######## serial_subtractor_flat ########
==> serial_subtractor_flat/class_map.png <==
Scale bar: 20 um.
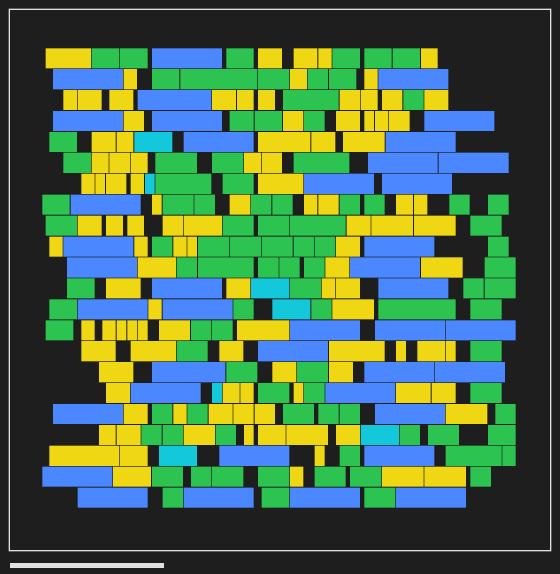

$ cat config.mk
export PLATFORM = sky130hd
export DESIGN_NAME = serial_subtractor_flat
export DESIGN_NICKNAME = d
export VERILOG_FILES = /design/src/rtl/serial_subtractor_if.sv /design/src/rtl/serial_subtractor.sv /design/src/flat_wrapper.sv
export SDC_FILE = /design/constraint.sdc
export NUM_CORES = 1
export LEC_CHECK = 0
export CAP_MARGIN = 40
export CORE_MARGIN = 4
export CORE_UTILIZATION = 46
export DETAILED_ROUTE_END_ITERATION = 10
export PLACE_DENSITY = 0.74
export SETUP_SLACK_MARGIN = 0.3
export SYNTH_ARGS = -nofsm -noshare
export SYNTH_HDL_FRONTEND = slang
export SYNTH_SLANG_ARGS = --single-unit
$ cat constraint.sdc
create_clock -name clk -period 1.4 [get_ports clk]
set_input_delay 0.28 -clock clk [delete_from_list [all_inputs] [get_ports clk]]
set_output_delay 0.28 -clock clk [all_outputs]
set_load 0.02 [all_outputs]
$ cat src/rtl/serial_subtractor_if.sv
// Start/done bus for the bit-serial subtractor: request side (master) and
// arithmetic unit side (slave), plus an FSM state tap for checkers.
interface serial_subtractor_if #(
  parameter int WIDTH = 8
);
  logic             start;
  logic [WIDTH-1:0] a;
  logic [WIDTH-1:0] b;
  logic             busy;
  logic             done;
  logic [WIDTH-1:0] diff;
  logic             borrow;
  logic             zero;
  logic [1:0]       dbg_state;

  modport master (
    output start, a, b,
    input  busy, done, diff, borrow, zero, dbg_state
  );

  modport slave (
    input  start, a, b,
    output busy, done, diff, borrow, zero, dbg_state
  );
endinterface

$ cat src/rtl/serial_subtractor.sv
// Bit-serial a - b, LSB first, using one full-subtractor cell and a borrow
// flop. Result, borrow and zero are registered on the edge entering DONE.
module serial_subtractor #(
  parameter int WIDTH = 8
) (
  input  logic               clk,
  input  logic               rst_n,
  serial_subtractor_if.slave bus
);

  localparam int CNT_W = $clog2(WIDTH) + 1;

  typedef enum logic [1:0] {
    S_IDLE  = 2'd0,
    S_SHIFT = 2'd1,
    S_DONE  = 2'd2
  } state_t;

  state_t           state_q, state_d;
  logic [WIDTH-1:0] a_sh_q, a_sh_d;
  logic [WIDTH-1:0] b_sh_q, b_sh_d;
  logic [WIDTH-1:0] r_sh_q, r_sh_d;
  logic             bin_q, bin_d;
  logic [CNT_W-1:0] cnt_q, cnt_d;
  logic [WIDTH-1:0] diff_q, diff_d;
  logic             borrow_q, borrow_d;
  logic             zero_q, zero_d;

  // Full-subtractor cell on the current LSBs.
  logic             a0, b0, d_bit, bout;
  logic [WIDTH-1:0] r_next;

  assign a0     = a_sh_q[0];
  assign b0     = b_sh_q[0];
  assign d_bit  = a0 ^ b0 ^ bin_q;
  assign bout   = (~a0 & b0) | (~(a0 ^ b0) & bin_q);
  assign r_next = {d_bit, r_sh_q[WIDTH-1:1]};

  // Handshake: start is sampled only in IDLE, and a/b are captured on that
  // same edge; done is a one-cycle pulse, with diff/borrow/zero valid from
  // that cycle until the next done. start outside IDLE is dropped.
  always_comb begin
    state_d  = state_q;
    a_sh_d   = a_sh_q;
    b_sh_d   = b_sh_q;
    r_sh_d   = r_sh_q;
    bin_d    = bin_q;
    cnt_d    = cnt_q;
    diff_d   = diff_q;
    borrow_d = borrow_q;
    zero_d   = zero_q;
    case (state_q)
      S_IDLE: begin
        if (bus.start) begin
          a_sh_d  = bus.a;
          b_sh_d  = bus.b;
          r_sh_d  = '0;
          bin_d   = 1'b0;
          cnt_d   = '0;
          state_d = S_SHIFT;
        end
      end
      S_SHIFT: begin
        r_sh_d = r_next;
        a_sh_d = {1'b0, a_sh_q[WIDTH-1:1]};
        b_sh_d = {1'b0, b_sh_q[WIDTH-1:1]};
        bin_d  = bout;
        cnt_d  = cnt_q + 1'b1;
        if (cnt_q == CNT_W'(WIDTH - 1)) begin
          diff_d   = r_next;
          borrow_d = bout;
          zero_d   = (r_next == '0);
          state_d  = S_DONE;
        end
      end
      S_DONE:  state_d = S_IDLE;
      default: state_d = S_IDLE;
    endcase
  end

  always_ff @(posedge clk or negedge rst_n) begin
    if (!rst_n) begin
      state_q  <= S_IDLE;
      a_sh_q   <= '0;
      b_sh_q   <= '0;
      r_sh_q   <= '0;
      bin_q    <= 1'b0;
      cnt_q    <= '0;
      diff_q   <= '0;
      borrow_q <= 1'b0;
      zero_q   <= 1'b0;
    end else begin
      state_q  <= state_d;
      a_sh_q   <= a_sh_d;
      b_sh_q   <= b_sh_d;
      r_sh_q   <= r_sh_d;
      bin_q    <= bin_d;
      cnt_q    <= cnt_d;
      diff_q   <= diff_d;
      borrow_q <= borrow_d;
      zero_q   <= zero_d;
    end
  end

  assign bus.busy      = (state_q == S_SHIFT);
  assign bus.done      = (state_q == S_DONE);
  assign bus.diff      = diff_q;
  assign bus.borrow    = borrow_q;
  assign bus.zero      = zero_q;
  assign bus.dbg_state = state_q;

endmodule

$ cat src/flat_wrapper.sv
// flat-port wrapper written by rule: the top's interface ports become plain ports
module serial_subtractor_flat 
#(
  parameter int WIDTH = 8
)
  (clk, rst_n, bus_start, bus_a, bus_b, bus_busy, bus_done, bus_diff, bus_borrow, bus_zero, bus_dbg_state);
  serial_subtractor_if #(.WIDTH(WIDTH)) bus_i ();
  input  logic clk;
  input  logic rst_n;
  input wire logic [$bits(bus_i.start)-1:0] bus_start;
  input wire logic [$bits(bus_i.a)-1:0] bus_a;
  input wire logic [$bits(bus_i.b)-1:0] bus_b;
  output wire logic [$bits(bus_i.busy)-1:0] bus_busy;
  output wire logic [$bits(bus_i.done)-1:0] bus_done;
  output wire logic [$bits(bus_i.diff)-1:0] bus_diff;
  output wire logic [$bits(bus_i.borrow)-1:0] bus_borrow;
  output wire logic [$bits(bus_i.zero)-1:0] bus_zero;
  output wire logic [$bits(bus_i.dbg_state)-1:0] bus_dbg_state;
  assign bus_i.start = bus_start;
  assign bus_i.a = bus_a;
  assign bus_i.b = bus_b;
  assign bus_busy = bus_i.busy;
  assign bus_done = bus_i.done;
  assign bus_diff = bus_i.diff;
  assign bus_borrow = bus_i.borrow;
  assign bus_zero = bus_i.zero;
  assign bus_dbg_state = bus_i.dbg_state;
  serial_subtractor #(.WIDTH(WIDTH)) u_core (.clk(clk), .rst_n(rst_n), .bus(bus_i));
endmodule
######## braid_inject_sequencer ########
**config.mk**
```make
export PLATFORM = sky130hd
export DESIGN_NAME = braid_inject_sequencer
export DESIGN_NICKNAME = d
export VERILOG_FILES = /design/src/rtl/braid_inject_sequencer.sv
export SDC_FILE = /design/constraint.sdc
export NUM_CORES = 1
export LEC_CHECK = 0
export ABC_AREA = 1
export CAP_MARGIN = 20
export CELL_PAD_IN_SITES_DETAIL_PLACEMENT = 0
export CELL_PAD_IN_SITES_GLOBAL_PLACEMENT = 1
export CORE_ASPECT_RATIO = 1.1
export CORE_MARGIN = 2
export CORE_UTILIZATION = 47
export DETAILED_ROUTE_END_ITERATION = 12
export HOLD_SLACK_MARGIN = 0.05
export PLACE_DENSITY_LB_ADDON = 0.1
export SLEW_MARGIN = 20
export SYNTH_ARGS = -nofsm -noshare
export SYNTH_HDL_FRONTEND = slang
export SYNTH_SLANG_ARGS = --single-unit
```
**constraint.sdc**
```tcl
create_clock -name clk -period 4.8 [get_ports clk]
set_clock_uncertainty 0.1 [all_clocks]
set_input_delay 1.2 -clock clk [delete_from_list [all_inputs] [get_ports clk]]
set_output_delay 1.2 -clock clk [all_outputs]
set_load 0.02 [all_outputs]
```
**src/rtl/braid_inject_sequencer.sv**
```systemverilog
// Injection sequencer for a braid mixer: buffers (channel, volume) requests, opens one input
// valve at a time for the requested cycles, then holds a closed settle gap before reporting done.
module braid_inject_sequencer #(
    parameter int unsigned N_INPUTS   = 8,
    parameter int unsigned CH_W       = 3,
    parameter int unsigned VOL_W      = 8,
    parameter int unsigned SETTLE     = 16,
    parameter int unsigned FIFO_DEPTH = 4
) (
    input  logic                clk,
    input  logic                rst,
    input  logic                req_valid,
    output logic                req_ready,
    input  logic [CH_W-1:0]     req_chan,
    input  logic [VOL_W-1:0]    req_vol,
    output logic [N_INPUTS-1:0] valve_en,
    output logic                pump_en,
    output logic                busy,
    output logic                done,
    output logic                err_chan
);

    localparam int unsigned PTR_W = (FIFO_DEPTH > 1) ? $clog2(FIFO_DEPTH) : 1;
    localparam int unsigned CNT_W = $clog2(FIFO_DEPTH + 1);
    localparam int unsigned SET_W = $clog2(SETTLE + 1);

    typedef enum logic [1:0] {StIdle, StOpen, StSettle} state_e;

    logic [CH_W-1:0]  fifo_chan [FIFO_DEPTH];
    logic [VOL_W-1:0] fifo_vol  [FIFO_DEPTH];
    logic [PTR_W-1:0] wr_ptr_q, rd_ptr_q;
    logic [CNT_W-1:0] count_q;

    state_e           state_q, state_d;
    logic [CH_W-1:0]  chan_q, chan_d;
    logic [VOL_W-1:0] remaining_q, remaining_d;
    logic [SET_W-1:0] settle_q, settle_d;
    logic             err_q, err_d;

    logic             push, pop, chan_ok;
    logic [CH_W-1:0]  head_chan;
    logic [VOL_W-1:0] head_vol;

    // Ready is purely occupancy based, so a full FIFO never accepts even when popping.
    assign req_ready = (count_q != CNT_W'(FIFO_DEPTH));
    assign push      = req_valid && req_ready;
    assign pop       = (state_q == StIdle) && (count_q != '0);
    assign head_chan = fifo_chan[rd_ptr_q];
    assign head_vol  = fifo_vol[rd_ptr_q];
    assign chan_ok   = (32'(head_chan) < N_INPUTS);

    always_ff @(posedge clk) begin
        if (push) begin
            fifo_chan[wr_ptr_q] <= req_chan;
            fifo_vol[wr_ptr_q]  <= req_vol;
        end
    end

    always_ff @(posedge clk) begin
        if (rst) begin
            wr_ptr_q <= '0;
            rd_ptr_q <= '0;
            count_q  <= '0;
        end else begin
            if (push) wr_ptr_q <= wr_ptr_q + PTR_W'(1);
            if (pop)  rd_ptr_q <= rd_ptr_q + PTR_W'(1);
            if (push && !pop)      count_q <= count_q + CNT_W'(1);
            else if (!push && pop) count_q <= count_q - CNT_W'(1);
        end
    end

    always_ff @(posedge clk) begin
        if (rst) begin
            state_q     <= StIdle;
            chan_q      <= '0;
            remaining_q <= '0;
            settle_q    <= '0;
            err_q       <= 1'b0;
        end else begin
            state_q     <= state_d;
            chan_q      <= chan_d;
            remaining_q <= remaining_d;
            settle_q    <= settle_d;
            err_q       <= err_d;
        end
    end

    always_comb begin
        state_d     = state_q;
        chan_d      = chan_q;
        remaining_d = remaining_q;
        settle_d    = settle_q;
        err_d       = err_q;
        valve_en    = '0;
        done        = 1'b0;
        unique case (state_q)
            StIdle: begin
                if (pop) begin
                    chan_d = head_chan;
                    if (head_vol != '0 && chan_ok) begin
                        state_d     = StOpen;
                        remaining_d = head_vol;
                    end else begin
                        // Zero-volume or bad-channel requests still get a settle window and done.
                        state_d  = StSettle;
                        settle_d = SET_W'(SETTLE);
                        if (!chan_ok) err_d = 1'b1;
                    end
                end
            end
            StOpen: begin
                valve_en    = N_INPUTS'(1) << chan_q;
                remaining_d = remaining_q - VOL_W'(1);
                if (remaining_q == VOL_W'(1)) begin
                    state_d  = StSettle;
                    settle_d = SET_W'(SETTLE);
                end
            end
            StSettle: begin
                settle_d = settle_q - SET_W'(1);
                if (settle_q == SET_W'(1)) begin
                    done    = 1'b1;
                    state_d = StIdle;
                end
            end
            default: state_d = StIdle;
        endcase
    end

    assign pump_en  = |valve_en;
    assign busy     = (state_q != StIdle) || (count_q != '0);
    assign err_chan = err_q;

endmodule

```
######## bcd_counter_multi ########
**config.mk**
```make
export PLATFORM = sky130hd
export DESIGN_NAME = bcd_counter_multi
export DESIGN_NICKNAME = d
export VERILOG_FILES = /design/src/rtl/bcd_counter_multi.sv
export SDC_FILE = /design/constraint.sdc
export NUM_CORES = 1
export LEC_CHECK = 0
export CAP_MARGIN = 20
export CORE_MARGIN = 3
export CORE_UTILIZATION = 50
export CTS_BUF_LIST = sky130_fd_sc_hd__clkbuf_8 sky130_fd_sc_hd__clkbuf_16
export DETAILED_ROUTE_END_ITERATION = 6
export GPL_ROUTABILITY_DRIVEN = 0
export PLACE_DENSITY = 0.7
export SETUP_SLACK_MARGIN = 0.5
export SLEW_MARGIN = 20
export SYNTH_ARGS = -nofsm -noshare
export SYNTH_HDL_FRONTEND = slang
export SYNTH_SLANG_ARGS = --single-unit
```
**constraint.sdc**
```tcl
create_clock -name clk -period 2.2 [get_ports clk]
set_input_delay 0.55 -clock clk [delete_from_list [all_inputs] [get_ports clk]]
set_output_delay 0.55 -clock clk [all_outputs]
set_load 0.02 [all_outputs]
```
**src/rtl/bcd_counter_multi.sv**
```systemverilog
// bcd_counter_multi: multi-digit BCD up/down counter with a clock-enable prescaler,
// parallel load with per-digit clamping, and one-cycle tick/wrap pulses.
`default_nettype none

module bcd_counter_multi #(
  parameter int DIGITS   = 4,
  parameter int TICK_DIV = 50000000,
  parameter int DIV_W    = 26
) (
  input  logic                  clk,
  input  logic                  reset,
  input  logic                  en,
  input  logic                  up_dn,
  input  logic                  load,
  input  logic [4*DIGITS-1:0]   load_val,
  output logic [4*DIGITS-1:0]   q,
  output logic                  tick,
  output logic                  wrap
);

  localparam logic [DIV_W-1:0] DIV_LAST = DIV_W'(TICK_DIV - 1);

  logic [DIV_W-1:0]    div;
  logic [4*DIGITS-1:0] q_next;
  logic [4*DIGITS-1:0] load_clamped;
  logic                carry;
  logic                step;

  assign step = en && (div == DIV_LAST);

  // Ripple carry/borrow across digits; a carry out of the top digit is a wrap.
  always_comb begin
    q_next = q;
    carry  = 1'b1;
    for (int i = 0; i < DIGITS; i++) begin
      if (carry) begin
        if (up_dn) begin
          carry = (q[4*i +: 4] == 4'd9);
          q_next[4*i +: 4] = carry ? 4'd0 : q[4*i +: 4] + 4'd1;
        end else begin
          carry = (q[4*i +: 4] == 4'd0);
          q_next[4*i +: 4] = carry ? 4'd9 : q[4*i +: 4] - 4'd1;
        end
      end
    end
  end

  always_comb begin
    load_clamped = load_val;
    for (int i = 0; i < DIGITS; i++) begin
      if (load_val[4*i +: 4] > 4'd9) load_clamped[4*i +: 4] = 4'd9;
    end
  end

  always_ff @(posedge clk) begin
    if (reset) begin
      div  <= '0;
      q    <= '0;
      tick <= 1'b0;
      wrap <= 1'b0;
    end else if (load) begin
      div  <= '0;
      q    <= load_clamped;
      tick <= 1'b0;
      wrap <= 1'b0;
    end else if (en) begin
      tick <= step;
      wrap <= step && carry;
      if (step) begin
        div <= '0;
        q   <= q_next;
      end else begin
        div <= div + DIV_W'(1);
      end
    end else begin
      tick <= 1'b0;
      wrap <= 1'b0;
    end
  end

endmodule

`default_nettype wire

```
######## vga_sync_generator ########
--- src/rtl/vga_sync_generator.sv ---
// rtl/vga_sync_generator.sv - VGA sync/blanking generator driven by free-running H/V pixel counters
// Optional macro: VGA_TIMING_CHECK_EN enables the sticky counter-continuity checker (timing_error).
module vga_sync_generator #(
    parameter int H_MAX       = 800,
    parameter int V_MAX       = 525,
    parameter int H_ACTIVE    = 640,
    parameter int H_FP        = 16,
    parameter int H_SYNC      = 96,
    parameter int V_ACTIVE    = 480,
    parameter int V_FP        = 10,
    parameter int V_SYNC      = 2,
    parameter bit SYNC_POL    = 1'b0,
    parameter int PIPE_STAGES = 1
) (
    input  logic       normalCLK,
    input  logic       resetN,
    input  logic [9:0] HControl,
    input  logic [9:0] VControl,
    output logic       hsync,
    output logic       vsync,
    output logic       video_on,
    output logic [9:0] pixel_x,
    output logic [9:0] pixel_y,
    output logic       line_start,
    output logic       frame_start,
    output logic [7:0] frame_count,
    output logic       timing_error
);

    // All decode boundaries are 10-bit unsigned values
    localparam logic [9:0] H_LAST    = 10'(H_MAX);
    localparam logic [9:0] V_LAST    = 10'(V_MAX);
    localparam logic [9:0] H_VIS_END = 10'(H_ACTIVE);
    localparam logic [9:0] V_VIS_END = 10'(V_ACTIVE);
    localparam logic [9:0] HS_FIRST  = 10'(H_ACTIVE + H_FP);
    localparam logic [9:0] HS_LAST   = 10'(H_ACTIVE + H_FP + H_SYNC - 1);
    localparam logic [9:0] VS_FIRST  = 10'(V_ACTIVE + V_FP);
    localparam logic [9:0] VS_LAST   = 10'(V_ACTIVE + V_FP + V_SYNC - 1);

    typedef enum logic [1:0] {
        ACTIVE,
        FRONT,
        SYNC,
        BACK
    } line_state_t;

    // Sync flags are kept as "asserted" bits; polarity is applied only at the outputs
    typedef struct packed {
        logic       hs;
        logic       vs;
        logic       vis;
        logic [9:0] x;
        logic [9:0] y;
        logic       ls;
        logic       fs;
        logic [7:0] cnt;
    } stage_t;

    logic        in_range;
    line_state_t line_state;
    stage_t      stage0;
    stage_t      pipe [PIPE_STAGES];

    // Decode the position within the line; out-of-range counters fall into blanking
    always_comb begin
        in_range   = (HControl <= H_LAST) && (VControl <= V_LAST);
        line_state = BACK;
        if (in_range) begin
            if (HControl < H_VIS_END) begin
                line_state = ACTIVE;
            end else if (HControl < HS_FIRST) begin
                line_state = FRONT;
            end else if (HControl <= HS_LAST) begin
                line_state = SYNC;
            end else begin
                line_state = BACK;
            end
        end
    end

    // Build the unregistered stage; frame_count advances together with the frame_start it belongs to
    always_comb begin
        stage0     = '0;
        stage0.hs  = (line_state == SYNC);
        stage0.vs  = in_range && (VControl >= VS_FIRST) && (VControl <= VS_LAST);
        stage0.vis = (line_state == ACTIVE) && (VControl < V_VIS_END);
        stage0.x   = stage0.vis ? HControl : 10'd0;
        stage0.y   = stage0.vis ? VControl : 10'd0;
        stage0.ls  = (HControl == 10'd0);
        stage0.fs  = (HControl == 10'd0) && (VControl == 10'd0);
        stage0.cnt = pipe[0].cnt + {7'd0, stage0.fs};
    end

    // Delay line matching the colour path; every stage clears to the idle/reset values
    always_ff @(posedge normalCLK or negedge resetN) begin
        if (!resetN) begin
            for (int i = 0; i < PIPE_STAGES; i++) begin
                pipe[i] <= '0;
            end
        end else begin
            pipe[0] <= stage0;
            for (int i = 1; i < PIPE_STAGES; i++) begin
                pipe[i] <= pipe[i-1];
            end
        end
    end

    assign hsync       = pipe[PIPE_STAGES-1].hs ? SYNC_POL : ~SYNC_POL;
    assign vsync       = pipe[PIPE_STAGES-1].vs ? SYNC_POL : ~SYNC_POL;
    assign video_on    = pipe[PIPE_STAGES-1].vis;
    assign pixel_x     = pipe[PIPE_STAGES-1].x;
    assign pixel_y     = pipe[PIPE_STAGES-1].y;
    assign line_start  = pipe[PIPE_STAGES-1].ls;
    assign frame_start = pipe[PIPE_STAGES-1].fs;
    assign frame_count = pipe[PIPE_STAGES-1].cnt;

`ifdef VGA_TIMING_CHECK_EN
    logic [9:0] h_prev;
    logic [9:0] v_prev;
    logic [9:0] h_exp;
    logic [9:0] v_exp;
    logic       armed;
    logic       err;

    // Predict the next counter pair from the previous one (V steps only on an H wrap)
    always_comb begin
        h_exp = (h_prev == H_LAST) ? 10'd0 : h_prev + 10'd1;
        v_exp = v_prev;
        if (h_prev == H_LAST) begin
            v_exp = (v_prev == V_LAST) ? 10'd0 : v_prev + 10'd1;
        end
    end

    // Sticky discontinuity flag; the first sample after reset only primes the history
    always_ff @(posedge normalCLK or negedge resetN) begin
        if (!resetN) begin
            h_prev <= 10'd0;
            v_prev <= 10'd0;
            armed  <= 1'b0;
            err    <= 1'b0;
        end else begin
            h_prev <= HControl;
            v_prev <= VControl;
            armed  <= 1'b1;
            if (armed && ((HControl != h_exp) || (VControl != v_exp))) begin
                err <= 1'b1;
            end
        end
    end

    assign timing_error = err;
`else
    assign timing_error = 1'b0;
`endif

endmodule

--- config.mk ---
export PLATFORM = sky130hd
export DESIGN_NAME = vga_sync_generator
export DESIGN_NICKNAME = d
export VERILOG_FILES = /design/src/rtl/vga_sync_generator.sv
export SDC_FILE = /design/constraint.sdc
export NUM_CORES = 1
export LEC_CHECK = 0
export ABC_AREA = 1
export ABC_CLOCK_PERIOD_IN_PS = 1600
export CAP_MARGIN = 20
export CORE_MARGIN = 5
export CORE_UTILIZATION = 45
export DETAILED_ROUTE_END_ITERATION = 8
export GPL_TIMING_DRIVEN = 0
export PLACE_DENSITY = 0.86
export SLEW_MARGIN = 20
export SYNTH_ARGS = -nofsm -noshare
export SYNTH_HDL_FRONTEND = slang
export SYNTH_SLANG_ARGS = --single-unit
export TNS_END_PERCENT = 10
--- constraint.sdc ---
create_clock -name normalCLK -period 1.6 [get_ports normalCLK]
set_input_delay 0.32 -clock normalCLK [delete_from_list [all_inputs] [get_ports normalCLK]]
set_output_delay 0.32 -clock normalCLK [all_outputs]
set_load 0.02 [all_outputs]
######## instr_queue ########
--- src/rtl/instr_queue.sv ---
// Fetch-to-decode decoupling FIFO: holds {instruction, pc, fetch_err} entries
// until decode accepts them; a flush discards everything in one clock.
module instr_queue #(
  parameter int DEPTH = 4,
  parameter int ILEN  = 32,
  parameter int XLEN  = 32
) (
  input  logic                       clk_i,
  input  logic                       rst_i,
  input  logic                       flush_i,
  input  logic                       valid_i,
  output logic                       ready_o,
  input  logic [ILEN-1:0]            instruction_i,
  input  logic [XLEN-1:0]            pc_i,
  input  logic                       fetch_err_i,
  output logic                       valid_o,
  input  logic                       ready_i,
  output logic [ILEN-1:0]            instruction_o,
  output logic [XLEN-1:0]            pc_o,
  output logic                       fetch_err_o,
  output logic [$clog2(DEPTH):0]     count_o
);

  localparam int AW = $clog2(DEPTH);
  localparam int CW = AW + 1;
  localparam logic [CW-1:0] FULL = CW'(DEPTH);

  logic [ILEN-1:0] instr_q [DEPTH];
  logic [XLEN-1:0] pc_q    [DEPTH];
  logic [DEPTH-1:0] err_q;

  logic [AW-1:0] rd_ptr_q, rd_ptr_d;
  logic [AW-1:0] wr_ptr_q, wr_ptr_d;
  logic [CW-1:0] cnt_q, cnt_d;
  logic          push, pop;

  // Status depends only on registered occupancy, so ready_o never sees ready_i.
  assign ready_o       = (cnt_q != FULL);
  assign valid_o       = (cnt_q != '0);
  assign push          = valid_i & ready_o;
  assign pop           = valid_o & ready_i;
  assign instruction_o = instr_q[rd_ptr_q];
  assign pc_o          = pc_q[rd_ptr_q];
  assign fetch_err_o   = err_q[rd_ptr_q];
  assign count_o       = cnt_q;

  always_comb begin
    rd_ptr_d = rd_ptr_q;
    wr_ptr_d = wr_ptr_q;
    cnt_d    = cnt_q;
    if (flush_i) begin
      rd_ptr_d = '0;
      wr_ptr_d = '0;
      cnt_d    = '0;
    end else begin
      if (push) wr_ptr_d = wr_ptr_q + AW'(1);
      if (pop)  rd_ptr_d = rd_ptr_q + AW'(1);
      if (push && !pop)      cnt_d = cnt_q + CW'(1);
      else if (pop && !push) cnt_d = cnt_q - CW'(1);
    end
  end

  always_ff @(posedge clk_i) begin
    if (rst_i) begin
      rd_ptr_q <= '0;
      wr_ptr_q <= '0;
      cnt_q    <= '0;
    end else begin
      rd_ptr_q <= rd_ptr_d;
      wr_ptr_q <= wr_ptr_d;
      cnt_q    <= cnt_d;
    end
  end

  // Entry storage is never reset; a push coinciding with reset or flush is dropped.
  always_ff @(posedge clk_i) begin
    if (!rst_i && !flush_i && push) begin
      instr_q[wr_ptr_q] <= instruction_i;
      pc_q[wr_ptr_q]    <= pc_i;
      err_q[wr_ptr_q]   <= fetch_err_i;
    end
  end

endmodule

--- config.mk ---
export PLATFORM = sky130hd
export DESIGN_NAME = instr_queue
export DESIGN_NICKNAME = d
export VERILOG_FILES = /design/src/rtl/instr_queue.sv
export SDC_FILE = /design/constraint.sdc
export NUM_CORES = 1
export LEC_CHECK = 0
export ABC_AREA = 1
export CAP_MARGIN = 5
export CORE_AREA = 2 2 139 141
export DETAILED_ROUTE_END_ITERATION = 7
export DIE_AREA = 0 0 141 143
export PLACE_DENSITY = 0.81
export SKIP_CTS_REPAIR_TIMING = 1
export SLEW_MARGIN = 20
export SYNTH_ARGS = -nofsm -noshare
export SYNTH_HDL_FRONTEND = slang
export SYNTH_SLANG_ARGS = --single-unit
--- constraint.sdc ---
create_clock -name clk_i -period 11.6 [get_ports clk_i]
set_input_delay 2.9 -clock clk_i [delete_from_list [all_inputs] [get_ports clk_i]]
set_output_delay 2.9 -clock clk_i [all_outputs]
set_load 0.02 [all_outputs]

==> layout pictures side by side <==
Routed clock nets over the placement.
picture 1
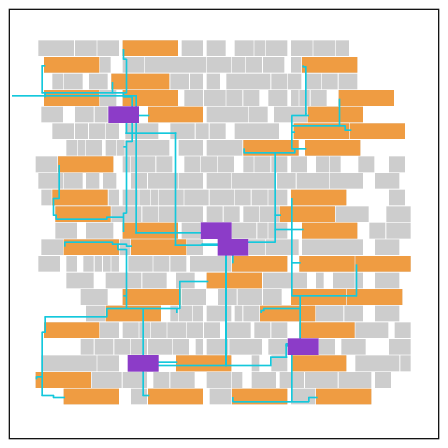
picture 2
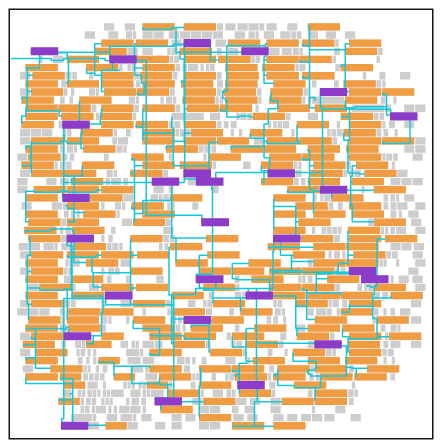
picture 3
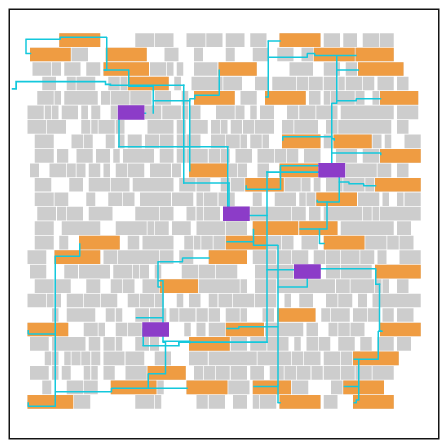
picture 4
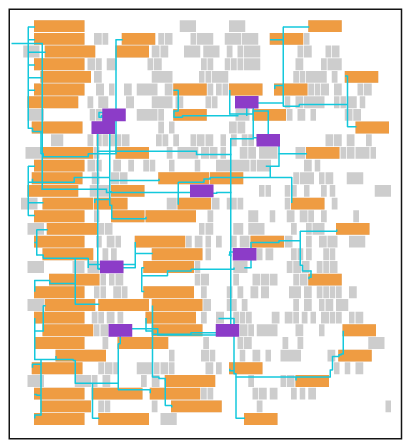
picture 5
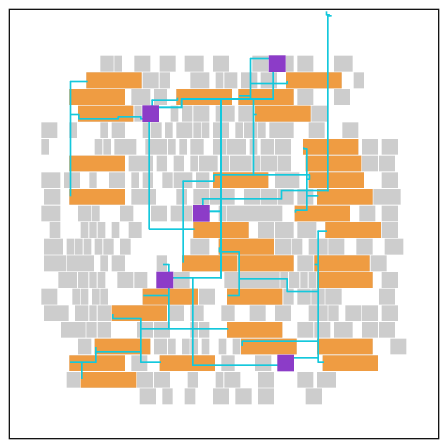
Picture 3 comes from bcd_counter_multi.
Picture 5 comes from vga_sync_generator.
Picture 4 comes from braid_inject_sequencer.
Picture 1 comes from serial_subtractor_flat.
Picture 2 comes from instr_queue.
- fewest sequential cells: picture 5

==> serial_subtractor_flat/sizing.png <==
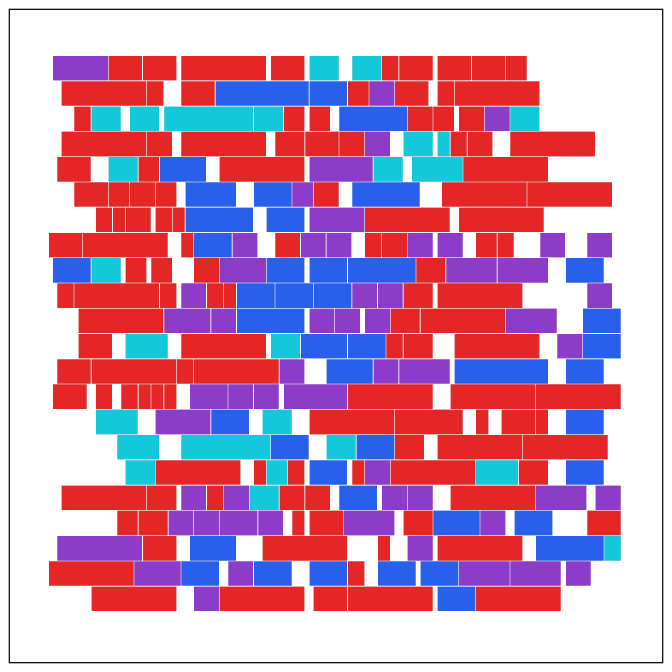
x6 and larger: drawn in blue, cells 43, share 17%. x2: drawn in cyan, cells 25, share 10%. x3 and x4: drawn in purple, cells 57, share 23%. x1 and smaller: drawn in red, cells 126, share 50%.
minimum setup slack in the final design: -127.5 ps
Layout area overhead: 72.22%
final standard cell area without fillers: 0.003064 mm^2
number of non-clock buffers: 94

## Picture notes: serial_subtractor_flat/class_map.png
remaining logic cells: drawn in yellow, cells 110, share of their area 31%. registers: drawn in blue, cells 40, share of their area 33%. clock drivers and dummy loads: drawn in cyan, cells 7, share of their area 2.5%. remaining buffers and delay cells: drawn in green, cells 94, share of their area 33%.
sequential share of cell area: 0.3275
number of cell rows: 22

==> results.txt, serial_subtractor_flat <==
Implementation run completed; key figures follow.

Status:
- The run finished, with violations left.
- The checks that failed: setup timing.

Clocking:
- The run gives the library cell used as clock root buffer as sky130_fd_sc_hd__clkbuf_8.
- The run puts the number of buffers between clock root and the deepest sink at 2.

Global routing:
- The run puts the met2 capacity usage during global routing at 0.3599.

Critical path:
- On the worst path, the slowest cell contributes a delay of 380 ps.
- In this run the number of cells on the critical path is 7.
- Looking at the reg2reg group, the worst path ends at u_core.a_sh_q[5]$_DFFE_PN0P_.

Yosys:
- During synthesis, Yosys emitted a total of 0 warnings.
- The run gives the area fraction in full adders, half adders and majority gates as 0.01828.
- The run gives the number of storage elements in the synthesis netlist as 40.
- Synthesis produced a netlist whose cell count is 159.
- Looking at area per cell type in the netlist, the leader is sky130_fd_sc_hd__dfrtp_1.
- The run puts the mux share of post-synthesis cell area at 0.06751.

Floorplanning:
- The core region is 0.003689 mm^2.
- The run puts the chip width at 70.19 um.

Cells and area:
- Per the layout area report, the register area comes to 0.001003 mm^2.
- The run gives the number of diodes as 0.
- The run gives the number of nets in the finished design as 272.
- The run gives the most frequent logic cell in the layout as sky130_fd_sc_hd__dfrtp_1.

STA:
- The run puts the final number of setup-violating endpoints at 22.
- The run puts the minimum setup slack in the final design at -127.5 ps.
- The run puts the final critical path time including I/O delays and setup at 1528 ps.
- The run gives the worst slack on hold paths as 480.8 ps.

Power and ir drop:
- The run puts the combinational cell power at 4.03 mW.

Place:
- The run gives the post-place setup slack as -171.3 ps.
==> serial_subtractor_flat: worst min-delay path, cell delays in order <==
cell	delay (ps)
sky130_fd_sc_hd__dlygate4sd3_1	520
sky130_fd_sc_hd__buf_2	120
sky130_fd_sc_hd__buf_12	220
==> serial_subtractor_flat: stage by stage <==
stage	power, mW	area, um^2	utilization	std cells
global route	7.188	3064	0.8307	299
detailed placement	4.616	2407	0.6526	252
global placement	4.501	2407	0.6526	252
floorplan	3.634	1916	-	159
CTS	6.016	2825	0.7659	284
finish	6.845	3064	0.8307	299
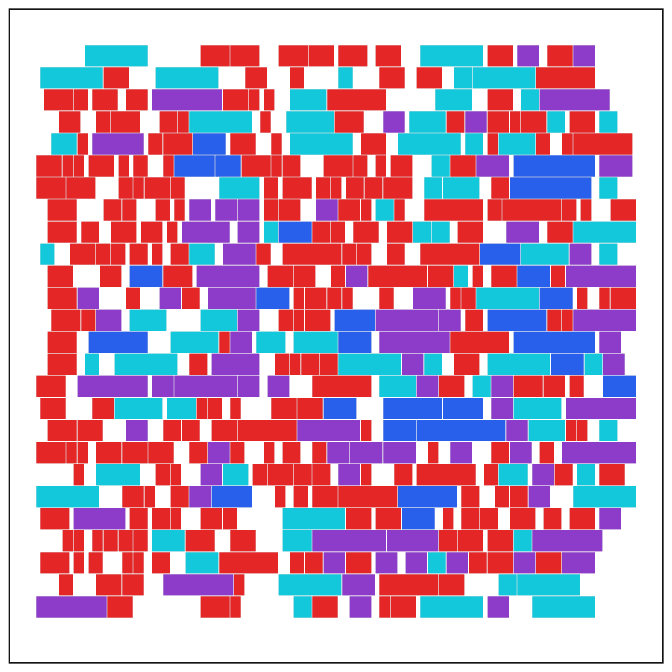
(bcd_counter_multi/sizing.png)
x1 and smaller: drawn in red, cells 264, share 60%. x6 and larger: drawn in blue, cells 26, share 5.9%. x3 and x4: drawn in purple, cells 76, share 17%. x2: drawn in cyan, cells 72, share 16%.

==> results.txt, bcd_counter_multi <==
Implementation run completed; key figures follow.

Clocking:
- The run puts the post-CTS resize count at 115.
- The run puts the number of buffers between clock root and the deepest sink at 2.
- The run puts the H-tree depth reported by CTS at 2.
- The run gives the count of buffers added by post-CTS timing repair for setup as 18.

Yosys:
- The cell type that accounts for the most area after synthesis is sky130_fd_sc_hd__dfxtp_1.
- Measured against the total synthesized area, the mux share comes to 0.02212.
- The run gives the cell total in the yosys stat output as 354.
- The run puts the number of enable flip-flop cells at 0.
- The run gives the number of synthesis warnings as 0.
- After synthesis the netlist holds a flip-flop and latch count of 44.
- The commonest cells after synthesis are sky130_fd_sc_hd__nor2_1, sky130_fd_sc_hd__dfxtp_1, sky130_fd_sc_hd__o21ai_0, sky130_fd_sc_hd__xnor2_1, sky130_fd_sc_hd__nand2_1.
- The run gives the main flop type as sky130_fd_sc_hd__dfxtp_1.

Critical path:
- The run gives the data arrival time of the critical path as 2140 ps.
- For reference, the critical path is launched at div[18]$_SDFFE_PP0P_.
- The run puts the required time reported for the critical path endpoint at 2390 ps.
- The run gives the kind of critical path as flip-flop to flip-flop.

Global routing:
- The run puts the number of global-route vias before repair at 2812.
- The run puts the aggregate global-route resource usage at 0.2662.

Routing:
- The run puts the DRC violation count after routing at 0.
- The run gives the vias after detailed routing as 2975.
- The run gives the vias per cell as 5.856.
- The run gives the count of TritonRoute iterations in the first routing pass as 4.
- In the per-layer breakdown of the detailed-route log, met1 shows 3.448 mm.

Floorplanning:
- From left edge to right edge, the die measures 80.45 um.
- The floorplan has 26 rows.
- The die covers 0.006472 mm^2.

Cells and area:
- Ranking logic cells in the layout by count gives the top entries sky130_fd_sc_hd__buf_4, sky130_fd_sc_hd__nor2_1, sky130_fd_sc_hd__xnor2_1.
- According to the finish report, the design has a final net count of 459.
- The largest registers in the layout are div (26), q (16).

Status:
- The flow ran to the end, and the final reports show no timing, DRC or antenna violations.

Power and ir drop:
- The share of total power dissipated in combinational logic is 0.191.

STA:
- Subtracting the final worst setup slack from the clock period gives 1949 ps.
- The run puts the final cycle utilization of the critical path at 0.8860.
- Headroom to the max-slew limit came out at 0.7283.
-- bcd_counter_multi: metal layers --
layer,vias up,GRT usage
met1,1410,0.3121
met2,109,0.4719
met4,0,0.09291
li1,1434,-
met3,22,0.06054
met5,-,0
-- bcd_counter_multi: layout make-up --
cell class,count,share of cell area
multi-input cells,272,0.4900
repair buffers,101,0.2292
flip-flops and latches,44,0.2215
well taps,70,0.02065
clock buffers,5,0.01622
inverters,13,0.01150
clock inverters,3,0.01091
==> instr_queue/clock_nets.png <==
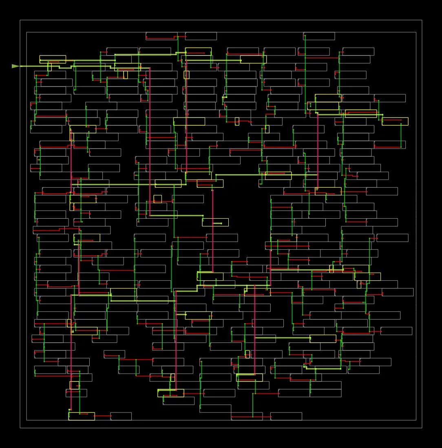
TritonCTS Sinks: 269
Seq Cell Count: 269
clock buffer count: 33
clk latency late pin: 510 ps
clock network power: 822 uW

==> results.txt, instr_queue <==
Implementation run completed; key figures follow.

Cells and area:
- The run gives the final-layout fill cell count as 1273.
- From synthesis to final layout, the design area changed by 22.92%.

Critical path:
- The run gives the kind of start point of the critical path as a flip-flop.
- The startpoint identified for the worst register-to-register timing path is count_o[0]$_SDFFE_PP0P_.

Power and ir drop:
- Power comes to 2.052 mW.

Global routing:
- The run gives the aggregate global-route resource usage as 0.1989.
- The run puts the number of antenna violations at the first check in global routing at 0.
- The run puts the met2 capacity usage during global routing at 0.3494.

Clocking:
- TritonCTS built the clock tree.

Yosys:
- After synthesis, the most frequently instantiated cells are sky130_fd_sc_hd__edfxtp_1, sky130_fd_sc_hd__nor2_1, sky130_fd_sc_hd__o21ai_0.
- The run puts the area fraction in full adders, half adders and majority gates at 0.008147.
- The run gives the synthesized-area fraction occupied by ao, oa, aoi and oai cells as 0.1084.

Place:
- The pre-CTS setup check shows a worst slack of 5809 ps.

Status:
- The flow ran to the end, and the final reports show no timing, DRC or antenna violations.

STA:
- The run puts the minimum setup slack in the final design at 5381 ps.
- The run puts the achievable clock frequency at 160.8 MHz.

Min path:
- The startpoint identified for the worst hold timing path is rd_ptr_q[1]$_SDFFE_PP0P_.
instr_queue: registers in the layout, summed over array words and instances, names as in the netlist, named ones only:
| signal | cells |
|---|---|
| count_o | 3 |
| err_q | 4 |
| instr_q | 128 |
| wr_ptr_q | 2 |
| rd_ptr_q | 2 |
| pc_q | 128 |
instr_queue: where the power goes:
| group | total [mW] | leakage (nW) | switching (mW) | internal [mW] |
|---|---|---|---|---|
| logic | 0.145 | 1.29 | 0.0806 | 0.0642 |
| clock network | 0.822 | 0.399 | 0.332 | 0.489 |
| registers | 1.09 | 2.42 | 0.00631 | 1.08 |
==> vga_sync_generator/sizing.png <==
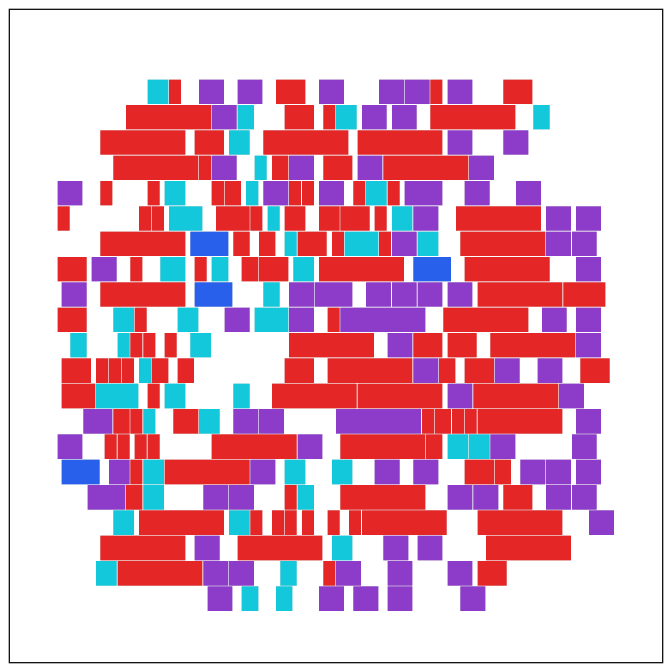
x2: drawn in cyan, cells 45, share 18%. x3 and x4: drawn in purple, cells 85, share 34%. x6 and larger: drawn in blue, cells 4, share 1.6%. x1 and smaller: drawn in red, cells 117, share 47%.

==> vga_sync_generator/class_map.png <==
Scale bar: 20 um.
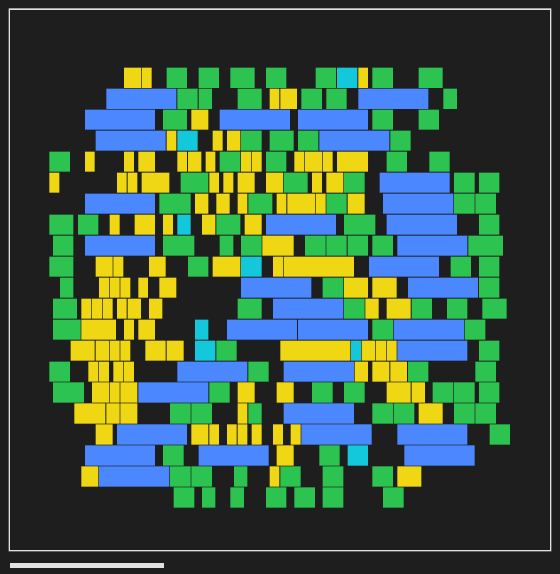
registers: drawn in blue, cells 33, share of their area 36%. remaining logic cells: drawn in yellow, cells 109, share of their area 27%. clock drivers and dummy loads: drawn in cyan, cells 8, share of their area 2.2%. remaining buffers and delay cells: drawn in green, cells 101, share of their area 34%.
number of cell rows: 21
final core utilization: 0.6850

==> results.txt, vga_sync_generator <==
Implementation run completed; key figures follow.

Status:
- The flow ran to the end, and the final reports show no timing, DRC or antenna violations.

STA:
- Between clock sinks in the finished design, the worst skew comes to 2.198 ps.
- The run puts the relative slew slack at 0.5264.
- The run puts the final critical path time including I/O delays and setup at 1555 ps.
- Looking at the max-slew report, the worst-margin pin has a slew of 710.4 ps.

Global routing:
- Entering global routing, the biggest net connects 34 pins.
- The run gives the routing usage on met3 as 0.04878.

Cells and area:
- The run gives the total of clock buffers placed in the layout as 6.
- The run puts the non-clock buffer contribution to total cell area at 0.3332.
- In the final design database the tool counted 274 nets.
- The run gives the dominant kind of cell as sequential cells.
- Relative to the synthesized area, the layout overhead comes to 44.51%.
- The number of antenna diodes in the final layout is 0.
- Registers represent a cell area share of 0.3529.
- Counting the inverters off the clock network in the layout gives 27.
- In the final layout, excluding clock buffers the buffer count is 101.
- The run puts the multi-input combinational cell area at 516.7 um^2.

Min path:
- The run gives the class of the tightest hold or removal check as primary input to async pin.

Routing:
- Per the detail_route log, the uppermost layer with routed signals is met4.
- After the first detailed-routing iteration, the DRC count stood at 52.
- Dividing the detail-routed via count by the number of cells gives 4.313.
- In the post-route report, total wirelength is listed as 3.497 mm.
- The run puts the amount of wire on met3 after detailed routing at 210 um.

Yosys:
- The run gives the number of enable flip-flop cells as 0.
- The share of synthesized area in the top cell type comes to 0.5100.
- Yosys reports the multiplexer fraction of the synthesized area as 0.
- In the synthesized netlist, the dominant kind of combinational cell is simple AND/OR/NAND/NOR gates.

Critical path:
- In this run the worst setup path terminates at frame_start$_DFF_PN0_.
- Among the stages of the critical path, the cell type that occurs most often is sky130_fd_sc_hd__buf_4.
- The run puts the data arrival time of the critical path at 1810 ps.
- STA classifies the critical path startpoint as a primary input.
- The run gives the kind of critical path as primary input to flip-flop.
- The run puts the register-to-register setup slack at 460 ps.

Clocking:
- The run puts the clock latency of the later-clocked register in the worst-skew pair at 340 ps.
- The run gives the clock-pin slew on the worst setup and hold paths as 100 ps.

Power and ir drop:
- Switching power as a fraction of the total was reported as 0.2748.
- The sequential power reported by the tool is 855 uW.
- The run gives the cell-internal power as 1.121 mW.
- The run gives the leakage power total as 1.364 nW.
- For the combinational group, total power comes out at 239 uW.
- The clock network consumes a total of 452 uW.

Floorplanning:
- The run puts the overall chip area at 0.004897 mm^2.
- 56 I/O pins were placed.
==> vga_sync_generator: through the flow <==
step	worst slack (ps)	hold slack [ps]	instance area [um^2]	setup TNS (ps)
finish	44.69	12.47	2340	0
global route	-5.415	73.82	2340	-5.415
CTS	-36.99	26.42	2293	-36.99
detailed placement	-788.7	404.6	2243	-8103
global placement	-719.7	454.0	2248	-21070
floorplan	0.1051	24.41	1650	0
==> vga_sync_generator: sequential cells by signal, indices dropped and copies added (netlist names) <==
name	cells
frame_count	8
pixel_y	10
frame_start	1
video_on	1
pixel_x	10
line_start	1
pipe	2
==> braid_inject_sequencer/class_map.png <==
Scale bar: 20 um.
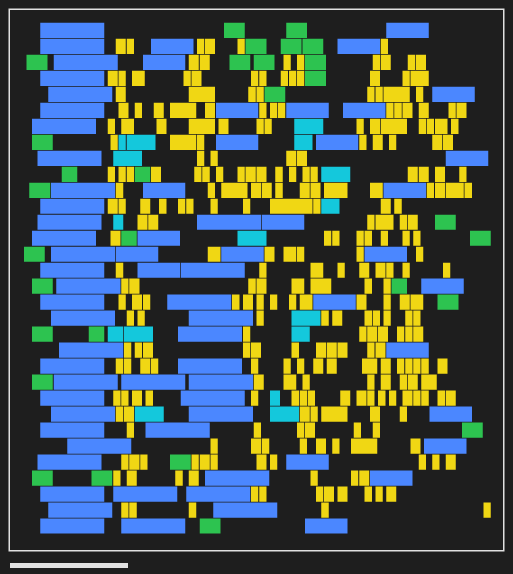
remaining buffers and delay cells: drawn in green, cells 30, share of their area 7.8%. registers: drawn in blue, cells 71, share of their area 51%. remaining logic cells: drawn in yellow, cells 291, share of their area 37%. clock drivers and dummy loads: drawn in cyan, cells 16, share of their area 4.7%.
sequential share of cell area: 0.4909
number of cell rows: 32
Std-Cell Core Area: 0.006927 mm^2
final core utilization: 0.5475

==> results.txt, braid_inject_sequencer <==
Implementation run completed; key figures follow.

Routing:
- The run gives the sum of routed wire segments on met1 as 2.943 mm.
- For this run, design rule violations remaining after detail routing come to 0.
- The run gives the count of TritonRoute iterations in the first routing pass as 5.
- The run gives the per-cell routed wire length as 13.29 um.
- The run gives the wire length on met2 as 3.293 mm.
- The run puts the number of nets with antenna violations after detailed routing at 0.
- The run gives the highest metal layer with signal wires as met4.

Yosys:
- The run gives the cell total in the yosys stat output as 373.
- The run gives the area share of the leading cell type in the synthesized netlist as 0.4005.
- The run gives the summed instance area of the synthesized netlist as 0.003299 mm^2.
- Of all cell types, the one taking the most synthesized area is sky130_fd_sc_hd__edfxtp_1.
- The run gives the number of distinct library cells after synthesis as 29.

Power and ir drop:
- The run gives the cell-internal power as 1.351 mW.
- The leakage component of the power was reported as 1.510 nW.
- The share of total power dissipated in sequential elements is 0.377.

Place:
- The run gives the weighted congestion reported at the end of routability-driven placement as 0.7976.

STA:
- Endpoints failing hold in the final report were tallied at 0.
- Once routing completed, OpenROAD measured the worst setup slack at 1172 ps.
- Setup repair after global routing left no endpoint under its margin.

Global routing:
- The run puts the number of global-route vias before repair at 2460.

Critical path:
- The run gives the stage delay of the slowest cell on the critical path as 610 ps.
- Among cell families on the critical path, the largest total delay comes from buffers and inverters.

Cells and area:
- The run puts the final-layout fill cell count at 667.
- In the layout the commonest cells are sky130_fd_sc_hd__nand2_1, sky130_fd_sc_hd__nor2_1, sky130_fd_sc_hd__edfxtp_1.
- For this run, the number of standard cells in the final layout without fillers is 493.
- The run puts the layout sequential cell count at 71.

Clocking:
- The run puts the clock net sink count at 71.
- The run gives the H-tree depth reported by CTS as 3.
- The run gives the CTS buffer count as 9.
- Looking at the post-CTS report, the setup buffer insertion count equals 0.

Status:
- The run finished with clean final reports.

Job:
- Across all stage logs, warnings added up to 31.

Floorplanning:
- The run gives the overall chip area as 0.007707 mm^2.
[braid_inject_sequencer: path summary, 6_finish.rpt]
path                                from                          end  slack (ps)  cells after the start
max              state_q[0]$_SDFFE_PP0P_                  valve_en[0]        1170                      7
min          remaining_q[1]$_SDFFE_PP0P_  remaining_q[1]$_SDFFE_PP0P_         390                      2
max reg2reg      state_q[1]$_SDFFE_PP0P_      count_q[1]$_SDFFE_PP0P_        2270                      9
min reg2reg  remaining_q[1]$_SDFFE_PP0P_  remaining_q[1]$_SDFFE_PP0P_         390                      2

######## mem_trace_buffer ########
==> mem_trace_buffer/clock_nets.png <==
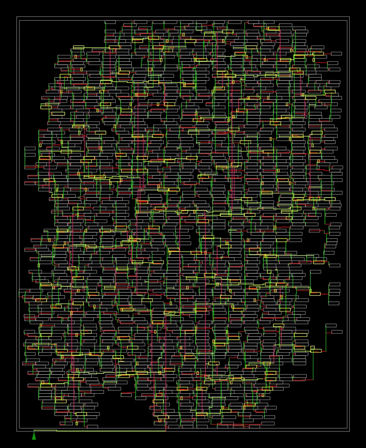

$ cat config.mk
export PLATFORM = sky130hd
export DESIGN_NAME = mem_trace_buffer
export DESIGN_NICKNAME = d
export VERILOG_FILES = /design/src/rtl/mem_trace_buffer_pkg.sv /design/src/rtl/mem_trace_buffer_trace_ram.sv /design/src/rtl/mem_trace_buffer.sv
export SDC_FILE = /design/constraint.sdc
export NUM_CORES = 2
export LEC_CHECK = 0
export CAP_MARGIN = 20
export CORE_ASPECT_RATIO = 1.25
export CORE_MARGIN = 2
export CORE_UTILIZATION = 65
export CTS_BUF_LIST = sky130_fd_sc_hd__clkbuf_8 sky130_fd_sc_hd__clkbuf_16
export CTS_CLUSTER_SIZE = 12
export DETAILED_ROUTE_END_ITERATION = 12
export HOLD_SLACK_MARGIN = 0.02
export PLACE_DENSITY = 0.83
export SLEW_MARGIN = 20
export SYNTH_ARGS = -nofsm -noshare
export SYNTH_HDL_FRONTEND = slang
export SYNTH_SLANG_ARGS = --single-unit
$ cat constraint.sdc
create_clock -name clock -period 12.5 [get_ports clock]
set_clock_uncertainty 0.1 [all_clocks]
set_input_delay 2.5 -clock clock [delete_from_list [all_inputs] [get_ports clock]]
set_output_delay 2.5 -clock clock [all_outputs]
set_load 0.01 [all_outputs]
$ cat src/rtl/mem_trace_buffer_pkg.sv
// Shared encodings for the RAM write trace buffer: capture FSM states and capture modes.
package mem_trace_buffer_pkg;

    typedef enum logic [1:0] {
        TR_IDLE    = 2'd0,
        TR_CAPTURE = 2'd1,
        TR_STOPPED = 2'd2
    } tr_state_e;

    typedef enum logic {
        TR_WRAP = 1'b0,
        TR_STOP = 1'b1
    } tr_mode_e;

endpackage

$ cat src/rtl/mem_trace_buffer_trace_ram.sv
// Trace entry storage: one write port, one read port whose output register holds
// the last popped entry until the next read.
module trace_ram #(
    parameter int WIDTH = 96,
    parameter int DEPTH = 16,
    parameter int PTR_W = $clog2(DEPTH)
) (
    input  logic             clock,
    input  logic             reset,
    input  logic             wr_en,
    input  logic [PTR_W-1:0] wr_addr,
    input  logic [WIDTH-1:0] wr_data,
    input  logic             rd_en,
    input  logic [PTR_W-1:0] rd_addr,
    output logic [WIDTH-1:0] rd_data
);

    logic [WIDTH-1:0] mem [DEPTH];

    always_ff @(posedge clock) begin
        if (wr_en) mem[wr_addr] <= wr_data;
    end

    // Read-before-write: a pop and an overwrite of the same slot return the old entry.
    always_ff @(posedge clock or negedge reset) begin
        if (!reset)     rd_data <= '0;
        else if (rd_en) rd_data <= mem[rd_addr];
    end

endmodule

$ cat src/rtl/mem_trace_buffer.sv
// Captures data-RAM write events (pc, address, data) into a circular trace buffer
// drained through a pop interface; wrap or stop-on-full capture modes.
module mem_trace_buffer
    import mem_trace_buffer_pkg::*;
#(
    parameter int PC_WIDTH   = 32,
    parameter int ADDR_WIDTH = 32,
    parameter int DATA_WIDTH = 32,
    parameter int DEPTH      = 16,
    parameter int FILTER_EN  = 1
) (
    input  logic                       clock,
    input  logic                       reset,
    input  logic                       enable,
    input  logic                       arm,
    input  logic                       mode,
    input  logic                       cap_valid,
    input  logic [PC_WIDTH-1:0]        cap_pc,
    input  logic [ADDR_WIDTH-1:0]      cap_addr,
    input  logic [DATA_WIDTH-1:0]      cap_data,
    input  logic [ADDR_WIDTH-1:0]      filt_lo,
    input  logic [ADDR_WIDTH-1:0]      filt_hi,
    input  logic                       rd_req,
    output logic                       rd_valid,
    output logic [PC_WIDTH-1:0]        rd_pc,
    output logic [ADDR_WIDTH-1:0]      rd_addr,
    output logic [DATA_WIDTH-1:0]      rd_data,
    output logic [$clog2(DEPTH+1)-1:0] count,
    output logic                       empty,
    output logic                       full,
    output logic                       overflow,
    output logic [1:0]                 state
);

    localparam int PTR_W = $clog2(DEPTH);
    localparam int CNT_W = $clog2(DEPTH + 1);
    localparam int ENT_W = PC_WIDTH + ADDR_WIDTH + DATA_WIDTH;
    localparam logic [CNT_W-1:0] FULL_COUNT = CNT_W'(DEPTH);

    tr_state_e        state_q;
    logic [PTR_W-1:0] wr_ptr;
    logic [PTR_W-1:0] rd_ptr;
    logic [CNT_W-1:0] count_q;
    logic             overflow_q;
    logic             rd_valid_q;
    logic [ENT_W-1:0] rd_entry;

    logic in_window;
    logic accept;
    logic pop;
    logic is_full;
    logic store;
    logic overwrite;
    logic drop;

    // arm wins over capture and pop in the same cycle, so both are gated by it here.
    always_comb begin
        in_window = (FILTER_EN == 0) || ((cap_addr >= filt_lo) && (cap_addr <= filt_hi));
        accept    = enable && !arm && (state_q == TR_CAPTURE) && cap_valid && in_window;
        pop       = enable && !arm && rd_req && (count_q != '0);
        is_full   = (count_q == FULL_COUNT);
        store     = accept && (!is_full || pop || (mode == TR_WRAP));
        overwrite = accept && is_full && !pop && (mode == TR_WRAP);
        drop      = accept && is_full && !pop && (mode == TR_STOP);
    end

    always_ff @(posedge clock or negedge reset) begin
        if (!reset) begin
            state_q    <= TR_IDLE;
            wr_ptr     <= '0;
            rd_ptr     <= '0;
            count_q    <= '0;
            overflow_q <= 1'b0;
            rd_valid_q <= 1'b0;
        end else if (!enable) begin
            rd_valid_q <= 1'b0;
        end else if (arm) begin
            state_q    <= TR_CAPTURE;
            wr_ptr     <= '0;
            rd_ptr     <= '0;
            count_q    <= '0;
            overflow_q <= 1'b0;
            rd_valid_q <= 1'b0;
        end else begin
            rd_valid_q <= pop;
            if (store) wr_ptr <= wr_ptr + 1'b1;
            if (pop || overwrite) rd_ptr <= rd_ptr + 1'b1;
            if (store && !pop && !is_full) count_q <= count_q + 1'b1;
            else if (pop && !store)        count_q <= count_q - 1'b1;
            if (overwrite || drop) overflow_q <= 1'b1;
            if (drop) state_q <= TR_STOPPED;
        end
    end

    trace_ram #(
        .WIDTH (ENT_W),
        .DEPTH (DEPTH),
        .PTR_W (PTR_W)
    ) u_trace_ram (
        .clock   (clock),
        .reset   (reset),
        .wr_en   (store),
        .wr_addr (wr_ptr),
        .wr_data ({cap_pc, cap_addr, cap_data}),
        .rd_en   (pop),
        .rd_addr (rd_ptr),
        .rd_data (rd_entry)
    );

    assign rd_valid = rd_valid_q;
    assign rd_pc    = rd_entry[ENT_W-1 -: PC_WIDTH];
    assign rd_addr  = rd_entry[ADDR_WIDTH+DATA_WIDTH-1 -: ADDR_WIDTH];
    assign rd_data  = rd_entry[DATA_WIDTH-1:0];
    assign count    = count_q;
    assign empty    = (count_q == '0);
    assign full     = (count_q == FULL_COUNT);
    assign overflow = overflow_q;
    assign state    = state_q;

endmodule

######## dbus_initiator ########
## src/rtl/dbus_initiator.sv

```systemverilog
// dbus_initiator: data-bus initiator between the memory stage and the
// memory-mapped peripherals. It accepts one load/store from the core,
// issues a single-cycle access strobe, waits for the responder's
// registered ack/err, and returns extended load data with done/fault.
//
// Optional feature macro: BUS_TIMEOUT_EN
//   When defined, WAIT is bounded to TIMEOUT_CYCLES cycles. After that the
//   access completes with fault cause 11 (timeout).
//   When undefined, WAIT lasts until ack/err arrives.
module dbus_initiator #(
  parameter int TIMEOUT_CYCLES = 16,
  parameter int CNT_W          = $clog2(TIMEOUT_CYCLES + 1)
) (
  input  logic        i_clk,
  input  logic        i_rst,
  // core side
  input  logic        i_req,
  input  logic        i_req_we,
  input  logic [31:0] i_req_addr,
  input  logic [31:0] i_req_wd,
  input  logic [1:0]  i_req_size,
  input  logic        i_req_unsigned,
  output logic        o_busy,
  output logic        o_done,
  output logic [31:0] o_rdata,
  output logic        o_fault,
  output logic [1:0]  o_fault_cause,
  // bus side
  output logic        o_addr_access,
  output logic        o_we,
  output logic [31:0] o_addr,
  output logic [31:0] o_wd,
  output logic [1:0]  o_mask_type,
  input  logic        i_ack,
  input  logic        i_err,
  input  logic [31:0] i_rd
);

  typedef enum logic [1:0] {S_IDLE, S_REQ, S_WAIT, S_DONE} state_t;

  localparam logic [1:0] CAUSE_NONE  = 2'b00;
  localparam logic [1:0] CAUSE_ALIGN = 2'b01;
  localparam logic [1:0] CAUSE_BUS   = 2'b10;
`ifdef BUS_TIMEOUT_EN
  localparam logic [1:0] CAUSE_TMO   = 2'b11;
`endif

  // A timeout shorter than two WAIT cycles cannot be distinguished from a
  // normal registered ack, so reject such configurations at elaboration.
  if (TIMEOUT_CYCLES < 2 || CNT_W < 2) begin : g_bad_cfg
    $error("dbus_initiator: TIMEOUT_CYCLES must be >= 2");
  end

  state_t      r_state;
  // request fields needed after acceptance (load extension)
  logic        r_req_we;
  logic        r_req_unsigned;
  logic [1:0]  r_req_size;
  // registered outputs
  logic        r_busy;
  logic        r_done;
  logic [31:0] r_rdata;
  logic        r_fault;
  logic [1:0]  r_fault_cause;
  logic        r_addr_access;
  logic        r_we;
  logic [31:0] r_addr;
  logic [31:0] r_wd;
  logic [1:0]  r_mask_type;

  logic        w_ready;
  logic        w_accept;
  logic        w_misalign;
  logic [31:0] w_ext;

`ifdef BUS_TIMEOUT_EN
  logic [CNT_W-1:0] r_cnt;
  logic [CNT_W-1:0] w_cnt_nxt;
  logic             w_tmo;
  assign w_cnt_nxt = r_cnt + 1'b1;
  assign w_tmo     = (w_cnt_nxt == CNT_W'(TIMEOUT_CYCLES));
`endif

  assign w_ready  = (r_state == S_IDLE) || (r_state == S_DONE);
  assign w_accept = i_req && w_ready;

  // Alignment / size legality of the incoming request.
  always_comb begin
    w_misalign = 1'b0;
    case (i_req_size)
      2'b00:   w_misalign = 1'b0;
      2'b01:   w_misalign = i_req_addr[0];
      2'b10:   w_misalign = |i_req_addr[1:0];
      default: w_misalign = 1'b1;
    endcase
  end

  // Right-aligned responder data extended to 32 bits; stores return zero.
  always_comb begin
    w_ext = 32'd0;
    if (!r_req_we) begin
      case (r_req_size)
        2'b00:   w_ext = {{24{~r_req_unsigned & i_rd[7]}},  i_rd[7:0]};
        2'b01:   w_ext = {{16{~r_req_unsigned & i_rd[15]}}, i_rd[15:0]};
        2'b10:   w_ext = i_rd;
        default: w_ext = 32'd0;
      endcase
    end
  end

  // Control FSM; every output is registered so the bus sees clean levels.
  always_ff @(posedge i_clk or negedge i_rst) begin
    if (!i_rst) begin
      r_state        <= S_IDLE;
      r_req_we       <= 1'b0;
      r_req_unsigned <= 1'b0;
      r_req_size     <= 2'b00;
      r_busy         <= 1'b0;
      r_done         <= 1'b0;
      r_rdata        <= 32'd0;
      r_fault        <= 1'b0;
      r_fault_cause  <= CAUSE_NONE;
      r_addr_access  <= 1'b0;
      r_we           <= 1'b0;
      r_addr         <= 32'd0;
      r_wd           <= 32'd0;
      r_mask_type    <= 2'b00;
`ifdef BUS_TIMEOUT_EN
      r_cnt          <= '0;
`endif
    end else begin
      // single-cycle pulses default low; completion fields only live in DONE
      r_addr_access <= 1'b0;
      r_done        <= 1'b0;
      r_rdata       <= 32'd0;
      r_fault       <= 1'b0;
      r_fault_cause <= CAUSE_NONE;

      case (r_state)
        S_IDLE, S_DONE: begin
          r_state     <= S_IDLE;
          r_busy      <= 1'b0;
          r_we        <= 1'b0;
          r_addr      <= 32'd0;
          r_wd        <= 32'd0;
          r_mask_type <= 2'b00;
          if (w_accept) begin
            r_req_we       <= i_req_we;
            r_req_unsigned <= i_req_unsigned;
            r_req_size     <= i_req_size;
            if (w_misalign) begin
              // illegal access completes immediately, never reaches the bus
              r_state       <= S_DONE;
              r_done        <= 1'b1;
              r_fault       <= 1'b1;
              r_fault_cause <= CAUSE_ALIGN;
            end else begin
              r_state       <= S_REQ;
              r_busy        <= 1'b1;
              r_addr_access <= 1'b1;
              r_we          <= i_req_we;
              r_addr        <= i_req_addr;
              r_wd          <= i_req_wd;
              r_mask_type   <= i_req_size;
            end
          end
        end

        // Strobe cycle: any ack here is from a combinational responder and
        // is deliberately ignored.
        S_REQ: begin
          r_state <= S_WAIT;
          r_busy  <= 1'b1;
`ifdef BUS_TIMEOUT_EN
          r_cnt   <= '0;
`endif
        end

        S_WAIT: begin
          if (i_err || i_ack) begin
            r_state     <= S_DONE;
            r_busy      <= 1'b0;
            r_done      <= 1'b1;
            r_we        <= 1'b0;
            r_addr      <= 32'd0;
            r_wd        <= 32'd0;
            r_mask_type <= 2'b00;
            if (i_err) begin
              // err wins over a simultaneous ack
              r_fault       <= 1'b1;
              r_fault_cause <= CAUSE_BUS;
            end else begin
              r_rdata <= w_ext;
            end
          end
`ifdef BUS_TIMEOUT_EN
          else if (w_tmo) begin
            r_state       <= S_DONE;
            r_busy        <= 1'b0;
            r_done        <= 1'b1;
            r_fault       <= 1'b1;
            r_fault_cause <= CAUSE_TMO;
            r_we          <= 1'b0;
            r_addr        <= 32'd0;
            r_wd          <= 32'd0;
            r_mask_type   <= 2'b00;
            r_cnt         <= w_cnt_nxt;
          end else begin
            r_cnt <= w_cnt_nxt;
          end
`endif
        end

        default: begin
          r_state <= S_IDLE;
          r_busy  <= 1'b0;
        end
      endcase
    end
  end

  assign o_busy        = r_busy;
  assign o_done        = r_done;
  assign o_rdata       = r_rdata;
  assign o_fault       = r_fault;
  assign o_fault_cause = r_fault_cause;
  assign o_addr_access = r_addr_access;
  assign o_we          = r_we;
  assign o_addr        = r_addr;
  assign o_wd          = r_wd;
  assign o_mask_type   = r_mask_type;

endmodule

```

## config.mk

```make
export PLATFORM = sky130hd
export DESIGN_NAME = dbus_initiator
export DESIGN_NICKNAME = d
export VERILOG_FILES = /design/src/rtl/dbus_initiator.sv
export SDC_FILE = /design/constraint.sdc
export NUM_CORES = 1
export LEC_CHECK = 0
export ABC_AREA = 1
export CAP_MARGIN = 10
export CORE_UTILIZATION = 35
export CTS_BUF_LIST = sky130_fd_sc_hd__clkbuf_4 sky130_fd_sc_hd__clkbuf_8
export CTS_CLUSTER_DIAMETER = 120
export CTS_CLUSTER_SIZE = 12
export DETAILED_ROUTE_END_ITERATION = 6
export PLACE_DENSITY = 0.69
export SLEW_MARGIN = 15
export SYNTH_ARGS = -nofsm -noshare
export SYNTH_HDL_FRONTEND = slang
export SYNTH_SLANG_ARGS = --single-unit
```

## constraint.sdc

```tcl
create_clock -name i_clk -period 1.9 [get_ports i_clk]
set_input_delay 0.285 -clock i_clk [delete_from_list [all_inputs] [get_ports i_clk]]
set_output_delay 0.285 -clock i_clk [all_outputs]
set_load 0.02 [all_outputs]
```

######## slave_response_sequencer ########
### src/rtl/slave_response_sequencer.sv
// Slave-side response sequencer: records the issuing master of each read in order, then tags each slave read response with {master, slave, seq}.
// Optional macro SEQ_ORPHAN_CHECK_EN: swallow responses that arrive with no outstanding read and raise sticky seq_err.
module slave_response_sequencer #(
   parameter int          DATA_WIDTH     = 32,
   parameter int unsigned SLAVE_N        = 0,
   parameter int          ORDER_FIFO_EXP = 3
) (
   input  logic                  clk,
   input  logic                  rst,
   input  logic                  cmd_ack,
   input  logic                  cmd_rw,
   input  logic [1:0]            cmd_master,
   output logic                  order_full,
   input  logic                  slave_resp_valid,
   input  logic [DATA_WIDTH-1:0] slave_resp_data,
   output logic                  slave_resp_ready,
   output logic                  resp_valid,
   output logic [DATA_WIDTH-1:0] resp_data,
   output logic [6:0]            resp_tag,
   input  logic                  resp_accept,
   output logic                  seq_err
);

   localparam int                  DEPTH    = 1 << ORDER_FIFO_EXP;
   localparam logic [1:0]          SLAVE_ID = SLAVE_N[1:0];
   localparam logic [ORDER_FIFO_EXP:0]   CNT_ONE  = (ORDER_FIFO_EXP+1)'(1);
   localparam logic [ORDER_FIFO_EXP:0]   CNT_FULL = (ORDER_FIFO_EXP+1)'(DEPTH);
   localparam logic [ORDER_FIFO_EXP-1:0] PTR_ONE  = ORDER_FIFO_EXP'(1);

   typedef enum logic [1:0] {
      IDLE      = 2'd0,
      WAIT_DATA = 2'd1,
      PRESENT   = 2'd2
   } state_t;

   state_t                      state_reg;
   logic                        ack_d1_reg;
   logic [1:0]                  fifo_mem [DEPTH];
   logic [ORDER_FIFO_EXP-1:0]   wr_ptr_reg;
   logic [ORDER_FIFO_EXP-1:0]   rd_ptr_reg;
   logic [ORDER_FIFO_EXP:0]     count_reg;
   logic [ORDER_FIFO_EXP:0]     count_next;
   logic                        empty_reg;
   logic                        full_reg;
   logic                        push;
   logic                        pop;
   logic [1:0]                  head;
   logic [2:0]                  seq_reg [4];
   logic [3:0]                  seq_inc;
   logic                        resp_valid_reg;
   logic [DATA_WIDTH-1:0]       resp_data_reg;
   logic [6:0]                  resp_tag_reg;

   // Only the rising edge of a read ack records an entry; a held ack counts once.
   assign push = cmd_ack && !ack_d1_reg && !cmd_rw && !full_reg;
   assign pop  = (state_reg == PRESENT) && resp_accept;
   assign head = fifo_mem[rd_ptr_reg];

   always_comb begin
      count_next = count_reg;
      if (push && !pop)
         count_next = count_reg + CNT_ONE;
      else if (pop && !push)
         count_next = count_reg - CNT_ONE;
   end

   always_ff @(posedge clk or negedge rst) begin
      if (!rst)
         ack_d1_reg <= 1'b0;
      else
         ack_d1_reg <= cmd_ack;
   end

   always_ff @(posedge clk) begin
      if (push)
         fifo_mem[wr_ptr_reg] <= cmd_master;
   end

   always_ff @(posedge clk or negedge rst) begin
      if (!rst) begin
         wr_ptr_reg <= '0;
         rd_ptr_reg <= '0;
         count_reg  <= '0;
         empty_reg  <= 1'b1;
         full_reg   <= 1'b0;
      end else begin
         if (push)
            wr_ptr_reg <= wr_ptr_reg + PTR_ONE;
         if (pop)
            rd_ptr_reg <= rd_ptr_reg + PTR_ONE;
         count_reg <= count_next;
         empty_reg <= (count_next == '0);
         full_reg  <= (count_next == CNT_FULL);
      end
   end

   assign order_full = full_reg;

   genvar gi;
   generate
      for (gi = 0; gi < 4; gi++) begin : g_seq_inc
         assign seq_inc[gi] = pop && (head == 2'(gi));
      end
   endgenerate

   // One counter per master: counts responses delivered from this slave, wraps at 8.
   always_ff @(posedge clk or negedge rst) begin
      if (!rst) begin
         for (int i = 0; i < 4; i++)
            seq_reg[i] <= 3'd0;
      end else begin
         for (int i = 0; i < 4; i++)
            if (seq_inc[i])
               seq_reg[i] <= seq_reg[i] + 3'd1;
      end
   end

   always_ff @(posedge clk or negedge rst) begin
      if (!rst) begin
         state_reg      <= IDLE;
         resp_valid_reg <= 1'b0;
         resp_data_reg  <= '0;
         resp_tag_reg   <= '0;
      end else begin
         case (state_reg)
            IDLE: begin
               if (!empty_reg)
                  state_reg <= WAIT_DATA;
            end
            WAIT_DATA: begin
               if (slave_resp_valid) begin
                  resp_data_reg  <= slave_resp_data;
                  resp_tag_reg   <= {head, SLAVE_ID, seq_reg[head]};
                  resp_valid_reg <= 1'b1;
                  state_reg      <= PRESENT;
               end
            end
            PRESENT: begin
               if (resp_accept) begin
                  resp_valid_reg <= 1'b0;
                  state_reg      <= (count_next != '0) ? WAIT_DATA : IDLE;
               end
            end
            default: state_reg <= IDLE;
         endcase
      end
   end

   assign resp_valid = resp_valid_reg;
   assign resp_data  = resp_data_reg;
   assign resp_tag   = resp_tag_reg;

`ifdef SEQ_ORPHAN_CHECK_EN
   logic seq_err_reg;

   // With nothing outstanding, any slave response is an orphan: accept it so it cannot stall, and flag it.
   assign slave_resp_ready = (state_reg == WAIT_DATA) || ((state_reg == IDLE) && empty_reg);

   always_ff @(posedge clk or negedge rst) begin
      if (!rst)
         seq_err_reg <= 1'b0;
      else if ((state_reg == IDLE) && empty_reg && slave_resp_valid)
         seq_err_reg <= 1'b1;
   end

   assign seq_err = seq_err_reg;
`else
   assign slave_resp_ready = (state_reg == WAIT_DATA);
   assign seq_err          = 1'b0;
`endif

endmodule

### config.mk
export PLATFORM = sky130hd
export DESIGN_NAME = slave_response_sequencer
export DESIGN_NICKNAME = d
export VERILOG_FILES = /design/src/rtl/slave_response_sequencer.sv
export SDC_FILE = /design/constraint.sdc
export NUM_CORES = 1
export LEC_CHECK = 0
export CAP_MARGIN = 15
export CORE_ASPECT_RATIO = 1.5
export CORE_MARGIN = 4
export CORE_UTILIZATION = 44
export DETAILED_ROUTE_END_ITERATION = 12
export GPL_TIMING_DRIVEN = 1
export PLACE_DENSITY_LB_ADDON = 0.1
export SYNTH_ARGS = -nofsm -noshare
export SYNTH_HDL_FRONTEND = slang
export SYNTH_SLANG_ARGS = --single-unit
### constraint.sdc
create_clock -name clk -period 2.1 [get_ports clk]
set_input_delay 0.42 -clock clk [delete_from_list [all_inputs] [get_ports clk]]
set_output_delay 0.42 -clock clk [all_outputs]
set_load 0.005 [all_outputs]
==> mem_trace_buffer/sizing.png <==
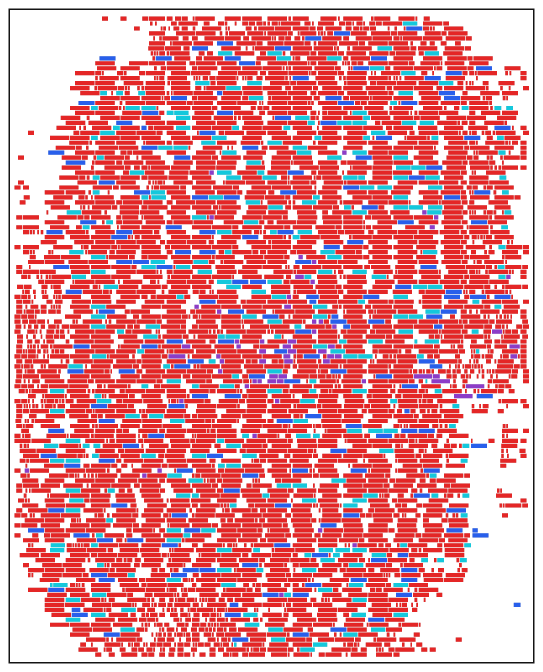
x3 and x4: drawn in purple, cells 64, share 1.6%. x2: drawn in cyan, cells 295, share 7.5%. x1 and smaller: drawn in red, cells 3398, share 86%. x6 and larger: drawn in blue, cells 185, share 4.7%.
final standard cell area without fillers: 0.07357 mm^2
number of non-clock buffers: 314
Layout area overhead: 13.59%
minimum setup slack in the final design: 4451 ps

## Picture notes: mem_trace_buffer/clock_nets.png
TritonCTS Sinks: 1649
Seq Cell Count: 1649
clk latency late pin: 780 ps
clock network power: 4.38 mW

==> results.txt, mem_trace_buffer <==
Implementation run completed; key figures follow.

Status:
- The run finished with clean final reports.

STA:
- The run puts the relative slew slack at 0.2236.
- The run gives the worst slack on hold paths as 374.3 ps.

Critical path:
- The run puts the required time reported for the critical path endpoint at 12780 ps.
- The run puts the register-to-register setup slack at 7250 ps.

Routing:
- The run gives the count of TritonRoute iterations in the first routing pass as 5.
- The run puts the amount of wire on met3 after detailed routing at 14.36 mm.

Place:
- The run puts the weighted congestion reported at the end of routability-driven placement at 0.7966.
- The run gives the placed wire-length estimate after detailed placement as 79.12 mm.

Power and ir drop:
- The run puts the combinational fraction of design power at 0.237.

Yosys:
- The run gives the number of synthesis warnings as 0.
- The run puts the synthesized-area fraction occupied by ao, oa, aoi and oai cells at 0.05635.
- In this run, the synthesized area fraction spent on and/or/nand/nor cells is recorded as 0.02751.
- The run gives the fraction of the yosys area taken by sequential cells as 0.7558.
- By count the netlist is led by sky130_fd_sc_hd__edfxtp_1, sky130_fd_sc_hd__nand2_1, sky130_fd_sc_hd__mux2i_1.
- Sorting the Yosys area breakdown by cell type puts at the top sky130_fd_sc_hd__edfxtp_1.

Floorplanning:
- According to the floorplan report, the die height is 356.9 um.

Clocking:
- The tree is rooted in a sky130_fd_sc_hd__clkbuf_16.

Min path:
- The worst hold path passes through 2 cells.

Global routing:
- The global routing report lists met1 layer usage as 0.3951.
[mem_trace_buffer: layout make-up]
| class | count | area, um^2 | share of cell area |
|---|---|---|---|
| inverter | 75 | 281.5 | 0.003827 |
| clock inverter | 106 | 486.7 | 0.006616 |
| antenna | 8 | 20.02 | 0.0002721 |
| clock buffer | 171 | 4245 | 0.05770 |
| multi-input combinational | 1627 | 14840 | 0.2017 |
| tap | 1310 | 1639 | 0.02228 |
| sequential | 1649 | 48970 | 0.6656 |
| timing repair buffer | 314 | 3090 | 0.04201 |
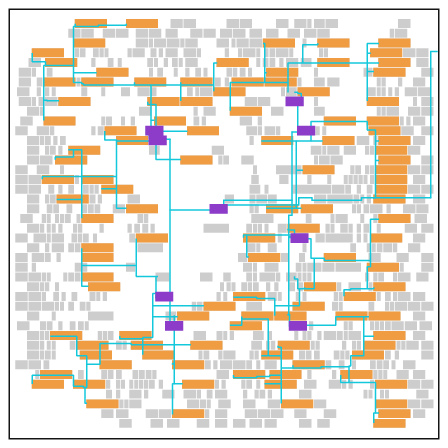
(dbus_initiator/clock_wires.png)
clock-net drivers: drawn in purple, count 9. flip-flops: drawn in orange, count 111. clock wires: drawn in cyan, length 1270 um.
There are 10 routed clock nets. Position of the flops: all over the die.
clock network power: 1.43 mW
clk latency late pin: 370 ps

==> results.txt, dbus_initiator <==
Implementation run completed; key figures follow.

Power and ir drop:
- The run puts the peak ir drop on the vdd network at 0.3515 mV.
- The run puts the share of total power in the clock network at 0.179.
- The run puts the total power after layout at 8.033 mW.

Critical path:
- The run puts the register-to-register setup slack at 200 ps.
- The run gives the critical register-to-register path endpoint as o_wd[2]$_DFFE_PN0P_.
- The run gives the total stage count of the critical path as 7.

Cells and area:
- Of the total standard cell area in the layout, the sequential portion is 0.3769.
- The fraction of final cell area spent on clock buffers and inverters in this run is 0.02784.

Floorplanning:
- After floorplanning, the die was sized to cover 0.01424 mm^2.
- For this configuration, the core starts out at a cell density of 0.3611.
- The run gives the chip width as 119.3 um.
- The run puts the count of pins on the block boundary at 210.

Status:
- The run finished with clean final reports.

Clocking:
- Buffers inserted to repair hold after CTS numbered 1.
- The run gives the CTS buffer count as 9.

STA:
- The run gives the transition time at the pin with the least slew margin as 525.8 ps.
- The run gives the total negative slack as 0 ps.
- The run gives the final setup skew as 15.65 ps.

Global routing:
- Entering global routing, the biggest net connects 39 pins.

Routing:
- The run puts the per-cell routed wire length at 13.78 um.

Yosys:
- The run puts the number of nets produced by synthesis at 667.
## dbus_initiator: kinds of logic after synthesis
family,synth area share
simple gates,0.2253
compound gates,0.09969
flops,0.5763
buf+inv,0.09346
fa+ha+maj,0.005191
## dbus_initiator: metrics by stage
stage | worst slack, ps | utilization | area, um^2
2_1_floorplan | 420.4 | - | 4820
5_1_grt | 76.31 | 0.5521 | 7370
3_3_place_gp | 222.3 | 0.5360 | 7154
6_report | 197.8 | 0.5521 | 7370
4_1_cts | 163.5 | 0.5521 | 7370
3_5_place_dp | 184.4 | 0.5360 | 7154
==> slave_response_sequencer/sizing.png <==
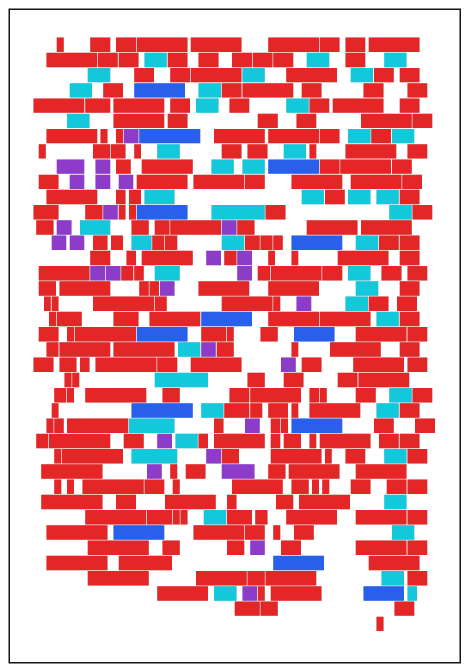
x6 and larger: drawn in blue, cells 13, share 3.7%. x1 and smaller: drawn in red, cells 269, share 76%. x2: drawn in cyan, cells 47, share 13%. x3 and x4: drawn in purple, cells 27, share 7.6%.

==> slave_response_sequencer/clock_wires.png <==
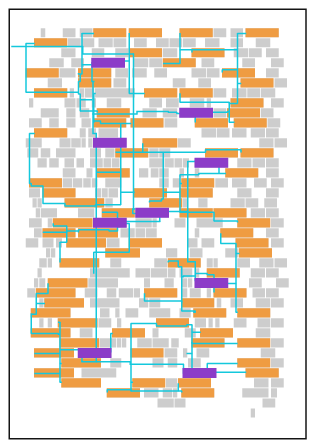
flip-flops: drawn in orange, count 81. clock wires: drawn in cyan, length 1020 um. clock-net drivers: drawn in purple, count 9.
There are 10 routed clock nets. Position of the flops: all over the die.
clk latency late pin: 330 ps
Clock Power Share: 0.240
clock skew after layout: 6.373 ps
clock network power: 1.61 mW

==> results.txt, slave_response_sequencer <==
Implementation run completed; key figures follow.

Status:
- The flow ran to the end, and the final reports show no timing, DRC or antenna violations.

Power and ir drop:
- Of the total power, combinational logic draws 0.381.
- The run puts the leakage power total at 2.045 nW.
- The run puts the cell-internal power at 4.834 mW.

Cells and area:
- In the final design database the tool counted 399 nets.
- The run gives the final-layout fill cell count as 642.

Routing:
- The run puts the per-cell routed wire length at 14.62 um.
- The pre-antenna-repair detailed-routing pass consisted of 3 iterations.
- For this run, the detailed router reports a per-instance via density of 4.967.
- The highest metal layer carrying signal wires in the routed design is met4.

Place:
- The run gives the count of buffers inserted at the top-level ports as 79.
- The run gives the post-place setup slack as -445.8 ps.

Yosys:
- The run gives the synthesized-area fraction occupied by ao, oa, aoi and oai cells as 0.03234.
- In the synthesized netlist the dominant register cell turns out to be sky130_fd_sc_hd__dfrtp_1.
- The gate-level netlist out of Yosys references 43 unique cell types.
- The run gives the synthesis area per yosys as 0.003443 mm^2.
- The synthesis report lists the most area-consuming cells as sky130_fd_sc_hd__dfrtp_1, sky130_fd_sc_hd__edfxtp_1, sky130_fd_sc_hd__mux2_2.

STA:
- The run gives the total count of max-transition violations in the final report as 0.

Clocking:
- In this run the post-CTS setup repair buffer count came out at 2.
- TritonCTS built the clock tree.

Critical path:
- The capture point of the critical path was reported as state_reg[0]$_DFFE_PN0P_.
- The launch point of the critical path was reported as ack_d1_reg$_DFF_PN0_.

Global routing:
- The total overflow left after global routing is 0.
- The run gives the largest net degree at the start of global routing as 66.

Floorplanning:
- The run puts the overall chip area at 0.009334 mm^2.
- The run gives the initial core utilization as 0.4523.
==> slave_response_sequencer: layout make-up <==
cell class              count  area (um^2)  area share
clock buffers              12        236.5     0.04879
inverters                   2        7.507    0.001549
well taps                 102        127.6     0.02633
multi-input cells         151         1284      0.2648
repair buffers            106         1015      0.2093
flip-flops and latches     81         2110      0.4352
clock inverters             4        67.56     0.01394
==> slave_response_sequencer: critical path: cells and delay by family (launching register included) <==
kind,cells,cell delay (ps)
simple gates,2,1020
compound gates,3,490
flops,1,390

######## imem_loader ########
==> imem_loader/m1.png <==
Supply wires on this layer in grey. Cells faint in the background.
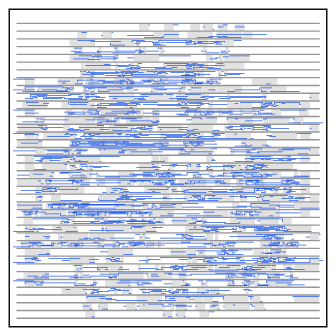

<file path="src/rtl/imem_loader_pkg.sv">
// Purpose: shared types and constants for the instruction-memory loader.
// Latency: n/a (declarations only).
// Backpressure: n/a.
package imem_loader_pkg;

    localparam int IM_ADDR_W      = 5;
    localparam int WORD_W         = 32;
    localparam int BYTES_PER_WORD = WORD_W / 8;
    localparam int LANE_W         = $clog2(BYTES_PER_WORD);

    typedef enum logic [2:0] {
        ST_IDLE  = 3'd0,
        ST_CLEAR = 3'd1,
        ST_LOAD  = 3'd2,
        ST_FLUSH = 3'd3,
        ST_DONE  = 3'd4
    } state_e;

    // Instruction memory depth in words for a given word-address width.
    function automatic int im_depth(input int addr_w);
        return 1 << addr_w;
    endfunction

endpackage

</file>
<file path="src/rtl/imem_loader_word_assembler.sv">
// Purpose: packs little-endian stream bytes into words; flush emits a zero-padded partial word.
// Latency: word_vld_o/word_dat_o are combinational in the cycle the completing byte (or flush) arrives.
// Backpressure: none; every byte_vld_i is consumed, the parent gates acceptance.
// Ports: clear_i drops any partial word; byte_vld_i/byte_dat_i feed one byte; flush_i forces
//        out a partial word; word_vld_o/word_dat_o carry the finished word; lane_o = bytes held.
module imem_loader_word_assembler
    import imem_loader_pkg::*;
#(
    parameter int DATA_W = WORD_W
) (
    input  logic              clk_i,
    input  logic              rst_i,
    input  logic              clear_i,
    input  logic              byte_vld_i,
    input  logic [7:0]        byte_dat_i,
    input  logic              flush_i,
    output logic              word_vld_o,
    output logic [DATA_W-1:0] word_dat_o,
    output logic [LANE_W-1:0] lane_o
);

    localparam logic [LANE_W-1:0] LAST_LANE = LANE_W'(BYTES_PER_WORD - 1);
    localparam logic [LANE_W-1:0] LANE_ONE  = LANE_W'(1);

    logic [LANE_W-1:0] lane_q, lane_d;
    logic [DATA_W-1:0] acc_q, acc_d;

    always_comb begin
        lane_d     = lane_q;
        acc_d      = acc_q;
        word_vld_o = 1'b0;
        word_dat_o = acc_q;
        if (clear_i) begin
            lane_d = '0;
            acc_d  = '0;
        end else if (byte_vld_i) begin
            // Lanes above lane_q are still zero, so OR-ing merges the new byte in place.
            word_dat_o = acc_q | (DATA_W'(byte_dat_i) << {lane_q, 3'b000});
            if (lane_q == LAST_LANE) begin
                word_vld_o = 1'b1;
                lane_d     = '0;
                acc_d      = '0;
            end else begin
                lane_d = lane_q + LANE_ONE;
                acc_d  = word_dat_o;
            end
        end else if (flush_i && (lane_q != '0)) begin
            word_vld_o = 1'b1;
            lane_d     = '0;
            acc_d      = '0;
        end
    end

    always_ff @(posedge clk_i or posedge rst_i) begin
        if (rst_i) begin
            lane_q <= '0;
            acc_q  <= '0;
        end else begin
            lane_q <= lane_d;
            acc_q  <= acc_d;
        end
    end

    assign lane_o = lane_q;

endmodule

</file>
<file path="src/rtl/imem_loader.sv">
// Purpose: clears the CPU instruction memory, loads it from a byte stream, then releases CPU reset.
// Latency: IM write one cycle after the 4th byte of a word; CLEAR takes 2^ADDR_W cycles.
// Backpressure: byte_ready_o is high only in LOAD; bytes offered elsewhere are ignored.
// Ports: start_i pulse (IDLE/DONE only); byte_valid_i/byte_i/last_i/byte_ready_o stream input;
//        imem_we_o/imem_addr_o/imem_wdata_o IM write port; cpu_rst_n_o, busy_o, done_o,
//        err_o (sticky overflow) and word_count_o status, all registered.
module imem_loader
    import imem_loader_pkg::*;
#(
    parameter int ADDR_W = IM_ADDR_W,
    parameter int DATA_W = WORD_W
) (
    input  logic              clk_i,
    input  logic              rst_i,
    input  logic              start_i,
    input  logic              byte_valid_i,
    input  logic [7:0]        byte_i,
    input  logic              last_i,
    output logic              byte_ready_o,
    output logic              imem_we_o,
    output logic [ADDR_W-1:0] imem_addr_o,
    output logic [DATA_W-1:0] imem_wdata_o,
    output logic              cpu_rst_n_o,
    output logic              busy_o,
    output logic              done_o,
    output logic              err_o,
    output logic [ADDR_W:0]   word_count_o
);

    localparam int             DEPTH   = im_depth(ADDR_W);
    localparam logic [ADDR_W:0] DEPTH_C = DEPTH[ADDR_W:0];
    localparam logic [ADDR_W:0] ONE_C   = {{ADDR_W{1'b0}}, 1'b1};

    state_e            state_q, state_d;
    logic [ADDR_W:0]   clr_q, clr_d;
    logic [ADDR_W:0]   idx_q, idx_d;      // word index, doubles as word_count_o
    logic              we_q, we_d;
    logic [ADDR_W-1:0] addr_q, addr_d;
    logic [DATA_W-1:0] wdata_q, wdata_d;
    logic              ready_q, ready_d;
    logic              cpu_rst_n_q, cpu_rst_n_d;
    logic              busy_q, busy_d;
    logic              done_q, done_d;
    logic              err_q, err_d;

    logic              accept;
    logic              asm_clear, asm_byte_vld, asm_flush;
    logic              asm_word_vld;
    logic [DATA_W-1:0] asm_word_dat;
    logic [LANE_W-1:0] asm_lane;

    imem_loader_word_assembler #(.DATA_W(DATA_W)) u_asm (
        .clk_i      (clk_i),
        .rst_i      (rst_i),
        .clear_i    (asm_clear),
        .byte_vld_i (asm_byte_vld),
        .byte_dat_i (byte_i),
        .flush_i    (asm_flush),
        .word_vld_o (asm_word_vld),
        .word_dat_o (asm_word_dat),
        .lane_o     (asm_lane)
    );

    assign accept = byte_valid_i & ready_q;

    always_comb begin
        state_d      = state_q;
        clr_d        = clr_q;
        idx_d        = idx_q;
        we_d         = 1'b0;
        addr_d       = addr_q;
        wdata_d      = wdata_q;
        ready_d      = 1'b0;
        err_d        = err_q;
        asm_clear    = 1'b0;
        asm_byte_vld = 1'b0;
        asm_flush    = 1'b0;

        case (state_q)
            ST_IDLE, ST_DONE: begin
                if (start_i) begin
                    // First clear write (address 0) is issued on the start edge.
                    state_d   = ST_CLEAR;
                    we_d      = 1'b1;
                    addr_d    = '0;
                    wdata_d   = '0;
                    clr_d     = ONE_C;
                    idx_d     = '0;
                    err_d     = 1'b0;
                    asm_clear = 1'b1;
                end
            end
            ST_CLEAR: begin
                if (clr_q == DEPTH_C) begin
                    state_d = ST_LOAD;
                    ready_d = 1'b1;
                end else begin
                    we_d   = 1'b1;
                    addr_d = clr_q[ADDR_W-1:0];
                    clr_d  = clr_q + ONE_C;
                end
            end
            ST_LOAD: begin
                ready_d = 1'b1;
                if (accept) begin
                    // Memory full: swallow the byte so the stream still drains to last_i.
                    if (idx_q == DEPTH_C) err_d = 1'b1;
                    else                  asm_byte_vld = 1'b1;
                    if (last_i) begin
                        state_d = ST_FLUSH;
                        ready_d = 1'b0;
                    end
                end
            end
            ST_FLUSH: begin
                // Every load ends here so DONE (and CPU release) always follows the
                // cycle of the final write: a partial word is emitted and we linger one
                // more cycle; with nothing pending we leave straight away.
                asm_flush = 1'b1;
                if (!asm_word_vld) state_d = ST_DONE;
            end
            default: state_d = ST_IDLE;
        endcase

        if (asm_word_vld) begin
            we_d    = 1'b1;
            addr_d  = idx_q[ADDR_W-1:0];
            wdata_d = asm_word_dat;
            idx_d   = idx_q + ONE_C;
        end

        busy_d      = (state_d == ST_CLEAR) || (state_d == ST_LOAD) || (state_d == ST_FLUSH);
        done_d      = (state_d == ST_DONE);
        cpu_rst_n_d = done_d;
    end

    always_ff @(posedge clk_i or posedge rst_i) begin
        if (rst_i) begin
            state_q     <= ST_IDLE;
            clr_q       <= '0;
            idx_q       <= '0;
            we_q        <= 1'b0;
            addr_q      <= '0;
            wdata_q     <= '0;
            ready_q     <= 1'b0;
            cpu_rst_n_q <= 1'b0;
            busy_q      <= 1'b0;
            done_q      <= 1'b0;
            err_q       <= 1'b0;
        end else begin
            state_q     <= state_d;
            clr_q       <= clr_d;
            idx_q       <= idx_d;
            we_q        <= we_d;
            addr_q      <= addr_d;
            wdata_q     <= wdata_d;
            ready_q     <= ready_d;
            cpu_rst_n_q <= cpu_rst_n_d;
            busy_q      <= busy_d;
            done_q      <= done_d;
            err_q       <= err_d;
        end
    end

    assign byte_ready_o = ready_q;
    assign imem_we_o    = we_q;
    assign imem_addr_o  = addr_q;
    assign imem_wdata_o = wdata_q;
    assign cpu_rst_n_o  = cpu_rst_n_q;
    assign busy_o       = busy_q;
    assign done_o       = done_q;
    assign err_o        = err_q;
    assign word_count_o = idx_q;

    // Lane count is only needed inside the assembler's flush decision.
    logic unused_lane;
    assign unused_lane = ^asm_lane;

endmodule

</file>
<file path="config.mk">
export PLATFORM = sky130hd
export DESIGN_NAME = imem_loader
export DESIGN_NICKNAME = d
export VERILOG_FILES = /design/src/rtl/imem_loader_pkg.sv /design/src/rtl/imem_loader_word_assembler.sv /design/src/rtl/imem_loader.sv
export SDC_FILE = /design/constraint.sdc
export NUM_CORES = 1
export LEC_CHECK = 0
export CAP_MARGIN = 20
export CORE_MARGIN = 2
export CORE_UTILIZATION = 40
export DETAILED_ROUTE_END_ITERATION = 16
export MAX_ROUTING_LAYER = met4
export PLACE_DENSITY = 0.59
export SYNTH_ARGS = -nofsm -noshare
export SYNTH_HDL_FRONTEND = slang
export SYNTH_HIERARCHICAL = 1
export SYNTH_SLANG_ARGS = --single-unit
</file>
<file path="constraint.sdc">
create_clock -name clk_i -period 3.36 [get_ports clk_i]
set_input_delay 0.84 -clock clk_i [delete_from_list [all_inputs] [get_ports clk_i]]
set_output_delay 0.84 -clock clk_i [all_outputs]
set_load 0.02 [all_outputs]
</file>
######## alert_scheduler_flat ########
$ cat src/rtl/alert_scheduler_if.sv
// Buzzer scheduler bus: request/tick/ack inputs towards the scheduler and
// buzzer/status outputs back to the main controller. The current FSM state
// is carried alongside so checkers can observe it directly.
//
// Handshake: there is no valid/ready pair. req, tick and ack are one-cycle
// pulses sampled on the rising clock edge, and every output is a registered
// or state-decoded level that is valid throughout each cycle.
interface alert_scheduler_if;
    logic       tick;
    logic [3:0] req;
    logic       ack;
    logic       buzz_en;
    logic [3:0] grant;
    logic       busy;
    logic [3:0] pending;
    logic [2:0] missed;
    logic [2:0] state;

    modport master (
        output tick, req, ack,
        input  buzz_en, grant, busy, pending, missed, state
    );

    modport slave (
        input  tick, req, ack,
        output buzz_en, grant, busy, pending, missed, state
    );
endinterface

$ cat src/rtl/alert_scheduler.sv
// Shares one buzzer between three round-robin dose alarms (ids 0-2) and a
// low-priority key click (id 3). Alarms sound ON/OFF bursts until they are
// acknowledged or the burst limit runs out. A click is one short beep.
module alert_scheduler #(
    parameter int ON_MS      = 200,
    parameter int OFF_MS     = 300,
    parameter int CLICK_MS   = 20,
    parameter int MAX_BURSTS = 10,
    parameter int CNT_W      = 10
) (
    input  logic               clk,
    input  logic               rst,
    alert_scheduler_if.slave   bus
);
    localparam int BW = $clog2(MAX_BURSTS + 1);

    typedef enum logic [2:0] {
        S_IDLE  = 3'd0,
        S_ON    = 3'd1,
        S_OFF   = 3'd2,
        S_CLICK = 3'd3,
        S_DONE  = 3'd4
    } state_t;

    state_t           state, state_next;
    logic [CNT_W-1:0] cnt;
    logic [BW-1:0]    burst;
    logic [1:0]       owner;
    logic [1:0]       last_rr;
    logic [3:0]       pending;
    logic [2:0]       missed;

    logic [1:0]       rr_first, rr_second, rr_third, rr_pick;
    logic [3:0]       owner_vec;
    logic [3:0]       clr_mask;
    logic [2:0]       miss_set;

    assign owner_vec = 4'b0001 << owner;

    // Round-robin pick: first pending alarm searching upward from last_rr+1.
    always_comb begin
        rr_first  = 2'd0;
        rr_second = 2'd1;
        rr_third  = 2'd2;
        case (last_rr)
            2'd0: begin rr_first = 2'd1; rr_second = 2'd2; rr_third = 2'd0; end
            2'd1: begin rr_first = 2'd2; rr_second = 2'd0; rr_third = 2'd1; end
            default: begin rr_first = 2'd0; rr_second = 2'd1; rr_third = 2'd2; end
        endcase
        if (pending[rr_first])
            rr_pick = rr_first;
        else if (pending[rr_second])
            rr_pick = rr_second;
        else
            rr_pick = rr_third;
    end

    // State register.
    always_ff @(posedge clk) begin
        if (rst)
            state <= S_IDLE;
        else
            state <= state_next;
    end

    // Next-state logic; ack beats a same-cycle counter expiry in ON/OFF.
    always_comb begin
        state_next = state;
        case (state)
            S_IDLE: begin
                if (pending[2:0] != 3'b000)
                    state_next = S_ON;
                else if (pending[3])
                    state_next = S_CLICK;
            end
            S_ON: begin
                if (bus.ack)
                    state_next = S_DONE;
                else if (bus.tick && cnt == CNT_W'(ON_MS - 1))
                    state_next = S_OFF;
            end
            S_OFF: begin
                if (bus.ack)
                    state_next = S_DONE;
                else if (bus.tick && cnt == CNT_W'(OFF_MS - 1))
                    state_next = (burst == BW'(MAX_BURSTS)) ? S_DONE : S_ON;
            end
            S_CLICK: begin
                if (bus.tick && cnt == CNT_W'(CLICK_MS - 1))
                    state_next = S_DONE;
            end
            S_DONE:  state_next = S_IDLE;
            default: state_next = S_IDLE;
        endcase
    end

    // Side-effect masks: DONE retires the owner's request, and an OFF expiry
    // into DONE (without ack) marks the alarm as missed.
    always_comb begin
        clr_mask = 4'b0000;
        miss_set = 3'b000;
        if (state == S_DONE)
            clr_mask = owner_vec;
        if (state == S_OFF && state_next == S_DONE && !bus.ack)
            miss_set = owner_vec[2:0];
    end

    // Datapath: tick counter, burst counter, owner, round-robin pointer,
    // pending and missed flags.
    always_ff @(posedge clk) begin
        if (rst) begin
            cnt     <= '0;
            burst   <= '0;
            owner   <= 2'd0;
            last_rr <= 2'd2;
            pending <= 4'b0000;
            missed  <= 3'b000;
        end else begin
            if (state == S_IDLE || state_next != state)
                cnt <= '0;
            else if (bus.tick)
                cnt <= cnt + CNT_W'(1);

            if (state == S_DONE)
                burst <= '0;
            else if (state == S_ON && state_next == S_OFF)
                burst <= burst + BW'(1);

            if (state == S_IDLE && state_next == S_ON)
                owner <= rr_pick;
            else if (state == S_IDLE && state_next == S_CLICK)
                owner <= 2'd3;

            if (state == S_DONE && owner != 2'd3)
                last_rr <= owner;

            pending <= (pending & ~clr_mask) | bus.req;
            missed  <= (missed | miss_set) & ~bus.req[2:0];
        end
    end

    // Output decode from the current state.
    always_comb begin
        bus.buzz_en = (state == S_ON) || (state == S_CLICK);
        bus.busy    = (state != S_IDLE);
        bus.grant   = (state != S_IDLE) ? owner_vec : 4'b0000;
        bus.pending = pending;
        bus.missed  = missed;
        bus.state   = state;
    end
endmodule

$ cat src/flat_wrapper.sv
// flat-port wrapper written by rule: the top's interface ports become plain ports
module alert_scheduler_flat 
#(
    parameter int ON_MS      = 200,
    parameter int OFF_MS     = 300,
    parameter int CLICK_MS   = 20,
    parameter int MAX_BURSTS = 10,
    parameter int CNT_W      = 10
)
  (clk, rst, bus_tick, bus_req, bus_ack, bus_buzz_en, bus_grant, bus_busy, bus_pending, bus_missed, bus_state);
  alert_scheduler_if bus_i ();
  input  logic clk;
  input  logic rst;
  input wire logic [$bits(bus_i.tick)-1:0] bus_tick;
  input wire logic [$bits(bus_i.req)-1:0] bus_req;
  input wire logic [$bits(bus_i.ack)-1:0] bus_ack;
  output wire logic [$bits(bus_i.buzz_en)-1:0] bus_buzz_en;
  output wire logic [$bits(bus_i.grant)-1:0] bus_grant;
  output wire logic [$bits(bus_i.busy)-1:0] bus_busy;
  output wire logic [$bits(bus_i.pending)-1:0] bus_pending;
  output wire logic [$bits(bus_i.missed)-1:0] bus_missed;
  output wire logic [$bits(bus_i.state)-1:0] bus_state;
  assign bus_i.tick = bus_tick;
  assign bus_i.req = bus_req;
  assign bus_i.ack = bus_ack;
  assign bus_buzz_en = bus_i.buzz_en;
  assign bus_grant = bus_i.grant;
  assign bus_busy = bus_i.busy;
  assign bus_pending = bus_i.pending;
  assign bus_missed = bus_i.missed;
  assign bus_state = bus_i.state;
  alert_scheduler #(.ON_MS(ON_MS), .OFF_MS(OFF_MS), .CLICK_MS(CLICK_MS), .MAX_BURSTS(MAX_BURSTS), .CNT_W(CNT_W)) u_core (.clk(clk), .rst(rst), .bus(bus_i));
endmodule
$ cat config.mk
export PLATFORM = sky130hd
export DESIGN_NAME = alert_scheduler_flat
export DESIGN_NICKNAME = d
export VERILOG_FILES = /design/src/rtl/alert_scheduler_if.sv /design/src/rtl/alert_scheduler.sv /design/src/flat_wrapper.sv
export SDC_FILE = /design/constraint.sdc
export NUM_CORES = 1
export LEC_CHECK = 0
export CAP_MARGIN = 0
export CORE_MARGIN = 5
export CORE_UTILIZATION = 40
export CTS_CLUSTER_SIZE = 24
export DETAILED_ROUTE_END_ITERATION = 8
export SKIP_CTS_REPAIR_TIMING = 1
export SYNTH_ARGS = -nofsm -noshare
export SYNTH_HDL_FRONTEND = slang
export SYNTH_SLANG_ARGS = --single-unit
export TNS_END_PERCENT = 100
$ cat constraint.sdc
create_clock -name clk -period 4 [get_ports clk]
set_input_delay 1.2 -clock clk [delete_from_list [all_inputs] [get_ports clk]]
set_output_delay 1.2 -clock clk [all_outputs]
set_load 0.005 [all_outputs]
######## pc_sequencer ########
$ cat src/rtl/pc_sequencer_pkg.sv
// Shared state encodings, fault codes and helpers for the program-counter sequencer.
package pc_sequencer_pkg;

    localparam int unsigned STATE_W     = 3;
    localparam int unsigned CAUSE_W     = 2;
    localparam int unsigned INSTR_BYTES = 4;

    typedef logic [STATE_W-1:0] state_t;
    typedef logic [CAUSE_W-1:0] cause_t;

    localparam logic [2:0] ST_BOOT  = 3'd0;
    localparam logic [2:0] ST_FETCH = 3'd1;
    localparam logic [2:0] ST_EXEC  = 3'd2;
    localparam logic [2:0] ST_HALT  = 3'd3;
    localparam logic [2:0] ST_FAULT = 3'd4;

    localparam logic [1:0] FC_NONE     = 2'b00;
    localparam logic [1:0] FC_MISALIGN = 2'b01;
    localparam logic [1:0] FC_TIMEOUT  = 2'b10;

    // Instruction addresses must be word aligned.
    function automatic logic is_aligned(input logic [1:0] lsb);
        return lsb == 2'b00;
    endfunction

endpackage

$ cat src/rtl/pc_sequencer_next_pc_select.sv
// Next-PC priority mux (halt > jump > branch > pc+4) with misaligned-target detection.
module pc_sequencer_next_pc_select
    import pc_sequencer_pkg::*;
#(
    parameter int unsigned XLEN = 32
) (
    input  logic [XLEN-1:0] pc,
    input  logic            halt_req,
    input  logic            jump,
    input  logic [XLEN-1:0] jump_target,
    input  logic            take_branch,
    input  logic [XLEN-1:0] branch_target,
    output logic [XLEN-1:0] target_c,
    output logic            misaligned_c
);

    logic [XLEN-1:0] pc_inc;

    assign pc_inc = pc + XLEN'(INSTR_BYTES);

    // Halt advances past the halting instruction; only redirects can misalign.
    always_comb begin
        target_c     = pc_inc;
        misaligned_c = 1'b0;
        if (halt_req) begin
            target_c = pc_inc;
        end else if (jump) begin
            target_c     = jump_target;
            misaligned_c = !is_aligned(jump_target[1:0]);
        end else if (take_branch) begin
            target_c     = branch_target;
            misaligned_c = !is_aligned(branch_target[1:0]);
        end
    end

endmodule

$ cat src/rtl/pc_sequencer.sv
// Program counter owner: sequences BOOT/FETCH/EXEC, handles halt/resume, faults and retire count.
module pc_sequencer
    import pc_sequencer_pkg::*;
#(
    parameter int unsigned     XLEN          = 32,
    parameter logic [XLEN-1:0] RESET_PC      = '0,
    parameter int unsigned     FETCH_TIMEOUT = 16,
    parameter int unsigned     CNT_W         = 32
) (
    input  logic             clk,
    input  logic             rst,
    output logic             imem_req,
    output logic [XLEN-1:0]  imem_addr,
    input  logic             imem_ready,
    output logic             instr_valid,
    input  logic             take_branch,
    input  logic [XLEN-1:0]  branch_target,
    input  logic             jump,
    input  logic [XLEN-1:0]  jump_target,
    input  logic             halt_req,
    input  logic             resume,
    output logic [XLEN-1:0]  pc,
    output logic             halted,
    output logic             fault,
    output logic [1:0]       fault_cause,
    output logic [CNT_W-1:0] retired
);

    localparam int unsigned TO_W = (FETCH_TIMEOUT > 1) ? $clog2(FETCH_TIMEOUT) : 1;

    state_t           state_q, state_d;
    logic [XLEN-1:0]  pc_d;
    logic [CNT_W-1:0] retired_d;
    logic [TO_W-1:0]  to_cnt_q, to_cnt_d;
    cause_t           cause_d;
    logic [XLEN-1:0]  target_c;
    logic             misaligned_c;

    pc_sequencer_next_pc_select #(
        .XLEN (XLEN)
    ) u_next_pc_select (
        .pc            (pc),
        .halt_req      (halt_req),
        .jump          (jump),
        .jump_target   (jump_target),
        .take_branch   (take_branch),
        .branch_target (branch_target),
        .target_c      (target_c),
        .misaligned_c  (misaligned_c)
    );

    assign imem_addr = pc;

    // Next-state and datapath update; control inputs only matter in EXEC.
    always_comb begin
        state_d   = state_q;
        pc_d      = pc;
        retired_d = retired;
        to_cnt_d  = '0;
        cause_d   = fault_cause;
        case (state_q)
            ST_BOOT: begin
                state_d = ST_FETCH;
            end
            ST_FETCH: begin
                if (imem_ready) begin
                    state_d = ST_EXEC;
                end else begin
                    to_cnt_d = to_cnt_q + TO_W'(1);
                    if ((FETCH_TIMEOUT != 0) && (to_cnt_q == TO_W'(FETCH_TIMEOUT - 1))) begin
                        state_d = ST_FAULT;
                        cause_d = FC_TIMEOUT;
                    end
                end
            end
            ST_EXEC: begin
                retired_d = retired + CNT_W'(1);
                if (halt_req) begin
                    pc_d    = target_c;
                    state_d = ST_HALT;
                end else if (misaligned_c) begin
                    state_d = ST_FAULT;
                    cause_d = FC_MISALIGN;
                end else begin
                    pc_d    = target_c;
                    state_d = ST_FETCH;
                end
            end
            ST_HALT: begin
                if (resume) begin
                    state_d = ST_FETCH;
                end
            end
            ST_FAULT: begin
                state_d = ST_FAULT;
            end
            default: begin
                state_d = ST_BOOT;
            end
        endcase
    end

    // State, datapath and status flags; flags are decoded from the next state so they are registered.
    always_ff @(posedge clk or posedge rst) begin
        if (rst) begin
            state_q     <= ST_BOOT;
            pc          <= RESET_PC;
            retired     <= '0;
            to_cnt_q    <= '0;
            fault_cause <= FC_NONE;
            imem_req    <= 1'b0;
            instr_valid <= 1'b0;
            halted      <= 1'b0;
            fault       <= 1'b0;
        end else begin
            state_q     <= state_d;
            pc          <= pc_d;
            retired     <= retired_d;
            to_cnt_q    <= to_cnt_d;
            fault_cause <= cause_d;
            imem_req    <= (state_d == ST_FETCH);
            instr_valid <= (state_d == ST_EXEC);
            halted      <= (state_d == ST_HALT);
            fault       <= (state_d == ST_FAULT);
        end
    end

endmodule

$ cat config.mk
export PLATFORM = sky130hd
export DESIGN_NAME = pc_sequencer
export DESIGN_NICKNAME = d
export VERILOG_FILES = /design/src/rtl/pc_sequencer_pkg.sv /design/src/rtl/pc_sequencer_next_pc_select.sv /design/src/rtl/pc_sequencer.sv
export SDC_FILE = /design/constraint.sdc
export NUM_CORES = 1
export LEC_CHECK = 0
export CORE_MARGIN = 1.5
export CORE_UTILIZATION = 35
export CTS_BUF_LIST = sky130_fd_sc_hd__clkbuf_16
export CTS_CLUSTER_SIZE = 8
export DETAILED_ROUTE_END_ITERATION = 10
export PLACE_DENSITY_LB_ADDON = 0.25
export SYNTH_ARGS = -nofsm -noshare
export SYNTH_HDL_FRONTEND = slang
export SYNTH_SLANG_ARGS = --single-unit
export TNS_END_PERCENT = 10
$ cat constraint.sdc
create_clock -name clk -period 2.8 [get_ports clk]
set_input_delay 0.56 -clock clk [delete_from_list [all_inputs] [get_ports clk]]
set_output_delay 0.56 -clock clk [all_outputs]
set_load 0.01 [all_outputs]
######## tiger_wb_arbiter ########
[src/rtl/tiger_wb_arbiter_pkg.sv]
// Shared types and constants for the writeback arbiter slice.
//   REGNUM_WIDTH / DATA_WIDTH : register file address / data widths
//   wb_state_e                : arbiter FSM states (NORMAL, FORCE)
//   rf_write_en()             : register-file write enable with r0 suppression
package tiger_wb_arbiter_pkg;

  localparam int unsigned REGNUM_WIDTH = 5;
  localparam int unsigned DATA_WIDTH   = 32;

  typedef logic [REGNUM_WIDTH-1:0] regnum_t;
  typedef logic [DATA_WIDTH-1:0]   data_t;

  typedef enum logic {
    WB_ST_NORMAL = 1'b0,
    WB_ST_FORCE  = 1'b1
  } wb_state_e;

  // A write to r0 is still consumed, but never reaches the register file
  // unless it is accompanied by a coprocessor write.
  function automatic logic rf_write_en(input logic we, input logic cop_we, input regnum_t regnum);
    return we && ((regnum != '0) || cop_we);
  endfunction

endpackage

[src/rtl/tiger_wb_fifo.sv]
// Circular buffer of multi-cycle results {regnum, data}.
// Ports:
//   clk, reset_n                : clock, asynchronous active-low reset (empties the buffer)
//   push, push_regnum, push_data: enqueue request and payload (ignored when full)
//   pop                         : dequeue request (ignored when empty)
//   head_regnum, head_data      : oldest entry
//   full, empty                 : occupancy flags
//   ent_valid, ent_regnum       : per-slot valid flag and destination, for hazard compare
module tiger_wb_fifo
  import tiger_wb_arbiter_pkg::*;
#(
  parameter int unsigned DEPTH = 4
) (
  input  logic                                clk,
  input  logic                                reset_n,
  input  logic                                push,
  input  logic [REGNUM_WIDTH-1:0]             push_regnum,
  input  logic [DATA_WIDTH-1:0]               push_data,
  input  logic                                pop,
  output logic [REGNUM_WIDTH-1:0]             head_regnum,
  output logic [DATA_WIDTH-1:0]               head_data,
  output logic                                full,
  output logic                                empty,
  output logic [DEPTH-1:0]                    ent_valid,
  output logic [DEPTH-1:0][REGNUM_WIDTH-1:0]  ent_regnum
);

  localparam int unsigned PW = $clog2(DEPTH);

  logic [PW-1:0]                     wr_ptr, rd_ptr;
  logic [PW:0]                       count;
  logic [DEPTH-1:0][REGNUM_WIDTH-1:0] regnum_q;
  logic [DEPTH-1:0][DATA_WIDTH-1:0]   data_q;
  logic                              do_push, do_pop;

  assign full    = (count == (PW+1)'(DEPTH));
  assign empty   = (count == '0);
  assign do_push = push & ~full;
  assign do_pop  = pop & ~empty;

  // Pointers wrap naturally because DEPTH is a power of two.
  always_ff @(posedge clk or negedge reset_n) begin
    if (!reset_n) begin
      wr_ptr <= '0;
      rd_ptr <= '0;
      count  <= '0;
    end else begin
      if (do_push) wr_ptr <= wr_ptr + 1'b1;
      if (do_pop)  rd_ptr <= rd_ptr + 1'b1;
      case ({do_push, do_pop})
        2'b10:   count <= count + 1'b1;
        2'b01:   count <= count - 1'b1;
        default: count <= count;
      endcase
    end
  end

  always_ff @(posedge clk) begin
    if (do_push) begin
      regnum_q[wr_ptr] <= push_regnum;
      data_q[wr_ptr]   <= push_data;
    end
  end

  assign head_regnum = regnum_q[rd_ptr];
  assign head_data   = data_q[rd_ptr];
  assign ent_regnum  = regnum_q;

  // A slot is live when its distance from the read pointer is below the count.
  always_comb begin
    ent_valid = '0;
    for (int unsigned i = 0; i < DEPTH; i++) begin
      ent_valid[i] = ({1'b0, PW'(i) - rd_ptr} < count);
    end
  end

endmodule

[src/rtl/tiger_wb_arbiter.sv]
// Writeback arbiter: owns the single register-file write port, shared by the
// in-order pipeline writeback and a buffered multi-cycle unit. A starvation
// counter forces a pipeline stall so buffered results drain; pending
// destinations are exported to decode for hazard detection.
// Optional feature macro: TIGER_WB_BYPASS_EN -- a multi-cycle result arriving
// with the buffer empty and the pipeline idle goes straight to rf_* without
// being buffered.
// Ports:
//   clk, reset_n                 : clock, asynchronous active-low reset
//   pipe_we, pipe_cop_we         : pipeline register / coprocessor write enables
//   pipe_regnum, pipe_data       : pipeline write address / data
//   mc_valid, mc_regnum, mc_data : multi-cycle result handshake and payload
//   mc_ready                     : buffer can accept a result
//   stall_pipe                   : pipeline must hold writeback while high
//   hz_regnum_a, hz_regnum_b     : decode source operands
//   hz_pending                   : a source operand has an uncommitted write
//   rf_we, rf_cop_we, rf_regnum, rf_data : registered register-file write port
module tiger_wb_arbiter
  import tiger_wb_arbiter_pkg::*;
#(
  parameter int unsigned FIFO_DEPTH   = 4,
  parameter int unsigned STARVE_LIMIT = 8
) (
  input  logic                    clk,
  input  logic                    reset_n,
  input  logic                    pipe_we,
  input  logic                    pipe_cop_we,
  input  logic [REGNUM_WIDTH-1:0] pipe_regnum,
  input  logic [DATA_WIDTH-1:0]   pipe_data,
  input  logic                    mc_valid,
  output logic                    mc_ready,
  input  logic [REGNUM_WIDTH-1:0] mc_regnum,
  input  logic [DATA_WIDTH-1:0]   mc_data,
  output logic                    stall_pipe,
  input  logic [REGNUM_WIDTH-1:0] hz_regnum_a,
  input  logic [REGNUM_WIDTH-1:0] hz_regnum_b,
  output logic                    hz_pending,
  output logic                    rf_we,
  output logic                    rf_cop_we,
  output logic [REGNUM_WIDTH-1:0] rf_regnum,
  output logic [DATA_WIDTH-1:0]   rf_data
);

  localparam int unsigned SW = $clog2(STARVE_LIMIT + 1);
  localparam logic [SW-1:0] STARVE_MAX = SW'(STARVE_LIMIT);

  wb_state_e                        state_q, state_d;
  logic [SW-1:0]                    starve_q, starve_d;

  logic                             fifo_full, fifo_empty, fifo_push, fifo_pop;
  regnum_t                          head_regnum;
  data_t                            head_data;
  logic [FIFO_DEPTH-1:0]            ent_valid;
  logic [FIFO_DEPTH-1:0][REGNUM_WIDTH-1:0] ent_regnum;

  logic                             sel_pipe, sel_fifo, sel_byp;
  logic                             rf_we_d, rf_cop_we_d;
  regnum_t                          rf_regnum_d;
  data_t                            rf_data_d;
  logic                             hit_a, hit_b;

  tiger_wb_fifo #(
    .DEPTH (FIFO_DEPTH)
  ) u_fifo (
    .clk         (clk),
    .reset_n     (reset_n),
    .push        (fifo_push),
    .push_regnum (mc_regnum),
    .push_data   (mc_data),
    .pop         (fifo_pop),
    .head_regnum (head_regnum),
    .head_data   (head_data),
    .full        (fifo_full),
    .empty       (fifo_empty),
    .ent_valid   (ent_valid),
    .ent_regnum  (ent_regnum)
  );

  assign mc_ready = ~fifo_full;

  // Grant: the pipeline always wins, even in FORCE (a protocol violation is
  // tolerated rather than dropping a write); otherwise the buffer head.
  always_comb begin
    sel_pipe = pipe_we | pipe_cop_we;
    sel_fifo = ~sel_pipe & ~fifo_empty;
`ifdef TIGER_WB_BYPASS_EN
    sel_byp  = ~sel_pipe & fifo_empty & mc_valid;
`else
    sel_byp  = 1'b0;
`endif
    fifo_pop  = sel_fifo;
    fifo_push = mc_valid & ~fifo_full & ~sel_byp;
  end

  // Starvation counter: counts cycles the head loses to the pipeline; frozen
  // while FORCE is waiting for the pipeline to back off.
  always_comb begin
    starve_d = starve_q;
    if (fifo_empty || fifo_pop) begin
      starve_d = '0;
    end else if (sel_pipe && state_q == WB_ST_NORMAL && starve_q != STARVE_MAX) begin
      starve_d = starve_q + 1'b1;
    end
  end

  // FSM: state register
  always_ff @(posedge clk or negedge reset_n) begin
    if (!reset_n) begin
      state_q  <= WB_ST_NORMAL;
      starve_q <= '0;
    end else begin
      state_q  <= state_d;
      starve_q <= starve_d;
    end
  end

  // FSM: next state
  always_comb begin
    state_d = state_q;
    unique case (state_q)
      WB_ST_NORMAL: if (starve_q == STARVE_MAX && !fifo_empty) state_d = WB_ST_FORCE;
      WB_ST_FORCE:  if (fifo_pop || fifo_empty)                state_d = WB_ST_NORMAL;
      default:      state_d = WB_ST_NORMAL;
    endcase
  end

  // FSM: outputs (decoded straight from the state flop)
  always_comb begin
    stall_pipe = (state_q == WB_ST_FORCE);
  end

  // Next write-port contents; address/data hold when nothing is granted.
  always_comb begin
    rf_we_d     = 1'b0;
    rf_cop_we_d = 1'b0;
    rf_regnum_d = rf_regnum;
    rf_data_d   = rf_data;
    if (sel_pipe) begin
      rf_we_d     = rf_write_en(pipe_we, pipe_cop_we, pipe_regnum);
      rf_cop_we_d = pipe_cop_we;
      rf_regnum_d = pipe_regnum;
      rf_data_d   = pipe_data;
    end else if (sel_fifo) begin
      rf_we_d     = rf_write_en(1'b1, 1'b0, head_regnum);
      rf_regnum_d = head_regnum;
      rf_data_d   = head_data;
    end else if (sel_byp) begin
      rf_we_d     = rf_write_en(1'b1, 1'b0, mc_regnum);
      rf_regnum_d = mc_regnum;
      rf_data_d   = mc_data;
    end
  end

  always_ff @(posedge clk or negedge reset_n) begin
    if (!reset_n) begin
      rf_we     <= 1'b0;
      rf_cop_we <= 1'b0;
      rf_regnum <= '0;
      rf_data   <= '0;
    end else begin
      rf_we     <= rf_we_d;
      rf_cop_we <= rf_cop_we_d;
      rf_regnum <= rf_regnum_d;
      rf_data   <= rf_data_d;
    end
  end

  // Hazard compare against buffered results and the not-yet-committed output.
  always_comb begin
    hit_a = (rf_we | rf_cop_we) && (rf_regnum == hz_regnum_a);
    hit_b = (rf_we | rf_cop_we) && (rf_regnum == hz_regnum_b);
    for (int unsigned i = 0; i < FIFO_DEPTH; i++) begin
      if (ent_valid[i] && ent_regnum[i] == hz_regnum_a) hit_a = 1'b1;
      if (ent_valid[i] && ent_regnum[i] == hz_regnum_b) hit_b = 1'b1;
    end
    hz_pending = (hit_a && hz_regnum_a != '0) || (hit_b && hz_regnum_b != '0);
  end

endmodule
[config.mk]
export PLATFORM = sky130hd
export DESIGN_NAME = tiger_wb_arbiter
export DESIGN_NICKNAME = d
export VERILOG_FILES = /design/src/rtl/tiger_wb_arbiter_pkg.sv /design/src/rtl/tiger_wb_fifo.sv /design/src/rtl/tiger_wb_arbiter.sv
export SDC_FILE = /design/constraint.sdc
export NUM_CORES = 1
export LEC_CHECK = 0
export ABC_AREA = 1
export CORE_ASPECT_RATIO = 2
export CORE_MARGIN = 2
export CORE_UTILIZATION = 58
export CTS_CLUSTER_DIAMETER = 100
export DETAILED_ROUTE_END_ITERATION = 6
export PLACE_DENSITY = 0.89
export SLEW_MARGIN = 10
export SYNTH_ARGS = -nofsm -noshare
export SYNTH_HDL_FRONTEND = slang
export SYNTH_SLANG_ARGS = --single-unit
[constraint.sdc]
create_clock -name clk -period 5.78 [get_ports clk]
set_clock_uncertainty 0.1 [all_clocks]
set_input_delay 1.156 -clock clk [delete_from_list [all_inputs] [get_ports clk]]
set_output_delay 1.156 -clock clk [all_outputs]
set_load 0.02 [all_outputs]
==> tiger_wb_arbiter/sizing.png <==
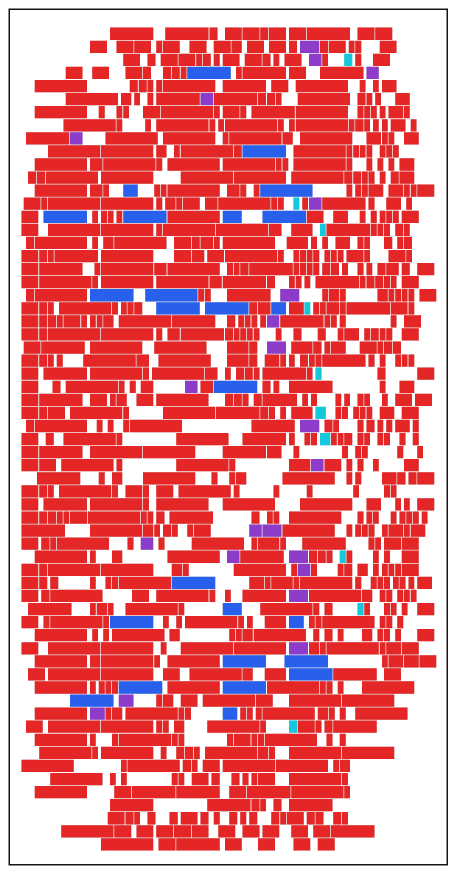
x1 and smaller: drawn in red, cells 921, share 94%. x2: drawn in cyan, cells 10, share 1.0%. x6 and larger: drawn in blue, cells 25, share 2.6%. x3 and x4: drawn in purple, cells 22, share 2.2%.

==> results.txt, tiger_wb_arbiter <==
Implementation run completed; key figures follow.

Status:
- The run finished with clean final reports.

Cells and area:
- The top cell type in the final layout, fill and taps aside, is sky130_fd_sc_hd__nand2_1.
- The run puts the count of inverters other than clock inverters in the layout at 65.
- In the layout the tool counted multi-input logic cells amounting to 543.

Critical path:
- The worst setup path is launched from a primary input.
- The run gives the critical-path maximum fanout as 7.
- Following the worst setup path forward leads to its endpoint at hz_pending.
- The run gives the stage delay of the slowest cell on the critical path as 590 ps.
- In this design, the largest share of critical-path delay is due to buffers and inverters.

Power and ir drop:
- The run gives the combinational fraction of design power as 0.329.
- The combinational power reported by the tool is 1.57 mW.
- VDD sags by at most 0.3241 mV.

STA:
- Dividing the final minimum period by the clock period gives 0.7722.
- From the final report, the count of setup violators was given as 0.
- The run puts the final critical path time including I/O delays and setup at 4463 ps.
- The run gives the worst slack on hold paths as 392.9 ps.

Place:
- The run puts the count of buffers inserted at the top-level ports at 130.

Floorplanning:
- The run gives the count of pins on the block boundary as 131.

Routing:
- The run puts the vias after detailed routing at 6581.
## tiger_wb_arbiter: cells by family (layout without fill, tap and decap cells)
group,count (synthesis),count (layout),synth area share
xor+xnor,27,27,0.02704
buf+inv,99,236,0.04778
flops,199,199,0.6541
simple gates,393,393,0.1825
fa+ha+maj,12,12,0.01803
compound gates,111,111,0.07053
## tiger_wb_arbiter: tightest hold or removal path: stages, from the launching register on
cell	delay, ps
sky130_fd_sc_hd__dfrtp_1	350
sky130_fd_sc_hd__nand2_1	50
sky130_fd_sc_hd__o21ai_0	60
==> alert_scheduler_flat/clock_wires.png <==
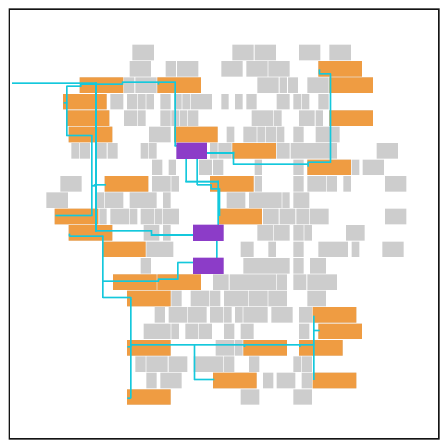
clock wires: drawn in cyan, length 324 um. clock-net drivers: drawn in purple, count 3. flip-flops: drawn in orange, count 28.
There are 4 routed clock nets.

==> alert_scheduler_flat/m1.png <==
Supply wires on this layer in grey. Cells faint in the background.
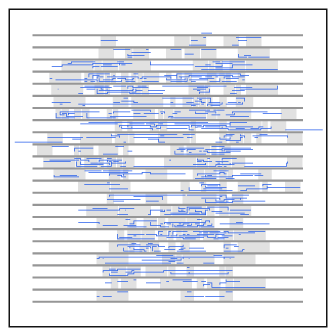
182 nets have wire on it. The wires run mostly horizontal. The longest straight run is 30.4 um.
overall via count from detail_route: 1310
final wirelength: 3.296 mm
met1 routing resource usage after global routing: 0.1985

==> results.txt, alert_scheduler_flat <==
Implementation run completed; key figures follow.

Clocking:
- For reference, the clock transition at the flip-flops on the worst setup and hold paths is 90 ps.
- The run puts the number of buffers between clock root and the deepest sink at 2.
- In this run the clock root is driven by a sky130_fd_sc_hd__clkbuf_8.
- The run puts the clock net sink count at 28.

Status:
- The run finished with clean final reports.

Power and ir drop:
- The run puts the total power after layout at 673.0 uW.
- The run puts the total net switching power at 205.0 uW.
- VDD sags by at most 0.1394 mV.
- The run puts the total power density per cell area at 377.2 mW/mm^2.
- Combinational cells consume a total of 173 uW.

Critical path:
- The signal on the critical path passes through nor3_1 -> inv_1 -> clkdlybuf4s50_1.
- The run puts the stage delay of the slowest cell on the critical path at 660 ps.
- Per the timing report, the most critical flop-to-flop path originates at u_core.bus.state[1]$_SDFF_PP0_.
- The run gives the kind of cell adding the most delay to the critical path as simple AND/OR/NAND/NOR gates.

Yosys:
- The run gives the number of instances in the synthesized netlist as 173.
- The run puts the number of distinct library cells after synthesis at 42.

Floorplanning:
- The run gives the die height as 70.96 um.

STA:
- The run gives the total count of max-transition violations in the final report as 0.
- The max-slew check reports its worst relative slack as 0.5148.
- The run puts the final critical path time including I/O delays and setup at 3190 ps.

Cells and area:
- Ranked by flip-flop count, first place goes to u_core.cnt.
- In the final layout, the registers with the most flip-flops are u_core.cnt (10), u_core.burst (4), u_core.bus.pending (4).
- The run puts the non-filler instance count after layout at 240.

Place:
- After detailed placement, the design holds a cell count of 236.
- The run puts the post-place setup slack at 868.4 ps.

Min path:
- The run gives the class of the tightest hold or removal check as flip-flop to flip-flop.
- The run puts the instance count along the most critical hold path at 2.

Job:
- The run gives the number of warnings in the stage logs as 27.

Routing:
- Routed signal wires occupy layers up through met4.
- The routed design uses 1.492 mm of met2 wire.
[alert_scheduler_flat: layout make-up]
type / count / area (um^2) / area share
sequential: 28 / 560.5 / 0.3142
clock buffer: 4 / 55.05 / 0.03086
timing repair buffer: 23 / 230.2 / 0.1290
multi-input combinational: 127 / 840.8 / 0.4712
inverter: 10 / 37.54 / 0.02104
tap: 48 / 60.06 / 0.03366
[alert_scheduler_flat: cell families after synthesis]
kind of cell	synth area share
adders and majority gates	0.02526
AOI/OAI and AO/OA	0.1414
and+or+nand+nor	0.3157
buffers and inverters	0.05723
DFF	0.3771
xor gates and xnor gates	0.07660
muxes	0.006734
==> pc_sequencer/m1.png <==
Supply wires on this layer in grey. Cells faint in the background.
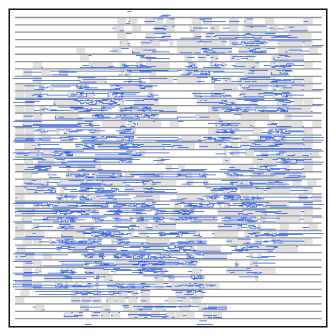
The layer carries 6070 um of wire. The longest straight run is 36.3 um. The layer holds 45% of the routed length.

==> results.txt, pc_sequencer <==
Implementation run completed; key figures follow.

Global routing:
- The number of global-route vias before repair was 4353.
- Per the GRT log, the top usage layer is met2.
- The run gives the largest net degree at the start of global routing as 46.

Routing:
- The detailed router used layers up to and including met4.
- The run puts the aggregate routed wire length at 13.59 mm.
- The run gives the vias after detailed routing as 4400.
- The run gives the sum of routed wire segments on met1 as 6.067 mm.

Critical path:
- The run gives the critical register-to-register path endpoint as imem_addr[24]$_DFFE_PP0P_.
- The timing report gives the biggest stage delay along the critical path as 550 ps.
- The worst-case reg-to-reg setup slack stands at 540 ps.
- Per STA, the worst path is made up of clkdlybuf4s50_1 -> o21ai_0 -> a211o_1 -> nand2_1 -> buf_4 -> a21oi_1 -> o22a_1.

STA:
- The clock arrives with 11.14 ps of skew.

Cells and area:
- The run gives the layout sequential cell count as 77.
- The run gives the share of layout cells above drive strength 1 as 0.06822.
- The run gives the number of nets in the finished design as 714.

Clocking:
- The clock tree has to reach 77 sinks.
- The run puts the clock-pin slew on the worst setup and hold paths at 60 ps.
- The clock passes through at most 2 buffers.
- The run gives the count of buffers added by post-CTS timing repair for setup as 0.

Yosys:
- The run puts the number of distinct library cells after synthesis at 56.
- The run gives the summed instance area of the synthesized netlist as 0.004551 mm^2.
- The run puts the number of instances in the synthesized netlist at 503.

Place:
- Summed over all nets, the half-perimeter wirelength after detailed placement is 9.998 mm.

Power and ir drop:
- The run gives the combinational cell power as 1.85 mW.
- The run gives the total power density per cell area as 742.4 mW/mm^2.
- The run gives the leakage power total as 2.582 nW.
- The run puts the power dissipated in sequential cells at 1.84 mW.

Status:
- The flow ran to the end, and the final reports show no timing, DRC or antenna violations.

Floorplanning:
- From left edge to right edge, the die measures 117.0 um.
- The floorplan report gives the top-level pin count as 173.
[pc_sequencer: logic make-up after synthesis]
family | synth area share
xor+xnor | 0.06351
mux | 0.006874
fa+ha+maj | 0.008249
buf+inv | 0.09046
compound gates | 0.1900
simple gates | 0.2175
flops | 0.4234
[pc_sequencer: metrics by stage]
step / instance area, um^2 / instances
5_1_grt: 6549 / 817
6_report: 6549 / 817
3_5_place_dp: 6248 / 801
2_1_floorplan: 4551 / 503
4_1_cts: 6549 / 817
3_3_place_gp: 6248 / 801
==> imem_loader/clock_nets.png <==
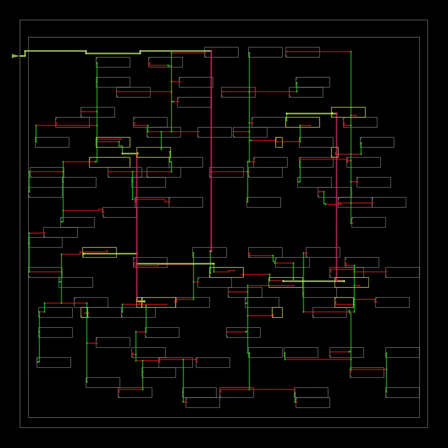
number of buffers inserted during clock tree synthesis: 9
clock buffer count: 11
TritonCTS Sinks: 91

==> imem_loader/sizing.png <==
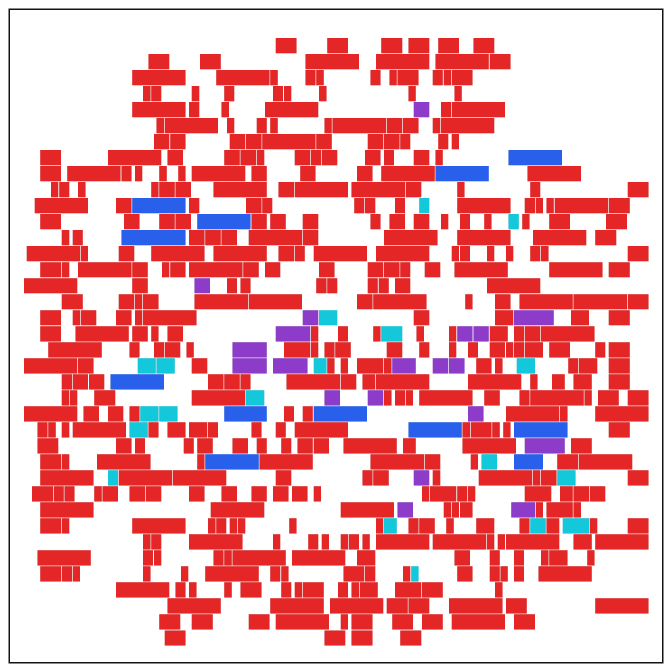
x1 and smaller: drawn in red, cells 470, share 90%. x6 and larger: drawn in blue, cells 12, share 2.3%. x2: drawn in cyan, cells 19, share 3.6%. x3 and x4: drawn in purple, cells 20, share 3.8%.

Notes on imem_loader/m1.png above:
The layer carries 5260 um of wire. The longest straight run is 50.6 um.
final wirelength: 11.06 mm
overall via count from detail_route: 3569
met1 routing resource usage after global routing: 0.2510

==> results.txt, imem_loader <==
Implementation run completed; key figures follow.

Status:
- The flow ran to the end, and the final reports show no timing, DRC or antenna violations.

Clocking:
- For the worst-skew pair, the clock arrives at the later sink with an insertion delay of 340 ps.
- The run gives the post-CTS resize count as 0.
- The run puts the post-cts hold-fix buffer tally at 0.

Yosys:
- The run puts the number of instances in the synthesized netlist at 474.
- The run puts the number of distinct library cells after synthesis at 48.
- The commonest cells after synthesis are sky130_fd_sc_hd__nand2_1, sky130_fd_sc_hd__dfrtp_1, sky130_fd_sc_hd__o21ai_0.
- The share of synthesized area in the top cell type comes to 0.4995.

Global routing:
- On met2, the global router reports a usage of 0.2998.

Cells and area:
- The run puts the signed area change from the synthesized netlist to the final layout at 21.02%.
- In the layout the commonest cells are sky130_fd_sc_hd__nand2_1, sky130_fd_sc_hd__dfrtp_1, sky130_fd_sc_hd__clkdlybuf4s50_1.
- The run gives the most frequent logic cell in the layout as sky130_fd_sc_hd__nand2_1.
- 328 cells are multi-input combinational gates.

Power and ir drop:
- The script extracted a total leakage power of 2.538 nW.
- The script computed the net switching share of total power as 0.3045.

Place:
- The post-placement cell area is 0.005223 mm^2.
- The run gives the weighted congestion reported at the end of routability-driven placement as 0.8038.

Floorplanning:
- 62 I/O pins were placed.
- After floorplanning, the core was sized to cover 0.01098 mm^2.

STA:
- The run puts the final number of setup-violating endpoints at 0.
- The run gives the final setup skew as 9.084 ps.
- The run gives the transition time at the pin with the least slew margin as 722.3 ps.

Routing:
- The run gives the DRC violation count after routing as 0.
- Per the post-route antenna check, the number of violating nets is 0.

Critical path:
- The run gives the stage delay of the slowest cell on the critical path as 510 ps.
- For the worst setup path, the data required time is 3590 ps.
- The run gives the master of the slowest instance on the critical path as sky130_fd_sc_hd__nor2_2.
- The run gives the origin of the worst setup path as word_count_o[0]$_DFFE_PP0P_.
-- imem_loader: final timing paths --
| kind | end | slack (ps) | cells after the start |
|---|---|---|---|
| max | u_asm/acc_q[12]$_DFFE_PP0P_ | 620 | 10 |
| min | clr_q[5]$_DFFE_PP0P_ | 490 | 1 |
| max reg2reg | u_asm/acc_q[12]$_DFFE_PP0P_ | 620 | 10 |
| min reg2reg | clr_q[5]$_DFFE_PP0P_ | 490 | 1 |
| max in group asynchronous | imem_wdata_o[24]$_DFFE_PP0P_ | 1820 | 3 |
| min in group asynchronous | clr_q[5]$_DFFE_PP0P_ | 930 | 2 |

## Gallery

Placement by cell class.
Scale bar: 20 um.
panel A
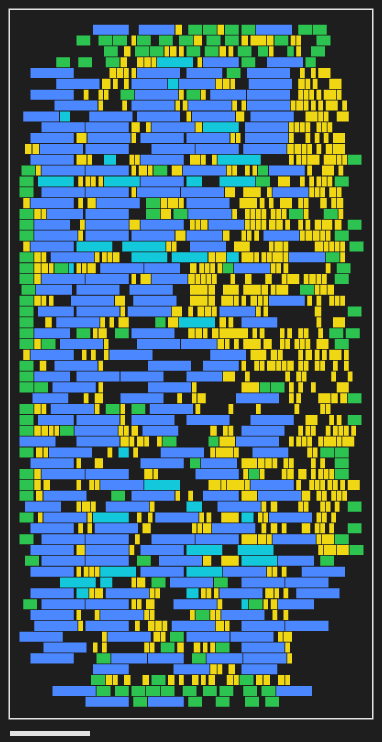
panel B
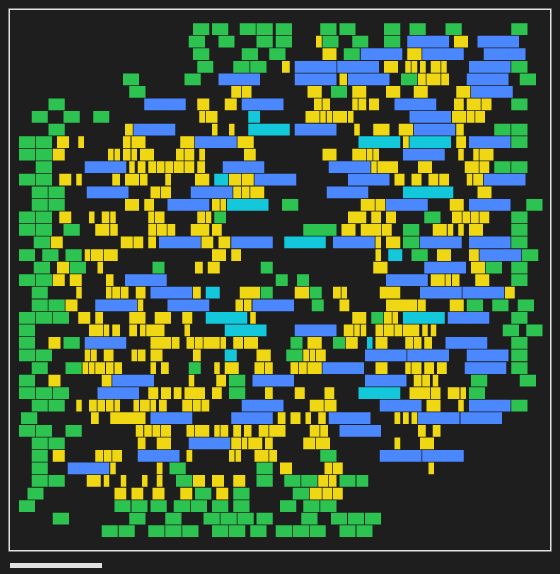
panel C
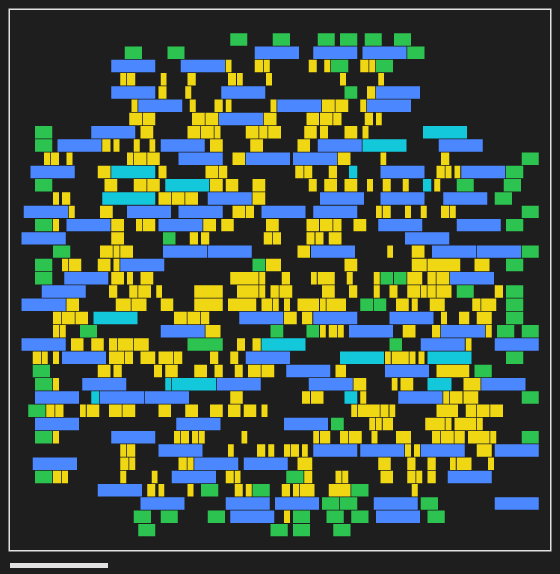
panel D
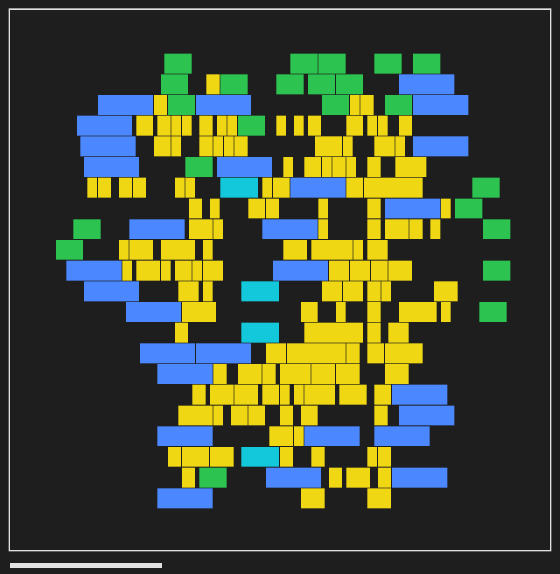
- highest utilization: panel A
- fewest sequential cells: panel D
pc_sequencer is panel B.
tiger_wb_arbiter is panel A.
alert_scheduler_flat is panel D.
imem_loader is panel C.

Key to panel A:
registers: drawn in blue, cells 199, share of their area 54%. clock drivers and dummy loads: drawn in cyan, cells 32, share of their area 5.6%. remaining logic cells: drawn in yellow, cells 608, share of their area 27%. remaining buffers and delay cells: drawn in green, cells 139, share of their area 13%.


######## serial_subtractor ########
==> serial_subtractor/sizing.png <==
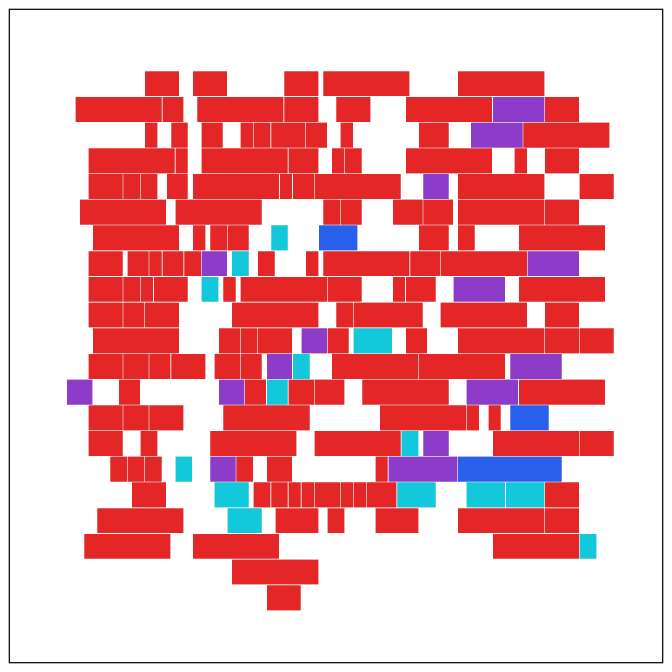

==> config.mk <==
export PLATFORM = sky130hd
export DESIGN_NAME = serial_subtractor
export DESIGN_NICKNAME = d
export VERILOG_FILES = /design/src/rtl/serial_arith_pkg.sv /design/src/rtl/full_subtractor.sv /design/src/rtl/serial_subtractor.sv
export SDC_FILE = /design/constraint.sdc
export NUM_CORES = 1
export LEC_CHECK = 0
export CORE_MARGIN = 5
export CORE_UTILIZATION = 50
export CTS_CLUSTER_SIZE = 30
export DETAILED_ROUTE_END_ITERATION = 10
export GPL_ROUTABILITY_DRIVEN = 1
export GPL_TIMING_DRIVEN = 0
export PLACE_DENSITY = 0.75
export SYNTH_ARGS = -nofsm -noshare
export SYNTH_HDL_FRONTEND = slang
export SYNTH_SLANG_ARGS = --single-unit
==> constraint.sdc <==
create_clock -name clk -period 3 [get_ports clk]
set_input_delay 0.45 -clock clk [delete_from_list [all_inputs] [get_ports clk]]
set_output_delay 0.45 -clock clk [all_outputs]
set_load 0.01 [all_outputs]
==> src/rtl/serial_arith_pkg.sv <==
// Shared definitions for the bit-serial arithmetic blocks: controller states and
// the default operand width.
package serial_arith_pkg;

   localparam int SUB_DEFAULT_WIDTH = 8;

   typedef enum logic [1:0] {
      IDLE  = 2'd0,
      SHIFT = 2'd1,
      DONE  = 2'd2
   } sub_state_t;

endpackage : serial_arith_pkg

==> src/rtl/full_subtractor.sv <==
// One-bit full-subtractor cell: computes x - y - bin, giving the difference bit
// and the borrow out.
module full_subtractor (
   input  logic x,
   input  logic y,
   input  logic bin,
   output logic d,
   output logic bout
);

   logic x_eq_y;

   assign x_eq_y = ~(x ^ y);
   assign d      = x ^ y ^ bin;
   // Borrow when y exceeds x outright, or when they tie and a borrow is pending.
   assign bout   = (~x & y) | (x_eq_y & bin);

endmodule : full_subtractor

==> src/rtl/serial_subtractor.sv <==
// Bit-serial WIDTH-bit subtractor (a - b), LSB first, one full-subtractor cell
// reused every cycle with a registered borrow between bits.
module serial_subtractor
   import serial_arith_pkg::*;
#(
   parameter int WIDTH = SUB_DEFAULT_WIDTH
) (
   input  logic             clk,
   input  logic             rst_n,
   input  logic             start,
   input  logic [WIDTH-1:0] a,
   input  logic [WIDTH-1:0] b,
   output logic             busy,
   output logic             done,
   output logic [WIDTH-1:0] diff,
   output logic             bout
);

   localparam int            CW       = (WIDTH > 2) ? $clog2(WIDTH) : 1;
   localparam logic [CW-1:0] CNT_LAST = CW'(WIDTH - 1);

   sub_state_t       state;
   sub_state_t       state_nxt;

   logic [WIDTH-1:0] a_sh;
   logic [WIDTH-1:0] b_sh;
   logic [WIDTH-1:0] diff_sh;
   logic [WIDTH-1:0] diff_sh_nxt;
   logic             borrow;
   logic [CW-1:0]    cnt;

   logic             load;
   logic             step;
   logic             last;
   logic             cell_d;
   logic             cell_b;

   full_subtractor u_cell (
      .x    (a_sh[0]),
      .y    (b_sh[0]),
      .bin  (borrow),
      .d    (cell_d),
      .bout (cell_b)
   );

   // New difference bits enter at the MSB so the LSB-first stream lands in place.
   assign diff_sh_nxt = {cell_d, diff_sh[WIDTH-1:1]};

   always_ff @(posedge clk or negedge rst_n) begin
      if (!rst_n) begin
         state <= IDLE;
      end else begin
         state <= state_nxt;
      end
   end

   always_comb begin
      state_nxt = state;
      load      = 1'b0;
      step      = 1'b0;
      last      = 1'b0;
      case (state)
         IDLE: begin
            if (start) begin
               state_nxt = SHIFT;
               load      = 1'b1;
            end
         end
         SHIFT: begin
            step = 1'b1;
            if (cnt == CNT_LAST) begin
               last      = 1'b1;
               state_nxt = DONE;
            end
         end
         DONE: begin
            if (start) begin
               state_nxt = SHIFT;
               load      = 1'b1;
            end else begin
               state_nxt = IDLE;
            end
         end
         default: begin
            state_nxt = IDLE;
         end
      endcase
   end

   always_ff @(posedge clk or negedge rst_n) begin
      if (!rst_n) begin
         a_sh    <= '0;
         b_sh    <= '0;
         diff_sh <= '0;
         borrow  <= 1'b0;
         cnt     <= '0;
      end else if (load) begin
         a_sh    <= a;
         b_sh    <= b;
         diff_sh <= '0;
         borrow  <= 1'b0;
         cnt     <= '0;
      end else if (step) begin
         a_sh    <= a_sh >> 1;
         b_sh    <= b_sh >> 1;
         diff_sh <= diff_sh_nxt;
         borrow  <= cell_b;
         // Counter parks on its last value rather than wrapping.
         if (!last) begin
            cnt <= cnt + 1'b1;
         end
      end
   end

   // Status flags follow the next state so they are registered yet line up with it.
   always_ff @(posedge clk or negedge rst_n) begin
      if (!rst_n) begin
         busy <= 1'b0;
         done <= 1'b0;
         diff <= '0;
         bout <= 1'b0;
      end else begin
         busy <= (state_nxt == SHIFT);
         done <= (state_nxt == DONE);
         if (last) begin
            diff <= diff_sh_nxt;
            bout <= cell_b;
         end
      end
   end

endmodule : serial_subtractor

######## regfile_wb_arbiter_flat ########
--- src/rtl/regfile_wb_arbiter_if.sv ---
// Bus bundle between the writeback requesters/issue stage and the register-file
// write arbiter. The master side is the requesters and the issue stage. The slave
// side is the arbiter.
interface regfile_wb_arbiter_if #(
    parameter int unsigned NREQ  = 4,
    parameter int unsigned WORD  = 32,
    parameter int unsigned RADDR = 5
);
    localparam int unsigned NREG = 2 ** RADDR;

    logic [NREQ-1:0]       req_valid_i;
    logic [NREQ-1:0]       req_ready_o;
    logic [NREQ*RADDR-1:0] req_addr_i;
    logic [NREQ*WORD-1:0]  req_data_i;
    logic                  rsv_valid_i;
    logic [RADDR-1:0]      rsv_addr_i;
    logic [NREG-1:0]       w_reserve_o;
    logic [NREG-1:0]       wb_o;
    logic [WORD-1:0]       wb_data_o;
    logic                  busy_o;

    modport master (
        output req_valid_i, req_addr_i, req_data_i, rsv_valid_i, rsv_addr_i,
        input  req_ready_o, w_reserve_o, wb_o, wb_data_o, busy_o
    );

    modport slave (
        input  req_valid_i, req_addr_i, req_data_i, rsv_valid_i, rsv_addr_i,
        output req_ready_o, w_reserve_o, wb_o, wb_data_o, busy_o
    );
endinterface

--- src/rtl/regfile_wb_arbiter.sv ---
// Round-robin arbiter for the single register-file write path. It issues one-hot
// reserve and writeback strobes that reach the cells one cycle after sampling.
// A requester is masked for any cycle in which its destination register is being
// reserved. The cell gives reserve priority and would otherwise drop the data.
module regfile_wb_arbiter #(
    parameter int unsigned NREQ  = 4,
    parameter int unsigned WORD  = 32,
    parameter int unsigned RADDR = 5
) (
    input logic                clk,
    input logic                rst,
    regfile_wb_arbiter_if.slave bus
);
    localparam int unsigned NREG = 2 ** RADDR;
    localparam int unsigned PW   = (NREQ > 1) ? $clog2(NREQ) : 1;

    logic [RADDR-1:0] addr_a [NREQ];
    logic [WORD-1:0]  data_a [NREQ];
    logic [NREQ-1:0]  elig;

    logic [PW-1:0]    ptr_q, ptr_d;
    logic [PW-1:0]    gnt_idx;
    logic             gnt_found;
    logic             hs;
    logic [RADDR-1:0] gnt_addr;
    logic [WORD-1:0]  gnt_data;

    logic [NREG-1:0]  wb_q, wb_d;
    logic [NREG-1:0]  rsv_q, rsv_d;
    logic [WORD-1:0]  wb_data_q, wb_data_d;

    // Unpack the flat request buses and mask requesters that collide with a reserve.
    always_comb begin
        for (int k = 0; k < NREQ; k++) begin
            addr_a[k] = bus.req_addr_i[k*RADDR +: RADDR];
            data_a[k] = bus.req_data_i[k*WORD +: WORD];
            elig[k]   = bus.req_valid_i[k] &&
                        !(bus.rsv_valid_i && (bus.rsv_addr_i == addr_a[k]) &&
                          (addr_a[k] != '0));
        end
    end

    // Pick the first eligible requester, starting the search at the pointer.
    always_comb begin
        int unsigned idx;
        idx       = 0;
        gnt_found = 1'b0;
        gnt_idx   = '0;
        for (int unsigned i = 0; i < NREQ; i++) begin
            idx = 32'(ptr_q) + i;
            if (idx >= NREQ) idx = idx - NREQ;
            if (!gnt_found && elig[PW'(idx)]) begin
                gnt_found = 1'b1;
                gnt_idx   = PW'(idx);
            end
        end
    end

    // Ready and busy are combinational. Reset forces both low, so no handshake can occur.
    always_comb begin
        hs              = rst && gnt_found;
        gnt_addr        = addr_a[gnt_idx];
        gnt_data        = data_a[gnt_idx];
        bus.req_ready_o = '0;
        if (hs) bus.req_ready_o[gnt_idx] = 1'b1;
        bus.busy_o      = rst && (|bus.req_valid_i) && !hs;
    end

    // Next state: the pointer moves past the winner, and the output strobes are decoded.
    always_comb begin
        ptr_d     = ptr_q;
        wb_d      = '0;
        rsv_d     = '0;
        wb_data_d = wb_data_q;
        if (hs) begin
            ptr_d     = (32'(gnt_idx) == NREQ - 1) ? '0 : gnt_idx + PW'(1);
            wb_data_d = gnt_data;
            // Register 0 is hardwired: accept the write but never strobe the cell.
            if (gnt_addr != '0) wb_d[gnt_addr] = 1'b1;
        end
        if (bus.rsv_valid_i && (bus.rsv_addr_i != '0)) rsv_d[bus.rsv_addr_i] = 1'b1;
    end

    // State registers. An asynchronous reset drops any pending strobe.
    always_ff @(posedge clk or negedge rst) begin
        if (!rst) begin
            ptr_q     <= '0;
            wb_q      <= '0;
            rsv_q     <= '0;
            wb_data_q <= '0;
        end else begin
            ptr_q     <= ptr_d;
            wb_q      <= wb_d;
            rsv_q     <= rsv_d;
            wb_data_q <= wb_data_d;
        end
    end

    // Drive the registered strobes to the cells.
    always_comb begin
        bus.wb_o        = wb_q;
        bus.w_reserve_o = rsv_q;
        bus.wb_data_o   = wb_data_q;
    end
endmodule
--- src/flat_wrapper.sv ---
// flat-port wrapper written by rule: the top's interface ports become plain ports
module regfile_wb_arbiter_flat 
#(
    parameter int unsigned NREQ  = 4,
    parameter int unsigned WORD  = 32,
    parameter int unsigned RADDR = 5
)
  (clk, rst, bus_req_valid_i, bus_req_addr_i, bus_req_data_i, bus_rsv_valid_i, bus_rsv_addr_i, bus_req_ready_o, bus_w_reserve_o, bus_wb_o, bus_wb_data_o, bus_busy_o);
  regfile_wb_arbiter_if #(.NREQ(NREQ), .WORD(WORD), .RADDR(RADDR)) bus_i ();
  input logic clk;
  input logic rst;
  input wire logic [$bits(bus_i.req_valid_i)-1:0] bus_req_valid_i;
  input wire logic [$bits(bus_i.req_addr_i)-1:0] bus_req_addr_i;
  input wire logic [$bits(bus_i.req_data_i)-1:0] bus_req_data_i;
  input wire logic [$bits(bus_i.rsv_valid_i)-1:0] bus_rsv_valid_i;
  input wire logic [$bits(bus_i.rsv_addr_i)-1:0] bus_rsv_addr_i;
  output wire logic [$bits(bus_i.req_ready_o)-1:0] bus_req_ready_o;
  output wire logic [$bits(bus_i.w_reserve_o)-1:0] bus_w_reserve_o;
  output wire logic [$bits(bus_i.wb_o)-1:0] bus_wb_o;
  output wire logic [$bits(bus_i.wb_data_o)-1:0] bus_wb_data_o;
  output wire logic [$bits(bus_i.busy_o)-1:0] bus_busy_o;
  assign bus_i.req_valid_i = bus_req_valid_i;
  assign bus_i.req_addr_i = bus_req_addr_i;
  assign bus_i.req_data_i = bus_req_data_i;
  assign bus_i.rsv_valid_i = bus_rsv_valid_i;
  assign bus_i.rsv_addr_i = bus_rsv_addr_i;
  assign bus_req_ready_o = bus_i.req_ready_o;
  assign bus_w_reserve_o = bus_i.w_reserve_o;
  assign bus_wb_o = bus_i.wb_o;
  assign bus_wb_data_o = bus_i.wb_data_o;
  assign bus_busy_o = bus_i.busy_o;
  regfile_wb_arbiter #(.NREQ(NREQ), .WORD(WORD), .RADDR(RADDR)) u_core (.clk(clk), .rst(rst), .bus(bus_i));
endmodule
--- config.mk ---
export PLATFORM = sky130hd
export DESIGN_NAME = regfile_wb_arbiter_flat
export DESIGN_NICKNAME = d
export VERILOG_FILES = /design/src/rtl/regfile_wb_arbiter_if.sv /design/src/rtl/regfile_wb_arbiter.sv /design/src/flat_wrapper.sv
export SDC_FILE = /design/constraint.sdc
export NUM_CORES = 1
export LEC_CHECK = 0
export CAP_MARGIN = 10
export CORE_ASPECT_RATIO = 1.5
export CORE_UTILIZATION = 33
export CTS_CLUSTER_DIAMETER = 100
export DETAILED_ROUTE_END_ITERATION = 10
export HOLD_SLACK_MARGIN = 0.06
export PLACE_DENSITY = 0.79
export SLEW_MARGIN = 5
export SYNTH_ARGS = -nofsm -noshare
export SYNTH_HDL_FRONTEND = slang
export SYNTH_SLANG_ARGS = --single-unit
--- constraint.sdc ---
create_clock -name clk -period 11.15 [get_ports clk]
set_input_delay 2.23 -clock clk [delete_from_list [all_inputs] [get_ports clk]]
set_output_delay 2.23 -clock clk [all_outputs]
set_load 0.005 [all_outputs]
######## ex_muldiv_unit ########
<file path="config.mk">
export PLATFORM = sky130hd
export DESIGN_NAME = ex_muldiv_unit
export DESIGN_NICKNAME = d
export VERILOG_FILES = /design/src/rtl/mips_pkg.sv /design/src/rtl/muldiv_sign_fix.sv /design/src/rtl/ex_muldiv_unit.sv
export SDC_FILE = /design/constraint.sdc
export NUM_CORES = 1
export LEC_CHECK = 0
export ABC_AREA = 1
export CAP_MARGIN = 20
export CORE_MARGIN = 2
export CORE_UTILIZATION = 25
export CTS_BUF_LIST = sky130_fd_sc_hd__clkbuf_16
export CTS_CLUSTER_SIZE = 28
export DETAILED_ROUTE_END_ITERATION = 12
export GPL_TIMING_DRIVEN = 1
export PLACE_DENSITY = 0.42
export SLEW_MARGIN = 5
export SYNTH_ARGS = -nofsm -noshare
export SYNTH_HDL_FRONTEND = slang
export SYNTH_SLANG_ARGS = --single-unit
export TNS_END_PERCENT = 50
</file>
<file path="constraint.sdc">
create_clock -name clk -period 3.4 [get_ports clk]
set_input_delay 0.34 -clock clk [delete_from_list [all_inputs] [get_ports clk]]
set_output_delay 0.34 -clock clk [all_outputs]
set_load 0.01 [all_outputs]
</file>
<file path="src/rtl/mips_pkg.sv">
// Shared definitions for the EX-stage multiply/divide unit.
//   md_op_e    : 2-bit op encoding as presented on the op port
//   md_state_e : multiply/divide sequencer states
//   MD_XLEN    : default operand / HI / LO width
package mips_pkg;

   localparam int MD_XLEN = 32;

   typedef enum logic [1:0] {
      MD_MULT  = 2'b00,
      MD_MULTU = 2'b01,
      MD_DIV   = 2'b10,
      MD_DIVU  = 2'b11
   } md_op_e;

   typedef enum logic [1:0] {
      ST_IDLE = 2'b00,
      ST_MUL  = 2'b01,
      ST_DIV  = 2'b10,
      ST_FIX  = 2'b11
   } md_state_e;

endpackage

</file>
<file path="src/rtl/muldiv_sign_fix.sv">
// Combinational sign handling shared by multiply and divide.
// Entry side : turns raw operands into magnitudes plus sign flags.
// Exit side  : restores signs on the unsigned iteration result.
//   sign_op          in   operation is signed (MULT/DIV)
//   rs_val, rt_val   in   raw operands
//   rs_abs, rt_abs   out  magnitudes (raw values for unsigned ops)
//   rs_neg, rt_neg   out  operand is negative (always 0 for unsigned ops)
//   is_div           in   result being fixed belongs to a divide
//   res_neg          in   product / quotient must be negated
//   rem_neg          in   remainder must be negated (dividend was negative)
//   acc_hi, acc_lo   in   unsigned result: product halves or remainder/quotient
//   fix_hi, fix_lo   out  signed result for HI / LO
module muldiv_sign_fix #(
   parameter int XLEN = 32
) (
   input  logic            sign_op,
   input  logic [XLEN-1:0] rs_val,
   input  logic [XLEN-1:0] rt_val,
   output logic [XLEN-1:0] rs_abs,
   output logic [XLEN-1:0] rt_abs,
   output logic            rs_neg,
   output logic            rt_neg,
   input  logic            is_div,
   input  logic            res_neg,
   input  logic            rem_neg,
   input  logic [XLEN-1:0] acc_hi,
   input  logic [XLEN-1:0] acc_lo,
   output logic [XLEN-1:0] fix_hi,
   output logic [XLEN-1:0] fix_lo
);

   logic [2*XLEN-1:0] prod;
   logic [2*XLEN-1:0] prod_fix;

   assign rs_neg = sign_op & rs_val[XLEN-1];
   assign rt_neg = sign_op & rt_val[XLEN-1];
   // The most negative value maps onto itself, which is its correct unsigned magnitude.
   assign rs_abs = rs_neg ? -rs_val : rs_val;
   assign rt_abs = rt_neg ? -rt_val : rt_val;

   // Product sign is applied across the full double-width value.
   assign prod     = {acc_hi, acc_lo};
   assign prod_fix = res_neg ? -prod : prod;

   always_comb begin
      // NOTE: every output gets a value on every path so no latch is inferred.
      fix_hi = prod_fix[2*XLEN-1:XLEN];
      fix_lo = prod_fix[XLEN-1:0];
      if (is_div) begin
         fix_lo = res_neg ? -acc_lo : acc_lo;
         fix_hi = rem_neg ? -acc_hi : acc_hi;
      end
   end

endmodule

</file>
<file path="src/rtl/ex_muldiv_unit.sv">
// EX-stage iterative multiply/divide unit owning the HI/LO register pair.
// Radix-2 shift-add multiply and restoring divide, XLEN iterations each,
// followed by a single sign-fix/write-back cycle.
//   clk, rst_n         clock, asynchronous active-low reset
//   start, en_ex, op   op request from ID/EX (op: MULT, MULTU, DIV, DIVU)
//   rs_val, rt_val     operands after forwarding
//   flush              squash any in-flight op
//   hilo_rd            EX instruction reads HI/LO (MFHI/MFLO)
//   hi_we, lo_we,
//   wr_val             MTHI/MTLO write port
//   hi, lo             architectural HI/LO
//   busy               op in flight
//   done               1-cycle pulse when an op updated HI/LO
//   stall_req          hold IF/ID and ID/EX while a HI/LO user waits
module ex_muldiv_unit
   import mips_pkg::*;
#(
   parameter int XLEN  = MD_XLEN,
   parameter int CNT_W = 6
) (
   input  logic            clk,
   input  logic            rst_n,
   input  logic            start,
   input  logic            en_ex,
   input  logic [1:0]      op,
   input  logic [XLEN-1:0] rs_val,
   input  logic [XLEN-1:0] rt_val,
   input  logic            flush,
   input  logic            hilo_rd,
   input  logic            hi_we,
   input  logic            lo_we,
   input  logic [XLEN-1:0] wr_val,
   output logic [XLEN-1:0] hi,
   output logic [XLEN-1:0] lo,
   output logic            busy,
   output logic            done,
   output logic            stall_req
);

   md_state_e        state, state_nxt;
   logic [CNT_W-1:0] cnt;
   logic [XLEN-1:0]  acc_hi;    // partial product high half / running remainder
   logic [XLEN-1:0]  acc_lo;    // multiplier bits / dividend bits becoming quotient
   logic [XLEN-1:0]  opb;       // multiplicand / divisor magnitude
   logic             res_neg;
   logic             rem_neg;
   logic             div0;
   logic             is_div;

   logic             accept;
   logic             last_iter;
   logic [XLEN-1:0]  rs_abs, rt_abs;
   logic             rs_neg, rt_neg;
   logic [XLEN-1:0]  fix_hi, fix_lo;
   logic [XLEN:0]    mul_sum;
   logic [XLEN:0]    div_shift;
   logic [XLEN-1:0]  div_diff;
   logic             div_ge;

   assign accept    = (state == ST_IDLE) & start & en_ex & ~flush;
   assign last_iter = (cnt == CNT_W'(XLEN - 1));
   assign busy      = (state != ST_IDLE);
   assign stall_req = busy & (start | hilo_rd | hi_we | lo_we);

   muldiv_sign_fix #(.XLEN(XLEN)) u_sign_fix (
      .sign_op (~op[0]),
      .rs_val  (rs_val),
      .rt_val  (rt_val),
      .rs_abs  (rs_abs),
      .rt_abs  (rt_abs),
      .rs_neg  (rs_neg),
      .rt_neg  (rt_neg),
      .is_div  (is_div),
      .res_neg (res_neg),
      .rem_neg (rem_neg),
      .acc_hi  (acc_hi),
      .acc_lo  (acc_lo),
      .fix_hi  (fix_hi),
      .fix_lo  (fix_lo)
   );

   // Multiply step: add multiplicand when the current multiplier bit is set,
   // then shift the whole {carry, acc_hi, acc_lo} right by one.
   assign mul_sum = {1'b0, acc_hi} + (acc_lo[0] ? {1'b0, opb} : '0);

   // Divide step: bring the next dividend bit into the remainder and subtract
   // the divisor if it fits. The remainder stays below the divisor, so the
   // difference always fits in XLEN bits. A zero divisor yields an all-ones
   // quotient and a remainder equal to the dividend magnitude.
   assign div_shift = {acc_hi, acc_lo[XLEN-1]};
   assign div_ge    = (div_shift >= {1'b0, opb});
   assign div_diff  = div_shift[XLEN-1:0] - opb;

   always_ff @(posedge clk or negedge rst_n) begin
      if (!rst_n) state <= ST_IDLE;
      else        state <= state_nxt;
   end

   always_comb begin
      state_nxt = state;
      case (state)
         ST_IDLE: if (accept) state_nxt = op[1] ? ST_DIV : ST_MUL;
         ST_MUL,
         ST_DIV: begin
            if (flush)          state_nxt = ST_IDLE;
            else if (last_iter) state_nxt = ST_FIX;
         end
         ST_FIX:  state_nxt = ST_IDLE;
         default: state_nxt = ST_IDLE;
      endcase
   end

   always_ff @(posedge clk or negedge rst_n) begin
      if (!rst_n) begin
         cnt     <= '0;
         acc_hi  <= '0;
         acc_lo  <= '0;
         opb     <= '0;
         res_neg <= 1'b0;
         rem_neg <= 1'b0;
         div0    <= 1'b0;
         is_div  <= 1'b0;
         hi      <= '0;
         lo      <= '0;
         done    <= 1'b0;
      end else begin
         // NOTE: non-blocking assignments so every register samples pre-edge values.
         done <= 1'b0;
         case (state)
            ST_IDLE: begin
               if (accept) begin
                  cnt     <= '0;
                  acc_hi  <= '0;
                  acc_lo  <= rs_abs;
                  opb     <= rt_abs;
                  res_neg <= rs_neg ^ rt_neg;
                  rem_neg <= rs_neg;
                  div0    <= op[1] & (rt_val == '0);
                  is_div  <= op[1];
               end
               // MTHI/MTLO only land while idle; otherwise the stall holds them.
               if (hi_we) hi <= wr_val;
               if (lo_we) lo <= wr_val;
            end
            ST_MUL: begin
               acc_hi <= mul_sum[XLEN:1];
               acc_lo <= {mul_sum[0], acc_lo[XLEN-1:1]};
               cnt    <= cnt + 1'b1;
            end
            ST_DIV: begin
               acc_hi <= div_ge ? div_diff : div_shift[XLEN-1:0];
               acc_lo <= {acc_lo[XLEN-2:0], div_ge};
               cnt    <= cnt + 1'b1;
            end
            ST_FIX: begin
               // Sign-restored remainder of a divide-by-zero is the raw dividend.
               if (!flush) begin
                  hi   <= fix_hi;
                  lo   <= div0 ? '1 : fix_lo;
                  done <= 1'b1;
               end
            end
            default: ;
         endcase
      end
   end

endmodule

</file>

## Gallery

The clock network.
(a)
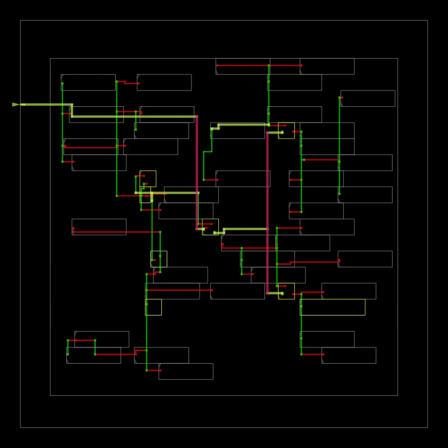
(b)
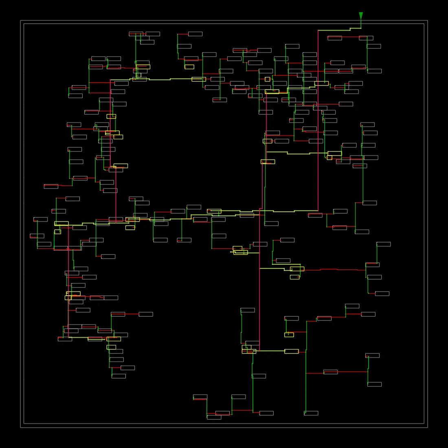
(c)
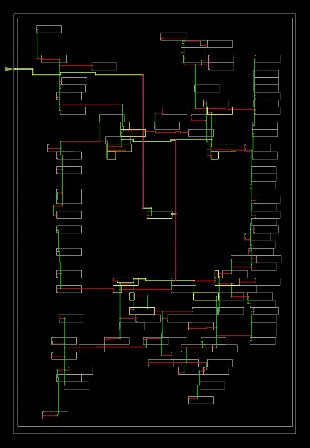
- most sequential cells: (b)
- most clock buffers: (b)
(a): serial_subtractor
(b): ex_muldiv_unit
(c): regfile_wb_arbiter_flat

==> ex_muldiv_unit/clock_wires.png <==
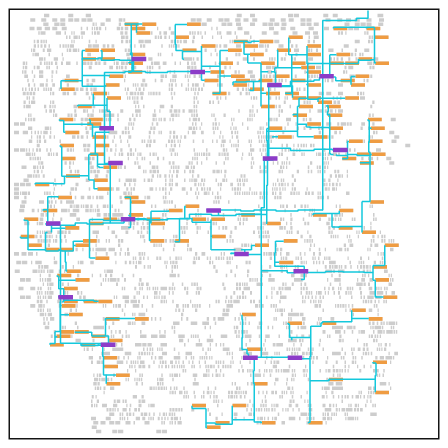
clock-net drivers: drawn in purple, count 17. clock wires: drawn in cyan, length 3400 um. flip-flops: drawn in orange, count 173.
Position of the flops: all over the die. There are 18 routed clock nets.
clock network power: 2.19 mW
Clock Power Share: 0.087

==> results.txt, ex_muldiv_unit <==
Implementation run completed; key figures follow.

Status:
- The flow ran to the end, and the final reports show no timing, DRC or antenna violations.

Critical path:
- The cell sequence reported for the critical path is ha_1 -> nand2_1 -> nor2_1 -> nand3_1 -> nand3b_4 -> nand2_4 -> nor2_8 -> nand2_8 -> nand2_2 -> nand2_1 -> o211ai_1 -> o21ai_0.
- Looking at the reg2reg group, the worst path starts from acc_hi[3]$_DFFE_PN0P_.
- Per STA, the endpoint of the critical path is acc_lo[0]$_DFFE_PN0P_.

Yosys:
- In the synthesized netlist, the dominant kind of combinational cell is simple AND/OR/NAND/NOR gates.
- The run gives the mean post-synth cell area as 5.879 um^2.

Cells and area:
- The run puts the number of nets in the finished design at 3315.
- The run puts the multi-input combinational cell area at 0.01138 mm^2.
- The run gives the signed area change from the synthesized netlist to the final layout as 20.75%.
- The most common logic cell in the final layout is sky130_fd_sc_hd__nand2_1.
- Multi-input logic gates represent a cell area share of 0.5381.
- The run puts the area taken by flip-flops and latches at 0.004329 mm^2.
- The run gives the final-layout fill cell count as 7957.

Routing:
- Detailed-route iteration 0 reported a violation count of 1960.
- The run puts the aggregate routed wire length at 88.35 mm.

Min path:
- The worst hold path belongs to the class primary input to async pin.

Power and ir drop:
- The run gives the total power density per cell area as 1194 mW/mm^2.

Clocking:
- The tree is rooted in a sky130_fd_sc_hd__clkbuf_16.
- The run gives the clock latency of the later-clocked register in the worst-skew pair as 520 ps.

Job:
- The run gives the number of warnings in the stage logs as 29.

Place:
- The run puts the post-place setup slack at 139.5 ps.

Floorplanning:
- The run puts the number of tap instances at 940.

STA:
- The run gives the total negative slack as 0 ps.

Global routing:
- The run gives the aggregate global-route resource usage as 0.2456.
==> ex_muldiv_unit: stage by stage <==
step | total power, mW | hold slack [ps] | instance area [um^2]
finish | 25.27 | 383.8 | 21160
global route | 27.47 | 446.9 | 21160
CTS | 25.15 | 416.3 | 21160
detailed placement | 22.85 | 423.4 | 20510
global placement | 22.95 | 423.7 | 20510
floorplan | 15.59 | 44.41 | 17520
==> ex_muldiv_unit: routing by layer <==
metal | wire length [um] | part of all wire
met4 | 1448 | 0.016
met3 | 4734 | 0.054
met5 | 0 | 0
met1 | 42590 | 0.48
met2 | 39570 | 0.45
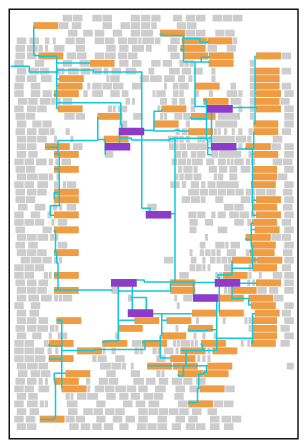
(regfile_wb_arbiter_flat/clock_wires.png)
clock wires: drawn in cyan, length 1120 um. clock-net drivers: drawn in purple, count 9. flip-flops: drawn in orange, count 98.
Position of the flops: all over the die.

==> results.txt, regfile_wb_arbiter_flat <==
Implementation run completed; key figures follow.

Cells and area:
- The filler cells instantiated in the layout total 1322.
- The run gives the non-clock buffer contribution to total cell area as 0.3257.
- The run puts the area taken by flip-flops and latches at 0.002452 mm^2.
- By area, non-clock buffers come first.

Yosys:
- The run puts the number of storage elements in the synthesis netlist at 98.
- The run gives the prevailing logic family in the synthesized netlist as multiplexers.
- For reference, the mux area share after synthesis is 0.2321.
- The run gives the number of synthesis warnings as 0.
- The run puts the share of synthesized registers carrying an async set or reset at 1.000.
- After synthesis, the mean cell area works out to 10.84 um^2.
- Per Yosys stat, the portion of area used by sequential elements is 0.4834.
- By area the synthesized netlist is led by sky130_fd_sc_hd__dfrtp_1, sky130_fd_sc_hd__mux2i_1, sky130_fd_sc_hd__mux2_2.
- The run puts the area fraction in full adders, half adders and majority gates at 0.009864.

STA:
- Setup repair after global routing left no endpoint under its margin.
- The run gives the relative slew slack as 0.2294.
- The run gives the transition time at the pin with the least slew margin as 1148 ps.
- The worst path in the final design needs a cycle of 8324 ps, including I/O delays and setup.

Floorplanning:
- The run puts the number of tap instances at 199.
- The run gives the count of pins on the block boundary as 261.

Clocking:
- The run puts the H-tree depth reported by CTS at 3.
- The run puts the number of buffers between clock root and the deepest sink at 2.

Global routing:
- The global routing report lists combined usage of all routing layers as 0.1850.

Min path:
- The run puts the instance count along the most critical hold path at 2.
- The run gives the end point of the most critical hold path as u_core.bus.wb_data_o[1]$_DFFE_PN0P_.
- The startpoint identified for the worst hold timing path is u_core.bus.wb_data_o[1]$_DFFE_PN0P_.

Critical path:
- The run gives the element type at the critical path end as a primary output.
- The critical path ends at bus_req_ready_o[2].
- The slowest stage of the critical path is the sky130_fd_sc_hd__clkdlybuf4s50_1 cell.
- The run puts the register-to-register setup slack at 7740 ps.
- In this design, the critical path's most frequently occurring cell is sky130_fd_sc_hd__clkdlybuf4s50_1.

Power and ir drop:
- The run gives the peak ir drop on the vdd network as 0.09064 mV.

Routing:
- The run gives the amount of wire on met3 after detailed routing as 852 um.
- The run puts the sum of routed wire segments on met1 at 4.999 mm.
- The first TritonRoute pass finished after 5 iterations.
- Across all layers, the routed design uses 4363 vias.
- The run puts the wire length on met2 at 7.993 mm.

Status:
- The flow ran to the end, and the final reports show no timing, DRC or antenna violations.
-- regfile_wb_arbiter_flat: power breakdown --
part           leakage, nW  switching [mW]  internal, mW
Clock                0.129           0.130         0.152
Sequential            1.30          0.0295         0.406
Combinational         1.97           0.236         0.295
-- regfile_wb_arbiter_flat: per-stage QoR --
| stage | area (um^2) | setup WS (ps) |
|---|---|---|
| after floorplan | 5077 | 4185 |
| after global placement | 7805 | 2950 |
| after detailed placement | 7805 | 2858 |
| after CTS | 8073 | 2841 |
| after global routing | 8075 | 2618 |
| final | 8075 | 2826 |
==> serial_subtractor/clock_wires.png <==
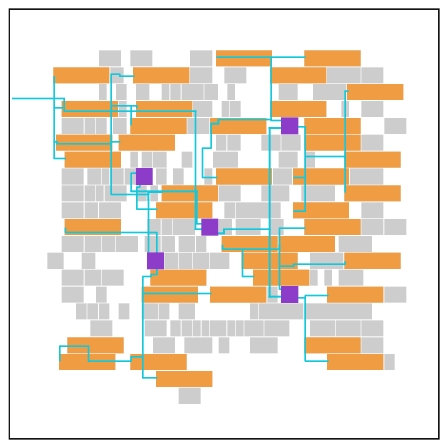
flip-flops: drawn in orange, count 40. clock-net drivers: drawn in purple, count 5. clock wires: drawn in cyan, length 433 um.
There are 6 routed clock nets. Position of the flops: all over the die.

==> serial_subtractor/class_map.png <==
Scale bar: 20 um.
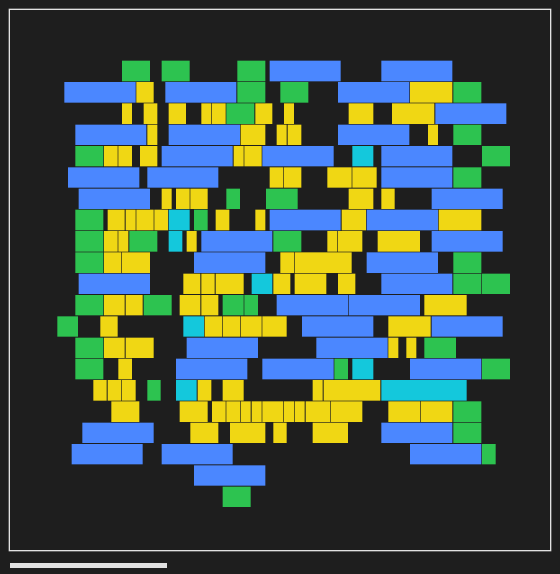
registers: drawn in blue, cells 40, share of their area 48%. remaining logic cells: drawn in yellow, cells 94, share of their area 32%. remaining buffers and delay cells: drawn in green, cells 37, share of their area 16%. clock drivers and dummy loads: drawn in cyan, cells 8, share of their area 3.8%.

Notes on serial_subtractor/sizing.png above:
x6 and larger: drawn in blue, cells 3, share 1.7%. x3 and x4: drawn in purple, cells 15, share 8.4%. x1 and smaller: drawn in red, cells 147, share 82%. x2: drawn in cyan, cells 14, share 7.8%.

==> results.txt, serial_subtractor <==
Implementation run completed; key figures follow.

Status:
- The flow ran to the end, and the final reports show no timing, DRC or antenna violations.

Critical path:
- The run puts the required time reported for the critical path endpoint at 2550 ps.
- The critical path starts at diff[5]$_DFFE_PN0N_.
- The critical path ends at diff[5].
- For reference, the most critical setup path is categorized as flip-flop to primary output.
- According to the timing report, the arrival time at the worst endpoint equals 1270 ps.
- The worst setup path is launched from a flip-flop.
- STA lists the endpoint of the worst register-to-register path as cnt[0]$_DFFE_PN0P_.
- The timing report shows that the slowest cell on the worst path is sky130_fd_sc_hd__clkdlybuf4s50_1.

Clocking:
- The run gives the H-tree depth reported by CTS as 2.
- The run puts the CTS buffer count at 5.

Cells and area:
- The run puts the signed area change from the synthesized netlist to the final layout at 23.72%.
- The run gives the non-filler instance count after layout as 225.
- Registers take 0.001001 mm^2.
- The layout report lists the non-clock buffer share of cell area as 0.1569.

STA:
- The run puts the total negative slack at 0 ps.
- The run puts the number of hold-slack violations in the final timing report at 0.

Routing:
- In this run, the number of DRC markers left after iteration 0 of detailed routing was 31.
- The run puts the vias per cell at 5.413.

Yosys:
- The synthesized netlist occupies a cell area of 0.001740 mm^2.
- Counting instances in the post-synthesis netlist gives the leading cell types as sky130_fd_sc_hd__dfrtp_1, sky130_fd_sc_hd__a21oi_1, sky130_fd_sc_hd__inv_1.
- The run gives the cell type with the highest aggregate area in the netlist as sky130_fd_sc_hd__dfrtp_1.
- The run gives the area share of the leading cell type in the synthesized netlist as 0.5751.
- The run gives the main flop type as sky130_fd_sc_hd__dfrtp_1.
- The run gives the simple-gate share of the synthesized area as 0.05823.

Place:
- The run gives the count of buffers inserted at the top-level ports as 28.
- Logged for this run, the post-placement worst setup slack is 1452 ps.

Global routing:
- The run puts the overall overflow remaining after global route at 0.
- The run puts the largest net degree at the start of global routing at 41.
- The run puts the wire length of the first global-routing pass at 5.485 mm.
- The run puts the met2 capacity usage during global routing at 0.2140.
- Per the GRT log, the top usage layer is met2.
- The run gives the number of antenna violations at the first check in global routing as 0.

Min path:
- The run gives the class of the tightest hold or removal check as primary input to async pin.

Floorplanning:
- Tap insertion was completed with 46 tapcells.
serial_subtractor: sequential cells by signal (all words and copies together) (netlist names):
| signal | cells |
|---|---|
| borrow | 1 |
| a_sh | 8 |
| busy | 1 |
| diff | 8 |
| done | 1 |
| diff_sh | 7 |
| bout | 1 |
| b_sh | 8 |
| cnt | 3 |
| state | 2 |
serial_subtractor: power breakdown:
part	switching [mW]	internal (mW)	leakage, nW	total, mW
logic	0.394	0.461	0.496	0.855
clock network	0.174	0.174	0.0412	0.348
registers	0.152	0.776	0.495	0.928

######## seg_scan_flat ########
==> seg_scan_flat/m1.png <==
Supply wires on this layer in grey. Cells faint in the background.
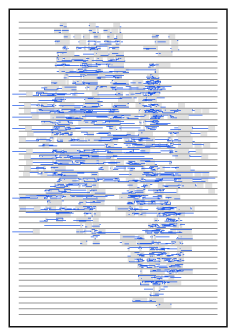

File: config.mk
export PLATFORM = sky130hd
export DESIGN_NAME = seg_scan_flat
export DESIGN_NICKNAME = d
export VERILOG_FILES = /design/src/rtl/seg_scan_if.sv /design/src/rtl/seg_scan.sv /design/src/flat_wrapper.sv
export SDC_FILE = /design/constraint.sdc
export NUM_CORES = 1
export LEC_CHECK = 0
export CAP_MARGIN = 20
export CORE_ASPECT_RATIO = 1.5
export CORE_MARGIN = 4
export CORE_UTILIZATION = 28
export CTS_BUF_LIST = sky130_fd_sc_hd__clkbuf_2
export CTS_CLUSTER_SIZE = 10
export DETAILED_ROUTE_END_ITERATION = 6
export GPL_TIMING_DRIVEN = 0
export SYNTH_ARGS = -nofsm -noshare
export SYNTH_HDL_FRONTEND = slang
export SYNTH_SLANG_ARGS = --single-unit
File: constraint.sdc
create_clock -name clk -period 2.3 [get_ports clk]
set_input_delay 0.46 -clock clk [delete_from_list [all_inputs] [get_ports clk]]
set_output_delay 0.46 -clock clk [all_outputs]
set_load 0.005 [all_outputs]
File: src/rtl/seg_scan_if.sv
`default_nettype none
// ---------------------------------------------------------------------------
// seg_scan_if : display-data and scan-output bundle for seg_scan
// Revision    : 1.0
// ---------------------------------------------------------------------------
interface seg_scan_if;
    logic        enable;
    logic [31:0] data;
    logic [7:0]  dp_mask;
    logic [7:0]  seg_n;
    logic [7:0]  dig_n;
    logic        frame_done;

    modport master (
        output enable, data, dp_mask,
        input  seg_n, dig_n, frame_done
    );

    modport slave (
        input  enable, data, dp_mask,
        output seg_n, dig_n, frame_done
    );
endinterface
`default_nettype wire

File: src/rtl/seg_scan.sv
`default_nettype none
// ---------------------------------------------------------------------------
// seg_scan : 8-digit multiplexed common-anode 7-seg scanner, frame-shadowed.
//            Define SEG_SCAN_LZS_EN for leading-zero suppression.
// Revision : 1.0
// ---------------------------------------------------------------------------
module seg_scan #(
    parameter int CLK_DIV   = 50000,
    parameter int BLANK_CYC = 16
) (
    input  wire logic  clk,
    input  wire logic  rstn,
    seg_scan_if.slave  bus
);

    localparam int CNT_W = (CLK_DIV > 1) ? $clog2(CLK_DIV) : 1;
    localparam logic [CNT_W-1:0] BLANK_LAST = CNT_W'(BLANK_CYC - 1);
    localparam logic [CNT_W-1:0] SLOT_LAST  = CNT_W'(CLK_DIV - 1);

    typedef enum logic [1:0] {
        IDLE  = 2'd0,
        BLANK = 2'd1,
        ON    = 2'd2
    } state_t;

    state_t           state_q, state_d;
    logic [CNT_W-1:0] cnt_q, cnt_d;
    logic [2:0]       idx_q, idx_d;
    logic [31:0]      data_sh_q, data_sh_d;
    logic [7:0]       dp_sh_q, dp_sh_d;
    logic [7:0]       seg_n_q, seg_n_d;
    logic [7:0]       dig_n_q, dig_n_d;
    logic             frame_done_q, frame_done_d;

    logic [3:0]       nib;
    logic [6:0]       seg_hex;
    logic             lz_blank;

    always_comb begin
        state_d   = state_q;
        cnt_d     = cnt_q;
        idx_d     = idx_q;
        data_sh_d = data_sh_q;
        dp_sh_d   = dp_sh_q;
        if (!bus.enable) begin
            state_d = IDLE;
            cnt_d   = '0;
            idx_d   = 3'd0;
        end else begin
            case (state_q)
                IDLE: begin
                    state_d   = BLANK;
                    cnt_d     = '0;
                    idx_d     = 3'd0;
                    data_sh_d = bus.data;
                    dp_sh_d   = bus.dp_mask;
                end
                BLANK: begin
                    cnt_d = cnt_q + 1'b1;
                    if (cnt_q == BLANK_LAST)
                        state_d = ON;
                end
                ON: begin
                    if (cnt_q == SLOT_LAST) begin
                        state_d = BLANK;
                        cnt_d   = '0;
                        idx_d   = idx_q + 3'd1;
                        // wrapping into digit 0 starts a new frame: resample inputs
                        if (idx_q == 3'd7) begin
                            data_sh_d = bus.data;
                            dp_sh_d   = bus.dp_mask;
                        end
                    end else begin
                        cnt_d = cnt_q + 1'b1;
                    end
                end
                default: state_d = IDLE;
            endcase
        end
    end

    always_comb begin
        nib = data_sh_q[{idx_q, 2'b00} +: 4];
        case (nib)
            4'h0: seg_hex = 7'h3F;
            4'h1: seg_hex = 7'h06;
            4'h2: seg_hex = 7'h5B;
            4'h3: seg_hex = 7'h4F;
            4'h4: seg_hex = 7'h66;
            4'h5: seg_hex = 7'h6D;
            4'h6: seg_hex = 7'h7D;
            4'h7: seg_hex = 7'h07;
            4'h8: seg_hex = 7'h7F;
            4'h9: seg_hex = 7'h6F;
            4'hA: seg_hex = 7'h77;
            4'hB: seg_hex = 7'h7C;
            4'hC: seg_hex = 7'h39;
            4'hD: seg_hex = 7'h5E;
            4'hE: seg_hex = 7'h79;
            default: seg_hex = 7'h71;
        endcase
    end

`ifdef SEG_SCAN_LZS_EN
    // the current digit and everything above it are zero -> leading zero
    assign lz_blank = (idx_q != 3'd0) && ((data_sh_q >> {idx_q, 2'b00}) == 32'd0);
`else
    assign lz_blank = 1'b0;
`endif

    always_comb begin
        seg_n_d      = 8'hFF;
        dig_n_d      = 8'hFF;
        frame_done_d = 1'b0;
        if (bus.enable && (state_q == ON)) begin
            seg_n_d      = ~{dp_sh_q[idx_q], (lz_blank ? 7'h00 : seg_hex)};
            dig_n_d      = ~(8'h01 << idx_q);
            frame_done_d = (idx_q == 3'd7) && (cnt_q == SLOT_LAST);
        end
    end

    always_ff @(posedge clk) begin
        if (!rstn) begin
            state_q      <= IDLE;
            cnt_q        <= '0;
            idx_q        <= 3'd0;
            data_sh_q    <= 32'd0;
            dp_sh_q      <= 8'd0;
            seg_n_q      <= 8'hFF;
            dig_n_q      <= 8'hFF;
            frame_done_q <= 1'b0;
        end else begin
            state_q      <= state_d;
            cnt_q        <= cnt_d;
            idx_q        <= idx_d;
            data_sh_q    <= data_sh_d;
            dp_sh_q      <= dp_sh_d;
            seg_n_q      <= seg_n_d;
            dig_n_q      <= dig_n_d;
            frame_done_q <= frame_done_d;
        end
    end

    assign bus.seg_n      = seg_n_q;
    assign bus.dig_n      = dig_n_q;
    assign bus.frame_done = frame_done_q;

endmodule
`default_nettype wire

File: src/flat_wrapper.sv
// flat-port wrapper written by rule: the top's interface ports become plain ports
module seg_scan_flat 
#(
    parameter int CLK_DIV   = 50000,
    parameter int BLANK_CYC = 16
)
  (clk, rstn, bus_enable, bus_data, bus_dp_mask, bus_seg_n, bus_dig_n, bus_frame_done);
  seg_scan_if bus_i ();
  input  wire logic clk;
  input  wire logic rstn;
  input wire logic [$bits(bus_i.enable)-1:0] bus_enable;
  input wire logic [$bits(bus_i.data)-1:0] bus_data;
  input wire logic [$bits(bus_i.dp_mask)-1:0] bus_dp_mask;
  output wire logic [$bits(bus_i.seg_n)-1:0] bus_seg_n;
  output wire logic [$bits(bus_i.dig_n)-1:0] bus_dig_n;
  output wire logic [$bits(bus_i.frame_done)-1:0] bus_frame_done;
  assign bus_i.enable = bus_enable;
  assign bus_i.data = bus_data;
  assign bus_i.dp_mask = bus_dp_mask;
  assign bus_seg_n = bus_i.seg_n;
  assign bus_dig_n = bus_i.dig_n;
  assign bus_frame_done = bus_i.frame_done;
  seg_scan #(.CLK_DIV(CLK_DIV), .BLANK_CYC(BLANK_CYC)) u_core (.clk(clk), .rstn(rstn), .bus(bus_i));
endmodule
######## edge_grad_engine ########
`src/rtl/edge_grad_engine.sv`:
```
// Row-wise horizontal gradient edge detector: streams 16-bit pixels from memory over
// Avalon-MM, thresholds |p[x+1]-p[x-1]| and writes 0x00FF/0x0000 results back.
module edge_grad_engine #(
  parameter int IMG_W = 640,
  parameter int IMG_H = 480
) (
  input  logic        clk,
  input  logic        reset_n,
  input  logic        start,
  output logic        done,
  output logic        busy,
  input  logic [31:0] cfg_src_base,
  input  logic [31:0] cfg_dst_base,
  input  logic [7:0]  cfg_thresh,
  output logic [31:0] avm_address,
  output logic        avm_read,
  output logic        avm_write,
  output logic [15:0] avm_writedata,
  output logic [1:0]  avm_byteenable,
  input  logic [15:0] avm_readdata,
  input  logic        avm_readdatavalid,
  input  logic        avm_waitrequest
);

  localparam int XW = $clog2(IMG_W + 1);
  localparam int YW = $clog2(IMG_H + 1);
  localparam logic [XW-1:0] X_LAST = XW'(IMG_W - 1);
  localparam logic [YW-1:0] Y_LAST = YW'(IMG_H - 1);

  typedef enum logic [2:0] {IDLE, RD_REQ, RD_WAIT, WR_REQ, WR_LAST, DONE} state_t;

  state_t      state_reg, state_next;
  logic        start_d_reg;
  logic [31:0] src_base_reg, src_base_next;
  logic [31:0] dst_base_reg, dst_base_next;
  logic [7:0]  thresh_reg, thresh_next;
  logic [XW-1:0] x_reg, x_next;
  logic [YW-1:0] y_reg, y_next;
  logic [31:0] rd_off_reg, rd_off_next;
  logic [31:0] wr_off_reg, wr_off_next;
  logic [7:0]  p1_reg, p1_next;
  logic [7:0]  p2_reg, p2_next;
  logic [15:0] wr_data_reg, wr_data_next;

  logic [7:0] pix;
  logic [8:0] diff;
  logic [7:0] mag;
  logic       edge_hit;
  logic       unused_hi;

  // Upper byte of each pixel word carries no image data.
  assign unused_hi = ^avm_readdata[15:8];
  assign pix       = avm_readdata[7:0];
  // p2_reg still holds p[x-2] when p[x] arrives.
  assign diff      = {1'b0, pix} - {1'b0, p2_reg};
  assign mag       = diff[8] ? (~diff[7:0] + 8'd1) : diff[7:0];
  assign edge_hit  = mag > thresh_reg;

  always_ff @(posedge clk or negedge reset_n) begin
    if (!reset_n) begin
      state_reg    <= IDLE;
      start_d_reg  <= 1'b1;
      src_base_reg <= '0;
      dst_base_reg <= '0;
      thresh_reg   <= '0;
      x_reg        <= '0;
      y_reg        <= '0;
      rd_off_reg   <= '0;
      wr_off_reg   <= '0;
      p1_reg       <= '0;
      p2_reg       <= '0;
      wr_data_reg  <= '0;
    end else begin
      state_reg    <= state_next;
      start_d_reg  <= start;
      src_base_reg <= src_base_next;
      dst_base_reg <= dst_base_next;
      thresh_reg   <= thresh_next;
      x_reg        <= x_next;
      y_reg        <= y_next;
      rd_off_reg   <= rd_off_next;
      wr_off_reg   <= wr_off_next;
      p1_reg       <= p1_next;
      p2_reg       <= p2_next;
      wr_data_reg  <= wr_data_next;
    end
  end

  always_comb begin
    state_next     = state_reg;
    src_base_next  = src_base_reg;
    dst_base_next  = dst_base_reg;
    thresh_next    = thresh_reg;
    x_next         = x_reg;
    y_next         = y_reg;
    rd_off_next    = rd_off_reg;
    wr_off_next    = wr_off_reg;
    p1_next        = p1_reg;
    p2_next        = p2_reg;
    wr_data_next   = wr_data_reg;
    done           = 1'b0;
    busy           = 1'b0;
    avm_address    = '0;
    avm_read       = 1'b0;
    avm_write      = 1'b0;
    avm_writedata  = '0;
    avm_byteenable = '0;

    case (state_reg)
      IDLE: begin
        if (start && !start_d_reg) begin
          src_base_next = cfg_src_base;
          dst_base_next = cfg_dst_base;
          thresh_next   = cfg_thresh;
          x_next        = '0;
          y_next        = '0;
          rd_off_next   = '0;
          wr_off_next   = '0;
          p1_next       = '0;
          p2_next       = '0;
          state_next    = RD_REQ;
        end
      end
      RD_REQ: begin
        busy        = 1'b1;
        avm_read    = 1'b1;
        avm_address = src_base_reg + rd_off_reg;
        if (!avm_waitrequest) begin
          rd_off_next = rd_off_reg + 32'd2;
          state_next  = RD_WAIT;
        end
      end
      RD_WAIT: begin
        busy = 1'b1;
        if (avm_readdatavalid) begin
          p2_next = p1_reg;
          p1_next = pix;
          if (x_reg == '0) begin
            wr_data_next = 16'h0000;
            state_next   = WR_REQ;
          end else if (x_reg == XW'(1)) begin
            // Need p[x+1] before out[x] can be formed.
            x_next     = x_reg + XW'(1);
            state_next = RD_REQ;
          end else begin
            wr_data_next = edge_hit ? 16'h00FF : 16'h0000;
            state_next   = WR_REQ;
          end
        end
      end
      WR_REQ: begin
        busy           = 1'b1;
        avm_write      = 1'b1;
        avm_byteenable = 2'b11;
        avm_address    = dst_base_reg + wr_off_reg;
        avm_writedata  = wr_data_reg;
        if (!avm_waitrequest) begin
          wr_off_next = wr_off_reg + 32'd2;
          if (x_reg == X_LAST) begin
            state_next = WR_LAST;
          end else begin
            x_next     = x_reg + XW'(1);
            state_next = RD_REQ;
          end
        end
      end
      WR_LAST: begin
        busy           = 1'b1;
        avm_write      = 1'b1;
        avm_byteenable = 2'b11;
        avm_address    = dst_base_reg + wr_off_reg;
        if (!avm_waitrequest) begin
          wr_off_next = wr_off_reg + 32'd2;
          if (y_reg == Y_LAST) begin
            state_next = DONE;
          end else begin
            y_next     = y_reg + YW'(1);
            x_next     = '0;
            p1_next    = '0;
            p2_next    = '0;
            state_next = RD_REQ;
          end
        end
      end
      DONE: begin
        done = 1'b1;
        if (!start) state_next = IDLE;
      end
      default: state_next = IDLE;
    endcase
  end

endmodule

```
`config.mk`:
```
export PLATFORM = sky130hd
export DESIGN_NAME = edge_grad_engine
export DESIGN_NICKNAME = d
export VERILOG_FILES = /design/src/rtl/edge_grad_engine.sv
export SDC_FILE = /design/constraint.sdc
export NUM_CORES = 1
export LEC_CHECK = 0
export CAP_MARGIN = 20
export CORE_UTILIZATION = 55
export CTS_BUF_LIST = sky130_fd_sc_hd__clkbuf_4
export CTS_CLUSTER_DIAMETER = 120
export DETAILED_ROUTE_END_ITERATION = 7
export PLACE_DENSITY = 0.83
export SLEW_MARGIN = 20
export SYNTH_ARGS = -nofsm -noshare
export SYNTH_HDL_FRONTEND = slang
export SYNTH_SLANG_ARGS = --single-unit
```
`constraint.sdc`:
```
create_clock -name clk -period 3.6 [get_ports clk]
set_input_delay 0.54 -clock clk [delete_from_list [all_inputs] [get_ports clk]]
set_output_delay 0.54 -clock clk [all_outputs]
set_load 0.05 [all_outputs]
```
######## rv3n_chain ########
===== config.mk =====
export PLATFORM = sky130hd
export DESIGN_NAME = rv3n_chain
export DESIGN_NICKNAME = d
export VERILOG_FILES = /design/src/rtl/rv3n_chain.sv
export SDC_FILE = /design/constraint.sdc
export NUM_CORES = 1
export LEC_CHECK = 0
export CAP_MARGIN = 25
export CORE_MARGIN = 2
export CORE_UTILIZATION = 55
export CTS_CLUSTER_DIAMETER = 80
export DETAILED_ROUTE_END_ITERATION = 8
export PLACE_DENSITY = 0.76
export SYNTH_ARGS = -nofsm -noshare
export SYNTH_HDL_FRONTEND = slang
export SYNTH_SLANG_ARGS = --single-unit

===== constraint.sdc =====
create_clock -name clk -period 5.8 [get_ports clk]
set_input_delay 1.16 -clock clk [delete_from_list [all_inputs] [get_ports clk]]
set_output_delay 1.16 -clock clk [all_outputs]
set_load 0.03 [all_outputs]

===== src/rtl/rv3n_chain.sv =====
// rv3n_chain: in-order retire buffer in front of the general register file.
// ID allocates up to PNUM entries per cycle, execute writes back out of order by tag,
// and up to PNUM completed head entries retire per cycle, youngest in slot 0.
// Optional feature macro: RV3N_CH_RETCNT_EN adds the 64-bit ch_retire_cnt output.
module rv3n_chain #(
  parameter int unsigned PNUM  = 2,
  parameter int unsigned RGBIT = 5,
  parameter int unsigned XLEN  = 32,
  parameter int unsigned DEPTH = 8,
  parameter int unsigned TBIT  = 3
) (
  input  logic                  clk,
  input  logic                  rst,
  input  logic [PNUM-1:0]       id2ch_valid,
  input  logic [PNUM*RGBIT-1:0] id2ch_rd,
  output logic                  ch2id_ready,
  output logic [PNUM*TBIT-1:0]  ch2id_tag,
  input  logic [PNUM-1:0]       ex2ch_valid,
  input  logic [PNUM*TBIT-1:0]  ex2ch_tag,
  input  logic [PNUM*XLEN-1:0]  ex2ch_data,
  output logic [PNUM*RGBIT-1:0] ch2gsr_order,
  output logic [PNUM*XLEN-1:0]  ch2gsr_data,
`ifdef RV3N_CH_RETCNT_EN
  output logic [63:0]           ch_retire_cnt,
`endif
  output logic                  ch2id_empty
);

  localparam int unsigned CBIT = TBIT + 1;

  logic [DEPTH-1:0]      r_valid;
  logic [DEPTH-1:0]      r_done;
  logic [RGBIT-1:0]      r_rd   [DEPTH];
  logic [XLEN-1:0]       r_data [DEPTH];
  logic [TBIT-1:0]       r_head;
  logic [TBIT-1:0]       r_tail;
  logic [CBIT-1:0]       r_count;
  logic [PNUM*RGBIT-1:0] r_order;
  logic [PNUM*XLEN-1:0]  r_rdata;
  logic                  r_empty;

  logic [PNUM-1:0]       w_alloc_en;
  logic [PNUM-1:0]       w_ret_en;
  logic [CBIT-1:0]       w_n_alloc;
  logic [CBIT-1:0]       w_n_take;
  logic [CBIT-1:0]       w_n_ret;
  logic [CBIT-1:0]       w_count_next;
  logic                  w_alloc_fire;

  // Ready when at least PNUM entries are free; tags are the next PNUM tail slots.
  always_comb begin
    ch2id_ready = (CBIT'(DEPTH) - r_count) >= CBIT'(PNUM);
    ch2id_tag   = '0;
    for (int i = 0; i < PNUM; i++) begin
      ch2id_tag[i*TBIT +: TBIT] = r_tail + TBIT'(i);
    end
  end

  // Leading-ones count of the allocate request; bits past the first zero are ignored.
  always_comb begin
    logic run;
    run        = 1'b1;
    w_alloc_en = '0;
    w_n_alloc  = '0;
    for (int i = 0; i < PNUM; i++) begin
      run           = run & id2ch_valid[i];
      w_alloc_en[i] = run;
      if (run) w_n_alloc = w_n_alloc + CBIT'(1);
    end
  end

  // Consecutive valid&done entries from head, capped at PNUM.
  always_comb begin
    logic            run;
    logic [TBIT-1:0] idx;
    run      = 1'b1;
    w_ret_en = '0;
    w_n_ret  = '0;
    for (int k = 0; k < PNUM; k++) begin
      idx         = r_head + TBIT'(k);
      run         = run & r_valid[idx] & r_done[idx];
      w_ret_en[k] = run;
      if (run) w_n_ret = w_n_ret + CBIT'(1);
    end
  end

  // Occupancy bookkeeping; retired slots only become free for ready next cycle.
  always_comb begin
    w_alloc_fire = ch2id_ready & (w_n_alloc != '0);
    w_n_take     = ch2id_ready ? w_n_alloc : '0;
    w_count_next = r_count + w_n_take - w_n_ret;
  end

  // Entry storage: writeback (higher port wins), then retire clear, then allocate.
  always_ff @(posedge clk) begin
    if (!rst) begin
      r_valid <= '0;
      r_done  <= '0;
      for (int e = 0; e < DEPTH; e++) begin
        r_rd[e]   <= '0;
        r_data[e] <= '0;
      end
    end else begin
      for (int p = 0; p < PNUM; p++) begin
        if (ex2ch_valid[p] && r_valid[ex2ch_tag[p*TBIT +: TBIT]]) begin
          r_done[ex2ch_tag[p*TBIT +: TBIT]] <= 1'b1;
          r_data[ex2ch_tag[p*TBIT +: TBIT]] <= ex2ch_data[p*XLEN +: XLEN];
        end
      end
      for (int k = 0; k < PNUM; k++) begin
        if (w_ret_en[k]) begin
          r_valid[r_head + TBIT'(k)] <= 1'b0;
          r_done[r_head + TBIT'(k)]  <= 1'b0;
        end
      end
      if (w_alloc_fire) begin
        for (int i = 0; i < PNUM; i++) begin
          if (w_alloc_en[i]) begin
            r_valid[r_tail + TBIT'(i)] <= 1'b1;
            r_done[r_tail + TBIT'(i)]  <= 1'b0;
            r_rd[r_tail + TBIT'(i)]    <= id2ch_rd[i*RGBIT +: RGBIT];
          end
        end
      end
    end
  end

  // Pointers, occupancy and the registered retire bus (oldest in slot PNUM-1).
  always_ff @(posedge clk) begin
    if (!rst) begin
      r_head  <= '0;
      r_tail  <= '0;
      r_count <= '0;
      r_order <= '0;
      r_rdata <= '0;
      r_empty <= 1'b1;
    end else begin
      r_head  <= r_head + TBIT'(w_n_ret);
      r_tail  <= r_tail + TBIT'(w_n_take);
      r_count <= w_count_next;
      r_empty <= (w_count_next == '0);
      for (int k = 0; k < PNUM; k++) begin
        if (w_ret_en[k]) begin
          r_order[(PNUM-1-k)*RGBIT +: RGBIT] <= r_rd[r_head + TBIT'(k)];
          r_rdata[(PNUM-1-k)*XLEN +: XLEN]   <= r_data[r_head + TBIT'(k)];
        end else begin
          r_order[(PNUM-1-k)*RGBIT +: RGBIT] <= '0;
          r_rdata[(PNUM-1-k)*XLEN +: XLEN]   <= '0;
        end
      end
    end
  end

  assign ch2gsr_order = r_order;
  assign ch2gsr_data  = r_rdata;
  assign ch2id_empty  = r_empty;

`ifdef RV3N_CH_RETCNT_EN
  logic [63:0] r_retire_cnt;

  // Running total of retired entries, rd=0 included, wrapping at 2^64.
  always_ff @(posedge clk) begin
    if (!rst) r_retire_cnt <= '0;
    else      r_retire_cnt <= r_retire_cnt + 64'(w_n_ret);
  end

  assign ch_retire_cnt = r_retire_cnt;
`endif

endmodule


######## score_display_pager_flat ########
$ cat src/rtl/score_display_pager_if.sv
// Bus between the game scoring logic and the score display pager.
// Control/data from the master: en (display enable), auto_mode (automatic paging),
// next_pg (single-cycle advance pulse), values (N_PAGES packed VAL_W-bit scores).
// Display/status from the slave: seg_en (one-hot digit select), ctr1/ctr2 (bank active),
// tube1/tube2 (segments {dp,g,f,e,d,c,b,a}), page (current page), busy (converter running).
interface score_display_pager_if #(
    parameter int unsigned N_PAGES = 7,
    parameter int unsigned VAL_W   = 21,
    parameter int unsigned DIGITS  = 8
);
    logic                     en;
    logic                     auto_mode;
    logic                     next_pg;
    logic [N_PAGES*VAL_W-1:0] values;
    logic [DIGITS-1:0]        seg_en;
    logic                     ctr1;
    logic                     ctr2;
    logic [7:0]               tube1;
    logic [7:0]               tube2;
    logic [3:0]               page;
    logic                     busy;

    modport master (
        output en, auto_mode, next_pg, values,
        input  seg_en, ctr1, ctr2, tube1, tube2, page, busy
    );

    modport slave (
        input  en, auto_mode, next_pg, values,
        output seg_en, ctr1, ctr2, tube1, tube2, page, busy
    );
endinterface

$ cat src/rtl/score_display_pager.sv
// Paged score display: holds N_PAGES score values, converts the selected page to decimal
// with a multicycle double-dabble converter and scans it onto two 4-digit tube banks.
// Ports: clk, rst (synchronous, active-high), bus (score_display_pager_if.slave) carrying
// en/auto_mode/next_pg/values in and seg_en/ctr1/ctr2/tube1/tube2/page/busy out.
module score_display_pager #(
    parameter int unsigned N_PAGES      = 7,
    parameter int unsigned VAL_W        = 21,
    parameter int unsigned DIGITS       = 8,
    parameter int unsigned CLK_DIV      = 200000,
    parameter int unsigned DWELL_FRAMES = 125,
    parameter int unsigned SHOW_PAGE    = 1,
    parameter int unsigned LZ_BLANK     = 1
) (
    input logic                  clk,
    input logic                  rst,
    score_display_pager_if.slave bus
);
    localparam int unsigned ND     = DIGITS - SHOW_PAGE;
    // One spare BCD digit above the display width so overflow always has digits to test.
    localparam int unsigned NBCD   = ((VAL_W / 3 + 1) > DIGITS ? (VAL_W / 3 + 1) : DIGITS) + 1;
    localparam int unsigned DIV_W  = $clog2(CLK_DIV);
    localparam int unsigned SCAN_W = $clog2(DIGITS);
    localparam int unsigned FC_W   = $clog2(DWELL_FRAMES + 1);
    localparam int unsigned STEP_W = $clog2(VAL_W);

    // Bit 0 of the state doubles as the busy flag.
    localparam logic [1:0] StIdle  = 2'b00;
    localparam logic [1:0] StShift = 2'b01;
    localparam logic [1:0] StLoad  = 2'b11;

    function automatic logic [7:0] seg7(input logic [3:0] d);
        case (d)
            4'd0:    seg7 = 8'h3F;
            4'd1:    seg7 = 8'h06;
            4'd2:    seg7 = 8'h5B;
            4'd3:    seg7 = 8'h4F;
            4'd4:    seg7 = 8'h66;
            4'd5:    seg7 = 8'h6D;
            4'd6:    seg7 = 8'h7D;
            4'd7:    seg7 = 8'h07;
            4'd8:    seg7 = 8'h7F;
            4'd9:    seg7 = 8'h6F;
            default: seg7 = 8'h00;
        endcase
    endfunction

    // ---------------- scan timebase and paging ----------------
    logic [DIV_W-1:0]  div_cnt_q;
    logic [SCAN_W-1:0] scan_q;
    logic [FC_W-1:0]   frame_cnt_q;
    logic [3:0]        page_q;
    logic              tick;
    logic              frame_end;
    logic              dwell_done;
    logic              page_adv;

    assign tick       = bus.en && (div_cnt_q == DIV_W'(CLK_DIV - 1));
    assign frame_end  = tick && (scan_q == SCAN_W'(DIGITS - 1));
    assign dwell_done = bus.auto_mode && frame_end &&
                        (frame_cnt_q == FC_W'(DWELL_FRAMES - 1));
    // A manual pulse coinciding with dwell expiry still moves only one page.
    assign page_adv   = bus.next_pg || dwell_done;

    always_ff @(posedge clk) begin
        if (rst) begin
            div_cnt_q <= '0;
            scan_q    <= '0;
        end else if (!bus.en) begin
            div_cnt_q <= '0;
            scan_q    <= '0;
        end else begin
            div_cnt_q <= tick ? '0 : div_cnt_q + 1'b1;
            if (tick) begin
                scan_q <= frame_end ? '0 : scan_q + 1'b1;
            end
        end
    end

    always_ff @(posedge clk) begin
        if (rst) begin
            frame_cnt_q <= '0;
        end else if (!bus.en || !bus.auto_mode || page_adv) begin
            frame_cnt_q <= '0;
        end else if (frame_end) begin
            frame_cnt_q <= frame_cnt_q + 1'b1;
        end
    end

    always_ff @(posedge clk) begin
        if (rst) begin
            page_q <= '0;
        end else if (page_adv) begin
            page_q <= (page_q == 4'(N_PAGES - 1)) ? 4'd0 : page_q + 4'd1;
        end
    end

    // ---------------- double-dabble converter ----------------
    logic [1:0]         cv_state_q;
    logic               req_q;
    logic [VAL_W-1:0]   bin_q;
    logic [4*NBCD-1:0]  bcd_q;
    logic [4*NBCD-1:0]  bcd_adj;
    logic [4*NBCD-1:0]  bcd_step;
    logic [STEP_W-1:0]  step_q;
    logic [4*DIGITS-1:0] disp_bcd_q;
    logic               ovf_q;
    logic               start;

    // Page changes always (re)start; frame-end refreshes only when idle.
    assign start = req_q || page_adv || (frame_end && (cv_state_q == StIdle));

    always_comb begin
        bcd_adj = bcd_q;
        for (int i = 0; i < int'(NBCD); i++) begin
            if (bcd_q[4*i +: 4] >= 4'd5) begin
                bcd_adj[4*i +: 4] = bcd_q[4*i +: 4] + 4'd3;
            end
        end
        bcd_step = (bcd_adj << 1) | {{(4*NBCD-1){1'b0}}, bin_q[VAL_W-1]};
    end

    always_ff @(posedge clk) begin
        if (rst) begin
            cv_state_q <= StIdle;
            req_q      <= 1'b1;  // page 0 converts right after reset
            bin_q      <= '0;
            bcd_q      <= '0;
            step_q     <= '0;
            disp_bcd_q <= '0;
            ovf_q      <= 1'b0;
        end else begin
            req_q <= 1'b0;
            if (start) begin
                cv_state_q <= StLoad;
            end else begin
                case (cv_state_q)
                    StLoad: begin
                        bin_q      <= bus.values[32'(page_q)*VAL_W +: VAL_W];
                        bcd_q      <= '0;
                        step_q     <= '0;
                        cv_state_q <= StShift;
                    end
                    StShift: begin
                        bcd_q  <= bcd_step;
                        bin_q  <= bin_q << 1;
                        step_q <= step_q + 1'b1;
                        // Commit digits and overflow together so the display never tears.
                        if (step_q == STEP_W'(VAL_W - 1)) begin
                            disp_bcd_q <= bcd_step[4*DIGITS-1:0];
                            ovf_q      <= |bcd_step[4*NBCD-1:4*ND];
                            cv_state_q <= StIdle;
                        end
                    end
                    default: cv_state_q <= StIdle;
                endcase
            end
        end
    end

    // ---------------- digit pattern and outputs ----------------
    logic [DIGITS-1:0] blank;
    logic              lz_run;
    logic [3:0]        cur_digit;
    logic [7:0]        pat;
    logic              hi_bank;

    // blank[i] is set when digit i and every value digit above it are zero; digit 0 never blanks.
    always_comb begin
        blank  = '0;
        lz_run = 1'b1;
        for (int i = int'(ND) - 1; i >= 1; i--) begin
            lz_run   = lz_run && (disp_bcd_q[4*i +: 4] == 4'd0);
            blank[i] = lz_run && (LZ_BLANK != 0);
        end
    end

    assign cur_digit = disp_bcd_q[{scan_q, 2'b00} +: 4];
    assign hi_bank   = scan_q >= SCAN_W'(DIGITS / 2);

    always_comb begin
        if ((SHOW_PAGE != 0) && (scan_q == SCAN_W'(DIGITS - 1))) begin
            pat = seg7(page_q);
        end else if (ovf_q) begin
            pat = 8'h40;
        end else if (blank[scan_q]) begin
            pat = 8'h00;
        end else begin
            pat = seg7(cur_digit);
        end
    end

    logic [DIGITS-1:0] seg_en_q;
    logic              ctr1_q;
    logic              ctr2_q;
    logic [7:0]        tube1_q;
    logic [7:0]        tube2_q;

    always_ff @(posedge clk) begin
        if (rst || !bus.en) begin
            seg_en_q <= '0;
            ctr1_q   <= 1'b0;
            ctr2_q   <= 1'b0;
            tube1_q  <= 8'h00;
            tube2_q  <= 8'h00;
        end else begin
            seg_en_q <= DIGITS'(1) << scan_q;
            ctr1_q   <= !hi_bank;
            ctr2_q   <= hi_bank;
            tube1_q  <= hi_bank ? 8'h00 : pat;
            tube2_q  <= hi_bank ? pat : 8'h00;
        end
    end

    assign bus.seg_en = seg_en_q;
    assign bus.ctr1   = ctr1_q;
    assign bus.ctr2   = ctr2_q;
    assign bus.tube1  = tube1_q;
    assign bus.tube2  = tube2_q;
    assign bus.page   = page_q;
    assign bus.busy   = cv_state_q[0];
endmodule

$ cat src/flat_wrapper.sv
// flat-port wrapper written by rule: the top's interface ports become plain ports
module score_display_pager_flat 
#(
    parameter int unsigned N_PAGES      = 7,
    parameter int unsigned VAL_W        = 21,
    parameter int unsigned DIGITS       = 8,
    parameter int unsigned CLK_DIV      = 200000,
    parameter int unsigned DWELL_FRAMES = 125,
    parameter int unsigned SHOW_PAGE    = 1,
    parameter int unsigned LZ_BLANK     = 1
)
  (clk, rst, bus_en, bus_auto_mode, bus_next_pg, bus_values, bus_seg_en, bus_ctr1, bus_ctr2, bus_tube1, bus_tube2, bus_page, bus_busy);
  score_display_pager_if #(.N_PAGES(N_PAGES), .VAL_W(VAL_W), .DIGITS(DIGITS)) bus_i ();
  input logic clk;
  input logic rst;
  input wire logic [$bits(bus_i.en)-1:0] bus_en;
  input wire logic [$bits(bus_i.auto_mode)-1:0] bus_auto_mode;
  input wire logic [$bits(bus_i.next_pg)-1:0] bus_next_pg;
  input wire logic [$bits(bus_i.values)-1:0] bus_values;
  output wire logic [$bits(bus_i.seg_en)-1:0] bus_seg_en;
  output wire logic [$bits(bus_i.ctr1)-1:0] bus_ctr1;
  output wire logic [$bits(bus_i.ctr2)-1:0] bus_ctr2;
  output wire logic [$bits(bus_i.tube1)-1:0] bus_tube1;
  output wire logic [$bits(bus_i.tube2)-1:0] bus_tube2;
  output wire logic [$bits(bus_i.page)-1:0] bus_page;
  output wire logic [$bits(bus_i.busy)-1:0] bus_busy;
  assign bus_i.en = bus_en;
  assign bus_i.auto_mode = bus_auto_mode;
  assign bus_i.next_pg = bus_next_pg;
  assign bus_i.values = bus_values;
  assign bus_seg_en = bus_i.seg_en;
  assign bus_ctr1 = bus_i.ctr1;
  assign bus_ctr2 = bus_i.ctr2;
  assign bus_tube1 = bus_i.tube1;
  assign bus_tube2 = bus_i.tube2;
  assign bus_page = bus_i.page;
  assign bus_busy = bus_i.busy;
  score_display_pager #(.N_PAGES(N_PAGES), .VAL_W(VAL_W), .DIGITS(DIGITS), .CLK_DIV(CLK_DIV), .DWELL_FRAMES(DWELL_FRAMES), .SHOW_PAGE(SHOW_PAGE), .LZ_BLANK(LZ_BLANK)) u_core (.clk(clk), .rst(rst), .bus(bus_i));
endmodule
$ cat config.mk
export PLATFORM = sky130hd
export DESIGN_NAME = score_display_pager_flat
export DESIGN_NICKNAME = d
export VERILOG_FILES = /design/src/rtl/score_display_pager_if.sv /design/src/rtl/score_display_pager.sv /design/src/flat_wrapper.sv
export SDC_FILE = /design/constraint.sdc
export NUM_CORES = 1
export LEC_CHECK = 0
export ABC_AREA = 1
export CAP_MARGIN = 10
export CORE_UTILIZATION = 53
export CTS_BUF_LIST = sky130_fd_sc_hd__clkbuf_4 sky130_fd_sc_hd__clkbuf_8 sky130_fd_sc_hd__clkbuf_16
export DETAILED_ROUTE_END_ITERATION = 8
export MAX_ROUTING_LAYER = met4
export PLACE_DENSITY = 0.87
export REMOVE_ABC_BUFFERS = 1
export SLEW_MARGIN = 20
export SYNTH_ARGS = -nofsm -noshare
export SYNTH_HDL_FRONTEND = slang
export SYNTH_SLANG_ARGS = --single-unit
export TNS_END_PERCENT = 10
$ cat constraint.sdc
create_clock -name clk -period 2.8 [get_ports clk]
set_clock_uncertainty 0.05 [all_clocks]
set_input_delay 0.84 -clock clk [delete_from_list [all_inputs] [get_ports clk]]
set_output_delay 0.84 -clock clk [all_outputs]
set_load 0.1 [all_outputs]
==> seg_scan_flat/clock_nets.png <==
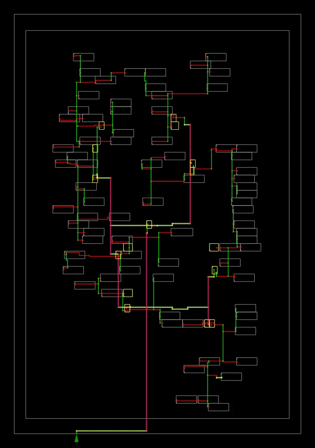
clock skew after layout: 42.44 ps
clock network power: 648 uW

==> seg_scan_flat/class_map.png <==
Scale bar: 20 um.
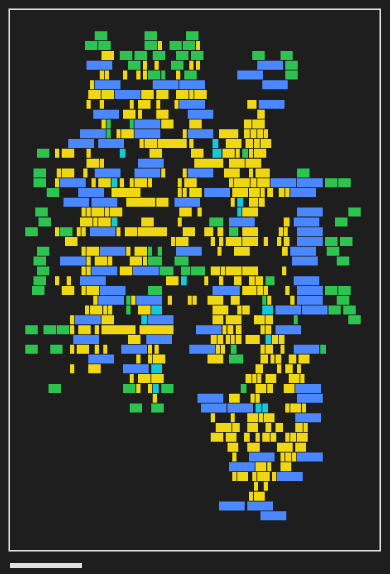
remaining logic cells: drawn in yellow, cells 304, share of their area 46%. registers: drawn in blue, cells 78, share of their area 35%. remaining buffers and delay cells: drawn in green, cells 83, share of their area 17%. clock drivers and dummy loads: drawn in cyan, cells 16, share of their area 2.1%.

## Picture notes: seg_scan_flat/m1.png
479 nets have wire on it. The layer carries 3580 um of wire. The longest straight run is 24.8 um. The layer holds 42% of the routed length.
overall via count from detail_route: 2961
met1 routing resource usage after global routing: 0.1324
final wirelength: 8.511 mm

==> results.txt, seg_scan_flat <==
Implementation run completed; key figures follow.

Status:
- The flow ran to the end, and the final reports show no timing, DRC or antenna violations.

Min path:
- In the hold report, the worst path ends at u_core.data_sh_q[31]$_SDFFE_PN0P_.

Yosys:
- The run gives the number of storage elements in the synthesis netlist as 78.
- The run gives the share of synthesized registers carrying an async set or reset as 0.
- Of the post-synthesis cell area, the part taken by muxes is 0.1995.
- Of the total synthesized cell area, the portion taken by AND-OR and OR-AND cells is 0.04822.
- The run gives the number of enable flip-flop cells as 0.
- The run puts the area fraction in full adders, half adders and majority gates at 0.05653.

Cells and area:
- In the final layout, the registers with the most flip-flops are u_core.data_sh_q (32), u_core.cnt_q (16).
- Summing all multi-input logic gate instances after layout gives 0.002018 mm^2.

Power and ir drop:
- The run gives the combinational cell power as 306 uW.
- The run gives the fraction of power consumed by sequential logic as 0.600.
- The run puts the total net switching power at 672.1 uW.
- The run gives the fraction of power spent switching nets as 0.2816.

Routing:
- The run gives the vias per cell as 4.619.

Clocking:
- The run puts the clock-pin slew on the worst setup and hold paths at 240 ps.
- The run gives the clock net sink count as 78.

Critical path:
- In this run the critical register-to-register path is launched from u_core.idx_q[2]$_SDFFE_PN0P_.

Floorplanning:
- The run puts the number of rows created at floorplan at 51.
[seg_scan_flat: through the flow]
step                      utilization  setup WS (ps)  cells  hold slack [ps]
after floorplan                     -          312.2    406            429.9
after global placement         0.3480          93.17    624            442.0
after detailed placement       0.3480          87.14    624            447.2
after CTS                      0.3550          17.62    640            382.4
after global routing           0.3564          59.53    641            399.2
final                          0.3564          156.5    641            417.9
==> edge_grad_engine/sizing.png <==
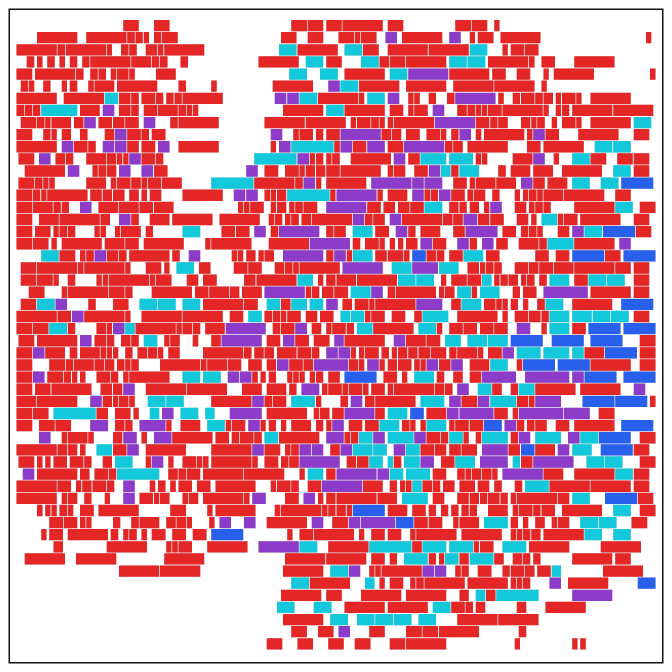
x3 and x4: drawn in purple, cells 164, share 12%. x6 and larger: drawn in blue, cells 30, share 2.1%. x2: drawn in cyan, cells 159, share 11%. x1 and smaller: drawn in red, cells 1062, share 75%.

==> results.txt, edge_grad_engine <==
Implementation run completed; key figures follow.

Status:
- The flow ran to the end, but the final reports show violations.
- The final reports fail on hold timing, setup timing.

STA:
- The run gives the final setup skew as 22.59 ps.
- The run puts the achievable clock frequency at 255.2 MHz.
- The run puts the total count of max-transition violations in the final report at 0.
- The run puts the minimum setup slack in the final design at -318.1 ps.
- Across all hold checks on the routed design, the worst slack comes to -30.79 ps.
- The run puts the number of hold-slack violations in the final timing report at 8.
- The last timing report of the flow puts the setup violation total at 20.

Clocking:
- The number of hold buffers added after CTS was 0.
- The run gives the CTS buffer count as 17.

Critical path:
- The run gives the total buffers and inverters traversed by the critical path as 3.

Yosys:
- The run gives the share of synthesized registers carrying an async set or reset as 1.000.

Cells and area:
- The run puts the share of layout cells above drive strength 1 at 0.2495.
- The run puts the count of inverters other than clock inverters in the layout at 45.
- The run puts the multi-input combinational cell area at 0.007516 mm^2.
- The sequential cells in the finished layout cover a total of 0.004364 mm^2.
## edge_grad_engine: metrics by stage
step / hold WS, ps / utilization / cell area, um^2 / worst slack [ps] / TNS, ps
6_report: -30.79 / 0.7274 / 14770 / -318.1 / -3299
5_1_grt: 49.00 / 0.7274 / 14770 / -425.3 / -6096
4_1_cts: 44.39 / 0.7089 / 14390 / -170.9 / -1724
3_5_place_dp: 496.6 / 0.6555 / 13310 / -535.7 / -543.0
3_3_place_gp: 480.4 / 0.6555 / 13310 / -303.9 / -303.9
2_1_floorplan: 244.4 / - / 11490 / 13.54 / 0
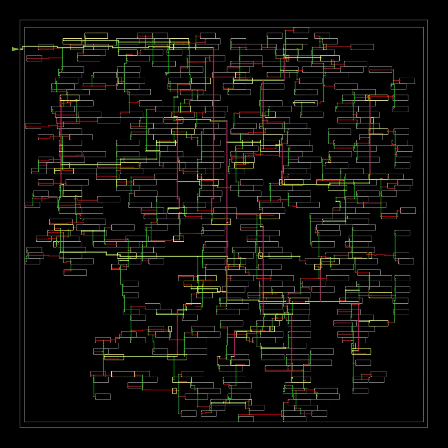
(rv3n_chain/clock_nets.png)
clock buffer count: 58
clock skew after layout: 24.32 ps
number of buffers inserted during clock tree synthesis: 42

==> rv3n_chain/sizing.png <==
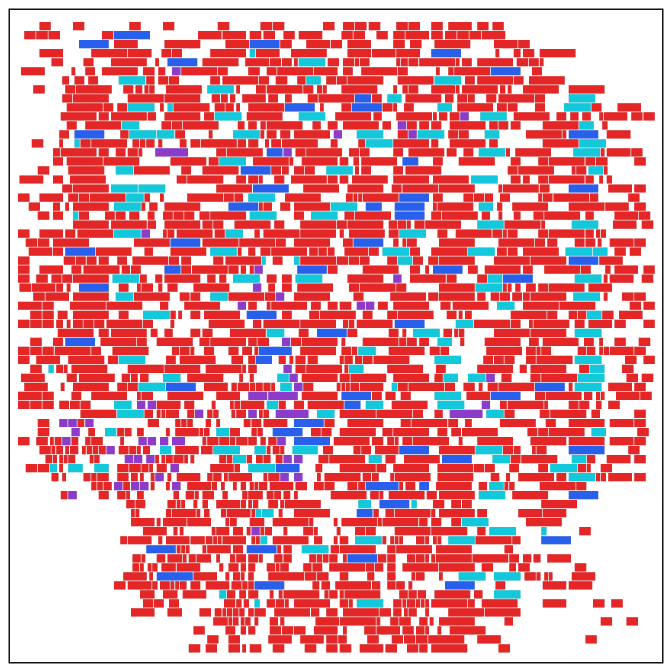
x6 and larger: drawn in blue, cells 60, share 3.4%. x2: drawn in cyan, cells 134, share 7.7%. x1 and smaller: drawn in red, cells 1494, share 86%. x3 and x4: drawn in purple, cells 55, share 3.2%.
minimum setup slack in the final design: 1355 ps
final standard cell area without fillers: 0.02371 mm^2
number of non-clock buffers: 217
Layout area overhead: 16.17%

==> results.txt, rv3n_chain <==
Implementation run completed; key figures follow.

Status:
- The flow ran to the end, and the final reports show no timing, DRC or antenna violations.

STA:
- Counting I/O delays and the setup requirement, the final critical path takes 4445 ps.
- Setup repair after global routing left no endpoint under its margin.
- The run gives the total count of max-transition violations in the final report as 0.

Yosys:
- The run gives the area share of the leading cell type in the synthesized netlist as 0.4355.
- The mapped netlist covers 0.02041 mm^2.
- Dividing the synthesized area by the synthesized cell count gives 12.39 um^2.
- Among the non-sequential cells, AND-OR/OR-AND gates take the most area.
- After synthesis, the design contains 1647 cells according to Yosys.
- sky130_fd_sc_hd__edfxtp_1 is the most common cell in the netlist.

Routing:
- The run puts the per-cell routed wire length at 30.72 um.
- The run puts the vias per cell at 7.438.
- For this run, the detailed router's first-pass iteration total came to 6.
- The run puts the violation count after the first detailed-route iteration at 2712.

Clocking:
- According to the CTS report, the clock sink count is 397.
- The report lists the number of cells resized after CTS as 0.
- The run gives the library cell used as clock root buffer as sky130_fd_sc_hd__clkbuf_16.
- The run gives the H-tree depth reported by CTS as 2.

Place:
- The run puts the total placed cells including tap cells at 2132.

Global routing:
- The run gives the routing layer with the top usage in global route as met2.

Critical path:
- Among cell families on the critical path, the largest total delay comes from adder cells.
- The worst setup path is captured at a flip-flop.
rv3n_chain: cell type report:
class / count / area (um^2)
Fill cell: 2690 / 12900
Sequential cell: 397 / 10910
Multi-Input combinational cell: 1026 / 8577
Timing Repair Buffer: 217 / 2082
Clock buffer: 58 / 1212
Tap cell: 468 / 585.6
Clock inverter: 20 / 242.7
Inverter: 25 / 95.09
Antenna cell: 1 / 2.502
rv3n_chain: where the power goes:
group	switching, mW	total, mW	internal (mW)
Sequential	0.136	3.38	3.24
Clock	1.14	2.83	1.69
Combinational	0.672	1.06	0.384
Total	1.95	7.27	5.32
==> score_display_pager_flat/sizing.png <==
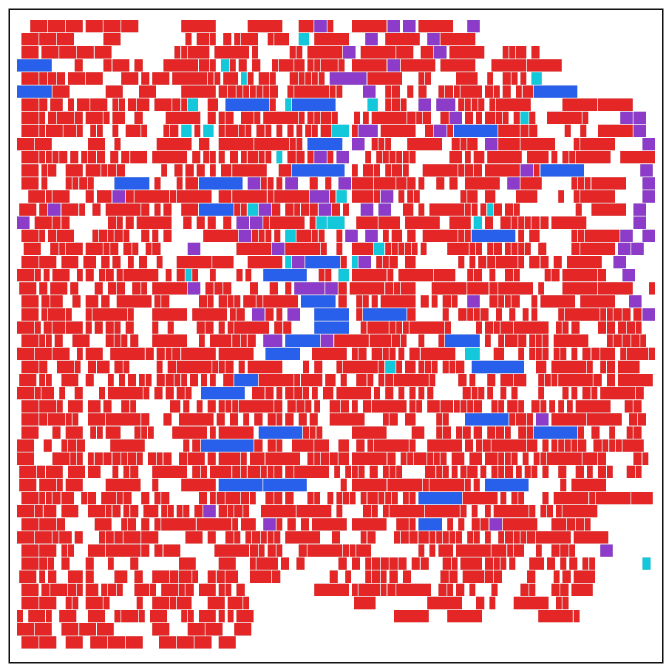
x6 and larger: drawn in blue, cells 34, share 2.1%. x2: drawn in cyan, cells 27, share 1.7%. x1 and smaller: drawn in red, cells 1465, share 92%. x3 and x4: drawn in purple, cells 73, share 4.6%.

==> results.txt, score_display_pager_flat <==
Implementation run completed; key figures follow.

Yosys:
- The run puts the number of distinct library cells after synthesis at 43.
- The run puts the area share of the leading cell type in the synthesized netlist at 0.3425.
- In the synthesized netlist the dominant register cell turns out to be sky130_fd_sc_hd__dfxtp_1.
- The run puts the fraction of the yosys area taken by sequential cells at 0.3425.
- In the post-synthesis netlist, the biggest area contributors are sky130_fd_sc_hd__dfxtp_1, sky130_fd_sc_hd__nand2_1, sky130_fd_sc_hd__nor2_1.
- Synthesis inferred 161 register bits.

Critical path:
- The slowest stage of the critical path belongs to the cell sky130_fd_sc_hd__clkdlybuf4s50_1.
- On the critical path the largest part of the delay comes from simple AND/OR/NAND/NOR gates.
- For the worst reg-to-reg path, the endpoint reported by OpenROAD is u_core.bus.tube2[3]$_SDFF_PP0_.
- The run gives the stage delay of the slowest cell on the critical path as 480 ps.

Clocking:
- The run puts the CTS buffer count at 17.
- Per the CTS log, the root buffer master is sky130_fd_sc_hd__clkbuf_16.
- The run gives the count of buffers added by post-CTS timing repair for setup as 0.

Cells and area:
- The run puts the non-clock buffer contribution to total cell area at 0.1807.
- The run puts the clock-cell share of area at 0.04987.
- 1042 cells are multi-input combinational gates.
- In the layout the commonest cells are sky130_fd_sc_hd__nand2_1, sky130_fd_sc_hd__nor2_1, sky130_fd_sc_hd__dfxtp_1.
- The run puts the area taken by flip-flops and latches at 0.003223 mm^2.
- The run gives the number of diodes as 2.
- The largest registers in the layout are u_core.bcd_q (36), u_core.disp_bcd_q (32), u_core.bin_q (21).

Floorplanning:
- The run gives the chip width as 135.3 um.
- The floorplan step set the die height to 135.3 um.
- The report lists the number of standard-cell rows as 48.

Power and ir drop:
- The run puts the total power density per cell area at 464.3 mW/mm^2.
- The run gives the fraction of power consumed by sequential logic as 0.419.
- Of the total power, the clock network draws 0.428.
- Of all power groups, the one with the highest power is clock.

Routing:
- Detailed routing placed a total of 13.08 mm of wire on met2.
- The detailed router placed 9946 vias in this run.

STA:
- The run puts the total count of max-transition violations in the final report at 0.
- The worst path meets setup with 254.4 ps of slack.
- The run gives the final critical path time including I/O delays and setup as 2546 ps.

Global routing:
- The run gives the routing usage on met3 as 0.04863.
- The run puts the met1 usage in global routing at 0.3677.
- The number of antenna violations at the first check in global routing was 2.

Status:
- The run finished with clean final reports.
-- score_display_pager_flat: worst max-delay path by stage --
stage                                    start   endpoint  slack, ps  cells after the start
2_1_floorplan  u_core.bus.page[1]$_SDFFE_PP0P_  flip-flop      -1490                     10
3_3_place_gp                            bus_en  flip-flop       -190                     15
3_5_place_dp                            bus_en  flip-flop       -280                     15
4_1_cts                                 bus_en  flip-flop        160                     15
5_1_grt                                 bus_en  flip-flop         40                     15
6_report                                bus_en  flip-flop        250                     15

==> gallery <==
Routed clock nets over the placement.
image #1
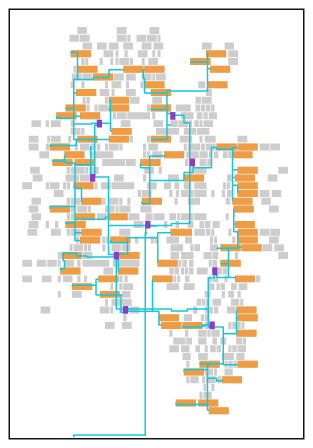
image #2
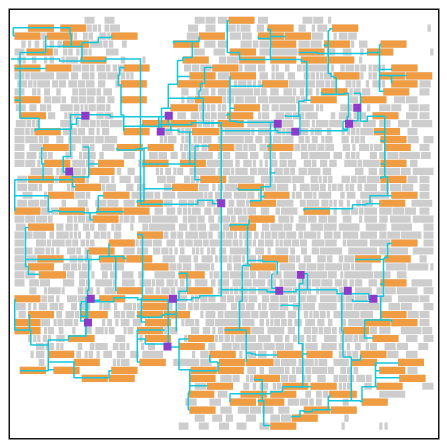
image #3
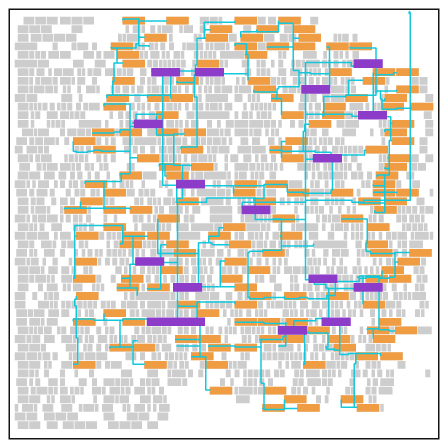
image #4
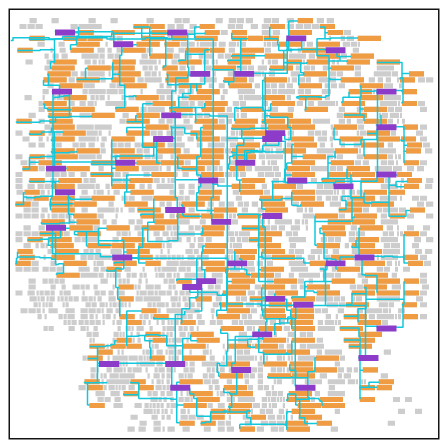
The one with the fewest sequential cells is image #1.
The one with the most sequential cells is image #4.
- image #4 = rv3n_chain
- image #3 = score_display_pager_flat
- image #2 = edge_grad_engine
- image #1 = seg_scan_flat

Key to image #1:
flip-flops: drawn in orange, count 78. clock wires: drawn in cyan, length 988 um. clock-net drivers: drawn in purple, count 9.
There are 10 routed clock nets.


######## wishbone_lsu ########
==> wishbone_lsu/clock_nets.png <==
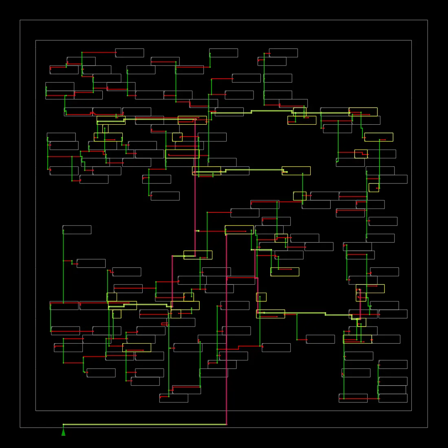

--- src/rtl/wishbone_lsu.sv ---
// wishbone_lsu: load/store unit that turns single CPU accesses into
// Wishbone classic bus cycles.
//
// Handshake: the CPU raises `request` with its access fields; they are
// sampled only in a cycle where busy=0. The unit then holds busy=1 until
// the access finishes, and pulses `done` for exactly one cycle. `misaligned`
// and `bus_error` qualify that pulse and are 0 whenever done=0. A request
// present in the done cycle is accepted straight away.
//
// Ports:
//   clock, reset            single clock, asynchronous active-high reset
//   request, write_enable   access strobe, 1=store / 0=load
//   size, unsigned_load     0=byte 1=half 2=word 3=double; zero/sign extend
//   address, write_data     byte address, right-aligned store data
//   busy, done, read_data   status, completion pulse, extended load result
//   misaligned, bus_error   completion qualifiers
//   wb_*                    Wishbone classic master side
//   debug_state             current FSM state
module wishbone_lsu #(
  parameter int DATA_WIDTH     = 32,
  parameter int ADDRESS_WIDTH  = 32,
  parameter int TIMEOUT_CYCLES = 255
) (
  input  logic                       clock,
  input  logic                       reset,
  input  logic                       request,
  input  logic                       write_enable,
  input  logic [1:0]                 size,
  input  logic                       unsigned_load,
  input  logic [ADDRESS_WIDTH-1:0]   address,
  input  logic [DATA_WIDTH-1:0]      write_data,
  output logic                       busy,
  output logic                       done,
  output logic [DATA_WIDTH-1:0]      read_data,
  output logic                       misaligned,
  output logic                       bus_error,
  output logic                       wb_cyc,
  output logic                       wb_stb,
  output logic                       wb_we,
  output logic [ADDRESS_WIDTH-1:0]   wb_adr,
  output logic [DATA_WIDTH-1:0]      wb_dat_o,
  output logic [DATA_WIDTH/8-1:0]    wb_sel,
  input  logic [DATA_WIDTH-1:0]      wb_dat_i,
  input  logic                       wb_ack,
  input  logic                       wb_err,
  output logic [1:0]                 debug_state
);

  localparam int NB    = DATA_WIDTH / 8;
  localparam int OFF_W = $clog2(NB);
  localparam int CW    = $clog2(TIMEOUT_CYCLES + 2);

  typedef enum logic [1:0] {
    IDLE   = 2'd0,
    BUS    = 2'd1,
    REJECT = 2'd2
  } state_t;

  state_t state;

  // Latched access attributes used when the slave answers.
  logic             we_q;
  logic [1:0]       size_q;
  logic             unsigned_q;
  logic [OFF_W-1:0] off_q;
  logic [CW-1:0]    cnt;

  assign busy        = (state != IDLE);
  assign debug_state = state;

  // ---------------- request decode ----------------
  logic             req_illegal;
  logic             req_misaligned;
  logic [3:0]       req_bytes;
  logic [NB-1:0]    sel_base;
  logic [DATA_WIDTH-1:0] wd_masked;
  logic [OFF_W-1:0] req_off;
  logic [NB-1:0]    req_sel;
  logic [DATA_WIDTH-1:0] req_dat;

  assign req_off = address[OFF_W-1:0];

  always_comb begin
    req_illegal    = (size == 2'd3) && (DATA_WIDTH == 32);
    req_misaligned = 1'b0;
    req_bytes      = 4'd1;
    case (size)
      2'd1: begin req_misaligned = address[0];      req_bytes = 4'd2; end
      2'd2: begin req_misaligned = |address[1:0];   req_bytes = 4'd4; end
      2'd3: begin req_misaligned = |address[2:0];   req_bytes = 4'd8; end
      default: begin req_misaligned = 1'b0;         req_bytes = 4'd1; end
    endcase
    // Lanes outside the access width are forced to zero before shifting.
    for (int b = 0; b < NB; b++) begin
      sel_base[b]        = (b < int'(req_bytes));
      wd_masked[8*b +: 8] = sel_base[b] ? write_data[8*b +: 8] : 8'h00;
    end
  end

  assign req_sel = sel_base << req_off;
  assign req_dat = wd_masked << {req_off, 3'b000};

  // ---------------- load extraction ----------------
  logic [DATA_WIDTH-1:0] ld_shift;
  logic [DATA_WIDTH-1:0] ld_ext;
  logic [6:0]            ld_bits;
  logic                  ld_sign;

  assign ld_shift = wb_dat_i >> {off_q, 3'b000};

  always_comb begin
    case (size_q)
      2'd0:    ld_bits = 7'd8;
      2'd1:    ld_bits = 7'd16;
      2'd2:    ld_bits = 7'd32;
      default: ld_bits = 7'd64;
    endcase
    ld_sign = 1'b0;
    for (int i = 0; i < DATA_WIDTH; i++) begin
      if (i == int'(ld_bits) - 1) ld_sign = ld_shift[i];
    end
    // Full-width accesses have no bits above ld_bits, so they pass through.
    ld_ext = ld_shift;
    for (int i = 0; i < DATA_WIDTH; i++) begin
      if (i >= int'(ld_bits)) ld_ext[i] = unsigned_q ? 1'b0 : ld_sign;
    end
  end

  // ---------------- timeout ----------------
  logic [CW-1:0] cnt_next;
  logic          timeout_hit;

  assign cnt_next    = cnt + CW'(1);
  assign timeout_hit = (TIMEOUT_CYCLES != 0) && (cnt_next == CW'(TIMEOUT_CYCLES));

  // ---------------- FSM ----------------
  always_ff @(posedge clock or posedge reset) begin
    if (reset) begin
      state      <= IDLE;
      done       <= 1'b0;
      misaligned <= 1'b0;
      bus_error  <= 1'b0;
      read_data  <= '0;
      wb_cyc     <= 1'b0;
      wb_stb     <= 1'b0;
      wb_we      <= 1'b0;
      wb_adr     <= '0;
      wb_dat_o   <= '0;
      wb_sel     <= '0;
      we_q       <= 1'b0;
      size_q     <= 2'd0;
      unsigned_q <= 1'b0;
      off_q      <= '0;
      cnt        <= '0;
    end else begin
      done       <= 1'b0;
      misaligned <= 1'b0;
      bus_error  <= 1'b0;
      case (state)
        IDLE: begin
          if (request) begin
            if (req_illegal || req_misaligned) begin
              state <= REJECT;
            end else begin
              state      <= BUS;
              we_q       <= write_enable;
              size_q     <= size;
              unsigned_q <= unsigned_load;
              off_q      <= req_off;
              cnt        <= '0;
              wb_cyc     <= 1'b1;
              wb_stb     <= 1'b1;
              wb_we      <= write_enable;
              wb_adr     <= {address[ADDRESS_WIDTH-1:OFF_W], {OFF_W{1'b0}}};
              wb_sel     <= req_sel;
              wb_dat_o   <= req_dat;
            end
          end
        end
        BUS: begin
          if (wb_ack || wb_err || timeout_hit) begin
            state  <= IDLE;
            wb_cyc <= 1'b0;
            wb_stb <= 1'b0;
            wb_we  <= 1'b0;
            done   <= 1'b1;
            // An error wins over a simultaneous ack; no ack at all means timeout.
            if (wb_err || !wb_ack) bus_error <= 1'b1;
            else if (!we_q)        read_data <= ld_ext;
          end else begin
            cnt <= cnt_next;
          end
        end
        REJECT: begin
          state      <= IDLE;
          done       <= 1'b1;
          misaligned <= 1'b1;
        end
        default: state <= IDLE;
      endcase
    end
  end

endmodule

--- config.mk ---
export PLATFORM = sky130hd
export DESIGN_NAME = wishbone_lsu
export DESIGN_NICKNAME = d
export VERILOG_FILES = /design/src/rtl/wishbone_lsu.sv
export SDC_FILE = /design/constraint.sdc
export NUM_CORES = 1
export LEC_CHECK = 0
export CAP_MARGIN = 20
export CORE_MARGIN = 5
export CORE_UTILIZATION = 40
export CTS_CLUSTER_DIAMETER = 30
export DETAILED_ROUTE_END_ITERATION = 8
export GPL_TIMING_DRIVEN = 0
export PLACE_DENSITY = 0.76
export SLEW_MARGIN = 20
export SYNTH_ARGS = -nofsm -noshare
export SYNTH_HDL_FRONTEND = slang
export SYNTH_SLANG_ARGS = --single-unit
--- constraint.sdc ---
create_clock -name clock -period 3.78 [get_ports clock]
set_input_delay 0.756 -clock clock [delete_from_list [all_inputs] [get_ports clock]]
set_output_delay 0.756 -clock clock [all_outputs]
set_load 0.005 [all_outputs]
######## hazard_ctrl ########
--- src/rtl/hazard_ctrl_pkg.sv ---
// hazard_ctrl_pkg: shared pipeline definitions (package pipe_defs) for hazard detection and forwarding.
//  Provides:
//   T_W         width of Tuse/Tnew fields
//   TUSE_NONE   Tuse code meaning "register not read"
//   FWD_*       forwarding mux select codes
//   reg_hit     producer/consumer register match with $0 excluded
//   late_hit    match whose producer is not ready in time (stall term)
//   fwd_sel     youngest-ready-producer select
package pipe_defs;

    localparam int T_W = 2;

    localparam logic [T_W-1:0] TUSE_NONE = 2'd3;

    localparam logic [1:0] FWD_RF = 2'd0;
    localparam logic [1:0] FWD_W  = 2'd1;
    localparam logic [1:0] FWD_M  = 2'd2;
    localparam logic [1:0] FWD_E  = 2'd3;

    // $0 is hardwired to zero, so a write to it is never a hazard source.
    function automatic logic reg_hit(input logic [4:0] r, input logic [4:0] w);
        return (w != 5'd0) && (r == w);
    endfunction

    function automatic logic late_hit(
        input logic [4:0]     r,
        input logic [T_W-1:0] tuse,
        input logic [4:0]     w,
        input logic [T_W-1:0] tnew
    );
        return reg_hit(r, w) && (tuse != TUSE_NONE) && (tuse < tnew);
    endfunction

    // use_e selects whether the E stage is a candidate producer (D-stage consumers only).
    function automatic logic [1:0] fwd_sel(
        input logic [4:0]     r,
        input logic           use_e,
        input logic [4:0]     e_wreg,
        input logic [T_W-1:0] e_tnew,
        input logic [4:0]     m_wreg,
        input logic [T_W-1:0] m_tnew,
        input logic [4:0]     w_wreg
    );
        return (use_e && reg_hit(r, e_wreg) && e_tnew == '0) ? FWD_E :
               (reg_hit(r, m_wreg) && m_tnew == '0)          ? FWD_M :
               reg_hit(r, w_wreg)                            ? FWD_W : FWD_RF;
    endfunction

endpackage

--- src/rtl/hazard_ctrl_md_busy_cnt.sv ---
// md_busy_cnt: mult/div unit busy counter; a start loads the op latency, then counts down to idle.
//  Ports:
//   clk       clock
//   reset     synchronous active-high reset, clears the counter
//   start     mult*/div* in E this cycle (reloads even if already busy)
//   op        0 = mult family, 1 = div family
//   busy      counter nonzero
module md_busy_cnt #(
    parameter int MULT_CYCLES = 5,
    parameter int DIV_CYCLES  = 10,
    parameter int CNT_W       = 4
) (
    input  logic clk,
    input  logic reset,
    input  logic start,
    input  logic op,
    output logic busy
);

    logic [CNT_W-1:0] cnt;

    always_ff @(posedge clk) begin
        if (reset)
            cnt <= '0;
        else if (start)
            cnt <= op ? CNT_W'(DIV_CYCLES) : CNT_W'(MULT_CYCLES);
        else if (cnt != '0)
            cnt <= cnt - CNT_W'(1);
    end

    assign busy = (cnt != '0);

endmodule

--- src/rtl/hazard_ctrl.sv ---
// hazard_ctrl: stall, MD busy tracking and forwarding selects for the 5-stage F/D/E/M/W core.
//  Optional feature macro: HAZARD_STALL_CNT_EN adds the 32-bit stall_cycles counter output.
//  Ports:
//   clk, reset                  clock, synchronous active-high reset
//   d_rs, d_rt, d_tuse_rs/rt    D sources and their Tuse (3 = not read)
//   d_is_md                     D instruction uses HI/LO/MD unit
//   e_rs, e_rt, e_wreg, e_tnew  E sources, destination, cycles to result
//   e_md_start, e_md_op         mult/div launch in E and its family
//   m_rt, m_wreg, m_tnew        M store-data source, destination, cycles to result
//   w_wreg                      W destination (always ready)
//   stall, pc_en, de_flush      freeze PC+F/D and bubble D/E
//   md_busy                     MD unit busy
//   fwd_d_rs/rt                 0 regfile, 1 W, 2 M, 3 E
//   fwd_e_rs/rt                 0 pipeline, 1 W, 2 M
//   fwd_m_rt                    0 pipeline, 1 W
//   stall_cycles                (HAZARD_STALL_CNT_EN only) count of stalled cycles
module hazard_ctrl
    import pipe_defs::*;
#(
    parameter int MULT_CYCLES = 5,
    parameter int DIV_CYCLES  = 10,
    parameter int CNT_W       = 4
) (
    input  logic           clk,
    input  logic           reset,
    input  logic [4:0]     d_rs,
    input  logic [4:0]     d_rt,
    input  logic [T_W-1:0] d_tuse_rs,
    input  logic [T_W-1:0] d_tuse_rt,
    input  logic           d_is_md,
    input  logic [4:0]     e_rs,
    input  logic [4:0]     e_rt,
    input  logic [4:0]     e_wreg,
    input  logic [T_W-1:0] e_tnew,
    input  logic           e_md_start,
    input  logic           e_md_op,
    input  logic [4:0]     m_rt,
    input  logic [4:0]     m_wreg,
    input  logic [T_W-1:0] m_tnew,
    input  logic [4:0]     w_wreg,
    output logic           stall,
    output logic           pc_en,
    output logic           de_flush,
    output logic           md_busy,
    output logic [1:0]     fwd_d_rs,
    output logic [1:0]     fwd_d_rt,
    output logic [1:0]     fwd_e_rs,
    output logic [1:0]     fwd_e_rt,
    output logic           fwd_m_rt
`ifdef HAZARD_STALL_CNT_EN
    ,
    output logic [31:0]    stall_cycles
`endif
);

    logic stall_rs, stall_rt, stall_md;

    md_busy_cnt #(
        .MULT_CYCLES(MULT_CYCLES),
        .DIV_CYCLES (DIV_CYCLES),
        .CNT_W      (CNT_W)
    ) u_md_busy_cnt (
        .clk  (clk),
        .reset(reset),
        .start(e_md_start),
        .op   (e_md_op),
        .busy (md_busy)
    );

    assign stall_rs = late_hit(d_rs, d_tuse_rs, e_wreg, e_tnew) ||
                      late_hit(d_rs, d_tuse_rs, m_wreg, m_tnew);
    assign stall_rt = late_hit(d_rt, d_tuse_rt, e_wreg, e_tnew) ||
                      late_hit(d_rt, d_tuse_rt, m_wreg, m_tnew);
    // Any HI/LO access must wait for a launching or running mult/div to finish.
    assign stall_md = d_is_md && (e_md_start || md_busy);

    assign stall    = stall_rs || stall_rt || stall_md;
    assign pc_en    = ~stall;
    assign de_flush = stall;

    assign fwd_d_rs = fwd_sel(d_rs, 1'b1, e_wreg, e_tnew, m_wreg, m_tnew, w_wreg);
    assign fwd_d_rt = fwd_sel(d_rt, 1'b1, e_wreg, e_tnew, m_wreg, m_tnew, w_wreg);
    assign fwd_e_rs = fwd_sel(e_rs, 1'b0, e_wreg, e_tnew, m_wreg, m_tnew, w_wreg);
    assign fwd_e_rt = fwd_sel(e_rt, 1'b0, e_wreg, e_tnew, m_wreg, m_tnew, w_wreg);
    assign fwd_m_rt = reg_hit(m_rt, w_wreg);

`ifdef HAZARD_STALL_CNT_EN
    always_ff @(posedge clk) begin
        if (reset)
            stall_cycles <= '0;
        else if (stall)
            stall_cycles <= stall_cycles + 32'd1;
    end
`endif

endmodule

--- config.mk ---
export PLATFORM = sky130hd
export DESIGN_NAME = hazard_ctrl
export DESIGN_NICKNAME = d
export VERILOG_FILES = /design/src/rtl/hazard_ctrl_pkg.sv /design/src/rtl/hazard_ctrl_md_busy_cnt.sv /design/src/rtl/hazard_ctrl.sv
export SDC_FILE = /design/constraint.sdc
export NUM_CORES = 1
export LEC_CHECK = 0
export CAP_MARGIN = 40
export CORE_ASPECT_RATIO = 1.75
export CORE_MARGIN = 5
export CORE_UTILIZATION = 39
export DETAILED_ROUTE_END_ITERATION = 6
export PLACE_DENSITY = 0.81
export SLEW_MARGIN = 15
export SYNTH_ARGS = -nofsm -noshare
export SYNTH_HDL_FRONTEND = slang
export SYNTH_HIERARCHICAL = 1
export SYNTH_SLANG_ARGS = --single-unit
--- constraint.sdc ---
create_clock -name clk -period 2.3 [get_ports clk]
set_input_delay 0.23 -clock clk [delete_from_list [all_inputs] [get_ports clk]]
set_output_delay 0.23 -clock clk [all_outputs]
set_load 0.005 [all_outputs]
==> wishbone_lsu/clock_wires.png <==
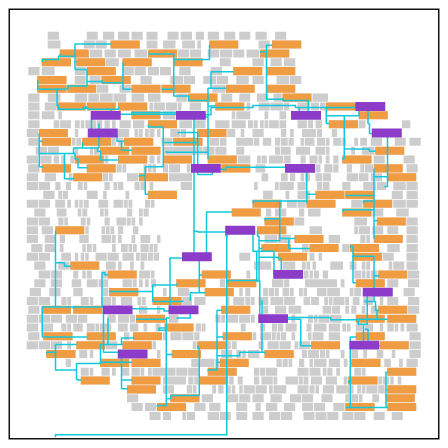
clock wires: drawn in cyan, length 1700 um. flip-flops: drawn in orange, count 120. clock-net drivers: drawn in purple, count 17.
Position of the flops: all over the die.

==> wishbone_lsu/m1.png <==
Supply wires on this layer in grey. Cells faint in the background.
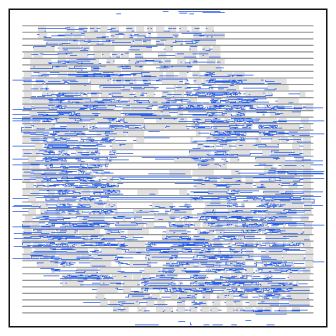
The wires run mostly horizontal. The longest straight run is 52.9 um. The layer holds 43% of the routed length.

About wishbone_lsu/clock_nets.png:
clock buffer count: 17
clk latency late pin: 430 ps
number of buffers inserted during clock tree synthesis: 17
TritonCTS Sinks: 120

==> results.txt, wishbone_lsu <==
Implementation run completed; key figures follow.

Status:
- The flow ran to the end, and the final reports show no timing, DRC or antenna violations.

Cells and area:
- The run gives the sequential cell area share as 0.3361.
- The run gives the most frequent logic cell in the layout as sky130_fd_sc_hd__clkdlybuf4s50_1.
- The run gives the proportion of cell area occupied by multi-input gates as 0.2988.
- The area taken by multi-input combinational cells is reported as 0.002670 mm^2.
- The run gives the number of multi-input combinational cells in the layout as 430.
- The run gives the share of layout cells above drive strength 1 as 0.1268.

Place:
- Summing all placed instances gives a cell area of 0.008353 mm^2.

Power and ir drop:
- The run gives the share of total power in the clock network as 0.248.
- The script extracted a net switching power of 2.146 mW.
- The run gives the total power after layout as 6.487 mW.
- The script computed the net switching share of total power as 0.3308.

Clocking:
- The run gives the H-tree depth reported by CTS as 4.
- After clock tree synthesis, the repair step resized 0 gates.
- The run gives the clock tree from TritonCTS as yes.

Yosys:
- The run puts the xor and xnor area share after synthesis at 0.004436.
- The run puts the cell total in the yosys stat output at 604.
- The run gives the number of storage elements in the synthesis netlist as 120.
- The most common cell in the synthesized netlist is sky130_fd_sc_hd__dfrtp_1.
- The run puts the number of synthesis warnings at 0.
- For reference, the post-synthesis area per instance comes to 9.807 um^2.

STA:
- The pin closest to its max-slew limit shows a slew of 759.3 ps.

Critical path:
- The run gives the data arrival time of the critical path as 3360 ps.

Routing:
- For this run, the detailed router reports a per-instance via density of 5.268.
wishbone_lsu: critical path, stage by stage:
cell and delay [ps]:
sky130_fd_sc_hd__clkdlybuf4s50_1 620, sky130_fd_sc_hd__or2_1 140, sky130_fd_sc_hd__buf_2 200, sky130_fd_sc_hd__o21ai_2 140
sky130_fd_sc_hd__nand3_1 220, sky130_fd_sc_hd__clkbuf_1 520, sky130_fd_sc_hd__buf_2 400, sky130_fd_sc_hd__mux2_2 370
==> hazard_ctrl/sizing.png <==
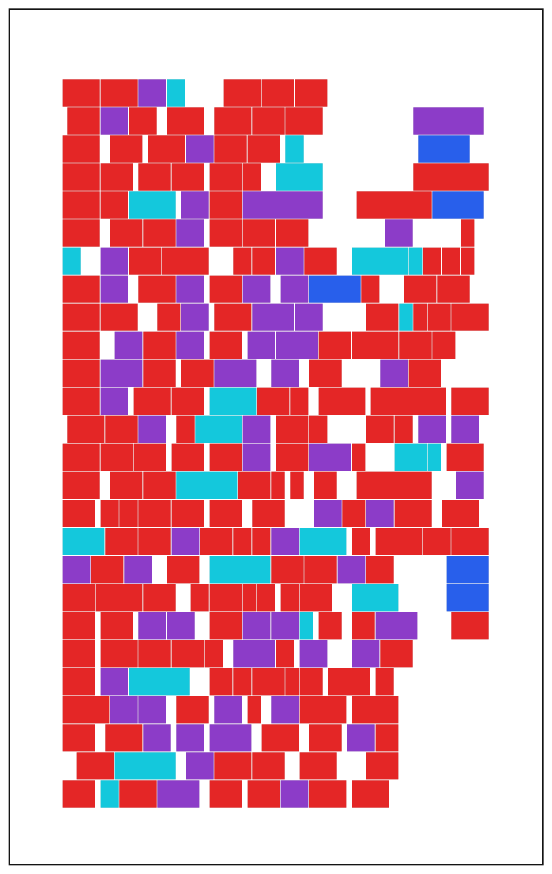
x6 and larger: drawn in blue, cells 5, share 1.9%. x3 and x4: drawn in purple, cells 60, share 23%. x1 and smaller: drawn in red, cells 174, share 67%. x2: drawn in cyan, cells 21, share 8.1%.
final standard cell area without fillers: 0.002311 mm^2
number of non-clock buffers: 115
Layout area overhead: 95.45%
minimum setup slack in the final design: 26.84 ps

==> results.txt, hazard_ctrl <==
Implementation run completed; key figures follow.

Critical path:
- The run gives the required time reported for the critical path endpoint as 2070 ps.
- The run gives the total stage count of the critical path as 7.

Yosys:
- In this run the mean area of a mapped cell was 7.728 um^2.
- The run puts the mux share of post-synthesis cell area at 0.
- Of the total synthesized cell area, the portion taken by full adders, half adders and majority gates is 0.06349.
- The run puts the simple-gate share of the synthesized area at 0.2995.

Global routing:
- The run gives the overall overflow remaining after global route as 0.

Min path:
- The min-delay analysis places its worst path in the category primary input to flip-flop.

Floorplanning:
- The core region is 0.002928 mm^2.

STA:
- The run gives the total count of max-transition violations in the final report as 0.
- For reference, the final report shows the hold violation count at 0.

Status:
- The flow ran to the end, and the final reports show no timing, DRC or antenna violations.

Power and ir drop:
- The share of total power dissipated in combinational logic is 0.653.
- The run gives the fraction of power consumed by sequential logic as 0.132.
- The run puts the combinational cell power at 449 uW.
- The run puts the total power density per cell area at 297.2 mW/mm^2.

Routing:
- In the routed design, unresolved DRC markers number 0.
- The run gives the aggregate routed wire length as 4.781 mm.
- The run gives the number of nets with antenna violations after detailed routing as 0.

Clocking:
- The run puts the clock net sink count at 4.
- Clock latency on the worst-skew pair, taken at its later pin, is 220 ps.
[hazard_ctrl: layout make-up]
cell class                      instances  area, um^2
Multi-Input combinational cell        133        1137
Sequential cell                         4       80.08
Inverter                                5       18.77
Tap cell                               28       35.03
Timing Repair Buffer                  115       998.5
Fill cell                             182       616.8
Clock buffer                            3       41.29
[hazard_ctrl: routing by layer]
metal / share of wire / wire (um) / vias to the layer above
met3: 0.060 / 288 / 14
met2: 0.57 / 2726 / 76
met1: 0.34 / 1620 / 727
li1: - / - / 752
met4: 0.031 / 146 / 0
met5: 0 / 0 / -

######## vram_write_arbiter_flat ########
==> src/rtl/vram_write_arbiter_if.sv <==
// VIDEORAM write-port bundle: two requesters, clear control and the RAM write bus.
interface vram_write_arbiter_if #(
  parameter int unsigned ADDR_W = 4,
  parameter int unsigned DATA_W = 8
);
  logic              req0;
  logic [ADDR_W-1:0] addr0;
  logic [DATA_W-1:0] data0;
  logic              gnt0;
  logic              req1;
  logic [ADDR_W-1:0] addr1;
  logic [DATA_W-1:0] data1;
  logic              gnt1;
  logic              clr_start;
  logic              clr_busy;
  logic              clr_done;
  logic [ADDR_W-1:0] ram_waddr;
  logic [DATA_W-1:0] ram_wdata;
  logic              ram_wen;

  // Requesters and the clear initiator drive this side.
  modport master (
    output req0, addr0, data0, req1, addr1, data1, clr_start,
    input  gnt0, gnt1, clr_busy, clr_done, ram_waddr, ram_wdata, ram_wen
  );

  // The arbiter owns grants, clear status and the RAM write port.
  modport slave (
    input  req0, addr0, data0, req1, addr1, data1, clr_start,
    output gnt0, gnt1, clr_busy, clr_done, ram_waddr, ram_wdata, ram_wen
  );
endinterface

==> src/rtl/vram_write_arbiter.sv <==
// Owns the single VIDEORAM write port: round-robin sharing between two
// requesters plus a clear sequencer that fills addresses 0..DEPTH-1.
module vram_write_arbiter #(
  parameter int unsigned          ADDR_W      = 4,
  parameter int unsigned          DATA_W      = 8,
  parameter int unsigned          DEPTH       = 16,
  parameter logic [DATA_W-1:0]    CLEAR_VALUE = '0
) (
  input  logic                  i_clk,
  input  logic                  i_rst_n,
  vram_write_arbiter_if.slave   bus
);

  // One extra bit so a full 2**ADDR_W clear can reach its terminal count.
  localparam int unsigned        CNT_W   = ADDR_W + 1;
  localparam logic [CNT_W-1:0]   DEPTH_C = CNT_W'(DEPTH);

  typedef enum logic {
    ST_ARB   = 1'b0,
    ST_CLEAR = 1'b1
  } state_t;

  state_t            r_state;
  logic [CNT_W-1:0]  r_cnt;
  logic              r_last;     // most recent contended winner (1 = requester 1)
  logic              r_gnt0;
  logic              r_gnt1;
  logic              r_wen;
  logic [ADDR_W-1:0] r_waddr;
  logic [DATA_W-1:0] r_wdata;
  logic              r_clr_busy;
  logic              r_clr_done;

  logic w_req0;
  logic w_req1;
  logic w_both;
  logic w_sel0;
  logic w_sel1;
  logic w_arb_en;

  // A request seen in its own grant cycle is stale; masking lets requesters drop late.
  always_comb begin
    w_req0   = bus.req0 & ~r_gnt0;
    w_req1   = bus.req1 & ~r_gnt1;
    w_both   = w_req0 & w_req1;
    w_sel0   = w_req0 & (~w_req1 | r_last);
    w_sel1   = w_req1 & ~w_sel0;
    // Arbitrate when idle without a clear request, or on the clear's closing edge.
    w_arb_en = ((r_state == ST_ARB) && !bus.clr_start) ||
               ((r_state == ST_CLEAR) && (r_cnt == DEPTH_C));
  end

  // Arbitration and clear sequencing; every output is a register.
  always_ff @(posedge i_clk or negedge i_rst_n) begin
    if (!i_rst_n) begin
      r_state    <= ST_ARB;
      r_cnt      <= '0;
      r_last     <= 1'b1;
      r_gnt0     <= 1'b0;
      r_gnt1     <= 1'b0;
      r_wen      <= 1'b0;
      r_waddr    <= '0;
      r_wdata    <= '0;
      r_clr_busy <= 1'b0;
      r_clr_done <= 1'b0;
    end else begin
      r_wen      <= 1'b0;
      r_gnt0     <= 1'b0;
      r_gnt1     <= 1'b0;
      r_clr_done <= 1'b0;

      case (r_state)
        ST_ARB: begin
          if (bus.clr_start) begin
            r_state    <= ST_CLEAR;
            r_wen      <= 1'b1;
            r_waddr    <= '0;
            r_wdata    <= CLEAR_VALUE;
            r_cnt      <= CNT_W'(1);
            r_clr_busy <= 1'b1;
          end
        end
        ST_CLEAR: begin
          if (r_cnt == DEPTH_C) begin
            r_state    <= ST_ARB;
            r_cnt      <= '0;
            r_clr_busy <= 1'b0;
            r_clr_done <= 1'b1;
          end else begin
            r_wen   <= 1'b1;
            r_waddr <= ADDR_W'(r_cnt);
            r_wdata <= CLEAR_VALUE;
            r_cnt   <= r_cnt + CNT_W'(1);
          end
        end
        default: r_state <= ST_ARB;
      endcase

      if (w_arb_en) begin
        if (w_sel0) begin
          r_gnt0  <= 1'b1;
          r_wen   <= 1'b1;
          r_waddr <= bus.addr0;
          r_wdata <= bus.data0;
        end else if (w_sel1) begin
          r_gnt1  <= 1'b1;
          r_wen   <= 1'b1;
          r_waddr <= bus.addr1;
          r_wdata <= bus.data1;
        end
        if (w_both) begin
          r_last <= w_sel1;
        end
      end
    end
  end

  assign bus.gnt0      = r_gnt0;
  assign bus.gnt1      = r_gnt1;
  assign bus.ram_wen   = r_wen;
  assign bus.ram_waddr = r_waddr;
  assign bus.ram_wdata = r_wdata;
  assign bus.clr_busy  = r_clr_busy;
  assign bus.clr_done  = r_clr_done;

endmodule

==> src/flat_wrapper.sv <==
// flat-port wrapper written by rule: the top's interface ports become plain ports
module vram_write_arbiter_flat 
#(
  parameter int unsigned          ADDR_W      = 4,
  parameter int unsigned          DATA_W      = 8,
  parameter int unsigned          DEPTH       = 16,
  parameter logic [DATA_W-1:0]    CLEAR_VALUE = '0
)
  (i_clk, i_rst_n, bus_req0, bus_addr0, bus_data0, bus_req1, bus_addr1, bus_data1, bus_clr_start, bus_gnt0, bus_gnt1, bus_clr_busy, bus_clr_done, bus_ram_waddr, bus_ram_wdata, bus_ram_wen);
  vram_write_arbiter_if #(.ADDR_W(ADDR_W), .DATA_W(DATA_W)) bus_i ();
  input  logic i_clk;
  input  logic i_rst_n;
  input wire logic [$bits(bus_i.req0)-1:0] bus_req0;
  input wire logic [$bits(bus_i.addr0)-1:0] bus_addr0;
  input wire logic [$bits(bus_i.data0)-1:0] bus_data0;
  input wire logic [$bits(bus_i.req1)-1:0] bus_req1;
  input wire logic [$bits(bus_i.addr1)-1:0] bus_addr1;
  input wire logic [$bits(bus_i.data1)-1:0] bus_data1;
  input wire logic [$bits(bus_i.clr_start)-1:0] bus_clr_start;
  output wire logic [$bits(bus_i.gnt0)-1:0] bus_gnt0;
  output wire logic [$bits(bus_i.gnt1)-1:0] bus_gnt1;
  output wire logic [$bits(bus_i.clr_busy)-1:0] bus_clr_busy;
  output wire logic [$bits(bus_i.clr_done)-1:0] bus_clr_done;
  output wire logic [$bits(bus_i.ram_waddr)-1:0] bus_ram_waddr;
  output wire logic [$bits(bus_i.ram_wdata)-1:0] bus_ram_wdata;
  output wire logic [$bits(bus_i.ram_wen)-1:0] bus_ram_wen;
  assign bus_i.req0 = bus_req0;
  assign bus_i.addr0 = bus_addr0;
  assign bus_i.data0 = bus_data0;
  assign bus_i.req1 = bus_req1;
  assign bus_i.addr1 = bus_addr1;
  assign bus_i.data1 = bus_data1;
  assign bus_i.clr_start = bus_clr_start;
  assign bus_gnt0 = bus_i.gnt0;
  assign bus_gnt1 = bus_i.gnt1;
  assign bus_clr_busy = bus_i.clr_busy;
  assign bus_clr_done = bus_i.clr_done;
  assign bus_ram_waddr = bus_i.ram_waddr;
  assign bus_ram_wdata = bus_i.ram_wdata;
  assign bus_ram_wen = bus_i.ram_wen;
  vram_write_arbiter #(.ADDR_W(ADDR_W), .DATA_W(DATA_W), .DEPTH(DEPTH), .CLEAR_VALUE(CLEAR_VALUE)) u_core (.i_clk(i_clk), .i_rst_n(i_rst_n), .bus(bus_i));
endmodule
==> config.mk <==
export PLATFORM = sky130hd
export DESIGN_NAME = vram_write_arbiter_flat
export DESIGN_NICKNAME = d
export VERILOG_FILES = /design/src/rtl/vram_write_arbiter_if.sv /design/src/rtl/vram_write_arbiter.sv /design/src/flat_wrapper.sv
export SDC_FILE = /design/constraint.sdc
export NUM_CORES = 1
export LEC_CHECK = 0
export CAP_MARGIN = 0
export CORE_ASPECT_RATIO = 0.6
export CORE_UTILIZATION = 40
export DETAILED_ROUTE_END_ITERATION = 8
export PLACE_DENSITY = 0.75
export SETUP_SLACK_MARGIN = 0.02
export SYNTH_ARGS = -nofsm -noshare
export SYNTH_HDL_FRONTEND = slang
export SYNTH_SLANG_ARGS = --single-unit
==> constraint.sdc <==
create_clock -name i_clk -period 2.2 [get_ports i_clk]
set_clock_uncertainty 0.2 [all_clocks]
set_input_delay 0.22 -clock i_clk [delete_from_list [all_inputs] [get_ports i_clk]]
set_output_delay 0.22 -clock i_clk [all_outputs]
set_load 0.02 [all_outputs]
==> vram_write_arbiter_flat/clock_nets.png <==
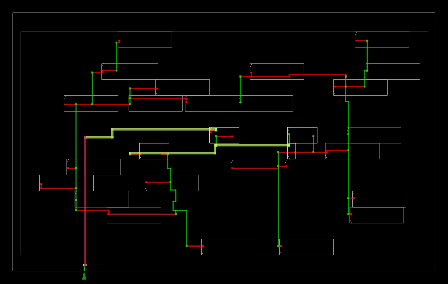
clock network power: 267 uW
clk latency late pin: 260 ps
TritonCTS Sinks: 24

==> results.txt <==
Implementation run completed; key figures follow.

STA:
- The run gives the final cycle utilization of the critical path as 0.8510.
- The run gives the final number of setup-violating endpoints as 0.
- The run puts the minimum setup slack in the final design at 327.8 ps.
- Checking max transition, the worst relative margin is 0.7425.
- Setup repair after global routing left no endpoint under its margin.

Yosys:
- The run gives the number of instances in the synthesized netlist as 116.
- Of the post-synthesis cell area, the dominant cell type holds 0.4888.
- Counting flops with a built-in enable in the synthesized netlist gives 0.
- In this run, the synthesized area fraction spent on adder and majority cells is recorded as 0.02125.
- The run puts the simple-gate share of the synthesized area at 0.1828.
- The run gives the number of synthesis warnings as 0.
- The run gives the cell type with the highest aggregate area in the netlist as sky130_fd_sc_hd__dfrtp_1.
- Yosys reported a register bit count of 24.
- Yosys attributes the largest share of cell area to sky130_fd_sc_hd__dfrtp_1, sky130_fd_sc_hd__a311oi_2, sky130_fd_sc_hd__nand2_1.

Critical path:
- The run puts the required time reported for the critical path endpoint at 2170 ps.
- The run gives the origin of the worst setup path as u_core.r_cnt[0]$_DFFE_PN0P_.
- The run gives the critical-path maximum fanout as 11.
- The run gives the total stage count of the critical path as 6.
- The run gives the total buffers and inverters traversed by the critical path as 2.

Routing:
- The run puts the violation count after the first detailed-route iteration at 62.
- The run puts the DRC violation count after routing at 0.
- The run gives the per-cell routed wire length as 15.22 um.
- The run puts the sum of routed wire segments on met1 at 1.423 mm.

Cells and area:
- 0 antenna diodes ended up in the layout.
- The register with the most flip-flops in the layout has 8 of them.

Power and ir drop:
- The run gives the group drawing the most power as registers.
- Power spread over the standard cell area amounts to 973.6 mW/mm^2.
- The run puts the combinational fraction of design power at 0.418.

Clocking:
- The run gives the H-tree depth reported by CTS as 1.
- The run gives the number of buffers between clock root and the deepest sink as 2.

Place:
- The run puts the total cell area at the placement stage at 0.001682 mm^2.
- The run puts the total placed cells including tap cells at 199.
- The run puts the weighted congestion reported at the end of routability-driven placement at 0.7685.

Floorplanning:
- The run gives the placeable core area as 0.002645 mm^2.
- The floorplan has 14 rows.

Global routing:
- The number of antenna violations at the first check in global routing is 0.

Status:
- The flow ran to the end, and the final reports show no timing, DRC or antenna violations.
==> vram_write_arbiter_flat/class_map.png <==
Scale bar: 20 um.
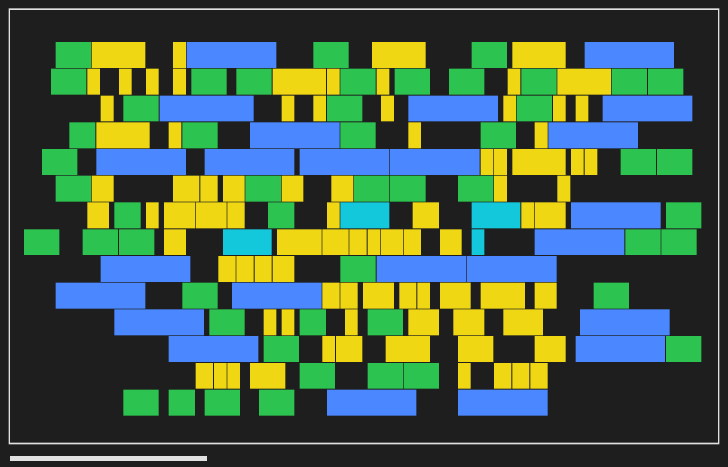
registers: drawn in blue, cells 24, share of their area 36%. clock drivers and dummy loads: drawn in cyan, cells 4, share of their area 2.7%. remaining logic cells: drawn in yellow, cells 85, share of their area 32%. remaining buffers and delay cells: drawn in green, cells 50, share of their area 29%.

## cell type report
cell class | instances | area, um^2
Fill cell | 223 | 918.4
Sequential cell | 24 | 601.8
Multi-Input combinational cell | 82 | 530.5
Timing Repair Buffer | 50 | 488.0
Tap cell | 40 | 50.05
Clock buffer | 4 | 45.04
Inverter | 3 | 11.26


==> layout pictures side by side <==
Met1 routing.
Supply wires on this layer in grey. Cells faint in the background.
shot_01.png
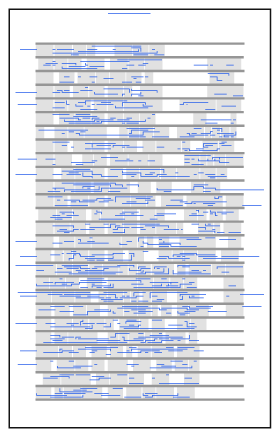
shot_02.png
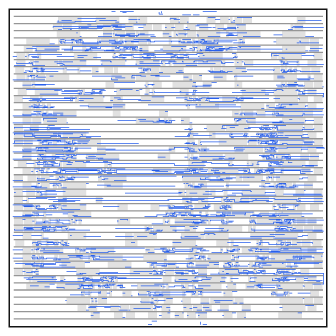
shot_03.png
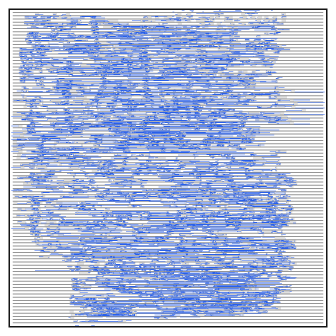
shot_04.png
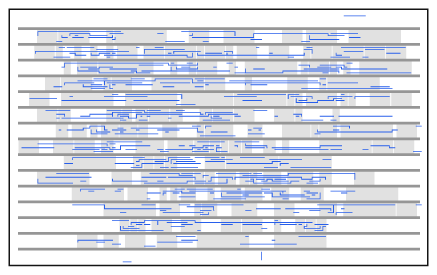
shot_05.png
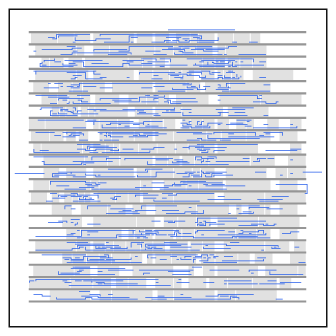
shot_06.png
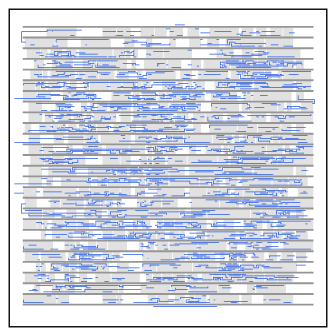
For serial_subtractor_flat, see shot_05.png.
For bcd_counter_multi, see shot_06.png.
For vram_write_arbiter_flat, see shot_04.png.
For hazard_ctrl, see shot_01.png.
For dbus_initiator, see shot_02.png.
For ex_muldiv_unit, see shot_03.png.

Key to shot_06.png:
422 nets have wire on it. The layer carries 3450 um of wire.


==> notes/layouts.md <==
Pictures saved along the way, in no particular order.

The clock network.
Plate I
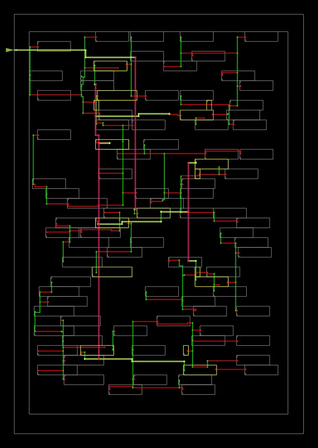
Plate II
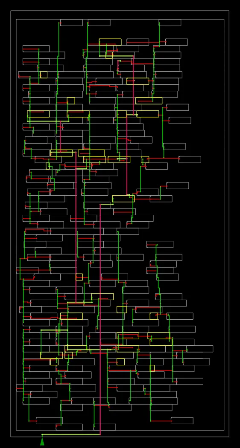
Plate III
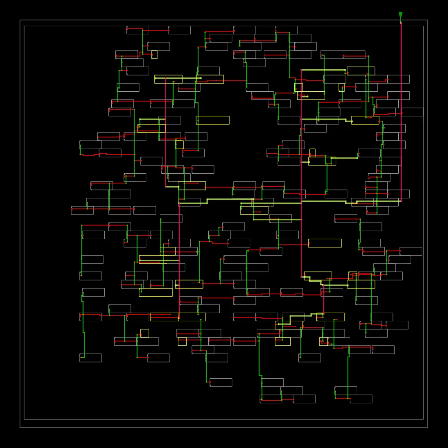
Plate IV
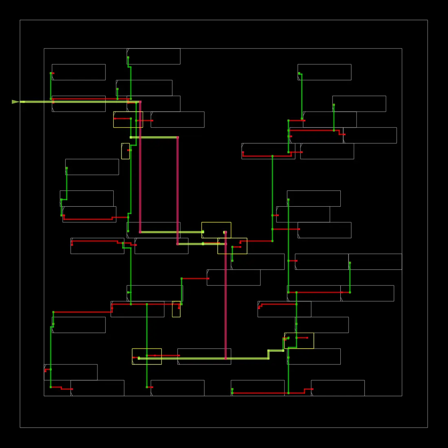
Plate V
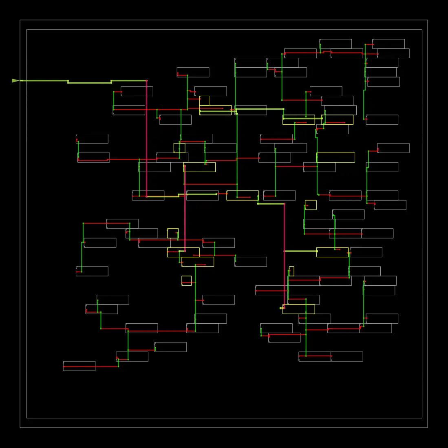
Plate VI
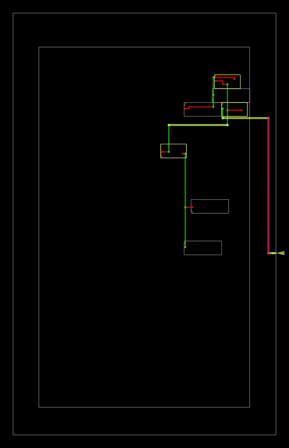
tiger_wb_arbiter -> Plate II
score_display_pager_flat -> Plate III
pc_sequencer -> Plate V
slave_response_sequencer -> Plate I
hazard_ctrl -> Plate VI
serial_subtractor_flat -> Plate IV

No activity file was given, so power comes from the tool's default toggle rates.
